# booth_mul_arbiter_flat

### Placed standard cells, booth_mul_arbiter_flat

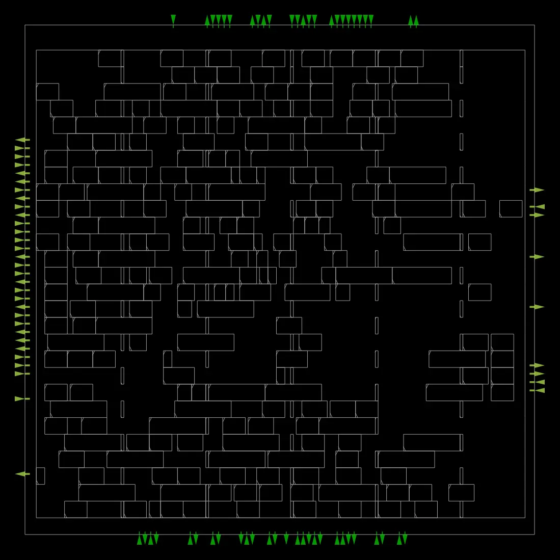

--- src/rtl/booth_mul_arbiter_if.sv ---
// Requester-side and multiplier-side signal bundle for booth_mul_arbiter.
// slave = the arbiter's view, master = the requesters plus the multiplier.
interface booth_mul_arbiter_if #(
  parameter int NREQ = 2
);
  logic [NREQ-1:0]   req_valid;
  logic [8*NREQ-1:0] req_mplier;
  logic [8*NREQ-1:0] req_mpcand;
  logic [NREQ-1:0]   req_ready;
  logic [NREQ-1:0]   resp_valid;
  logic [15:0]       resp_pdt;
  logic              resp_err;
  logic              mul_go;
  logic [7:0]        mul_mplier;
  logic [7:0]        mul_mpcand;
  logic              mul_reset;
  logic [15:0]       mul_pdt;
  logic              mul_over;

  modport slave (
    input  req_valid, req_mplier, req_mpcand, mul_pdt, mul_over,
    output req_ready, resp_valid, resp_pdt, resp_err,
           mul_go, mul_mplier, mul_mpcand, mul_reset
  );

  modport master (
    output req_valid, req_mplier, req_mpcand, mul_pdt, mul_over,
    input  req_ready, resp_valid, resp_pdt, resp_err,
           mul_go, mul_mplier, mul_mpcand, mul_reset
  );
endinterface

--- src/rtl/booth_mul_arbiter.sv ---
// Round-robin arbiter/sequencer sharing one radix-4 Booth 8x8 multiplier (go/over protocol) among NREQ requesters.
// Defining BOOTH_ARB_TIMEOUT_EN adds a WAIT watchdog that aborts the job and resets the multiplier.
module booth_mul_arbiter #(
  parameter int NREQ      = 2,
  parameter int TIMEOUT_W = 5
) (
  input  logic               clk,
  input  logic               reset,
  booth_mul_arbiter_if.slave bus
);
  localparam int IW = (NREQ > 1) ? $clog2(NREQ) : 1;

  if (NREQ < 2 || NREQ > 8 || TIMEOUT_W < 1) begin : g_bad_params
    $error("booth_mul_arbiter: NREQ must be 2..8 and TIMEOUT_W at least 1");
  end

`ifdef BOOTH_ARB_TIMEOUT_EN
  typedef enum logic [2:0] {
    S_RSTM  = 3'd0,
    S_IDLE  = 3'd1,
    S_EXIT  = 3'd2,
    S_ISSUE = 3'd3,
    S_WAIT  = 3'd4,
    S_DONE  = 3'd5,
    S_ABORT = 3'd6
  } state_e;
`else
  typedef enum logic [2:0] {
    S_RSTM  = 3'd0,
    S_IDLE  = 3'd1,
    S_EXIT  = 3'd2,
    S_ISSUE = 3'd3,
    S_WAIT  = 3'd4,
    S_DONE  = 3'd5
  } state_e;
`endif

  state_e          state_q, state_d;
  logic            parked_q, parked_d;
  logic [IW-1:0]   rr_ptr_q, rr_ptr_d;
  logic [IW-1:0]   owner_q, owner_d;
  logic [7:0]      mplier_q, mplier_d;
  logic [7:0]      mpcand_q, mpcand_d;
  logic [15:0]     pdt_q, pdt_d;
  logic            go_q, go_d;
  logic            mrst_q, mrst_d;
  logic            err_q, err_d;
  logic [NREQ-1:0] rvalid_q, rvalid_d;
  logic            found_s;
  logic [IW-1:0]   grant_s;
  logic [IW-1:0]   cand_s;
`ifdef BOOTH_ARB_TIMEOUT_EN
  logic [TIMEOUT_W-1:0] wd_q, wd_d;
`endif

  function automatic logic [NREQ-1:0] onehot(input logic [IW-1:0] idx);
    onehot = {{(NREQ-1){1'b0}}, 1'b1} << idx;
  endfunction

  function automatic logic [IW-1:0] next_ptr(input logic [IW-1:0] p);
    if (int'(p) >= NREQ - 1) begin
      next_ptr = {IW{1'b0}};
    end else begin
      next_ptr = p + IW'(1);
    end
  endfunction

  // Round-robin pick: scan downward so the closest valid requester at or after rr_ptr wins.
  always_comb begin
    int idx;
    found_s = 1'b0;
    grant_s = {IW{1'b0}};
    cand_s  = {IW{1'b0}};
    idx     = 0;
    for (int k = NREQ - 1; k >= 0; k--) begin
      idx = int'(rr_ptr_q) + k;
      if (idx >= NREQ) begin
        idx = idx - NREQ;
      end else begin
        idx = idx;
      end
      cand_s = IW'(idx);
      if (bus.req_valid[cand_s]) begin
        found_s = 1'b1;
        grant_s = cand_s;
      end else begin
        found_s = found_s;
        grant_s = grant_s;
      end
    end
  end

  assign bus.req_ready = (state_q == S_IDLE && found_s) ? onehot(grant_s) : {NREQ{1'b0}};

  // Sequencer next state; every output flop is computed here so outputs track the state they belong to.
  always_comb begin
    state_d  = state_q;
    parked_d = parked_q;
    rr_ptr_d = rr_ptr_q;
    owner_d  = owner_q;
    mplier_d = mplier_q;
    mpcand_d = mpcand_q;
    pdt_d    = pdt_q;
    go_d     = 1'b0;
    mrst_d   = 1'b0;
    err_d    = 1'b0;
    rvalid_d = {NREQ{1'b0}};
`ifdef BOOTH_ARB_TIMEOUT_EN
    wd_d     = wd_q;
`endif
    case (state_q)
      S_RSTM: begin
        state_d = S_IDLE;
      end
      S_IDLE: begin
        if (found_s) begin
          mplier_d = bus.req_mplier[{grant_s, 3'b000} +: 8];
          mpcand_d = bus.req_mpcand[{grant_s, 3'b000} +: 8];
          owner_d  = grant_s;
          go_d     = 1'b1;
          state_d  = parked_q ? S_EXIT : S_ISSUE;
        end else begin
          state_d = S_IDLE;
        end
      end
      // A parked multiplier sits in its done state and needs one extra go to get back to idle.
      S_EXIT: begin
        go_d    = 1'b1;
        state_d = S_ISSUE;
      end
      S_ISSUE: begin
        state_d = S_WAIT;
`ifdef BOOTH_ARB_TIMEOUT_EN
        wd_d    = {TIMEOUT_W{1'b0}};
`endif
      end
      S_WAIT: begin
        if (bus.mul_over) begin
          pdt_d    = bus.mul_pdt;
          parked_d = 1'b1;
          rvalid_d = onehot(owner_q);
          state_d  = S_DONE;
        end else begin
`ifdef BOOTH_ARB_TIMEOUT_EN
          wd_d = wd_q + TIMEOUT_W'(1);
          if (wd_d == {TIMEOUT_W{1'b1}}) begin
            mrst_d   = 1'b1;
            parked_d = 1'b0;
            pdt_d    = 16'h0000;
            err_d    = 1'b1;
            rvalid_d = onehot(owner_q);
            state_d  = S_ABORT;
          end else begin
            state_d = S_WAIT;
          end
`else
          state_d = S_WAIT;
`endif
        end
      end
      S_DONE: begin
        rr_ptr_d = next_ptr(owner_q);
        state_d  = S_IDLE;
      end
`ifdef BOOTH_ARB_TIMEOUT_EN
      S_ABORT: begin
        rr_ptr_d = next_ptr(owner_q);
        state_d  = S_IDLE;
      end
`endif
      default: begin
        mrst_d  = 1'b1;
        state_d = S_RSTM;
      end
    endcase
  end

  // State and output registers; reset parks the FSM in RSTM with the multiplier held in reset.
  always_ff @(posedge clk or negedge reset) begin
    if (!reset) begin
      state_q  <= S_RSTM;
      parked_q <= 1'b0;
      rr_ptr_q <= {IW{1'b0}};
      owner_q  <= {IW{1'b0}};
      mplier_q <= 8'h00;
      mpcand_q <= 8'h00;
      pdt_q    <= 16'h0000;
      go_q     <= 1'b0;
      mrst_q   <= 1'b1;
      err_q    <= 1'b0;
      rvalid_q <= {NREQ{1'b0}};
`ifdef BOOTH_ARB_TIMEOUT_EN
      wd_q     <= {TIMEOUT_W{1'b0}};
`endif
    end else begin
      state_q  <= state_d;
      parked_q <= parked_d;
      rr_ptr_q <= rr_ptr_d;
      owner_q  <= owner_d;
      mplier_q <= mplier_d;
      mpcand_q <= mpcand_d;
      pdt_q    <= pdt_d;
      go_q     <= go_d;
      mrst_q   <= mrst_d;
      err_q    <= err_d;
      rvalid_q <= rvalid_d;
`ifdef BOOTH_ARB_TIMEOUT_EN
      wd_q     <= wd_d;
`endif
    end
  end

  assign bus.resp_valid = rvalid_q;
  assign bus.resp_pdt   = pdt_q;
  assign bus.resp_err   = err_q;
  assign bus.mul_go     = go_q;
  assign bus.mul_mplier = mplier_q;
  assign bus.mul_mpcand = mpcand_q;
  assign bus.mul_reset  = mrst_q;
endmodule

--- src/flat_wrapper.sv ---
// flat-port wrapper written by rule: the top's interface ports become plain ports
module booth_mul_arbiter_flat 
#(
  parameter int NREQ      = 2,
  parameter int TIMEOUT_W = 5
)
  (clk, reset, bus_req_valid, bus_req_mplier, bus_req_mpcand, bus_mul_pdt, bus_mul_over, bus_req_ready, bus_resp_valid, bus_resp_pdt, bus_resp_err, bus_mul_go, bus_mul_mplier, bus_mul_mpcand, bus_mul_reset);
  booth_mul_arbiter_if #(.NREQ(NREQ)) bus_i ();
  input  logic clk;
  input  logic reset;
  input wire logic [$bits(bus_i.req_valid)-1:0] bus_req_valid;
  input wire logic [$bits(bus_i.req_mplier)-1:0] bus_req_mplier;
  input wire logic [$bits(bus_i.req_mpcand)-1:0] bus_req_mpcand;
  input wire logic [$bits(bus_i.mul_pdt)-1:0] bus_mul_pdt;
  input wire logic [$bits(bus_i.mul_over)-1:0] bus_mul_over;
  output wire logic [$bits(bus_i.req_ready)-1:0] bus_req_ready;
  output wire logic [$bits(bus_i.resp_valid)-1:0] bus_resp_valid;
  output wire logic [$bits(bus_i.resp_pdt)-1:0] bus_resp_pdt;
  output wire logic [$bits(bus_i.resp_err)-1:0] bus_resp_err;
  output wire logic [$bits(bus_i.mul_go)-1:0] bus_mul_go;
  output wire logic [$bits(bus_i.mul_mplier)-1:0] bus_mul_mplier;
  output wire logic [$bits(bus_i.mul_mpcand)-1:0] bus_mul_mpcand;
  output wire logic [$bits(bus_i.mul_reset)-1:0] bus_mul_reset;
  assign bus_i.req_valid = bus_req_valid;
  assign bus_i.req_mplier = bus_req_mplier;
  assign bus_i.req_mpcand = bus_req_mpcand;
  assign bus_i.mul_pdt = bus_mul_pdt;
  assign bus_i.mul_over = bus_mul_over;
  assign bus_req_ready = bus_i.req_ready;
  assign bus_resp_valid = bus_i.resp_valid;
  assign bus_resp_pdt = bus_i.resp_pdt;
  assign bus_resp_err = bus_i.resp_err;
  assign bus_mul_go = bus_i.mul_go;
  assign bus_mul_mplier = bus_i.mul_mplier;
  assign bus_mul_mpcand = bus_i.mul_mpcand;
  assign bus_mul_reset = bus_i.mul_reset;
  booth_mul_arbiter #(.NREQ(NREQ), .TIMEOUT_W(TIMEOUT_W)) u_core (.clk(clk), .reset(reset), .bus(bus_i));
endmodule
--- config.mk ---
export PLATFORM = sky130hd
export DESIGN_NAME = booth_mul_arbiter_flat
export DESIGN_NICKNAME = d
export VERILOG_FILES = /design/src/rtl/booth_mul_arbiter_if.sv /design/src/rtl/booth_mul_arbiter.sv /design/src/flat_wrapper.sv
export SDC_FILE = /design/constraint.sdc
export NUM_CORES = 1
export LEC_CHECK = 0
export CAP_MARGIN = 20
export CELL_PAD_IN_SITES_DETAIL_PLACEMENT = 0
export CELL_PAD_IN_SITES_GLOBAL_PLACEMENT = 1
export CORE_MARGIN = 1.5
export CORE_UTILIZATION = 28
export CTS_BUF_LIST = sky130_fd_sc_hd__clkbuf_8
export DETAILED_ROUTE_END_ITERATION = 10
export PLACE_DENSITY = 0.8
export SYNTH_ARGS = -nofsm -noshare
export SYNTH_HDL_FRONTEND = slang
export SYNTH_SLANG_ARGS = --single-unit
--- constraint.sdc ---
create_clock -name clk -period 1.6 [get_ports clk]
set_input_delay 0.16 -clock clk [delete_from_list [all_inputs] [get_ports clk]]
set_output_delay 0.16 -clock clk [all_outputs]
set_load 0.02 [all_outputs]
# fetch_pc_ctrl

<file path="src/rtl/fetch_pc_ctrl.sv">
// -----------------------------------------------------------------------------
// fetch_pc_ctrl
//
// IF-stage sequencer. Steers the external pc_counter register (pc_next/pc_en),
// drives a single-outstanding instruction-memory request port, and holds the
// most recently returned instruction in a one-entry buffer for decode.
// Redirects and traps reload the PC, flush the buffer and, when a request is
// still in flight, arm a KILL state that drops the wrong-path response.
//
// Parameters
//   RESET_VEC        first fetch address loaded into the PC after reset
//   TRAP_VEC         PC loaded when trap_valid is seen
//
// Ports
//   clk              clock, all state updates on posedge
//   reset            synchronous, active-high reset
//   pc               current PC from pc_counter
//   pc_next          next PC value presented to pc_counter
//   pc_en            PC load enable to pc_counter
//   imem_req         instruction fetch request
//   imem_addr        fetch address (equals pc while imem_req is high)
//   imem_gnt         request accepted this cycle
//   imem_rvalid      read data valid (at least one cycle after gnt)
//   imem_rdata       returned instruction word
//   if_valid         if_instr/if_pc hold a valid instruction
//   if_instr         buffered instruction
//   if_pc            address of the buffered instruction
//   if_ready         decode consumes the buffer this cycle
//   redirect_valid   taken branch/jump, one-cycle pulse
//   redirect_target  new PC for a redirect
//   trap_valid       trap/exception, one-cycle pulse, wins over redirect
// -----------------------------------------------------------------------------
module fetch_pc_ctrl #(
   parameter logic [31:0] RESET_VEC = 32'h0000_0000,
   parameter logic [31:0] TRAP_VEC  = 32'h0000_0100
) (
   input  logic        clk,
   input  logic        reset,
   input  logic [31:0] pc,
   output logic [31:0] pc_next,
   output logic        pc_en,
   output logic        imem_req,
   output logic [31:0] imem_addr,
   input  logic        imem_gnt,
   input  logic        imem_rvalid,
   input  logic [31:0] imem_rdata,
   output logic        if_valid,
   output logic [31:0] if_instr,
   output logic [31:0] if_pc,
   input  logic        if_ready,
   input  logic        redirect_valid,
   input  logic [31:0] redirect_target,
   input  logic        trap_valid
);

   typedef enum logic [1:0] {
      BOOT = 2'd0,
      REQ  = 2'd1,
      WAIT = 2'd2,
      KILL = 2'd3
   } state_t;

   // ---------------------------------------------------------------------------
   // State
   // ---------------------------------------------------------------------------
   state_t      state_reg;
   state_t      state_next;
   logic        if_valid_reg;
   logic        if_valid_next;
   logic [31:0] if_instr_reg;
   logic [31:0] if_instr_next;
   logic [31:0] if_pc_reg;
   logic [31:0] if_pc_next;
   // Address of the request currently in flight; tags the returned word.
   logic [31:0] req_pc_reg;
   logic [31:0] req_pc_next;

   // ---------------------------------------------------------------------------
   // Helper terms
   // ---------------------------------------------------------------------------
   logic [31:0] pc_plus4;
   logic        consume;
   logic        flush;
   logic        buf_free;

   assign pc_plus4 = pc + 32'd4;
   assign consume  = if_valid_reg && if_ready;
   // The buffer can accept a new word once the current one is gone or is
   // leaving this cycle; this is what keeps a load from ever overwriting
   // valid, unconsumed data.
   assign buf_free = !if_valid_reg || if_ready;
   // BOOT ignores control-flow changes: the PC is not yet meaningful there.
   assign flush    = (state_reg != BOOT) && (trap_valid || redirect_valid);

   // The address bus simply mirrors the PC; it only matters while imem_req
   // is high, and the PC does not move while a request waits for gnt.
   assign imem_addr = pc;

   // ---------------------------------------------------------------------------
   // Next-state and output logic
   // ---------------------------------------------------------------------------
   always_comb begin
      state_next    = state_reg;
      pc_en         = 1'b0;
      pc_next       = pc_plus4;
      imem_req      = 1'b0;
      if_valid_next = if_valid_reg;
      if_instr_next = if_instr_reg;
      if_pc_next    = if_pc_reg;
      req_pc_next   = req_pc_reg;

      // Default buffer drain; a load below in the same cycle takes precedence.
      if (consume) begin
         if_valid_next = 1'b0;
      end

      case (state_reg)
         BOOT: begin
            pc_en      = 1'b1;
            pc_next    = RESET_VEC;
            state_next = REQ;
         end

         REQ: begin
            // A request is never raised in a cycle that changes the PC,
            // otherwise the fetch address and the new PC would disagree.
            imem_req = buf_free && !redirect_valid && !trap_valid;
            if (imem_req && imem_gnt) begin
               pc_en       = 1'b1;
               pc_next     = pc_plus4;
               req_pc_next = pc;
               state_next  = WAIT;
            end
         end

         WAIT: begin
            if (imem_rvalid) begin
               if_instr_next = imem_rdata;
               if_pc_next    = req_pc_reg;
               if_valid_next = 1'b1;
               state_next    = REQ;
            end
         end

         KILL: begin
            // Wrong-path response: swallow it, leave the buffer alone.
            if (imem_rvalid) begin
               state_next = REQ;
            end
         end

         default: begin
            state_next = BOOT;
         end
      endcase

      // Redirect / trap overrides whatever the state logic decided for the
      // PC and the buffer.
      if (flush) begin
         pc_en         = 1'b1;
         pc_next       = trap_valid ? TRAP_VEC : redirect_target;
         if_valid_next = 1'b0;
         case (state_reg)
            // A response arriving in the same cycle retires the only
            // outstanding request, so nothing is left to kill.
            WAIT:    state_next = imem_rvalid ? REQ : KILL;
            // Same reasoning in KILL: if the stale response lands now,
            // waiting for another one would never end.
            KILL:    state_next = imem_rvalid ? REQ : KILL;
            default: state_next = REQ;
         endcase
      end

      // Keep the memory port and the PC quiet while reset is held.
      if (reset) begin
         pc_en    = 1'b0;
         imem_req = 1'b0;
      end
   end

   // ---------------------------------------------------------------------------
   // Registers
   // ---------------------------------------------------------------------------
   always_ff @(posedge clk) begin
      if (reset) begin
         state_reg    <= BOOT;
         if_valid_reg <= 1'b0;
         if_instr_reg <= 32'd0;
         if_pc_reg    <= 32'd0;
         req_pc_reg   <= 32'd0;
      end else begin
         state_reg    <= state_next;
         if_valid_reg <= if_valid_next;
         if_instr_reg <= if_instr_next;
         if_pc_reg    <= if_pc_next;
         req_pc_reg   <= req_pc_next;
      end
   end

   assign if_valid = if_valid_reg;
   assign if_instr = if_instr_reg;
   assign if_pc    = if_pc_reg;

endmodule
</file>
<file path="config.mk">
export PLATFORM = sky130hd
export DESIGN_NAME = fetch_pc_ctrl
export DESIGN_NICKNAME = d
export VERILOG_FILES = /design/src/rtl/fetch_pc_ctrl.sv
export SDC_FILE = /design/constraint.sdc
export NUM_CORES = 1
export LEC_CHECK = 0
export ABC_AREA = 1
export CAP_MARGIN = 30
export CELL_PAD_IN_SITES_DETAIL_PLACEMENT = 1
export CELL_PAD_IN_SITES_GLOBAL_PLACEMENT = 1
export CORE_MARGIN = 5
export CORE_UTILIZATION = 25
export DETAILED_ROUTE_END_ITERATION = 7
export GPL_ROUTABILITY_DRIVEN = 0
export HOLD_SLACK_MARGIN = 0.02
export PLACE_DENSITY = 0.84
export SYNTH_ARGS = -nofsm -noshare
export SYNTH_HDL_FRONTEND = slang
export SYNTH_SLANG_ARGS = --single-unit
export TNS_END_PERCENT = 30
</file>
<file path="constraint.sdc">
create_clock -name clk -period 1.4 [get_ports clk]
set_input_delay 0.28 -clock clk [delete_from_list [all_inputs] [get_ports clk]]
set_output_delay 0.28 -clock clk [all_outputs]
set_load 0.01 [all_outputs]
</file>
# uart_frame_rx

### config.mk
export PLATFORM = sky130hd
export DESIGN_NAME = uart_frame_rx
export DESIGN_NICKNAME = d
export VERILOG_FILES = /design/src/rtl/uart_frame_pkg.sv /design/src/rtl/uart_frame_buf.sv /design/src/rtl/uart_frame_rx.sv
export SDC_FILE = /design/constraint.sdc
export NUM_CORES = 1
export LEC_CHECK = 0
export ABC_CLOCK_PERIOD_IN_PS = 3300
export CAP_MARGIN = 20
export CORE_MARGIN = 1.5
export CORE_UTILIZATION = 29
export CTS_BUF_LIST = sky130_fd_sc_hd__clkbuf_4
export DETAILED_ROUTE_END_ITERATION = 7
export SETUP_SLACK_MARGIN = 0.5
export SYNTH_ARGS = -nofsm -noshare
export SYNTH_HDL_FRONTEND = slang
export SYNTH_SLANG_ARGS = --single-unit
### constraint.sdc
create_clock -name clk -period 3.3 [get_ports clk]
set_input_delay 0.495 -clock clk [delete_from_list [all_inputs] [get_ports clk]]
set_output_delay 0.495 -clock clk [all_outputs]
set_load 0.02 [all_outputs]
### src/rtl/uart_frame_pkg.sv
// Shared types and constants for the uart_frame_rx receive path.
package uart_frame_pkg;

    typedef enum logic [2:0] {
        ST_HUNT,
        ST_LEN,
        ST_PAYLOAD,
        ST_CSUM,
        ST_OUT
    } state_e;

    localparam logic [1:0] ERR_NONE    = 2'b00;
    localparam logic [1:0] ERR_LEN     = 2'b01;
    localparam logic [1:0] ERR_CSUM    = 2'b10;
    localparam logic [1:0] ERR_TIMEOUT = 2'b11;

    localparam logic [7:0] DEFAULT_SYNC_BYTE = 8'hA5;

endpackage

### src/rtl/uart_frame_buf.sv
// Payload store: DEPTH x 8 registers, synchronous write, combinational read.
module uart_frame_buf #(
    parameter int DEPTH = 16,
    parameter int AW    = (DEPTH > 1) ? $clog2(DEPTH) : 1
) (
    input  logic          clk,
    input  logic          wr_en_i,
    input  logic [AW-1:0] wr_addr_i,
    input  logic [7:0]    wr_data_i,
    input  logic [AW-1:0] rd_addr_i,
    output logic [7:0]    rd_data_o
);

    logic [7:0] mem_q [DEPTH];

    // Contents are deliberately not reset; only indices that were written get read.
    always_ff @(posedge clk) begin
        if (wr_en_i) begin
            mem_q[wr_addr_i] <= wr_data_i;
        end
    end

    assign rd_data_o = mem_q[rd_addr_i];

endmodule

### src/rtl/uart_frame_rx.sv
// Framed receiver: hunts for a sync byte, checks length and checksum, and
// forwards the buffered payload only when the frame is good.
// Optional inter-byte timeout is enabled with `define UART_FRAME_TIMEOUT_EN.
module uart_frame_rx
    import uart_frame_pkg::*;
#(
    parameter int          MAX_LEN        = 16,
    parameter logic [7:0]  SYNC_BYTE      = DEFAULT_SYNC_BYTE,
    parameter logic [15:0] TIMEOUT_CYCLES = 16'd50000
) (
    input  logic       clk,
    input  logic       rst,
    output logic       uart_rx_req,
    input  logic       uart_rx_ready,
    input  logic [7:0] uart_rx_data,
    output logic [7:0] m_data,
    output logic       m_valid,
    output logic       m_last,
    input  logic       m_ready,
    output logic       frame_ok,
    output logic       frame_err,
    output logic [1:0] err_code
);

    localparam int IW = $clog2(MAX_LEN + 1);
    localparam int AW = (MAX_LEN > 1) ? $clog2(MAX_LEN) : 1;

    state_e        state_q, state_d;
    logic [IW-1:0] len_q, len_d;
    logic [IW-1:0] wr_idx_q, wr_idx_d;
    logic [IW-1:0] rd_idx_q, rd_idx_d;
    logic [7:0]    sum_q, sum_d;
    logic [1:0]    err_code_q, err_code_d;
    logic          frame_ok_q, frame_ok_d;
    logic          frame_err_q, frame_err_d;

    logic          accept;
    logic          buf_wr_en;
    logic [7:0]    buf_rd_data;
    logic [7:0]    csum_total;

`ifdef UART_FRAME_TIMEOUT_EN
    logic [15:0]   tmo_q, tmo_d;
`else
    logic          unused_timeout;
    assign unused_timeout = ^TIMEOUT_CYCLES;
`endif

    assign uart_rx_req = (state_q != ST_OUT);
    assign accept      = uart_rx_req && uart_rx_ready;
    assign buf_wr_en   = accept && (state_q == ST_PAYLOAD);
    assign csum_total  = sum_q + uart_rx_data;

    assign m_valid   = (state_q == ST_OUT);
    assign m_data    = m_valid ? buf_rd_data : 8'h00;
    assign m_last    = m_valid && (rd_idx_q == len_q - IW'(1));
    assign frame_ok  = frame_ok_q;
    assign frame_err = frame_err_q;
    assign err_code  = err_code_q;

    uart_frame_buf #(
        .DEPTH (MAX_LEN),
        .AW    (AW)
    ) u_buf (
        .clk       (clk),
        .wr_en_i   (buf_wr_en),
        .wr_addr_i (wr_idx_q[AW-1:0]),
        .wr_data_i (uart_rx_data),
        .rd_addr_i (rd_idx_q[AW-1:0]),
        .rd_data_o (buf_rd_data)
    );

    // Frame parser: decides next state, bookkeeping and the status pulses.
    always_comb begin
        state_d     = state_q;
        len_d       = len_q;
        wr_idx_d    = wr_idx_q;
        rd_idx_d    = rd_idx_q;
        sum_d       = sum_q;
        err_code_d  = err_code_q;
        frame_ok_d  = 1'b0;
        frame_err_d = 1'b0;

        case (state_q)
            ST_HUNT: begin
                if (accept && uart_rx_data == SYNC_BYTE) begin
                    state_d = ST_LEN;
                end
            end
            ST_LEN: begin
                if (accept) begin
                    if (uart_rx_data == 8'd0 || int'(uart_rx_data) > MAX_LEN) begin
                        state_d     = ST_HUNT;
                        frame_err_d = 1'b1;
                        err_code_d  = ERR_LEN;
                    end else begin
                        len_d    = IW'(uart_rx_data);
                        sum_d    = uart_rx_data;
                        wr_idx_d = '0;
                        state_d  = ST_PAYLOAD;
                    end
                end
            end
            ST_PAYLOAD: begin
                if (accept) begin
                    wr_idx_d = wr_idx_q + IW'(1);
                    sum_d    = csum_total;
                    if (wr_idx_q + IW'(1) == len_q) begin
                        state_d = ST_CSUM;
                    end
                end
            end
            ST_CSUM: begin
                if (accept) begin
                    if (csum_total == 8'd0) begin
                        frame_ok_d = 1'b1;
                        rd_idx_d   = '0;
                        state_d    = ST_OUT;
                    end else begin
                        frame_err_d = 1'b1;
                        err_code_d  = ERR_CSUM;
                        state_d     = ST_HUNT;
                    end
                end
            end
            ST_OUT: begin
                if (m_ready) begin
                    rd_idx_d = rd_idx_q + IW'(1);
                    if (m_last) begin
                        state_d = ST_HUNT;
                    end
                end
            end
            default: begin
                state_d = ST_HUNT;
            end
        endcase

`ifdef UART_FRAME_TIMEOUT_EN
        tmo_d = '0;
        if (state_q == ST_LEN || state_q == ST_PAYLOAD || state_q == ST_CSUM) begin
            if (accept) begin
                tmo_d = '0;
            end else if (tmo_q == TIMEOUT_CYCLES - 16'd1) begin
                state_d     = ST_HUNT;
                frame_err_d = 1'b1;
                err_code_d  = ERR_TIMEOUT;
            end else begin
                tmo_d = tmo_q + 16'd1;
            end
        end
`endif
    end

    // State and bookkeeping registers with synchronous active-low reset.
    always_ff @(posedge clk) begin
        if (!rst) begin
            state_q     <= ST_HUNT;
            len_q       <= '0;
            wr_idx_q    <= '0;
            rd_idx_q    <= '0;
            sum_q       <= '0;
            err_code_q  <= ERR_NONE;
            frame_ok_q  <= 1'b0;
            frame_err_q <= 1'b0;
`ifdef UART_FRAME_TIMEOUT_EN
            tmo_q       <= '0;
`endif
        end else begin
            state_q     <= state_d;
            len_q       <= len_d;
            wr_idx_q    <= wr_idx_d;
            rd_idx_q    <= rd_idx_d;
            sum_q       <= sum_d;
            err_code_q  <= err_code_d;
            frame_ok_q  <= frame_ok_d;
            frame_err_q <= frame_err_d;
`ifdef UART_FRAME_TIMEOUT_EN
            tmo_q       <= tmo_d;
`endif
        end
    end

endmodule

# serial_alu_sequencer

**config.mk**
```make
export PLATFORM = sky130hd
export DESIGN_NAME = serial_alu_sequencer
export DESIGN_NICKNAME = d
export VERILOG_FILES = /design/src/rtl/serial_alu_sequencer.sv
export SDC_FILE = /design/constraint.sdc
export NUM_CORES = 1
export LEC_CHECK = 0
export CAP_MARGIN = 5
export CORE_MARGIN = 4
export CORE_UTILIZATION = 45
export CTS_CLUSTER_DIAMETER = 150
export DETAILED_ROUTE_END_ITERATION = 6
export PLACE_DENSITY = 0.7
export SYNTH_ARGS = -nofsm -noshare
export SYNTH_HDL_FRONTEND = slang
export SYNTH_SLANG_ARGS = --single-unit
```
**constraint.sdc**
```tcl
create_clock -name clk -period 14.6 [get_ports clk]
set_input_delay 2.92 -clock clk [delete_from_list [all_inputs] [get_ports clk]]
set_output_delay 2.92 -clock clk [all_outputs]
set_load 0.05 [all_outputs]
```
**src/rtl/serial_alu_sequencer.sv**
```systemverilog
// rtl/serial_alu_sequencer.sv - bit-serial MIPS ALU controller with start/done handshake
module serial_alu_sequencer #(
   parameter int WIDTH = 32
) (
   input  logic             clk,
   input  logic             rst,
   input  logic             start,
   input  logic [WIDTH-1:0] a,
   input  logic [WIDTH-1:0] b,
   input  logic [3:0]       alu_ctrl,
   output logic             busy,
   output logic             done,
   output logic [WIDTH-1:0] result,
   output logic             zero,
   output logic             overflow,
   output logic             carry_out
);

   localparam int CW = (WIDTH > 1) ? $clog2(WIDTH) : 1;
   localparam logic [CW-1:0] LAST_BIT = CW'(WIDTH - 1);

   typedef enum logic [1:0] {
      S_IDLE = 2'd0,
      S_RUN  = 2'd1,
      S_FIX  = 2'd2,
      S_DONE = 2'd3
   } state_t;

   state_t r_state;
   state_t w_next_state;

   // Operands and decode latched at accept; later input changes are invisible
   logic [WIDTH-1:0] r_a;
   logic [WIDTH-1:0] r_b;
   logic             r_ainv;
   logic             r_binv;
   logic [1:0]       r_op;
   logic             r_arith;
   logic             r_slt;

   // Serial datapath state
   logic [CW-1:0]    r_cnt;
   logic             r_carry;
   logic [WIDTH-1:0] r_shadow;
   logic             r_sum_msb;
   logic             r_ovf_cap;
   logic             r_cout_cap;

   // Decode of the incoming control code
   logic             w_dec_ainv;
   logic             w_dec_binv;
   logic             w_dec_cin;
   logic [1:0]       w_dec_op;
   logic             w_dec_arith;
   logic             w_dec_slt;

   // 1-bit ALU slice signals
   logic             w_ai;
   logic             w_bi;
   logic             w_sum;
   logic             w_slice_cout;
   logic             w_slice_bit;
   logic             w_last;
   logic [WIDTH-1:0] w_fix_value;

   // Map the ALU-control code onto Ainvert/Binvert/CarryIn/Operation.
   // Invalid codes select the "less" operation with less=0 and no arithmetic
   // flags, so they naturally produce an all-zero result.
   always_comb begin
      w_dec_ainv  = 1'b0;
      w_dec_binv  = 1'b0;
      w_dec_cin   = 1'b0;
      w_dec_op    = 2'b11;
      w_dec_arith = 1'b0;
      w_dec_slt   = 1'b0;
      case (alu_ctrl)
         4'b0000: begin
            w_dec_op = 2'b00;
         end
         4'b0001: begin
            w_dec_op = 2'b01;
         end
         4'b0010: begin
            w_dec_op    = 2'b10;
            w_dec_arith = 1'b1;
         end
         4'b0110: begin
            w_dec_binv  = 1'b1;
            w_dec_cin   = 1'b1;
            w_dec_op    = 2'b10;
            w_dec_arith = 1'b1;
         end
         4'b0111: begin
            w_dec_binv  = 1'b1;
            w_dec_cin   = 1'b1;
            w_dec_op    = 2'b11;
            w_dec_arith = 1'b1;
            w_dec_slt   = 1'b1;
         end
         4'b1100: begin
            w_dec_ainv = 1'b1;
            w_dec_binv = 1'b1;
            w_dec_op   = 2'b00;
         end
         default: begin
            w_dec_op = 2'b11;
         end
      endcase
   end

   // One ALU slice evaluated at the current bit index; the adder always runs
   // so the MSB sum/carry are available for the SLT fix-up and flags.
   always_comb begin
      w_ai         = r_a[r_cnt] ^ r_ainv;
      w_bi         = r_b[r_cnt] ^ r_binv;
      w_sum        = w_ai ^ w_bi ^ r_carry;
      w_slice_cout = (w_ai & w_bi) | (w_ai & r_carry) | (w_bi & r_carry);
      case (r_op)
         2'b00:   w_slice_bit = w_ai & w_bi;
         2'b01:   w_slice_bit = w_ai | w_bi;
         2'b10:   w_slice_bit = w_sum;
         default: w_slice_bit = 1'b0;
      endcase
   end

   assign w_last = (r_cnt == LAST_BIT);

   // Value committed to the result register in FIX (signed-correct less for SLT)
   assign w_fix_value = r_slt ? {{(WIDTH-1){1'b0}}, r_sum_msb ^ r_ovf_cap} : r_shadow;

   // State register
   always_ff @(posedge clk or posedge rst) begin
      if (rst) begin
         r_state <= S_IDLE;
      end else begin
         r_state <= w_next_state;
      end
   end

   // Next-state logic; start outside IDLE is simply dropped
   always_comb begin
      w_next_state = r_state;
      case (r_state)
         S_IDLE:  if (start) w_next_state = S_RUN;
         S_RUN:   if (w_last) w_next_state = S_FIX;
         S_FIX:   w_next_state = S_DONE;
         S_DONE:  w_next_state = S_IDLE;
         default: w_next_state = S_IDLE;
      endcase
   end

   assign busy = (r_state != S_IDLE);
   assign done = (r_state == S_DONE);

   // Operand capture, serial bit processing and result/flag commit
   always_ff @(posedge clk or posedge rst) begin
      if (rst) begin
         r_a        <= '0;
         r_b        <= '0;
         r_ainv     <= 1'b0;
         r_binv     <= 1'b0;
         r_op       <= 2'b00;
         r_arith    <= 1'b0;
         r_slt      <= 1'b0;
         r_cnt      <= '0;
         r_carry    <= 1'b0;
         r_shadow   <= '0;
         r_sum_msb  <= 1'b0;
         r_ovf_cap  <= 1'b0;
         r_cout_cap <= 1'b0;
         result     <= '0;
         zero       <= 1'b0;
         overflow   <= 1'b0;
         carry_out  <= 1'b0;
      end else begin
         case (r_state)
            S_IDLE: begin
               if (start) begin
                  r_a      <= a;
                  r_b      <= b;
                  r_ainv   <= w_dec_ainv;
                  r_binv   <= w_dec_binv;
                  r_op     <= w_dec_op;
                  r_arith  <= w_dec_arith;
                  r_slt    <= w_dec_slt;
                  r_cnt    <= '0;
                  r_carry  <= w_dec_cin;
                  r_shadow <= '0;
               end
            end
            S_RUN: begin
               r_shadow[r_cnt] <= w_slice_bit;
               r_carry         <= w_slice_cout;
               r_cnt           <= r_cnt + CW'(1);
               if (w_last) begin
                  r_sum_msb  <= w_sum;
                  r_ovf_cap  <= r_carry ^ w_slice_cout;
                  r_cout_cap <= w_slice_cout;
               end
            end
            S_FIX: begin
               result    <= w_fix_value;
               zero      <= (w_fix_value == '0);
               overflow  <= r_arith & r_ovf_cap;
               carry_out <= r_arith & r_cout_cap;
            end
            default: begin
            end
         endcase
      end
   end

endmodule

```
### Wiring heat map, booth_mul_arbiter_flat

(4 px per um) The die is cut into 17 by 17 equal tiles; dark purple is low, yellow is high, scaled to the fullest tile. Values are wire area over tile area, all layers added.
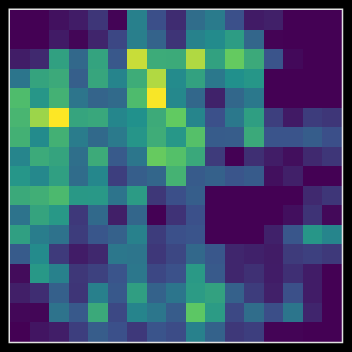
17% of the tiles are nearly empty. 22% of the tiles are over half the peak. The fullest tile reaches 0.34. The mean over all tiles is 0.10.
vias after detailed routing: 1399
gr usage total: 12.92%

### Layout detail, booth_mul_arbiter_flat

Window x 16 to 66, y 33 to 83 um. Cells in grey, sequential cells in the stronger grey; small squares are vias.
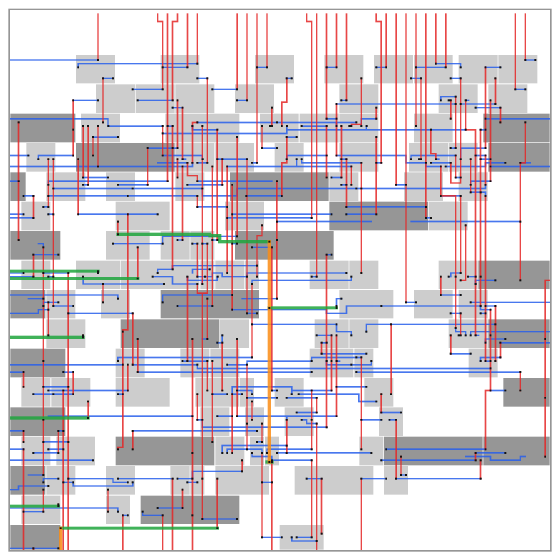
met2: shown in red. met1: shown in blue. met3: shown in green. met4: shown in orange.
Most frequent: clkdlybuf4s50_1 (28), dfrtp_1 (18), o21a_1 (16). Netlist names of flops here include u_core.bus.mul_mpcand (7), u_core.bus.mul_mplier (6), u_core.state_q (3). 113 logic cells have their middle in the window. Sequential cells in the window: 19.

## Picture notes: 'Placed standard cells' of booth_mul_arbiter_flat
Core Util, Final: 48.41%
Post-Layout Cell Count: 305
flop count: 42
Tap Count: 75

==> impl_metrics.csv, booth_mul_arbiter_flat <==
group,metric,value,unit
sta,finalMaxSlewViolations,0,
worst_setup_path,worstPathMaxFanout,4,
synthesis,synth_area,0.001790,mm2
route,dr.max_layer_used,"met4",
worst_setup_path,reg2regPathDepth,4,
grt,antenna_found_initial,0,
pwr,clkPwrFrac,12.8,%
finish,logic_area,670.6,um2
synthesis,flop_cell,"dfrtp_1",
clock_network,clk_latency,0.29,ns
floorplan,initCoreUtil,29.54,%
worst_setup_path,crit_start,"u_core.state_q[1]$_DFF_PN0_",
status,violations,"negative setup slack",
worst_setup_path,cp_cell_sequence,"or3b_4, nor3b_4, buf_6",
sta,fin_crit_sh,102.5,%
synthesis,yosys_area,0.001790,mm2
run,cap_violations,0,
route,drc,0,
sta,setup_viol,3,
sta,fin_ws,-0.04074,ns
pwr,maxPowerGroup,"combinational cells",
finish,regArea,0.001052,mm2
synthesis,avgSynthCellArea,13.99,um2
placed_design,dp_slack,-0.3159,ns
clock_network,clk_pin_slew,0.08,ns
sta,hold_ws,0.3819,ns
synthesis,postSynth.asyncResetShare,100.0,%
status,status,"finished with violations",
worst_setup_path,endpoint,"bus_req_ready[1]",
worst_setup_path,start_kind,"flop",
route,drt-met1-wl,1755,um
finish,fillCellCount,563,
pwr,seqPwrFrac,33.7,%
pwr,clock_net_power,0.000679,W
finish,nNetsFinal,282,
synthesis,top_area_cell,"dfrtp_1",
pwr,cellLeakagePower,1.228,nW
worst_setup_path,worstSetupPathType,"reg2out",
route,first_pass_iters,4,
finish,n_antenna_cell,0,
route,wl_met3,355,um
worst_setup_path,cp_slowest_cell,"or3b_4",
### Layout detail, uart_frame_rx

Window x 55 to 105, y 87 to 137 um. Cells in grey, sequential cells in the stronger grey; small squares are vias.
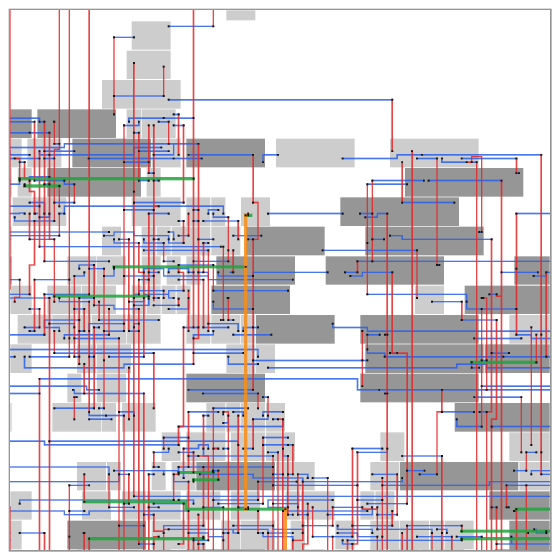
met1: shown in blue. met3: shown in green. met2: shown in red. met4: shown in orange.
Most frequent: edfxtp_1 (12), nand2_1 (11). 112 logic cells have their middle in the window. Netlist names of flops here include u_buf.mem_q (12), rd_idx_q (3), wr_idx_q (2). Sequential cells in the window: 23.

==> impl_metrics.csv, uart_frame_rx <==
group,metric,value,unit
grt,grt_pass1_vias,4513,
worst_setup_path,reg2reg_setup_slack,0.69,ns
finish,ff_count,162,
finish,logic_area,0.002507,mm2
synthesis,netlist_top_cells_count,"128 x edfxtp_1, 45 x nor2_1, 40 x mux4_2",
route,wl_met3,891,um
sta,fin_ws,0.2347,ns
worst_setup_path,cp_cell_sequence,"buf_6, buf_12, mux4_2, mux4_2, and2_4, buf_6",
pwr,p_comb_share,2.9,%
clock_network,cts_resized,52,
floorplan,initCoreUtil,29.55,%
worst_setup_path,reg2regPathDepth,9,
route,final_antenna_net_count,0,
run,warnings,31,
synthesis,synthMuxAreaShare,13.85,%
finish,largest_register_ffs,128,
finish,final_cells,876,
grt,antenna_found_initial,1,
finish,nNetsFinal,565,
sta,fin_worst_skew,0.01678,ns
route,wl_per_cell,19.48,um
status,status,"complete, no violations",
worst_setup_path,start_kind,"flop",
### Drive-strength map, serial_alu_sequencer

(2 px per um)
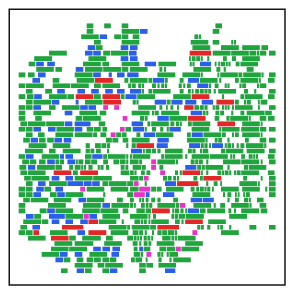
drive 1 or less: shown in green, cells 618. drive 6 and up: shown in red, cells 24. drive 3 to 4: shown in magenta, cells 18. drive 2: shown in blue, cells 108.

==> impl_metrics.csv, serial_alu_sequencer <==
group,metric,value,unit
pwr,p_int,0.001150,W
route,wl_met2,8100,um
worst_setup_path,r2r_end,"r_shadow[5]$_DFFE_PP0P_",
sta,maxSlewHeadroom,17.22,%
status,status,"complete, no violations",
synthesis,ys_types,49,
run,warnings,32,
placed_design,gp_congestion,0.7855,
grt,grt_use_total,19.02,%
floorplan,die_x,137.2,um
floorplan,taps,216,
route,drtIter0Drc,469,
sta,fin_ws,9.561,ns
finish,fillCellCount,1340,
floorplan,design.die.area,0.01881,mm2
### Drive-strength map, fetch_pc_ctrl

(2 px per um)
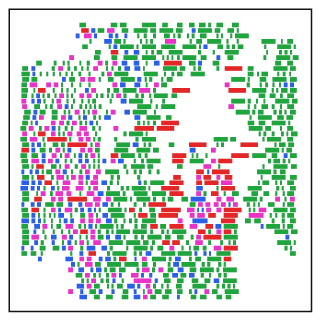
drive 6 and up: shown in red, cells 61. drive 2: shown in blue, cells 153. drive 1 or less: shown in green, cells 681. drive 3 to 4: shown in magenta, cells 147.

==> impl_metrics.csv, fetch_pc_ctrl <==
group,metric,value,unit
placed_design,dp_slack,-1.389,ns
synthesis,syn_nets,822,
worst_setup_path,r2r_end,"if_pc[2]$_SDFFE_PP0P_",
status,violations,"negative setup slack",
grt,antenna_found_initial,1,
route,final_antenna_net_count,0,
synthesis,edf_count,0,
finish,clk_share,3.071,%
worst_setup_path,crit_arrival,1.65,ns
route,drtIter0Drc,245,
grt,grt_pass1_wl,33100,um
sta,setup_viol,123,
floorplan,rows,51,
status,status,"finished with violations",
sta,fin_ws,-0.5333,ns
route,vias,5994,
clock_network,cts_resized,426,
route,drc,0,
finish,nClkBuffers,11,
pwr,seq_cell_power,0.00289,W

# fifo_rd_stream

`src/rtl/fifo_rd_stream.sv`:
```
// fifo_rd_stream: drains a 1-cycle-latency FIFO read port into a circular skid buffer and a valid/ready stream with packet last markers.
// Optional FIFO_RD_STREAM_STATS_EN adds saturating stall/starve cycle counters.
module fifo_rd_stream #(
  parameter int DATA_WIDTH = 32,
  parameter int BUF_DEPTH  = 2,
  parameter int PKT_LEN    = 16
) (
  input  logic                         rd_clk,
  input  logic                         rst_n,
  input  logic                         fifo_empty,
  output logic                         fifo_rd_en,
  input  logic [DATA_WIDTH-1:0]        fifo_dout,
  input  logic                         fifo_valid,
  output logic                         m_valid,
  input  logic                         m_ready,
  output logic [DATA_WIDTH-1:0]        m_data,
  output logic                         m_last,
  output logic [$clog2(PKT_LEN+1)-1:0] beat_cnt,
  output logic                         rd_err
`ifdef FIFO_RD_STREAM_STATS_EN
  ,
  output logic [31:0]                  stall_cnt,
  output logic [31:0]                  starve_cnt
`endif
);
  localparam int PW = $clog2(BUF_DEPTH);
  localparam int CW = $clog2(BUF_DEPTH + 1);
  localparam int BW = $clog2(PKT_LEN + 1);
  logic [DATA_WIDTH-1:0] mem_q [BUF_DEPTH];
  logic [PW-1:0] head_q, head_d, tail_q, tail_d;
  logic [CW-1:0] count_q, count_d;
  logic [BW-1:0] beat_q, beat_d;
  logic inflight_q, err_q, err_d, first_q, pop, push;
  assign m_valid  = count_q != '0;
  assign m_data   = m_valid ? mem_q[head_q] : '0;
  assign m_last   = m_valid & (beat_q == BW'(PKT_LEN - 1));
  assign beat_cnt = beat_q;
  assign rd_err   = err_q;
  always_comb begin
    pop        = m_valid & m_ready;
    push       = fifo_valid & inflight_q;
    fifo_rd_en = rst_n & ~fifo_empty & ((int'(count_q) + int'(inflight_q) - int'(pop)) < BUF_DEPTH);
    head_d     = pop ? head_q + PW'(1) : head_q;
    tail_d     = push ? tail_q + PW'(1) : tail_q;
    count_d    = count_q + CW'(push) - CW'(pop);
    beat_d     = !pop ? beat_q : (beat_q == BW'(PKT_LEN - 1)) ? '0 : beat_q + BW'(1);
    // a stray strobe right after reset may belong to a read issued before reset
    err_d      = err_q | (fifo_valid & ~inflight_q & ~first_q);
  end
  always_ff @(posedge rd_clk) begin
    if (!rst_n) begin
      head_q     <= '0;
      tail_q     <= '0;
      count_q    <= '0;
      beat_q     <= '0;
      inflight_q <= 1'b0;
      err_q      <= 1'b0;
      first_q    <= 1'b1;
    end else begin
      head_q     <= head_d;
      tail_q     <= tail_d;
      count_q    <= count_d;
      beat_q     <= beat_d;
      inflight_q <= fifo_rd_en;
      err_q      <= err_d;
      first_q    <= 1'b0;
    end
  end
  always_ff @(posedge rd_clk) begin
    if (push) mem_q[tail_q] <= fifo_dout;
  end
`ifdef FIFO_RD_STREAM_STATS_EN
  always_ff @(posedge rd_clk) begin
    if (!rst_n) begin
      stall_cnt  <= '0;
      starve_cnt <= '0;
    end else begin
      if (m_valid && !m_ready && stall_cnt != '1) stall_cnt <= stall_cnt + 32'd1;
      if (count_q == '0 && !inflight_q && fifo_empty && starve_cnt != '1) starve_cnt <= starve_cnt + 32'd1;
    end
  end
`endif
endmodule

```
`config.mk`:
```
export PLATFORM = sky130hd
export DESIGN_NAME = fifo_rd_stream
export DESIGN_NICKNAME = d
export VERILOG_FILES = /design/src/rtl/fifo_rd_stream.sv
export SDC_FILE = /design/constraint.sdc
export NUM_CORES = 1
export LEC_CHECK = 0
export CAP_MARGIN = 10
export CELL_PAD_IN_SITES_DETAIL_PLACEMENT = 0
export CELL_PAD_IN_SITES_GLOBAL_PLACEMENT = 2
export CORE_UTILIZATION = 35
export CTS_CLUSTER_SIZE = 10
export DETAILED_ROUTE_END_ITERATION = 6
export MAX_ROUTING_LAYER = met4
export PLACE_DENSITY = 0.93
export SLEW_MARGIN = 20
export SYNTH_ARGS = -nofsm -noshare
export SYNTH_HDL_FRONTEND = slang
export SYNTH_SLANG_ARGS = --single-unit
```
`constraint.sdc`:
```
create_clock -name rd_clk -period 7.2 [get_ports rd_clk]
set_clock_uncertainty 0.2 [all_clocks]
set_input_delay 1.44 -clock rd_clk [delete_from_list [all_inputs] [get_ports rd_clk]]
set_output_delay 1.44 -clock rd_clk [all_outputs]
set_load 0.05 [all_outputs]
```
# func_sequencer

===== src/rtl/seq_pkg.sv =====
// Shared definitions for the function sequencer.
// Holds the sequencer state encoding, the word widths used by the
// simple8BitProcessor interface, and the default idle func encoding.
package seq_pkg;

    localparam int FUNC_W = 9;               // {opCode, Rx, Ry}
    localparam int DATA_W = 8;               // processor data path
    localparam int WORD_W = FUNC_W + DATA_W; // one program slot: {func, imm}

    // Decodes to regWrite=0 in the processor, so it is safe to drive between runs.
    localparam logic [FUNC_W-1:0] IDLE_FUNC_DEFAULT = 9'h000;

    typedef enum logic [1:0] {
        S_IDLE  = 2'd0,
        S_RUN   = 2'd1,
        S_DRAIN = 2'd2
    } seq_state_e;

endpackage


===== src/rtl/func_program_mem.sv =====
// Program storage for the function sequencer.
// DEPTH x WORD_W register array with one synchronous write port and one
// asynchronous read port. Contents are not reset.
// Ports:
//   clock  - write clock
//   we     - write enable
//   waddr  - write slot
//   wdata  - {func, imm} word to store
//   raddr  - read slot
//   rdata  - {func, imm} word at raddr (combinational)
module func_program_mem
    import seq_pkg::*;
#(
    parameter int unsigned DEPTH = 16,
    parameter int unsigned AW    = 4
) (
    input  logic              clock,
    input  logic              we,
    input  logic [AW-1:0]     waddr,
    input  logic [WORD_W-1:0] wdata,
    input  logic [AW-1:0]     raddr,
    output logic [WORD_W-1:0] rdata
);

    logic [WORD_W-1:0] mem_q [DEPTH];

    always_ff @(posedge clock) begin
        if (we) begin
            mem_q[waddr] <= wdata;
        end
    end

    assign rdata = mem_q[raddr];

endmodule


===== src/rtl/func_sequencer.sv =====
// Program sequencer for simple8BitProcessor.
// Holds a loadable program of (func, immediate) pairs; on start it drives them
// onto the processor func/dataIn one per clock, then captures processor dataOut
// into result and pulses done.
// Ports:
//   clock, resetN           - clock, asynchronous active-low reset
//   loadEn/loadAddr/
//   loadFunc/loadImm        - program slot write (ignored while busy)
//   progLen                 - instruction count, sampled on start
//   start, pause, abort     - run control (abort has top priority)
//   funcOut, procDataIn     - to processor func / dataIn
//   procDataOut             - from processor dataOut
//   result, done            - captured dataOut and its one-cycle valid pulse
//   busy, pc                - run status and current/next slot
module func_sequencer
    import seq_pkg::*;
#(
    parameter int unsigned       DEPTH     = 16,
    parameter int unsigned       AW        = 4,
    parameter logic [FUNC_W-1:0] IDLE_FUNC = IDLE_FUNC_DEFAULT
) (
    input  logic              clock,
    input  logic              resetN,
    input  logic              loadEn,
    input  logic [AW-1:0]     loadAddr,
    input  logic [FUNC_W-1:0] loadFunc,
    input  logic [DATA_W-1:0] loadImm,
    input  logic [AW:0]       progLen,
    input  logic              start,
    input  logic              pause,
    input  logic              abort,
    output logic [FUNC_W-1:0] funcOut,
    output logic [DATA_W-1:0] procDataIn,
    input  logic [DATA_W-1:0] procDataOut,
    output logic [DATA_W-1:0] result,
    output logic              busy,
    output logic              done,
    output logic [AW-1:0]     pc
);

    seq_state_e        state_q, state_d;
    logic [AW:0]       cnt_q, cnt_d;     // instructions issued; low bits are pc
    logic [AW:0]       len_q, len_d;
    logic [FUNC_W-1:0] func_q, func_d;
    logic [DATA_W-1:0] din_q, din_d;
    logic [DATA_W-1:0] result_q, result_d;
    logic              busy_q, busy_d;
    logic              done_q, done_d;

    logic              mem_we;
    logic [WORD_W-1:0] rd_word;
    logic [WORD_W-1:0] first_word;

    assign mem_we = loadEn && (state_q == S_IDLE);

    func_program_mem #(
        .DEPTH (DEPTH),
        .AW    (AW)
    ) u_mem (
        .clock (clock),
        .we    (mem_we),
        .waddr (loadAddr),
        .wdata ({loadFunc, loadImm}),
        .raddr (cnt_q[AW-1:0]),
        .rdata (rd_word)
    );

    // The first word is issued on the start edge itself. A slot-0 write in the
    // same cycle has not reached the array yet, so forward it.
    assign first_word = (loadEn && (loadAddr == '0)) ? {loadFunc, loadImm} : rd_word;

    always_comb begin
        state_d  = state_q;
        cnt_d    = cnt_q;
        len_d    = len_q;
        func_d   = func_q;
        din_d    = din_q;
        result_d = result_q;
        done_d   = 1'b0;

        if (abort) begin
            state_d = S_IDLE;
            cnt_d   = '0;
            func_d  = IDLE_FUNC;
            din_d   = '0;
        end else begin
            unique case (state_q)
                S_IDLE: begin
                    if (start) begin
                        if (progLen == '0) begin
                            done_d = 1'b1;
                        end else begin
                            state_d = S_RUN;
                            len_d   = progLen;
                            func_d  = first_word[WORD_W-1:DATA_W];
                            din_d   = first_word[DATA_W-1:0];
                            cnt_d   = (AW+1)'(1);
                        end
                    end
                end
                S_RUN: begin
                    if (cnt_q == len_q) begin
                        // Last word has been on the bus for a cycle; let it execute.
                        state_d = S_DRAIN;
                        func_d  = IDLE_FUNC;
                        din_d   = '0;
                    end else if (pause) begin
                        func_d = IDLE_FUNC;
                        din_d  = '0;
                    end else begin
                        func_d = rd_word[WORD_W-1:DATA_W];
                        din_d  = rd_word[DATA_W-1:0];
                        cnt_d  = cnt_q + 1'b1;
                    end
                end
                S_DRAIN: begin
                    state_d  = S_IDLE;
                    result_d = procDataOut;
                    done_d   = 1'b1;
                    cnt_d    = '0;
                    func_d   = IDLE_FUNC;
                    din_d    = '0;
                end
                default: begin
                    state_d = S_IDLE;
                    cnt_d   = '0;
                    func_d  = IDLE_FUNC;
                    din_d   = '0;
                end
            endcase
        end

        busy_d = (state_d != S_IDLE);
    end

    always_ff @(posedge clock or negedge resetN) begin
        if (!resetN) begin
            state_q  <= S_IDLE;
            cnt_q    <= '0;
            len_q    <= '0;
            func_q   <= IDLE_FUNC;
            din_q    <= '0;
            result_q <= '0;
            busy_q   <= 1'b0;
            done_q   <= 1'b0;
        end else begin
            state_q  <= state_d;
            cnt_q    <= cnt_d;
            len_q    <= len_d;
            func_q   <= func_d;
            din_q    <= din_d;
            result_q <= result_d;
            busy_q   <= busy_d;
            done_q   <= done_d;
        end
    end

    assign funcOut    = func_q;
    assign procDataIn = din_q;
    assign result     = result_q;
    assign busy       = busy_q;
    assign done       = done_q;
    assign pc         = cnt_q[AW-1:0];

endmodule


===== config.mk =====
export PLATFORM = sky130hd
export DESIGN_NAME = func_sequencer
export DESIGN_NICKNAME = d
export VERILOG_FILES = /design/src/rtl/seq_pkg.sv /design/src/rtl/func_program_mem.sv /design/src/rtl/func_sequencer.sv
export SDC_FILE = /design/constraint.sdc
export NUM_CORES = 1
export LEC_CHECK = 0
export ABC_CLOCK_PERIOD_IN_PS = 8500
export CAP_MARGIN = 15
export CORE_AREA = 5 5 148 150
export CTS_CLUSTER_DIAMETER = 100
export DETAILED_ROUTE_END_ITERATION = 8
export DIE_AREA = 0 0 153 155
export GPL_ROUTABILITY_DRIVEN = 0
export PLACE_DENSITY = 0.87
export SETUP_SLACK_MARGIN = 0.1
export SYNTH_ARGS = -nofsm -noshare
export SYNTH_HDL_FRONTEND = slang
export SYNTH_SLANG_ARGS = --single-unit

===== constraint.sdc =====
create_clock -name clock -period 8.5 [get_ports clock]
set_input_delay 1.275 -clock clock [delete_from_list [all_inputs] [get_ports clock]]
set_output_delay 1.275 -clock clock [all_outputs]
set_load 0.01 [all_outputs]

# pwm_multichannel

### config.mk
export PLATFORM = sky130hd
export DESIGN_NAME = pwm_multichannel
export DESIGN_NICKNAME = d
export VERILOG_FILES = /design/src/rtl/pwm_pkg.sv /design/src/rtl/pwm_channel_cmp.sv /design/src/rtl/pwm_multichannel.sv
export SDC_FILE = /design/constraint.sdc
export NUM_CORES = 1
export LEC_CHECK = 0
export ABC_CLOCK_PERIOD_IN_PS = 5400
export CORE_MARGIN = 2
export CORE_UTILIZATION = 45
export CTS_CLUSTER_DIAMETER = 80
export DETAILED_ROUTE_END_ITERATION = 10
export GPL_TIMING_DRIVEN = 0
export HOLD_SLACK_MARGIN = 0.08
export PLACE_DENSITY = 0.66
export SYNTH_ARGS = -nofsm -noshare
export SYNTH_HDL_FRONTEND = slang
export SYNTH_HIERARCHICAL = 1
export SYNTH_SLANG_ARGS = --single-unit
### constraint.sdc
create_clock -name clk_in -period 5.4 [get_ports clk_in]
set_input_delay 0.54 -clock clk_in [delete_from_list [all_inputs] [get_ports clk_in]]
set_output_delay 0.54 -clock clk_in [all_outputs]
set_load 0.02 [all_outputs]
### src/rtl/pwm_pkg.sv
// Shared types and default sizing for the multi-channel PWM block.
// Optional centre-aligned mode is controlled by PWM_CENTER_ALIGN_EN.
package pwm_pkg;

    typedef enum logic {
        PWM_EDGE   = 1'b0,
        PWM_CENTER = 1'b1
    } pwm_mode_t;

    localparam int DEF_WIDTH    = 12;
    localparam int DEF_CHANNELS = 4;

endpackage

### src/rtl/pwm_channel_cmp.sv
// One PWM channel: compares the shared counter against this channel's duty and registers the pin.
// Centre-aligned compare exists only when PWM_CENTER_ALIGN_EN is defined.
module pwm_channel_cmp
    import pwm_pkg::*;
#(
    parameter int WIDTH = DEF_WIDTH
) (
    input  logic             clk_in,
    input  logic             reset,
    input  logic [WIDTH-1:0] count,
    input  logic [WIDTH-1:0] period,
    input  logic [WIDTH-1:0] duty,
    input  pwm_mode_t        mode,
    input  logic             enable,
    input  logic             polarity,
    output logic             out
);

    logic active_cmp;

`ifndef PWM_CENTER_ALIGN_EN
    logic unused_mode;
    assign unused_mode = mode;
`endif

    // A zero period parks every channel at its inactive level.
    always_comb begin
        active_cmp = 1'b0;
        if (period != '0) begin
            if (duty >= period) begin
                active_cmp = 1'b1;
`ifdef PWM_CENTER_ALIGN_EN
            end else if (mode == PWM_CENTER) begin
                active_cmp = (count >= period - duty);
`endif
            end else begin
                active_cmp = (count < duty);
            end
        end
    end

    always_ff @(posedge clk_in or posedge reset) begin
        if (reset) begin
            out <= 1'b0;
        end else begin
            out <= (active_cmp & enable) ^ polarity;
        end
    end

endmodule

### src/rtl/pwm_multichannel.sv
// Multi-channel PWM: shared period counter, double-buffered settings applied at period boundaries.
// Define PWM_CENTER_ALIGN_EN to enable the centre-aligned (up/down) counting mode.
module pwm_multichannel
    import pwm_pkg::*;
#(
    parameter int WIDTH    = DEF_WIDTH,
    parameter int CHANNELS = DEF_CHANNELS
) (
    input  logic                      clk_in,
    input  logic                      reset,
    input  logic [WIDTH-1:0]          period,
    input  logic [CHANNELS*WIDTH-1:0] duty,
    input  logic [CHANNELS-1:0]       enable,
    input  logic [CHANNELS-1:0]       polarity,
    input  logic                      center,
    input  logic                      load,
    output logic                      load_pending,
    output logic [WIDTH-1:0]          count,
    output logic                      sync,
    output logic [CHANNELS-1:0]       out
);

    localparam logic [WIDTH-1:0] ONE = WIDTH'(1);

    logic [WIDTH-1:0]          stg_period,   act_period;
    logic [CHANNELS*WIDTH-1:0] stg_duty,     act_duty;
    logic [CHANNELS-1:0]       stg_enable,   act_enable;
    logic [CHANNELS-1:0]       stg_polarity, act_polarity;
    pwm_mode_t                 stg_mode,     act_mode;
    pwm_mode_t                 in_mode;
    logic                      going_down;
    logic                      last_up;
    logic                      boundary;

`ifdef PWM_CENTER_ALIGN_EN
    logic dir_down;
    assign going_down = dir_down;
    assign in_mode    = center ? PWM_CENTER : PWM_EDGE;
`else
    logic unused_center;
    assign unused_center = center;
    assign going_down    = 1'b0;
    assign in_mode       = PWM_EDGE;
`endif

    assign last_up = (count == act_period - ONE);

    always_comb begin
        boundary = 1'b0;
        if (act_period == '0) begin
            boundary = 1'b1;
        end else if (act_mode == PWM_CENTER) begin
            boundary = going_down && (count == '0);
        end else begin
            boundary = last_up;
        end
    end

    always_ff @(posedge clk_in or posedge reset) begin
        if (reset) begin
            count        <= '0;
            sync         <= 1'b0;
            load_pending <= 1'b0;
            stg_period   <= '0;
            stg_duty     <= '0;
            stg_enable   <= '0;
            stg_polarity <= '0;
            stg_mode     <= PWM_EDGE;
            act_period   <= '0;
            act_duty     <= '0;
            act_enable   <= '0;
            act_polarity <= '0;
            act_mode     <= PWM_EDGE;
`ifdef PWM_CENTER_ALIGN_EN
            dir_down     <= 1'b0;
`endif
        end else begin
            // Only the up-count zero marks a period start; the down-count zero ends it.
            sync <= (act_period != '0) && (count == '0) && !going_down;

            if (load) begin
                stg_period   <= period;
                stg_duty     <= duty;
                stg_enable   <= enable;
                stg_polarity <= polarity;
                stg_mode     <= in_mode;
            end

            if (boundary) begin
                count        <= '0;
                load_pending <= 1'b0;
`ifdef PWM_CENTER_ALIGN_EN
                dir_down     <= 1'b0;
`endif
                // A load landing on the boundary bypasses staging.
                if (load) begin
                    act_period   <= period;
                    act_duty     <= duty;
                    act_enable   <= enable;
                    act_polarity <= polarity;
                    act_mode     <= in_mode;
                end else if (load_pending) begin
                    act_period   <= stg_period;
                    act_duty     <= stg_duty;
                    act_enable   <= stg_enable;
                    act_polarity <= stg_polarity;
                    act_mode     <= stg_mode;
                end
            end else begin
                if (load) begin
                    load_pending <= 1'b1;
                end
`ifdef PWM_CENTER_ALIGN_EN
                if (act_mode == PWM_CENTER) begin
                    if (dir_down) begin
                        count <= count - ONE;
                    end else if (last_up) begin
                        dir_down <= 1'b1;
                    end else begin
                        count <= count + ONE;
                    end
                end else begin
                    count <= count + ONE;
                end
`else
                count <= count + ONE;
`endif
            end
        end
    end

    for (genvar n = 0; n < CHANNELS; n++) begin : g_ch
        pwm_channel_cmp #(
            .WIDTH(WIDTH)
        ) u_cmp (
            .clk_in   (clk_in),
            .reset    (reset),
            .count    (count),
            .period   (act_period),
            .duty     (act_duty[n*WIDTH +: WIDTH]),
            .mode     (act_mode),
            .enable   (act_enable[n]),
            .polarity (act_polarity[n]),
            .out      (out[n])
        );
    end

endmodule

### Wiring heat map, fifo_rd_stream

(4 px per um) The die is cut into 19 by 19 equal tiles; dark purple is low, yellow is high, scaled to the fullest tile. Values are wire area over tile area, all layers added.
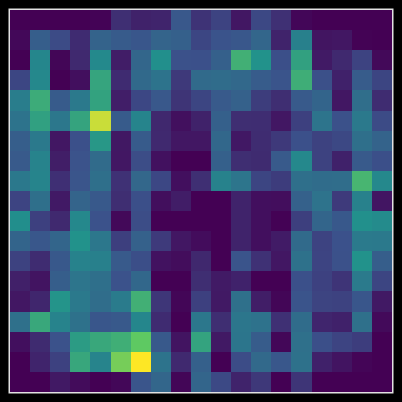
6.9% of the tiles are over half the peak. The emptiest ninth of the die: centre. The mean over all tiles is 0.092. 14% of the tiles are nearly empty. The fullest tile reaches 0.40.

### PDN straps and rails, fifo_rd_stream

(4 px per um) Pins as bars on the die edge.
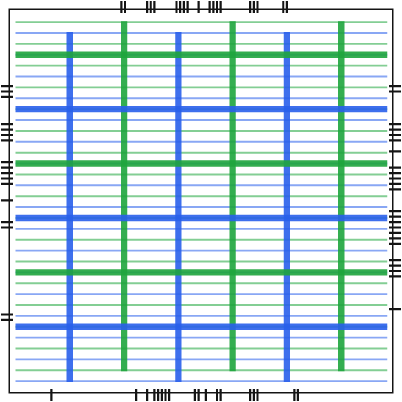
VSS: shown in blue. VDD: shown in green.
6 straps on met5. 6 straps on met4. 34 met1 rails follow the rows.

==> impl_metrics.csv, fifo_rd_stream <==
group,metric,value,unit
placed_design,place_inst,376,
floorplan,rows,33,
pwr,seq_cell_power,0.000600,W
grt,gr-usage-met1,14.56,%
route,final_antenna_net_count,0,
grt,grt.overflow.total,0,
clock_network,cts_resized,0,
placed_design,dp_slack,1.208,ns
sta,setup_viol,0,
floorplan,core,0.008341,mm2
route,first_pass_iters,4,
worst_setup_path,endpoint,"fifo_rd_en",
synthesis,ys_top_logic_family,"multiplexers",
route,drc,0,
finish,fin_area,0.004153,mm2
sta,finalMaxSlewViolations,0,
route,drtIter0Drc,39,
floorplan,die_x,95.51,um
grt,met2_usage,21.31,%
clock_network,clk_path_buf_depth,2,
route,viasPerCell,4.648,
placed_design,port_buffers,77,
clock_network,cts_root_buf,"clkbuf_8",
finish,logic_gates,114,
sta,grt_setup_unrepaired,"no",
worst_setup_path,crit_arrival,4.37,ns
worst_setup_path,cp.depth,8,
pwr,p_int,0.001043,W
worst_hold_path,min_path_cells,2,
synthesis,syn_nets,247,
sta,fin_crit,6.008,ns
worst_setup_path,worstPathMaxFanout,8,
finish,sh_seq_area,52.58,%
worst_setup_path,reg2regPathDepth,6,
route,wl_per_cell,13.61,um
synthesis,syn-instance-count,206,
route,wl_met3,279,um
clock_network,cts.sinks,77,
floorplan,design.die.area,0.009122,mm2
pwr,clkPwrFrac,21.9,%
floorplan,die_y,95.51,um
synthesis,postSynth.asyncResetShare,0,%
finish,largest_class,"flip-flops and latches",
sta,hold_ws,0.2815,ns
synthesis,aoi_share,3.475,%
worst_setup_path,slowest_delay,0.87,ns
finish,fillCellCount,726,
worst_setup_path,setup.worst_path.end_class,"output port",
finish,final_common_cell,"clkdlybuf4s50_1",
status,status,"complete, no violations",
route,dr.max_layer_used,"met4",
finish,final_cells,392,
finish,comb_area_share,19.49,%
run,cap_violations,0,
sta,fin_crit_sh,83.44,%
synthesis,synth_area,0.003060,mm2
finish,syn2layout_area_growth,35.69,%
floorplan,io_pins,78,
grt,grt_use_total,12.87,%
pwr,power,0.001788,W
finish,nNetsFinal,323,
worst_setup_path,critPathBufInv,2,
clock_network,cts_setup_buffers,0,
### Wiring heat map, pwm_multichannel

(3 px per um) The die is cut into 28 by 28 equal tiles; dark purple is low, yellow is high, scaled to the fullest tile. Values are wire area over tile area, all layers added.
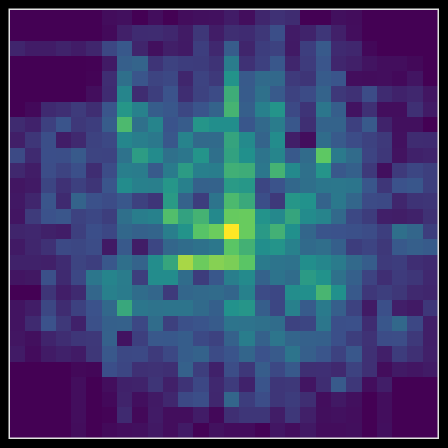
12% of the tiles are nearly empty. The fullest tile reaches 0.70. The mean over all tiles is 0.15. 6.9% of the tiles are over half the peak. The densest ninth of the die: centre.

### PDN straps and rails, pwm_multichannel

(3 px per um) Pins as bars on the die edge.
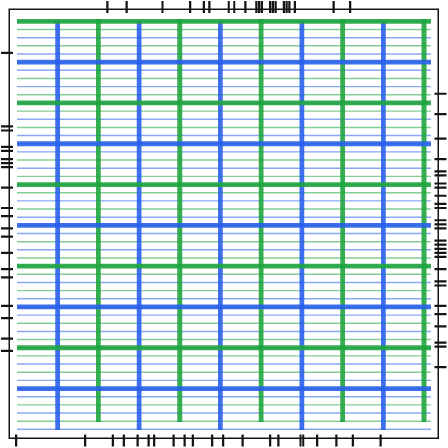
VSS: shown in blue. VDD: shown in green.
51 met1 rails follow the rows. 90 signal pins sit on the boundary. The core has 50 rows. 10 straps on met5.
die height: 142.5 um
Die Width: 142.5 um
Max rail drop VDD: 0.0003156 V
Placeable Area: 0.01877 mm2

==> impl_metrics.csv, pwm_multichannel <==
group,metric,value,unit
status,status,"complete, no violations",
route,dr.max_layer_used,"met4",
worst_setup_path,endpoint,"act_period[6]$_DFFE_PP0P_",
finish,fin_util,55.41,%
finish,logic_gates,478,
pwr,seq_cell_power,0.00210,W
synthesis,yosysWarnings,6,
grt,grt_pass1_wl,31840,um
grt,antenna_found_initial,0,
worst_setup_path,worstPathRequired,5.71,ns
sta,fin_crit_sh,70.36,%
route,viasPerCell,5.439,
route,final_antenna_net_count,0,
pwr,seqPwrFrac,38.3,%
clock_network,cts_root_buf,"clkbuf_16",
route,wl_per_cell,17.46,um
route,first_pass_iters,5,
run,warnings,28,
worst_setup_path,rr_startpoint,"act_period[0]$_DFFE_PP0P_",
worst_setup_path,crit_arrival,4.11,ns
worst_setup_path,reg2reg_setup_slack,1.60,ns
sta,grt_setup_unrepaired,"no",
pwr,p_comb_share,40.4,%
worst_setup_path,cp_cell_sequence,"or4_1, or3_1, a2111oi_2, o211ai_1, o41ai_2, buf_4, buf_6, mux2_1",
pwr,p_per_area,526.8,mW/mm2
worst_setup_path,cp_slowest_cell,"or4_1",
clock_network,cts.sinks,154,
grt,grt.overflow.total,0,
clock_network,cts_buffers,17,
worst_setup_path,cp.depth,8,
grt,grt_max_degree,94,
sta,tns,0,ns
route,drtIter0Drc,273,
finish,logic_area,0.004293,mm2
clock_network,clk_latency,0.43,ns
synthesis,synth_area,0.008632,mm2
sta,fin_worst_skew,0.008636,ns
placed_design,port_buffers,87,
worst_setup_path,reg2regPathDepth,8,
floorplan,design.die.area,0.02031,mm2
grt,gr-usage-met1,27.18,%
finish,n_antenna_cell,0,
sta,worst_pin_slew,0.9482,ns
### Placed standard cells, func_sequencer

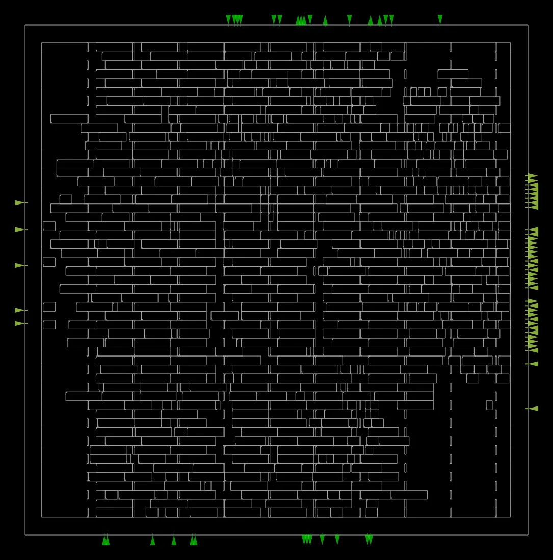
Tap Count: 275
Fillers: 1225
flop count: 311
Placeable Area: 0.02056 mm2

==> impl_metrics.csv, func_sequencer <==
group,metric,value,unit
clock_network,cts_setup_buffers,0,
worst_hold_path,min_path_cells,1,
finish,n_all_inverters,0,
worst_setup_path,rr_startpoint,"cnt_q[0]$_DFFE_PN0P_",
floorplan,design.die.area,0.02372,mm2
synthesis,synth.area.top_cells,"edfxtp_1 68%, mux4_2 13%, dfrtp_1 8.1%",
floorplan,rows,53,
synthesis,ys_top_logic_family,"multiplexers",
grt,gr-usage-met1,30.46,%
grt,grt.overflow.total,0,
sta,worst_pin_slew,1.176,ns
finish,lay_top_cells,"272 x edfxtp_1, 69 x clkdlybuf4s50_1, 68 x mux4_2",
sta,grt_setup_unrepaired,"no",
sta,timing.fmax,292.0,MHz
synthesis,yosysMostFrequentCell,"edfxtp_1",
worst_hold_path,hp-class,"reg2reg",
synthesis,yosys.area_share.adder,0.1035,%
synthesis,postSynth.asyncResetShare,12.54,%
finish,n_antenna_cell,0,
route,vias,6271,
placed_design,port_buffers,70,
clock_network,clk_latency,0.55,ns
grt,top_usage_layer,"met2",
grt,antenna_found_initial,1,
pwr,seq_cell_power,0.00174,W
sta,maxSlewHeadroom,21.54,%
grt,met2_usage,37.87,%
sta,tns,0,ns
clock_network,cts_tree,"done",
sta,finalHoldViolCount,0,
worst_setup_path,crit_family,"flip-flops",
status,status,"complete, no violations",
finish,logic_gates,248,
synthesis,synth_area,0.01209,mm2
clock_network,cts_root_buf,"clkbuf_16",
placed_design,dp_hpwl,15660,um
sta,fin_worst_skew,0.007914,ns
synthesis,flop_cell,"edfxtp_1",
finish,fin_area,0.01410,mm2
route,wl_met2,13510,um
synthesis,ys_seq_share,75.63,%
pwr,swShare,21.57,%
run,cap_violations,0,
clock_network,clk_pin_slew,0.06,ns
worst_setup_path,worstPathMaxFanout,39,
worst_setup_path,cp_slowest_cell,"dfrtp_4",
route,viasPerCell,6.465,
finish,regMostFlops,"u_mem.mem_q",
worst_hold_path,min-delay-start,"result[3]$_DFFE_PN0P_",
synthesis,ys_ff,311,
pwr,cellLeakagePower,4.597,nW
synthesis,top_cell_area_share,67.56,%
finish,nClkBuffers,34,

# fsm_iter_ctrl

### src/rtl/fsm_iter_ctrl_pkg.sv
// Shared definitions for the iterative-operation controller.
// State codes are fixed so debug probes and waveforms stay stable.
package fsm_iter_ctrl_pkg;

    typedef enum logic [2:0] {
        ST_IDLE = 3'b000,
        ST_INIT = 3'b001,
        ST_ITER = 3'b010,
        ST_DONE = 3'b011,
        ST_TOUT = 3'b100
    } state_e;

endpackage

### src/rtl/fsm_iter_ctrl_iter_counter.sv
// Iteration counter with sync clear, enable and terminal-count flag.
// tc_o flags the last permitted iteration (count == MAX_ITER-1).
module fsm_iter_ctrl_iter_counter #(
    parameter int CNT_W    = 8,
    parameter int MAX_ITER = 200
) (
    input  logic             clk,
    input  logic             rst,
    input  logic             clr_i,
    input  logic             en_i,
    output logic [CNT_W-1:0] cnt_o,
    output logic             tc_o
);

    localparam logic [CNT_W-1:0] TC_VAL = CNT_W'(MAX_ITER - 1);

    logic [CNT_W-1:0] cnt_q;
    logic [CNT_W-1:0] cnt_d;

    always_comb begin
        cnt_d = cnt_q;
        if (clr_i) begin
            cnt_d = '0;
        end else if (en_i) begin
            cnt_d = cnt_q + CNT_W'(1);
        end
    end

    always_ff @(posedge clk or posedge rst) begin
        if (rst) begin
            cnt_q <= '0;
        end else begin
            cnt_q <= cnt_d;
        end
    end

    assign cnt_o = cnt_q;
    assign tc_o  = (cnt_q == TC_VAL);

endmodule

### src/rtl/fsm_iter_ctrl.sv
// Iterative-operation controller: start/zero handshake with
// iteration limit, abort and optional ready-hold until ack.
module fsm_iter_ctrl
    import fsm_iter_ctrl_pkg::*;
#(
    parameter int CNT_W      = 8,
    parameter int MAX_ITER   = 200,
    parameter int READY_HOLD = 0
) (
    input  logic             clk,
    input  logic             rst,
    input  logic             start,
    input  logic             abort,
    input  logic             zero,
    input  logic             ack,
    output logic             do_iter,
    output logic             busy,
    output logic             ready,
    output logic             timeout,
    output logic [CNT_W-1:0] iter_cnt
);

    state_e state_q;
    state_e state_d;

    logic dbg_idle;
    logic dbg_init;
    logic dbg_iter;
    logic dbg_done;
    logic dbg_tout;
    logic cnt_tc;

    always_ff @(posedge clk or posedge rst) begin
        if (rst) begin
            state_q <= ST_IDLE;
        end else begin
            state_q <= state_d;
        end
    end

    always_comb begin
        state_d = state_q;
        case (state_q)
            ST_IDLE: begin
                if (start) state_d = ST_INIT;
            end
            ST_INIT: begin
                if (abort)     state_d = ST_IDLE;
                else if (zero) state_d = ST_DONE;
                else           state_d = ST_ITER;
            end
            ST_ITER: begin
                if (abort)       state_d = ST_IDLE;
                else if (zero)   state_d = ST_DONE;
                else if (cnt_tc) state_d = ST_TOUT;
            end
            ST_DONE, ST_TOUT: begin
                // Without hold the result is a single-cycle pulse
                if (READY_HOLD == 0 || ack || abort) begin
                    state_d = ST_IDLE;
                end
            end
            default: state_d = ST_IDLE;
        endcase
    end

    always_comb begin
        dbg_idle = (state_q == ST_IDLE);
        dbg_init = (state_q == ST_INIT);
        dbg_iter = (state_q == ST_ITER);
        dbg_done = (state_q == ST_DONE);
        dbg_tout = (state_q == ST_TOUT);
        do_iter  = dbg_iter;
        busy     = dbg_init | dbg_iter;
        ready    = dbg_done | dbg_tout;
        timeout  = dbg_tout;
    end

    fsm_iter_ctrl_iter_counter #(
        .CNT_W    (CNT_W),
        .MAX_ITER (MAX_ITER)
    ) u_cnt (
        .clk   (clk),
        .rst   (rst),
        .clr_i (dbg_idle & start),
        .en_i  (dbg_iter),
        .cnt_o (iter_cnt),
        .tc_o  (cnt_tc)
    );

endmodule

### config.mk
export PLATFORM = sky130hd
export DESIGN_NAME = fsm_iter_ctrl
export DESIGN_NICKNAME = d
export VERILOG_FILES = /design/src/rtl/fsm_iter_ctrl_pkg.sv /design/src/rtl/fsm_iter_ctrl_iter_counter.sv /design/src/rtl/fsm_iter_ctrl.sv
export SDC_FILE = /design/constraint.sdc
export NUM_CORES = 1
export LEC_CHECK = 0
export ABC_CLOCK_PERIOD_IN_PS = 5400
export CAP_MARGIN = 20
export CORE_MARGIN = 2
export CORE_UTILIZATION = 49
export DETAILED_ROUTE_END_ITERATION = 10
export PLACE_DENSITY = 0.89
export SLEW_MARGIN = 20
export SYNTH_ARGS = -nofsm -noshare
export SYNTH_HDL_FRONTEND = slang
export SYNTH_HIERARCHICAL = 1
export SYNTH_SLANG_ARGS = --single-unit
### constraint.sdc
create_clock -name clk -period 5.4 [get_ports clk]
set_input_delay 0.54 -clock clk [delete_from_list [all_inputs] [get_ports clk]]
set_output_delay 0.54 -clock clk [all_outputs]
set_load 0.005 [all_outputs]
# axi4_lite_cmd_master_flat

$ cat config.mk
export PLATFORM = sky130hd
export DESIGN_NAME = axi4_lite_cmd_master_flat
export DESIGN_NICKNAME = d
export VERILOG_FILES = /design/src/rtl/axi4_lite_cmd_master_if.sv /design/src/rtl/axi4_lite_cmd_master.sv /design/src/flat_wrapper.sv
export SDC_FILE = /design/constraint.sdc
export NUM_CORES = 1
export LEC_CHECK = 0
export CORE_MARGIN = 4
export CORE_UTILIZATION = 39
export DETAILED_ROUTE_END_ITERATION = 7
export PLACE_DENSITY = 0.81
export SETUP_SLACK_MARGIN = 0.02
export SYNTH_ARGS = -nofsm -noshare
export SYNTH_HDL_FRONTEND = slang
export SYNTH_SLANG_ARGS = --single-unit
$ cat constraint.sdc
create_clock -name clk -period 2.08 [get_ports clk]
set_clock_uncertainty 0.15 [all_clocks]
set_input_delay 0.416 -clock clk [delete_from_list [all_inputs] [get_ports clk]]
set_output_delay 0.416 -clock clk [all_outputs]
set_load 0.05 [all_outputs]
$ cat src/rtl/axi4_lite_cmd_master_if.sv
// Command/response port plus AXI4-Lite master channels for axi4_lite_cmd_master.
// The master modport is the command master's view; slave is the sequencer/AXI-slave side.
interface axi4_lite_cmd_master_if #(
    parameter int ALEN = 32,
    parameter int DLEN = 32,
    parameter int SLEN = DLEN / 8
);
    logic              cmd_valid;
    logic              cmd_ready;
    logic              cmd_write;
    logic [ALEN-1:0]   cmd_addr;
    logic [DLEN-1:0]   cmd_wdata;
    logic [SLEN-1:0]   cmd_wstrb;

    logic              rsp_valid;
    logic              rsp_ready;
    logic              rsp_write;
    logic [DLEN-1:0]   rsp_rdata;
    logic [1:0]        rsp_resp;

    logic              awvalid;
    logic              awready;
    logic [ALEN-1:0]   awaddr;
    logic [2:0]        awprot;
    logic              wvalid;
    logic              wready;
    logic [DLEN-1:0]   wdata;
    logic [SLEN-1:0]   wstrb;
    logic              bvalid;
    logic              bready;
    logic [1:0]        bresp;
    logic              arvalid;
    logic              arready;
    logic [ALEN-1:0]   araddr;
    logic [2:0]        arprot;
    logic              rvalid;
    logic              rready;
    logic [DLEN-1:0]   rdata;
    logic [1:0]        rresp;

    modport master (
        input  cmd_valid, cmd_write, cmd_addr, cmd_wdata, cmd_wstrb, rsp_ready,
               awready, wready, bvalid, bresp, arready, rvalid, rdata, rresp,
        output cmd_ready, rsp_valid, rsp_write, rsp_rdata, rsp_resp,
               awvalid, awaddr, awprot, wvalid, wdata, wstrb, bready,
               arvalid, araddr, arprot, rready
    );

    modport slave (
        output cmd_valid, cmd_write, cmd_addr, cmd_wdata, cmd_wstrb, rsp_ready,
               awready, wready, bvalid, bresp, arready, rvalid, rdata, rresp,
        input  cmd_ready, rsp_valid, rsp_write, rsp_rdata, rsp_resp,
               awvalid, awaddr, awprot, wvalid, wdata, wstrb, bready,
               arvalid, araddr, arprot, rready
    );
endinterface

$ cat src/rtl/axi4_lite_cmd_master.sv
// Single-outstanding AXI4-Lite master: one command in, one AXI transaction out, one response back.
// All AXI outputs come straight from registers; misaligned commands are answered locally with SLVERR.
module axi4_lite_cmd_master #(
    parameter int ALEN = 32,
    parameter int DLEN = 32,
    parameter int SLEN = DLEN / 8
) (
    input  logic                      clk,
    input  logic                      rstn,
    axi4_lite_cmd_master_if.master    bus
);
    localparam logic [2:0] IDLE = 3'd0;
    localparam logic [2:0] WR   = 3'd1;
    localparam logic [2:0] WB   = 3'd2;
    localparam logic [2:0] RA   = 3'd3;
    localparam logic [2:0] RD   = 3'd4;
    localparam logic [2:0] RSP  = 3'd5;

    localparam int ALIGN = (SLEN > 1) ? $clog2(SLEN) : 1;

    logic [2:0]      r_state;
    logic            r_write;
    logic [ALEN-1:0] r_addr;
    logic [DLEN-1:0] r_wdata;
    logic [SLEN-1:0] r_wstrb;
    logic            r_awvalid;
    logic            r_wvalid;
    logic            r_aw_done;
    logic            r_w_done;
    logic            r_bready;
    logic            r_arvalid;
    logic            r_rready;
    logic [DLEN-1:0] r_rsp_rdata;
    logic [1:0]      r_rsp_resp;

    logic            w_misaligned;
    logic            w_aw_fin;
    logic            w_w_fin;

    assign w_misaligned = (SLEN > 1) ? (|bus.cmd_addr[ALIGN-1:0]) : 1'b0;
    // A channel counts as finished if it completed earlier or is handshaking this cycle.
    assign w_aw_fin     = r_aw_done | (r_awvalid & bus.awready);
    assign w_w_fin      = r_w_done  | (r_wvalid  & bus.wready);

    assign bus.cmd_ready = (r_state == IDLE);
    assign bus.rsp_valid = (r_state == RSP);
    assign bus.rsp_write = r_write;
    assign bus.rsp_rdata = r_rsp_rdata;
    assign bus.rsp_resp  = r_rsp_resp;

    assign bus.awvalid = r_awvalid;
    assign bus.awaddr  = r_addr;
    assign bus.awprot  = 3'b000;
    assign bus.wvalid  = r_wvalid;
    assign bus.wdata   = r_wdata;
    assign bus.wstrb   = r_wstrb;
    assign bus.bready  = r_bready;
    assign bus.arvalid = r_arvalid;
    assign bus.araddr  = r_addr;
    assign bus.arprot  = 3'b000;
    assign bus.rready  = r_rready;

    always_ff @(posedge clk or negedge rstn) begin
        if (!rstn) begin
            r_state     <= IDLE;
            r_write     <= 1'b0;
            r_addr      <= '0;
            r_wdata     <= '0;
            r_wstrb     <= '0;
            r_awvalid   <= 1'b0;
            r_wvalid    <= 1'b0;
            r_aw_done   <= 1'b0;
            r_w_done    <= 1'b0;
            r_bready    <= 1'b0;
            r_arvalid   <= 1'b0;
            r_rready    <= 1'b0;
            r_rsp_rdata <= '0;
            r_rsp_resp  <= 2'b00;
        end else begin
            case (r_state)
                IDLE: begin
                    if (bus.cmd_valid) begin
                        r_write <= bus.cmd_write;
                        r_addr  <= bus.cmd_addr;
                        r_wdata <= bus.cmd_wdata;
                        r_wstrb <= bus.cmd_wstrb;
                        if (w_misaligned) begin
                            r_rsp_resp  <= 2'b10;
                            r_rsp_rdata <= '0;
                            r_state     <= RSP;
                        end else if (bus.cmd_write) begin
                            r_awvalid <= 1'b1;
                            r_wvalid  <= 1'b1;
                            r_aw_done <= 1'b0;
                            r_w_done  <= 1'b0;
                            r_state   <= WR;
                        end else begin
                            r_arvalid <= 1'b1;
                            r_state   <= RA;
                        end
                    end
                end
                WR: begin
                    if (r_awvalid && bus.awready) begin
                        r_awvalid <= 1'b0;
                        r_aw_done <= 1'b1;
                    end
                    if (r_wvalid && bus.wready) begin
                        r_wvalid <= 1'b0;
                        r_w_done <= 1'b1;
                    end
                    if (w_aw_fin && w_w_fin) begin
                        r_bready <= 1'b1;
                        r_state  <= WB;
                    end
                end
                WB: begin
                    if (bus.bvalid) begin
                        r_bready    <= 1'b0;
                        r_rsp_resp  <= bus.bresp;
                        r_rsp_rdata <= '0;
                        r_state     <= RSP;
                    end
                end
                RA: begin
                    if (bus.arready) begin
                        r_arvalid <= 1'b0;
                        r_rready  <= 1'b1;
                        r_state   <= RD;
                    end
                end
                RD: begin
                    if (bus.rvalid) begin
                        r_rready    <= 1'b0;
                        r_rsp_rdata <= bus.rdata;
                        r_rsp_resp  <= bus.rresp;
                        r_state     <= RSP;
                    end
                end
                RSP: begin
                    if (bus.rsp_ready) begin
                        r_state <= IDLE;
                    end
                end
                default: begin
                    r_state <= IDLE;
                end
            endcase
        end
    end
endmodule
$ cat src/flat_wrapper.sv
// flat-port wrapper written by rule: the top's interface ports become plain ports
module axi4_lite_cmd_master_flat 
#(
    parameter int ALEN = 32,
    parameter int DLEN = 32,
    parameter int SLEN = DLEN / 8
)
  (clk, rstn, bus_cmd_valid, bus_cmd_write, bus_cmd_addr, bus_cmd_wdata, bus_cmd_wstrb, bus_rsp_ready, bus_awready, bus_wready, bus_bvalid, bus_bresp, bus_arready, bus_rvalid, bus_rdata, bus_rresp, bus_cmd_ready, bus_rsp_valid, bus_rsp_write, bus_rsp_rdata, bus_rsp_resp, bus_awvalid, bus_awaddr, bus_awprot, bus_wvalid, bus_wdata, bus_wstrb, bus_bready, bus_arvalid, bus_araddr, bus_arprot, bus_rready);
  axi4_lite_cmd_master_if #(.ALEN(ALEN), .DLEN(DLEN), .SLEN(SLEN)) bus_i ();
  input  logic clk;
  input  logic rstn;
  input wire logic [$bits(bus_i.cmd_valid)-1:0] bus_cmd_valid;
  input wire logic [$bits(bus_i.cmd_write)-1:0] bus_cmd_write;
  input wire logic [$bits(bus_i.cmd_addr)-1:0] bus_cmd_addr;
  input wire logic [$bits(bus_i.cmd_wdata)-1:0] bus_cmd_wdata;
  input wire logic [$bits(bus_i.cmd_wstrb)-1:0] bus_cmd_wstrb;
  input wire logic [$bits(bus_i.rsp_ready)-1:0] bus_rsp_ready;
  input wire logic [$bits(bus_i.awready)-1:0] bus_awready;
  input wire logic [$bits(bus_i.wready)-1:0] bus_wready;
  input wire logic [$bits(bus_i.bvalid)-1:0] bus_bvalid;
  input wire logic [$bits(bus_i.bresp)-1:0] bus_bresp;
  input wire logic [$bits(bus_i.arready)-1:0] bus_arready;
  input wire logic [$bits(bus_i.rvalid)-1:0] bus_rvalid;
  input wire logic [$bits(bus_i.rdata)-1:0] bus_rdata;
  input wire logic [$bits(bus_i.rresp)-1:0] bus_rresp;
  output wire logic [$bits(bus_i.cmd_ready)-1:0] bus_cmd_ready;
  output wire logic [$bits(bus_i.rsp_valid)-1:0] bus_rsp_valid;
  output wire logic [$bits(bus_i.rsp_write)-1:0] bus_rsp_write;
  output wire logic [$bits(bus_i.rsp_rdata)-1:0] bus_rsp_rdata;
  output wire logic [$bits(bus_i.rsp_resp)-1:0] bus_rsp_resp;
  output wire logic [$bits(bus_i.awvalid)-1:0] bus_awvalid;
  output wire logic [$bits(bus_i.awaddr)-1:0] bus_awaddr;
  output wire logic [$bits(bus_i.awprot)-1:0] bus_awprot;
  output wire logic [$bits(bus_i.wvalid)-1:0] bus_wvalid;
  output wire logic [$bits(bus_i.wdata)-1:0] bus_wdata;
  output wire logic [$bits(bus_i.wstrb)-1:0] bus_wstrb;
  output wire logic [$bits(bus_i.bready)-1:0] bus_bready;
  output wire logic [$bits(bus_i.arvalid)-1:0] bus_arvalid;
  output wire logic [$bits(bus_i.araddr)-1:0] bus_araddr;
  output wire logic [$bits(bus_i.arprot)-1:0] bus_arprot;
  output wire logic [$bits(bus_i.rready)-1:0] bus_rready;
  assign bus_i.cmd_valid = bus_cmd_valid;
  assign bus_i.cmd_write = bus_cmd_write;
  assign bus_i.cmd_addr = bus_cmd_addr;
  assign bus_i.cmd_wdata = bus_cmd_wdata;
  assign bus_i.cmd_wstrb = bus_cmd_wstrb;
  assign bus_i.rsp_ready = bus_rsp_ready;
  assign bus_i.awready = bus_awready;
  assign bus_i.wready = bus_wready;
  assign bus_i.bvalid = bus_bvalid;
  assign bus_i.bresp = bus_bresp;
  assign bus_i.arready = bus_arready;
  assign bus_i.rvalid = bus_rvalid;
  assign bus_i.rdata = bus_rdata;
  assign bus_i.rresp = bus_rresp;
  assign bus_cmd_ready = bus_i.cmd_ready;
  assign bus_rsp_valid = bus_i.rsp_valid;
  assign bus_rsp_write = bus_i.rsp_write;
  assign bus_rsp_rdata = bus_i.rsp_rdata;
  assign bus_rsp_resp = bus_i.rsp_resp;
  assign bus_awvalid = bus_i.awvalid;
  assign bus_awaddr = bus_i.awaddr;
  assign bus_awprot = bus_i.awprot;
  assign bus_wvalid = bus_i.wvalid;
  assign bus_wdata = bus_i.wdata;
  assign bus_wstrb = bus_i.wstrb;
  assign bus_bready = bus_i.bready;
  assign bus_arvalid = bus_i.arvalid;
  assign bus_araddr = bus_i.araddr;
  assign bus_arprot = bus_i.arprot;
  assign bus_rready = bus_i.rready;
  axi4_lite_cmd_master #(.ALEN(ALEN), .DLEN(DLEN), .SLEN(SLEN)) u_core (.clk(clk), .rstn(rstn), .bus(bus_i));
endmodule
### Layout detail, axi4_lite_cmd_master_flat

Window x 34 to 84, y 57 to 107 um. Cells in grey, sequential cells in the stronger grey; small squares are vias.
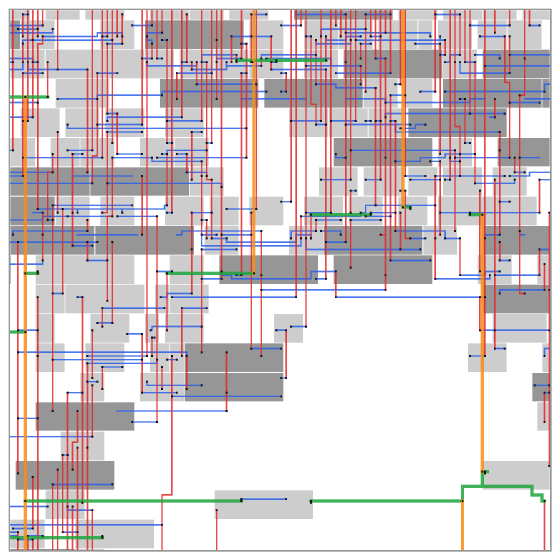
met1: shown in blue. met4: shown in orange. met3: shown in green. met2: shown in red.
Most frequent: dfrtp_1 (22), a22o_1 (21), clkdlybuf4s50_1 (15). Netlist names of flops here include u_core.bus.rsp_rdata (18), u_core.bus.rsp_resp (2). 100 logic cells have their middle in the window. Sequential cells in the window: 22.

### Wiring heat map, axi4_lite_cmd_master_flat

(3 px per um) The die is cut into 23 by 23 equal tiles; dark purple is low, yellow is high, scaled to the fullest tile. Values are wire area over tile area, all layers added.
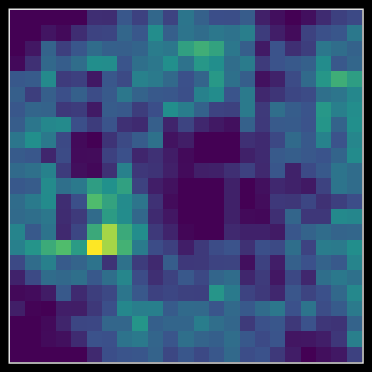
5.3% of the tiles are over half the peak. 7.9% of the tiles are nearly empty. The mean over all tiles is 0.15. The emptiest ninth of the die: centre.

==> impl_metrics.csv, axi4_lite_cmd_master_flat <==
group,metric,value,unit
status,status,"complete, no violations",
floorplan,die_x,117.5,um
route,drt-met1-wl,4983,um
synthesis,postSynth.asyncResetShare,100.0,%
clock_network,clk_pin_slew,0.05,ns
synthesis,ys_seq_share,60.52,%
grt,antenna_found_initial,0,
floorplan,die_y,117.5,um
floorplan,design.die.area,0.01379,mm2
grt,met2_usage,32.88,%
worst_setup_path,reg2reg_setup_slack,0.25,ns
placed_design,place_inst,697,
finish,drive_above_1_share,34.64,%
synthesis,top_area_cell,"dfrtp_1",
worst_setup_path,r2r_end,"u_core.bus.araddr[7]$_DFFE_PN0P_",
finish,largest_class,"flip-flops and latches",
synthesis,synthSimpleGateAreaFrac,2.678,%
worst_setup_path,worstSetupPathType,"reg2out",
synthesis,top_cell_area_share,60.52,%
finish,comb_area_share,19.53,%
grt,grt_use_total,19.08,%
clock_network,cts_tree,"done",
run,warnings,26,
finish,sh_seq_area,37.42,%
worst_setup_path,worstPathMaxFanout,8,
run,cap_violations,0,
finish,ff_count,113,
finish,logic_area,0.001476,mm2
worst_hold_path,hp-class,"in2async",
synthesis,flop_cell,"dfrtp_1",
sta,setup_viol,0,
finish,syn2layout_area_growth,61.81,%
finish,n_all_inverters,6,
grt,grt_pass1_vias,3911,
floorplan,core,0.01156,mm2
finish,fin_util,65.37,%
### Sequential cells grouped by signal name, fsm_iter_ctrl

(10 px per um) Other cells in grey.
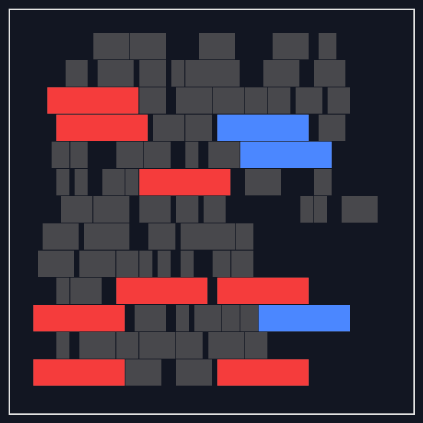
state_q: shown in blue, placed flops 3. u_cnt/cnt_o: shown in red, placed flops 8.
sequential cell area share: 33.59%
Core Util, Final: 64.60%
Flop area: 275.3 um2

==> impl_metrics.csv, fsm_iter_ctrl <==
group,metric,value,unit
grt,gr-usage-met1,27.43,%
route,viasPerCell,5.691,
floorplan,initCoreUtil,50.99,%
grt,grt_pass1_vias,519,
sta,fin_crit,2.345,ns
worst_setup_path,worstSetupPathType,"reg2out",
worst_setup_path,reg2reg_setup_slack,3.58,ns
clock_network,cts_tree,"done",
synthesis,yosys.area_share.xor_xnor,5.416,%
synthesis,syn-instance-count,66,
finish,layout.nonclk_buf_share,20.46,%
finish,fin_area,819.5,um2
placed_design,place_inst,93,
synthesis,ys_cells,66,
placed_design,dp_slack,3.113,ns
clock_network,cts_root_buf,"clkbuf_4",
finish,fillCellCount,111,
sta,hold_ws,0.4627,ns
route,wl_met3,44,um
finish,comb_area_share,39.54,%
worst_setup_path,crit_start,"state_q[0]$_DFFE_PP0P_",
sta,worst_pin_slew,0.3548,ns
finish,syn2layout_area_growth,26.69,%
floorplan,die_y,40.34,um
synthesis,yosysMostFrequentCell,"dfrtp_1",
worst_setup_path,crit_arrival,1.80,ns
finish,n_all_inverters,2,
floorplan,io_pins,18,
floorplan,core,0.001269,mm2
route,drtIter0Drc,12,
synthesis,synth_area,646.9,um2
route,dr.max_layer_used,"met4",
sta,fin_crit_sh,43.42,%
worst_setup_path,worstPathRequired,4.86,ns
route,final_antenna_net_count,0,
worst_setup_path,cp_slowest_cell,"clkdlybuf4s50_1",
status,status,"complete, no violations",
worst_setup_path,reg2regPathDepth,5,
grt,met2_usage,34.13,%
clock_network,h-tree-depth,1,
finish,logic_area,324.1,um2
grt,grt.overflow.total,0,
route,vias,552,
worst_setup_path,start_kind,"flop",
finish,n_antenna_cell,0,
grt,met3_usage,6.667,%

# rx_block_assembler

[config.mk]
export PLATFORM = sky130hd
export DESIGN_NAME = rx_block_assembler
export DESIGN_NICKNAME = d
export VERILOG_FILES = /design/src/rtl/rx_block_assembler.sv
export SDC_FILE = /design/constraint.sdc
export NUM_CORES = 1
export LEC_CHECK = 0
export ABC_CLOCK_PERIOD_IN_PS = 3000
export CELL_PAD_IN_SITES_DETAIL_PLACEMENT = 0
export CELL_PAD_IN_SITES_GLOBAL_PLACEMENT = 2
export CORE_MARGIN = 2
export CORE_UTILIZATION = 36
export DETAILED_ROUTE_END_ITERATION = 10
export GPL_ROUTABILITY_DRIVEN = 0
export PLACE_DENSITY_LB_ADDON = 0.1
export SLEW_MARGIN = 10
export SYNTH_ARGS = -nofsm -noshare
export SYNTH_HDL_FRONTEND = slang
export SYNTH_SLANG_ARGS = --single-unit
[constraint.sdc]
create_clock -name clk -period 3 [get_ports clk]
set_input_delay 0.6 -clock clk [delete_from_list [all_inputs] [get_ports clk]]
set_output_delay 0.6 -clock clk [all_outputs]
set_load 0.01 [all_outputs]
[src/rtl/rx_block_assembler.sv]
// rx_block_assembler: packs 32-bit AHB read words into 128-bit blocks, with
// the first word in the MSW. Finished blocks go into a small FIFO that feeds
// the AES datapath through a valid/ready handshake.
//   clk, rst              clock and synchronous active-high reset
//   clear                 synchronous flush of everything except block_count
//   word_in/valid/last    word input; word_ready is word-side backpressure
//   block_out/valid/last  FIFO head; block_ready pops it
//   level                 FIFO occupancy
//   block_count           blocks pushed since reset (wraps)
//   pad_err               sticky: a message ended on a partial block
module rx_block_assembler #(
  parameter int unsigned DEPTH = 2,
  parameter int unsigned LVL_W = 2,
  parameter int unsigned CNT_W = 16
) (
  input  logic               clk,
  input  logic               rst,
  input  logic               clear,
  input  logic [31:0]        word_in,
  input  logic               word_valid,
  input  logic               word_last,
  output logic               word_ready,
  output logic [127:0]       block_out,
  output logic               block_valid,
  output logic               block_last,
  input  logic               block_ready,
  output logic [LVL_W-1:0]   level,
  output logic [CNT_W-1:0]   block_count,
  output logic               pad_err
);

  localparam int unsigned PTR_W = (DEPTH > 1) ? $clog2(DEPTH) : 1;

  typedef enum logic [1:0] {SLOT0, SLOT1, SLOT2, SLOT3} slot_e;

  slot_e              slot_q, slot_d;
  logic [127:0]       asm_q, asm_d;
  logic [128:0]       mem_q [DEPTH];
  logic [128:0]       mem_d [DEPTH];
  logic [PTR_W-1:0]   wr_ptr_q, wr_ptr_d;
  logic [PTR_W-1:0]   rd_ptr_q, rd_ptr_d;
  logic [LVL_W-1:0]   level_q, level_d;
  logic [CNT_W-1:0]   cnt_q, cnt_d;
  logic               pad_err_q, pad_err_d;

  logic               accept;
  logic               push;
  logic               pop;
  logic [127:0]       blk;

  function automatic logic [PTR_W-1:0] ptr_inc(input logic [PTR_W-1:0] p);
    return (p == PTR_W'(DEPTH - 1)) ? '0 : p + PTR_W'(1);
  endfunction

  // Ready depends only on registered state, so nothing combinational from block_ready.
  assign word_ready  = !rst && !clear && (level_q != LVL_W'(DEPTH));
  assign block_valid = (level_q != '0);
  assign block_out   = mem_q[rd_ptr_q][127:0];
  assign block_last  = mem_q[rd_ptr_q][128];
  assign level       = level_q;
  assign block_count = cnt_q;
  assign pad_err     = pad_err_q;

  assign accept = word_valid && word_ready;
  assign push   = accept && ((slot_q == SLOT3) || word_last);
  assign pop    = block_valid && block_ready;

  always_comb begin
    blk = asm_q;
    unique case (slot_q)
      SLOT0: blk[127:96] = word_in;
      SLOT1: blk[95:64]  = word_in;
      SLOT2: blk[63:32]  = word_in;
      SLOT3: blk[31:0]   = word_in;
    endcase
  end

  always_comb begin
    slot_d    = slot_q;
    asm_d     = asm_q;
    mem_d     = mem_q;
    wr_ptr_d  = wr_ptr_q;
    rd_ptr_d  = rd_ptr_q;
    level_d   = level_q;
    cnt_d     = cnt_q;
    pad_err_d = pad_err_q;

    if (clear) begin
      slot_d    = SLOT0;
      asm_d     = '0;
      for (int unsigned i = 0; i < DEPTH; i++) mem_d[i] = '0;
      wr_ptr_d  = '0;
      rd_ptr_d  = '0;
      level_d   = '0;
      pad_err_d = 1'b0;
    end else begin
      if (accept) begin
        if (push) begin
          mem_d[wr_ptr_q] = {word_last, blk};
          wr_ptr_d        = ptr_inc(wr_ptr_q);
          asm_d           = '0;
          slot_d          = SLOT0;
          cnt_d           = cnt_q + CNT_W'(1);
          if (word_last && (slot_q != SLOT3)) pad_err_d = 1'b1;
        end else begin
          asm_d  = blk;
          slot_d = slot_e'(slot_q + 2'd1);
        end
      end
      if (pop) rd_ptr_d = ptr_inc(rd_ptr_q);
      if (push && !pop)      level_d = level_q + LVL_W'(1);
      else if (pop && !push) level_d = level_q - LVL_W'(1);
    end
  end

  always_ff @(posedge clk) begin
    if (rst) begin
      slot_q    <= SLOT0;
      asm_q     <= '0;
      for (int unsigned i = 0; i < DEPTH; i++) mem_q[i] <= '0;
      wr_ptr_q  <= '0;
      rd_ptr_q  <= '0;
      level_q   <= '0;
      cnt_q     <= '0;
      pad_err_q <= 1'b0;
    end else begin
      slot_q    <= slot_d;
      asm_q     <= asm_d;
      mem_q     <= mem_d;
      wr_ptr_q  <= wr_ptr_d;
      rd_ptr_q  <= rd_ptr_d;
      level_q   <= level_d;
      cnt_q     <= cnt_d;
      pad_err_q <= pad_err_d;
    end
  end

endmodule

# simple_bus

`config.mk`:
```
export PLATFORM = sky130hd
export DESIGN_NAME = simple_bus
export DESIGN_NICKNAME = d
export VERILOG_FILES = /design/src/rtl/simple_bus.sv
export SDC_FILE = /design/constraint.sdc
export NUM_CORES = 1
export LEC_CHECK = 0
export CORE_AREA = 8 8 100 102
export CTS_CLUSTER_DIAMETER = 100
export DETAILED_ROUTE_END_ITERATION = 10
export DIE_AREA = 0 0 108 110
export PLACE_DENSITY = 0.71
export SKIP_CTS_REPAIR_TIMING = 1
export SYNTH_ARGS = -nofsm -noshare
export SYNTH_HDL_FRONTEND = slang
export SYNTH_SLANG_ARGS = --single-unit
```
`constraint.sdc`:
```
create_clock -name clk_i -period 2.21 [get_ports clk_i]
set_input_delay 0.442 -clock clk_i [delete_from_list [all_inputs] [get_ports clk_i]]
set_output_delay 0.442 -clock clk_i [all_outputs]
set_load 0.01 [all_outputs]
```
`src/rtl/simple_bus.sv`:
```
// Host-to-device interconnect: fixed-priority arbitration, base/mask address decode,
// and response routing one cycle after the grant.
module simple_bus #(
  parameter int unsigned NrDevices    = 1,
  parameter int unsigned NrHosts      = 1,
  parameter int unsigned DataWidth    = 32,
  parameter int unsigned AddressWidth = 32
) (
  input  logic                                     clk_i,
  input  logic                                     rst_ni,

  input  logic [NrHosts-1:0]                       host_req_i,
  output logic [NrHosts-1:0]                       host_gnt_o,
  input  logic [NrHosts-1:0][AddressWidth-1:0]     host_addr_i,
  input  logic [NrHosts-1:0]                       host_we_i,
  input  logic [NrHosts-1:0][DataWidth/8-1:0]      host_be_i,
  input  logic [NrHosts-1:0][DataWidth-1:0]        host_wdata_i,
  output logic [NrHosts-1:0]                       host_rvalid_o,
  output logic [NrHosts-1:0][DataWidth-1:0]        host_rdata_o,
  output logic [NrHosts-1:0]                       host_err_o,

  output logic [NrDevices-1:0]                     device_req_o,
  output logic [NrDevices-1:0][AddressWidth-1:0]   device_addr_o,
  output logic [NrDevices-1:0]                     device_we_o,
  output logic [NrDevices-1:0][DataWidth/8-1:0]    device_be_o,
  output logic [NrDevices-1:0][DataWidth-1:0]      device_wdata_o,
  input  logic [NrDevices-1:0]                     device_rvalid_i,
  input  logic [NrDevices-1:0][DataWidth-1:0]      device_rdata_i,
  input  logic [NrDevices-1:0]                     device_err_i,

  input  logic [NrDevices-1:0][AddressWidth-1:0]   cfg_device_addr_base,
  input  logic [NrDevices-1:0][AddressWidth-1:0]   cfg_device_addr_mask
);

  localparam int unsigned HostIdxW = (NrHosts > 1) ? $clog2(NrHosts) : 1;
  localparam int unsigned DevIdxW  = (NrDevices > 1) ? $clog2(NrDevices) : 1;

  logic                    host_found;
  logic [HostIdxW-1:0]     host_sel;
  logic                    dev_found;
  logic [DevIdxW-1:0]      dev_sel;
  logic [AddressWidth-1:0] win_addr;

  logic                    pending_q;
  logic                    unmapped_q;
  logic [HostIdxW-1:0]     host_q;
  logic [DevIdxW-1:0]      dev_q;

  // Lowest-index requesting host wins; host 0 is the default when idle.
  always_comb begin
    host_found = 1'b0;
    host_sel   = '0;
    for (int unsigned h = 0; h < NrHosts; h++) begin
      if (host_req_i[h] && !host_found) begin
        host_found = 1'b1;
        host_sel   = HostIdxW'(h);
      end
    end
  end

  assign win_addr = host_addr_i[host_sel];

  // Lowest-index device whose masked base matches the winner's address.
  always_comb begin
    dev_found = 1'b0;
    dev_sel   = '0;
    for (int unsigned d = 0; d < NrDevices; d++) begin
      if (((win_addr & cfg_device_addr_mask[d]) == cfg_device_addr_base[d]) && !dev_found) begin
        dev_found = 1'b1;
        dev_sel   = DevIdxW'(d);
      end
    end
  end

  always_comb begin
    host_gnt_o = '0;
    for (int unsigned h = 0; h < NrHosts; h++) begin
      host_gnt_o[h] = host_found && (host_sel == HostIdxW'(h));
    end
  end

  // Winner's fields are broadcast; only the decoded device sees a request.
  always_comb begin
    device_req_o   = '0;
    device_addr_o  = '0;
    device_we_o    = '0;
    device_be_o    = '0;
    device_wdata_o = '0;
    for (int unsigned d = 0; d < NrDevices; d++) begin
      device_req_o[d]   = host_found && dev_found && (dev_sel == DevIdxW'(d));
      device_addr_o[d]  = win_addr;
      device_we_o[d]    = host_we_i[host_sel];
      device_be_o[d]    = host_be_i[host_sel];
      device_wdata_o[d] = host_wdata_i[host_sel];
    end
  end

  // Remember who was granted so the response next cycle can be steered back.
  always_ff @(posedge clk_i or negedge rst_ni) begin
    if (!rst_ni) begin
      pending_q  <= 1'b0;
      unmapped_q <= 1'b0;
      host_q     <= '0;
      dev_q      <= '0;
    end else begin
      pending_q <= host_found;
      if (host_found) begin
        host_q     <= host_sel;
        dev_q      <= dev_sel;
        unmapped_q <= !dev_found;
      end
    end
  end

  // Unmapped accesses complete with an error and zero data instead of a device reply.
  always_comb begin
    host_rvalid_o = '0;
    host_rdata_o  = '0;
    host_err_o    = '0;
    for (int unsigned h = 0; h < NrHosts; h++) begin
      if (pending_q && (host_q == HostIdxW'(h))) begin
        if (unmapped_q) begin
          host_rvalid_o[h] = 1'b1;
          host_err_o[h]    = 1'b1;
        end else begin
          host_rvalid_o[h] = device_rvalid_i[dev_q];
          host_rdata_o[h]  = device_rdata_i[dev_q];
          host_err_o[h]    = device_err_i[dev_q];
        end
      end
    end
  end

endmodule

```
# axis_fifo_reader

==> config.mk <==
export PLATFORM = sky130hd
export DESIGN_NAME = axis_fifo_reader
export DESIGN_NICKNAME = d
export VERILOG_FILES = /design/src/rtl/axis_fifo_pkg.sv /design/src/rtl/axis_skid_buf.sv /design/src/rtl/axis_fifo_reader.sv
export SDC_FILE = /design/constraint.sdc
export NUM_CORES = 1
export LEC_CHECK = 0
export CAP_MARGIN = 20
export CORE_MARGIN = 5
export CORE_UTILIZATION = 46
export CTS_CLUSTER_DIAMETER = 50
export DETAILED_ROUTE_END_ITERATION = 8
export GPL_TIMING_DRIVEN = 0
export HOLD_SLACK_MARGIN = 0.03
export PLACE_DENSITY = 0.87
export SLEW_MARGIN = 20
export SYNTH_ARGS = -nofsm -noshare
export SYNTH_HDL_FRONTEND = slang
export SYNTH_HIERARCHICAL = 1
export SYNTH_SLANG_ARGS = --single-unit
==> constraint.sdc <==
create_clock -name clk -period 2.5 [get_ports clk]
set_input_delay 0.25 -clock clk [delete_from_list [all_inputs] [get_ports clk]]
set_output_delay 0.25 -clock clk [all_outputs]
set_load 0.02 [all_outputs]
==> src/rtl/axis_fifo_pkg.sv <==
// Shared types and constants for the FIFO read-side AXI-Stream drainer.
package axis_fifo_pkg;

    typedef enum logic [1:0] {
        ST_IDLE  = 2'd0,
        ST_RUN   = 2'd1,
        ST_DRAIN = 2'd2
    } state_t;

    localparam int AXIS_DATA_W = 16;
    localparam int PKT_COUNT_W = 16;
    localparam int OCC_W       = 2;

    // Width of a modulo-len counter; a one-beat packet still needs one bit.
    function automatic int cnt_width(input int len);
        return (len > 1) ? $clog2(len) : 1;
    endfunction

endpackage

==> src/rtl/axis_skid_buf.sv <==
// Two-entry output buffer: a head entry that drives the stream and a skid
// entry that absorbs one extra word while the consumer stalls.
module axis_skid_buf
    import axis_fifo_pkg::*;
#(
    parameter int ENTRY_W = AXIS_DATA_W + 1
) (
    input  logic               clk,
    input  logic               reset,
    input  logic               push,
    input  logic [ENTRY_W-1:0] push_data,
    input  logic               pop,
    output logic [ENTRY_W-1:0] head_data,
    output logic               head_valid,
    output logic [OCC_W-1:0]   occ
);

    logic [ENTRY_W-1:0] head_q, head_d;
    logic [ENTRY_W-1:0] skid_q, skid_d;
    logic [OCC_W-1:0]   occ_q, occ_d;
    logic               valid_q, valid_d;

    // Next-entry and occupancy update; a push is only offered while occ < 2.
    always_comb begin
        head_d = head_q;
        skid_d = skid_q;
        occ_d  = occ_q;
        case (occ_q)
            2'd0: begin
                if (push) begin
                    head_d = push_data;
                    occ_d  = 2'd1;
                end else begin
                    occ_d  = 2'd0;
                end
            end
            2'd1: begin
                case ({push, pop})
                    2'b11: head_d = push_data;
                    2'b10: begin
                        skid_d = push_data;
                        occ_d  = 2'd2;
                    end
                    2'b01: occ_d = 2'd0;
                    default: occ_d = 2'd1;
                endcase
            end
            2'd2: begin
                if (pop) begin
                    head_d = skid_q;
                    occ_d  = 2'd1;
                end else begin
                    occ_d  = 2'd2;
                end
            end
            default: occ_d = 2'd0;
        endcase
        valid_d = (occ_d != 2'd0);
    end

    // Buffer registers; reset discards every buffered word.
    always_ff @(posedge clk) begin
        if (reset) begin
            head_q  <= {ENTRY_W{1'b0}};
            skid_q  <= {ENTRY_W{1'b0}};
            occ_q   <= 2'd0;
            valid_q <= 1'b0;
        end else begin
            head_q  <= head_d;
            skid_q  <= skid_d;
            occ_q   <= occ_d;
            valid_q <= valid_d;
        end
    end

    assign head_data  = head_q;
    assign head_valid = valid_q;
    assign occ        = occ_q;

endmodule

==> src/rtl/axis_fifo_reader.sv <==
// Drains the CDC FIFO read port into an AXI-Stream master.
// Packet framing (tlast, pkt_count, DRAIN state) exists only when the
// macro AXIS_FIFO_READER_TLAST_EN is defined; otherwise tlast and
// pkt_count are tied low and dropping enable stops popping at once.
module axis_fifo_reader
    import axis_fifo_pkg::*;
#(
    parameter int DATA_W  = AXIS_DATA_W,
    parameter int PKT_LEN = 8
) (
    input  logic                   clk,
    input  logic                   reset,
    input  logic                   enable,
    input  logic                   fifo_empty,
    output logic                   rd_en,
    input  logic [DATA_W-1:0]      rd_data,
    output logic                   m_axis_tvalid,
    input  logic                   m_axis_tready,
    output logic [DATA_W-1:0]      m_axis_tdata,
    output logic                   m_axis_tlast,
    output logic [PKT_COUNT_W-1:0] pkt_count,
    output logic                   busy
);

`ifdef AXIS_FIFO_READER_TLAST_EN
    localparam int ENTRY_W = DATA_W + 1;
`else
    localparam int ENTRY_W = DATA_W;
`endif

    state_t             state_q, state_d;
    logic               busy_q, busy_d;
    logic [OCC_W-1:0]   occ_s, occ_next_s;
    logic               valid_s;
    logic               hs_s;
    logic [ENTRY_W-1:0] push_entry_s;
    logic [ENTRY_W-1:0] head_entry_s;

    assign hs_s = valid_s && m_axis_tready;

    axis_skid_buf #(.ENTRY_W(ENTRY_W)) u_buf (
        .clk        (clk),
        .reset      (reset),
        .push       (rd_en),
        .push_data  (push_entry_s),
        .pop        (hs_s),
        .head_data  (head_entry_s),
        .head_valid (valid_s),
        .occ        (occ_s)
    );

    // Pop request: never looks at tready, so a full buffer always blocks.
    always_comb begin
        rd_en = 1'b0;
        if (!fifo_empty && (occ_s != 2'd2) &&
            ((state_q == ST_RUN) || (state_q == ST_DRAIN))) begin
            rd_en = 1'b1;
        end else begin
            rd_en = 1'b0;
        end
    end

`ifdef AXIS_FIFO_READER_TLAST_EN
    localparam int              CNT_W    = cnt_width(PKT_LEN);
    localparam logic [CNT_W-1:0] LAST_CNT = CNT_W'(PKT_LEN - 1);

    logic [CNT_W-1:0]       pop_cnt_q, pop_cnt_d;
    logic [PKT_COUNT_W-1:0] pkt_count_q, pkt_count_d;
    logic                   tag_last_s;

    // Tag tlast at pop time and advance the per-packet pop counter.
    always_comb begin
        tag_last_s  = (pop_cnt_q == LAST_CNT);
        pop_cnt_d   = pop_cnt_q;
        pkt_count_d = pkt_count_q;
        if (rd_en) begin
            if (tag_last_s) begin
                pop_cnt_d = {CNT_W{1'b0}};
            end else begin
                pop_cnt_d = pop_cnt_q + CNT_W'(1);
            end
        end else begin
            pop_cnt_d = pop_cnt_q;
        end
        if (hs_s && head_entry_s[DATA_W]) begin
            pkt_count_d = pkt_count_q + PKT_COUNT_W'(1);
        end else begin
            pkt_count_d = pkt_count_q;
        end
    end

    // Framing counters; reset starts a fresh packet.
    always_ff @(posedge clk) begin
        if (reset) begin
            pop_cnt_q   <= {CNT_W{1'b0}};
            pkt_count_q <= {PKT_COUNT_W{1'b0}};
        end else begin
            pop_cnt_q   <= pop_cnt_d;
            pkt_count_q <= pkt_count_d;
        end
    end

    assign push_entry_s = {tag_last_s, rd_data};
    assign m_axis_tlast = head_entry_s[DATA_W];
    assign pkt_count    = pkt_count_q;
`else
    assign push_entry_s = rd_data;
    assign m_axis_tlast = 1'b0;
    assign pkt_count    = {PKT_COUNT_W{1'b0}};
`endif

    // Popping state machine; buffered beats drain regardless of state.
    always_comb begin
        state_d = state_q;
        case (state_q)
            ST_IDLE: begin
                if (enable) state_d = ST_RUN;
                else        state_d = ST_IDLE;
            end
`ifdef AXIS_FIFO_READER_TLAST_EN
            ST_RUN: begin
                if (enable)                          state_d = ST_RUN;
                else if (pop_cnt_q == {CNT_W{1'b0}}) state_d = ST_IDLE;
                else                                 state_d = ST_DRAIN;
            end
            ST_DRAIN: begin
                if (enable)                   state_d = ST_RUN;
                else if (rd_en && tag_last_s) state_d = ST_IDLE;
                else                          state_d = ST_DRAIN;
            end
`else
            ST_RUN: begin
                if (enable) state_d = ST_RUN;
                else        state_d = ST_IDLE;
            end
`endif
            default: state_d = ST_IDLE;
        endcase
    end

    // Look-ahead occupancy so busy can be registered without lagging.
    always_comb begin
        occ_next_s = occ_s;
        case ({rd_en, hs_s})
            2'b10:   occ_next_s = occ_s + 2'd1;
            2'b01:   occ_next_s = occ_s - 2'd1;
            default: occ_next_s = occ_s;
        endcase
        busy_d = (state_d != ST_IDLE) || (occ_next_s != 2'd0);
    end

    // State and busy registers.
    always_ff @(posedge clk) begin
        if (reset) begin
            state_q <= ST_IDLE;
            busy_q  <= 1'b0;
        end else begin
            state_q <= state_d;
            busy_q  <= busy_d;
        end
    end

    assign m_axis_tvalid = valid_s;
    assign m_axis_tdata  = head_entry_s[DATA_W-1:0];
    assign busy          = busy_q;

endmodule

# par_mode_sequencer

--- src/rtl/par_mode_sequencer.sv ---
// par_mode_sequencer
// Timed mode controller for the Par-indexed datapath. The mode steps
// L(0) -> H1(1) -> H2(2) -> L, spending PERIOD enabled cycles in each mode.
// Level-tagged requests are admitted into a one-entry output buffer only in
// modes allowed for their level. H data still buffered when H2 returns to L
// is scrubbed, so it never reaches the L side.
//
// Ports:
//   clk, rst_n            rising-edge clock, async active-low reset
//   en                    run enable; 0 freezes the timer and blocks intake
//   req_valid/req_ready   request handshake; req_lvl (0=L,1=H), req_data
//   out_valid/out_ready   output buffer handshake; out_data, out_lvl
//   mode, mode_is_high    current Par index and (mode != 0)
//   switch_pulse          one cycle after every mode change
//   flush_pulse           one cycle after H data is dropped at H2->L
module par_mode_sequencer #(
   parameter int PERIOD = 10,
   parameter int CNT_W  = 4,
   parameter int DATA_W = 8
) (
   input  logic              clk,
   input  logic              rst_n,
   input  logic              en,
   input  logic              req_valid,
   output logic              req_ready,
   input  logic              req_lvl,
   input  logic [DATA_W-1:0] req_data,
   output logic              out_valid,
   input  logic              out_ready,
   output logic [DATA_W-1:0] out_data,
   output logic              out_lvl,
   output logic [1:0]        mode,
   output logic              mode_is_high,
   output logic              switch_pulse,
   output logic              flush_pulse
);

   localparam logic [CNT_W-1:0] LAST = CNT_W'(PERIOD - 1);

   typedef enum logic [1:0] {
      M_L   = 2'd0,
      M_H1  = 2'd1,
      M_H2  = 2'd2,
      M_BAD = 2'd3
   } mode_t;

   mode_t             mode_q;
   logic [CNT_W-1:0]  cnt_q;
   logic              vld_p1;
   logic [DATA_W-1:0] data_p1;
   logic              lvl_p1;

   logic last, wrap, guard, level_ok, push, pop, scrub;

   function automatic mode_t next_mode(input mode_t m);
      case (m)
         M_L:     next_mode = M_H1;
         M_H1:    next_mode = M_H2;
         default: next_mode = M_L;
      endcase
   endfunction

   assign last     = (cnt_q == LAST);
   assign wrap     = en && last && (mode_q != M_BAD);
   // The final H2 cycle takes no new data, so a push can never collide
   // with the scrub that happens on the same edge.
   assign guard    = ((mode_q == M_H2) && last) || (mode_q == M_BAD);
   assign level_ok = (mode_q != M_L) || !req_lvl;

   // Gated by rst_n so that every output reads 0 while reset is held.
   assign req_ready = rst_n && en && (!vld_p1 || out_ready) && level_ok && !guard;
   assign push      = req_valid && req_ready;
   assign pop       = vld_p1 && out_ready;
   assign scrub     = wrap && (mode_q == M_H2) && vld_p1 && lvl_p1;

   assign mode         = mode_q;
   assign mode_is_high = (mode_q != M_L);
   assign out_valid    = vld_p1;
   assign out_data     = data_p1;
   assign out_lvl      = lvl_p1;

   always_ff @(posedge clk or negedge rst_n) begin
      if (!rst_n) begin
         mode_q       <= M_L;
         cnt_q        <= '0;
         switch_pulse <= 1'b0;
         flush_pulse  <= 1'b0;
         vld_p1       <= 1'b0;
         data_p1      <= '0;
         lvl_p1       <= 1'b0;
      end else begin
         // timer / mode stage
         if (mode_q == M_BAD) begin
            mode_q <= M_L;
            cnt_q  <= '0;
         end else if (en) begin
            if (last) begin
               cnt_q  <= '0;
               mode_q <= next_mode(mode_q);
            end else begin
               cnt_q <= cnt_q + CNT_W'(1);
            end
         end
         switch_pulse <= wrap;
         flush_pulse  <= scrub;

         // output buffer stage: scrub wins over pop/push; push replaces a
         // popped entry in the same cycle so there is no bubble
         if (scrub) begin
            vld_p1  <= 1'b0;
            data_p1 <= '0;
            lvl_p1  <= 1'b0;
         end else if (push) begin
            vld_p1  <= 1'b1;
            data_p1 <= req_data;
            lvl_p1  <= req_lvl;
         end else if (pop) begin
            vld_p1  <= 1'b0;
         end
      end
   end

endmodule

--- config.mk ---
export PLATFORM = sky130hd
export DESIGN_NAME = par_mode_sequencer
export DESIGN_NICKNAME = d
export VERILOG_FILES = /design/src/rtl/par_mode_sequencer.sv
export SDC_FILE = /design/constraint.sdc
export NUM_CORES = 1
export LEC_CHECK = 0
export CAP_MARGIN = 20
export CORE_ASPECT_RATIO = 1.1
export CORE_MARGIN = 5
export CORE_UTILIZATION = 25
export CTS_BUF_LIST = sky130_fd_sc_hd__clkbuf_4 sky130_fd_sc_hd__clkbuf_8
export DETAILED_ROUTE_END_ITERATION = 12
export REMOVE_ABC_BUFFERS = 1
export SLEW_MARGIN = 20
export SYNTH_ARGS = -nofsm -noshare
export SYNTH_HDL_FRONTEND = slang
export SYNTH_SLANG_ARGS = --single-unit
--- constraint.sdc ---
create_clock -name clk -period 3.5 [get_ports clk]
set_input_delay 0.35 -clock clk [delete_from_list [all_inputs] [get_ports clk]]
set_output_delay 0.35 -clock clk [all_outputs]
set_load 0.02 [all_outputs]
### Layout detail, rx_block_assembler

Window x 83 to 133, y 127 to 177 um. Cells in grey, sequential cells in the stronger grey; small squares are vias.
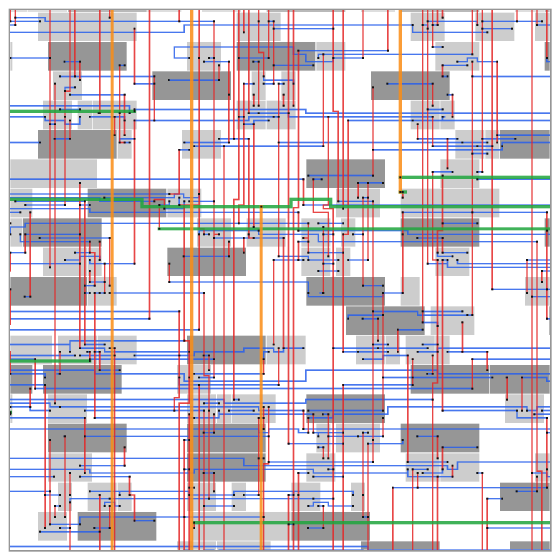
met4: shown in orange. met1: shown in blue. met3: shown in green. met2: shown in red.
Most frequent: dfxtp_1 (26), a211oi_1 (20), nor2_1 (18). Netlist names of flops here include mem_q (17), asm_q (9). 97 logic cells have their middle in the window. Sequential cells in the window: 26.

### Placed standard cells, rx_block_assembler

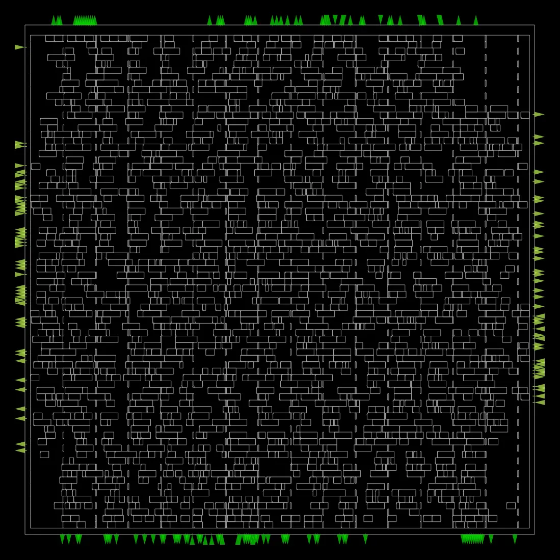
Post-Layout Cell Count: 2343
Tap Count: 592
flop count: 409
Placeable Area: 0.04441 mm2
Core Util, Final: 46.07%

==> impl_metrics.csv, rx_block_assembler <==
group,metric,value,unit
synthesis,ys_seq_share,50.37,%
synthesis,ys_ff,409,
worst_setup_path,reg2reg_setup_slack,0.75,ns
finish,comb_area_share,36.45,%
worst_setup_path,crit_arrival,2.27,ns
route,wl_per_cell,21.18,um
route,drt-met1-wl,23970,um
pwr,clkPwrFrac,48.3,%
placed_design,place_area,0.01888,mm2
route,drc,0,
finish,nNetsFinal,1759,
worst_setup_path,cp_cell_sequence,"buf_16, mux2_2, clkdlybuf4s50_1",
sta,worst_pin_slew,1.065,ns
status,status,"complete, no violations",
synthesis,top_area_cell,"dfxtp_1",
finish,regMostFlops,"mem_q",
finish,fin_area,0.02046,mm2
finish,lay_top_cells,"408 x dfxtp_1, 266 x nor2_1, 256 x a211oi_1",
synthesis,aoi_share,18.52,%
run,warnings,33,
worst_setup_path,worstPathRequired,2.40,ns
route,wirelength,49640,um
synthesis,synthSimpleGateAreaFrac,9.344,%
pwr,p_comb_share,5.3,%
worst_hold_path,min_path_cells,1,
worst_setup_path,worstSetupPathType,"reg2out",
synthesis,top_cell_area_share,50.37,%
route,drtIter0Drc,704,
worst_setup_path,critPathBufInv,2,
finish,sh_seq_area,40.04,%
grt,gr-usage-met1,30.42,%
synthesis,ys_types,40,
pwr,seqPwrFrac,46.4,%
worst_setup_path,cp.depth,3,
synthesis,postSynth.asyncResetShare,0,%
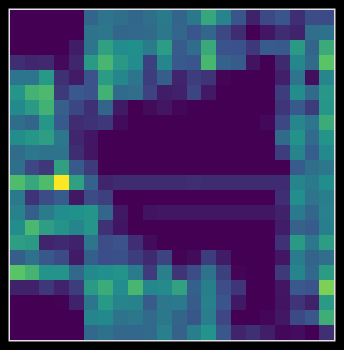
*Wiring heat map, simple_bus*
(3 px per um) The die is cut into 22 by 22 equal tiles; dark purple is low, yellow is high, scaled to the fullest tile. Values are wire area over tile area, all layers added.
The mean over all tiles is 0.097. 28% of the tiles are nearly empty. The emptiest ninth of the die: centre.
vias after detailed routing: 1681
WL/cell: 15.63 um
final WL: 6846 um

==> impl_metrics.csv, simple_bus <==
group,metric,value,unit
pwr,p_comb,0.000387,W
synthesis,synth_area,0.001292,mm2
pwr,swShare,25.56,%
synthesis,avgSynthCellArea,6.839,um2
floorplan,die_x,108,um
synthesis,yosysMostFrequentCell,"buf_4",
route,wl_met3,844,um
worst_setup_path,reg2reg_setup_slack,1.53,ns
synthesis,yosysWarnings,0,
pwr,switchingPower,0.0001454,W
run,warnings,27,
pwr,seqPwrFrac,6.8,%
finish,signal_buffers,211,
status,status,"complete, no violations",
grt,grt_max_degree,33,
worst_setup_path,worstPathRequired,1.77,ns
clock_network,cts_root_buf,"clkbuf_8",
worst_setup_path,crit_start,"cfg_device_addr_base[1]",
grt,grt_use_total,9.755,%
sta,maxSlewHeadroom,82.25,%
worst_setup_path,endpoint,"device_req_o",
sta,finalHoldViolCount,0,
placed_design,place_inst,433,
grt,grt_pass1_wl,9308,um
synthesis,ys_top_logic_family,"buffers and inverters",
finish,drive_above_1_share,6.970,%
### PDN straps and rails, par_mode_sequencer

(6 px per um) Pins as bars on the die edge.
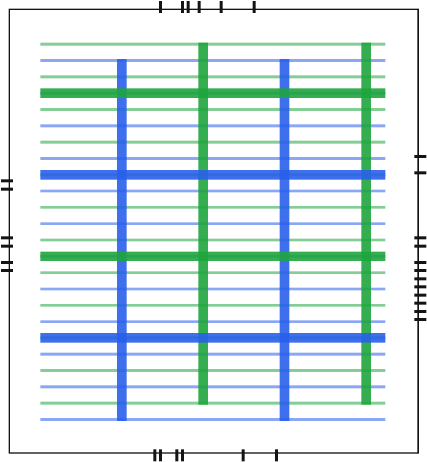
VDD: shown in green. VSS: shown in blue.
4 straps on met4. The core has 23 rows. 4 straps on met5. 30 signal pins sit on the boundary. 24 met1 rails follow the rows.

==> impl_metrics.csv, par_mode_sequencer <==
group,metric,value,unit
status,status,"complete, no violations",
floorplan,die_y,73.70,um
sta,hold_ws,0.4404,ns
clock_network,postCtsHoldBufs,0,
synthesis,yosysMostFrequentCell,"dfrtp_1",
worst_setup_path,crit_arrival,2.08,ns
finish,layout.nonclk_buf_share,23.31,%
route,final_antenna_net_count,0,
sta,grt_setup_unrepaired,"no",
worst_setup_path,worstPathMaxFanout,6,
sta,fin_worst_skew,0.001155,ns
clock_network,clk_path_buf_depth,2,
synthesis,yosys_area,922.1,um2
synthesis,ys_ff,18,
floorplan,initCoreUtil,25.63,%
clock_network,cts_root_buf,"clkbuf_8",
route,dr.max_layer_used,"met4",
pwr,p_comb_share,46.6,%
synthesis,avgSynthCellArea,10.48,um2
synthesis,ys_types,28,
finish,lay_top_cells,"29 x clkdlybuf4s50_1, 18 x dfrtp_1, 12 x nand2_1, 12 x mux2i_1, 10 x inv_1",
worst_setup_path,critPathBufInv,1,
worst_setup_path,start_kind,"flop",
synthesis,yosys.area_share.adder,2.714,%
worst_setup_path,cp_cell_sequence,"ha_1, and3b_4, o22ai_2, and2_1, clkdlybuf4s50_1",
synthesis,top_cell_area_share,48.85,%
finish,final_common_cell,"clkdlybuf4s50_1",
run,warnings,26,
placed_design,place_inst,163,
finish,nClkBuffers,3,
sta,fin_crit,2.430,ns
floorplan,io_pins,30,
synthesis,synthMuxAreaShare,13.03,%
finish,n_all_inverters,11,
synthesis,postSynth.asyncResetShare,100.0,%
route,wl_met2,964,um
worst_hold_path,hp-class,"in2async",
route,wl_met3,134,um
finish,fin_area,0.001277,mm2
synthesis,ys_cells,88,
route,drt-met1-wl,834,um
pwr,clkPwrFrac,13.9,%
synthesis,synth_area,922.1,um2
pwr,switchingPower,0.0003796,W
clock_network,clk_latency,0.24,ns
sta,finalMaxSlewViolations,0,
finish,logic_area,384.1,um2
finish,signal_buffers,30,
worst_setup_path,endpoint,"req_ready",
synthesis,top_area_cell,"dfrtp_1",
route,drtIter0Drc,49,
route,drc,0,
worst_setup_path,worstSetupPathType,"reg2out",
worst_setup_path,rr_startpoint,"cnt_q[0]$_DFFE_PN0P_",
sta,fin_ws,1.070,ns
clock_network,cts_resized,0,
floorplan,rows,23,
pwr,swShare,38.20,%
pwr,cellLeakagePower,0.6693,nW
synthesis,synthSimpleGateAreaFrac,17.64,%
synthesis,edf_count,0,
worst_setup_path,crit_start,"cnt_q[0]$_DFFE_PN0P_",
clock_network,cts_setup_buffers,0,
worst_setup_path,r2r_end,"out_data[1]$_DFFE_PN0P_",
grt,grt_pass1_vias,704,
grt,met3_usage,2.905,%
### Wiring heat map, axis_fifo_reader

(4 px per um) The die is cut into 15 by 15 equal tiles; dark purple is low, yellow is high, scaled to the fullest tile. Values are wire area over tile area, all layers added.
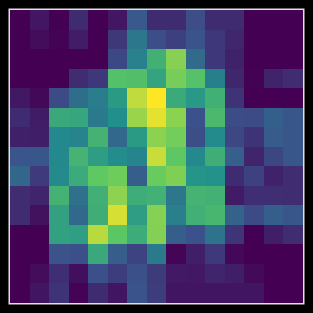
The densest ninth of the die: centre. 19% of the tiles are nearly empty. The fullest tile reaches 0.44. The mean over all tiles is 0.13.
final WL: 4219 um
WL/cell: 13.65 um
gr usage total: 15.71%
vias after detailed routing: 1554

==> impl_metrics.csv, axis_fifo_reader <==
group,metric,value,unit
worst_setup_path,critPathBufInv,2,
synthesis,synthSimpleGateAreaFrac,12.17,%
synthesis,yosysWarnings,6,
floorplan,io_pins,57,
finish,final_common_cell,"clkdlybuf4s50_1",
route,wl_met2,2141,um
clock_network,postCtsHoldBufs,0,
finish,fillCellCount,334,
worst_setup_path,start_kind,"flop",
status,status,"complete, no violations",
sta,hold_ws,0.4559,ns
clock_network,cts_root_buf,"clkbuf_8",
grt,met2_usage,25.62,%
sta,setup_viol,0,
clock_network,cts_buffers,5,
synthesis,yosys.area_share.adder,2.039,%
clock_network,clk_latency,0.29,ns
synthesis,ys_ff,37,
sta,grt_setup_unrepaired,"no",


==> screenshots <==
Wiring heat map.
picture 1
(4 px per um) The die is cut into 14 by 15 equal tiles; dark purple is low, yellow is high, scaled to the fullest tile. Values are wire area over tile area, all layers added.
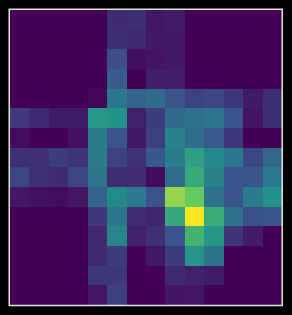
picture 2
(2 px per um) The die is cut into 30 by 30 equal tiles; dark purple is low, yellow is high, scaled to the fullest tile. Values are wire area over tile area, all layers added.
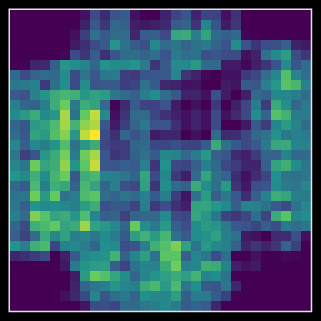
picture 3
(10 px per um) The die is cut into 8 by 8 equal tiles; dark purple is low, yellow is high, scaled to the fullest tile. Values are wire area over tile area, all layers added.
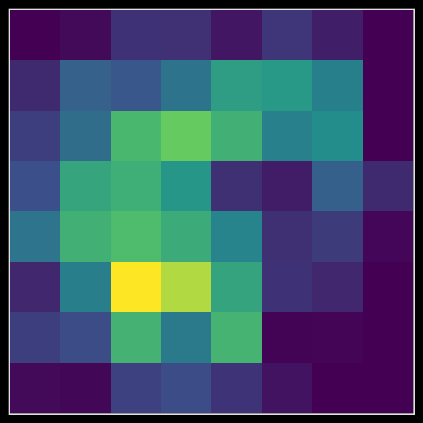
picture 4
(3 px per um) The die is cut into 27 by 27 equal tiles; dark purple is low, yellow is high, scaled to the fullest tile. Values are wire area over tile area, all layers added.
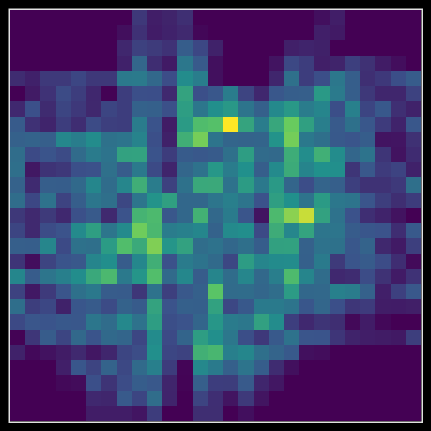
picture 5
(2 px per um) The die is cut into 32 by 32 equal tiles; dark purple is low, yellow is high, scaled to the fullest tile. Values are wire area over tile area, all layers added.
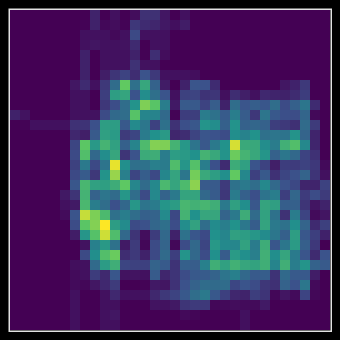
picture 6
(1.5 px per um) The die is cut into 22 by 22 equal tiles; dark purple is low, yellow is high, scaled to the fullest tile. Values are wire area over tile area, all layers added.
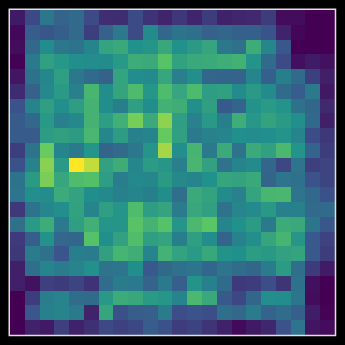
- picture 5 = uart_frame_rx
- picture 2 = fetch_pc_ctrl
- picture 3 = fsm_iter_ctrl
- picture 1 = par_mode_sequencer
- picture 6 = rx_block_assembler
- picture 4 = serial_alu_sequencer
Of these, largest die: picture 6
Of these, smallest die: picture 3

Key to picture 1:
The emptiest ninth of the die: upper left. The fullest tile reaches 0.43. 41% of the tiles are nearly empty. 6.2% of the tiles are over half the peak.


==> screenshots <==
Layout detail.
panel A
Window x 29 to 79, y 52 to 102 um. Cells in grey, sequential cells in the stronger grey; small squares are vias.
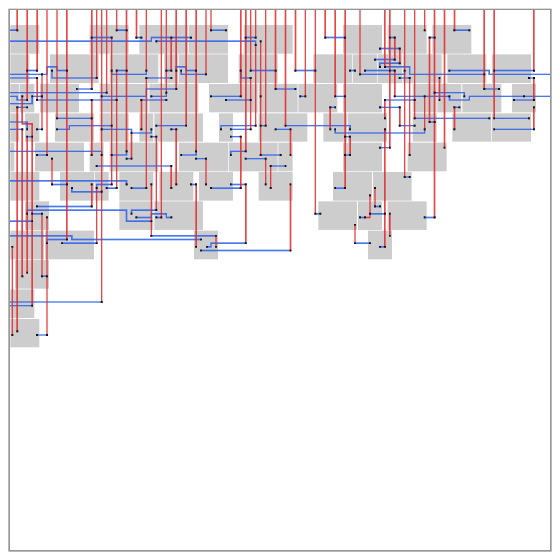
panel B
Window x 50 to 100, y 80 to 130 um. Cells in grey, sequential cells in the stronger grey; small squares are vias.
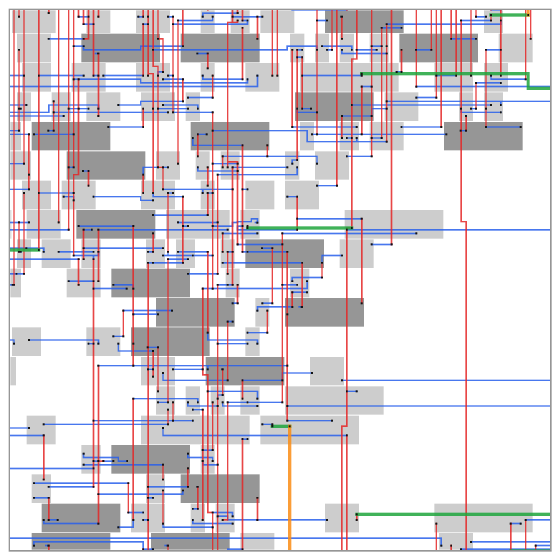
panel C
Window x 23 to 73, y 42 to 92 um. Cells in grey, sequential cells in the stronger grey; small squares are vias.
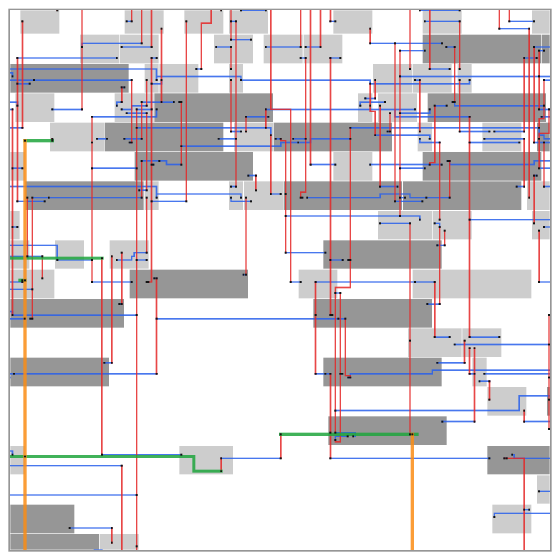
panel D
Window x 46 to 96, y 75 to 125 um. Cells in grey, sequential cells in the stronger grey; small squares are vias.
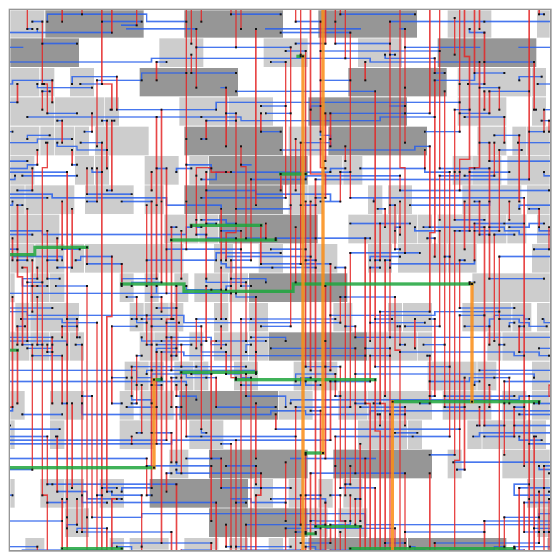
panel E
Window x 44 to 94, y 71 to 121 um. Cells in grey, sequential cells in the stronger grey; small squares are vias.
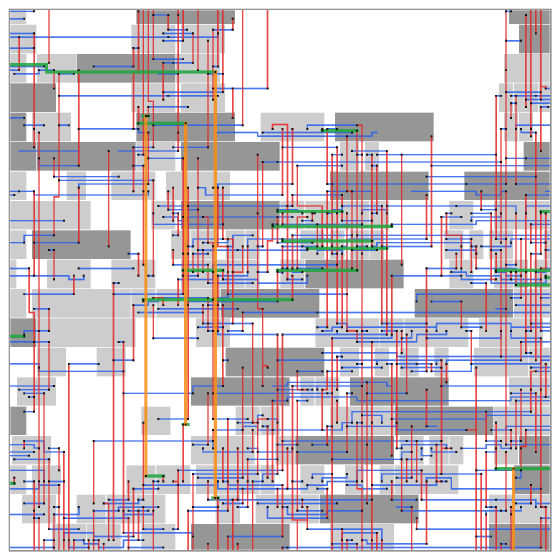
panel F
Window x 52 to 102, y 84 to 134 um. Cells in grey, sequential cells in the stronger grey; small squares are vias.
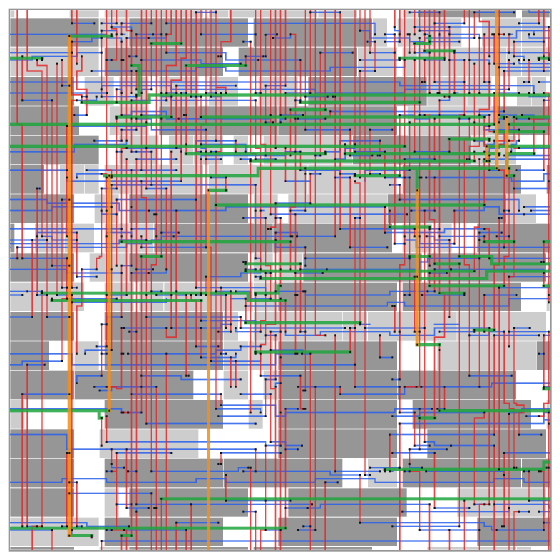
pwm_multichannel -> panel D
fetch_pc_ctrl -> panel B
simple_bus -> panel A
fifo_rd_stream -> panel C
serial_alu_sequencer -> panel E
func_sequencer -> panel F

Power and IR drop assume default switching activity.
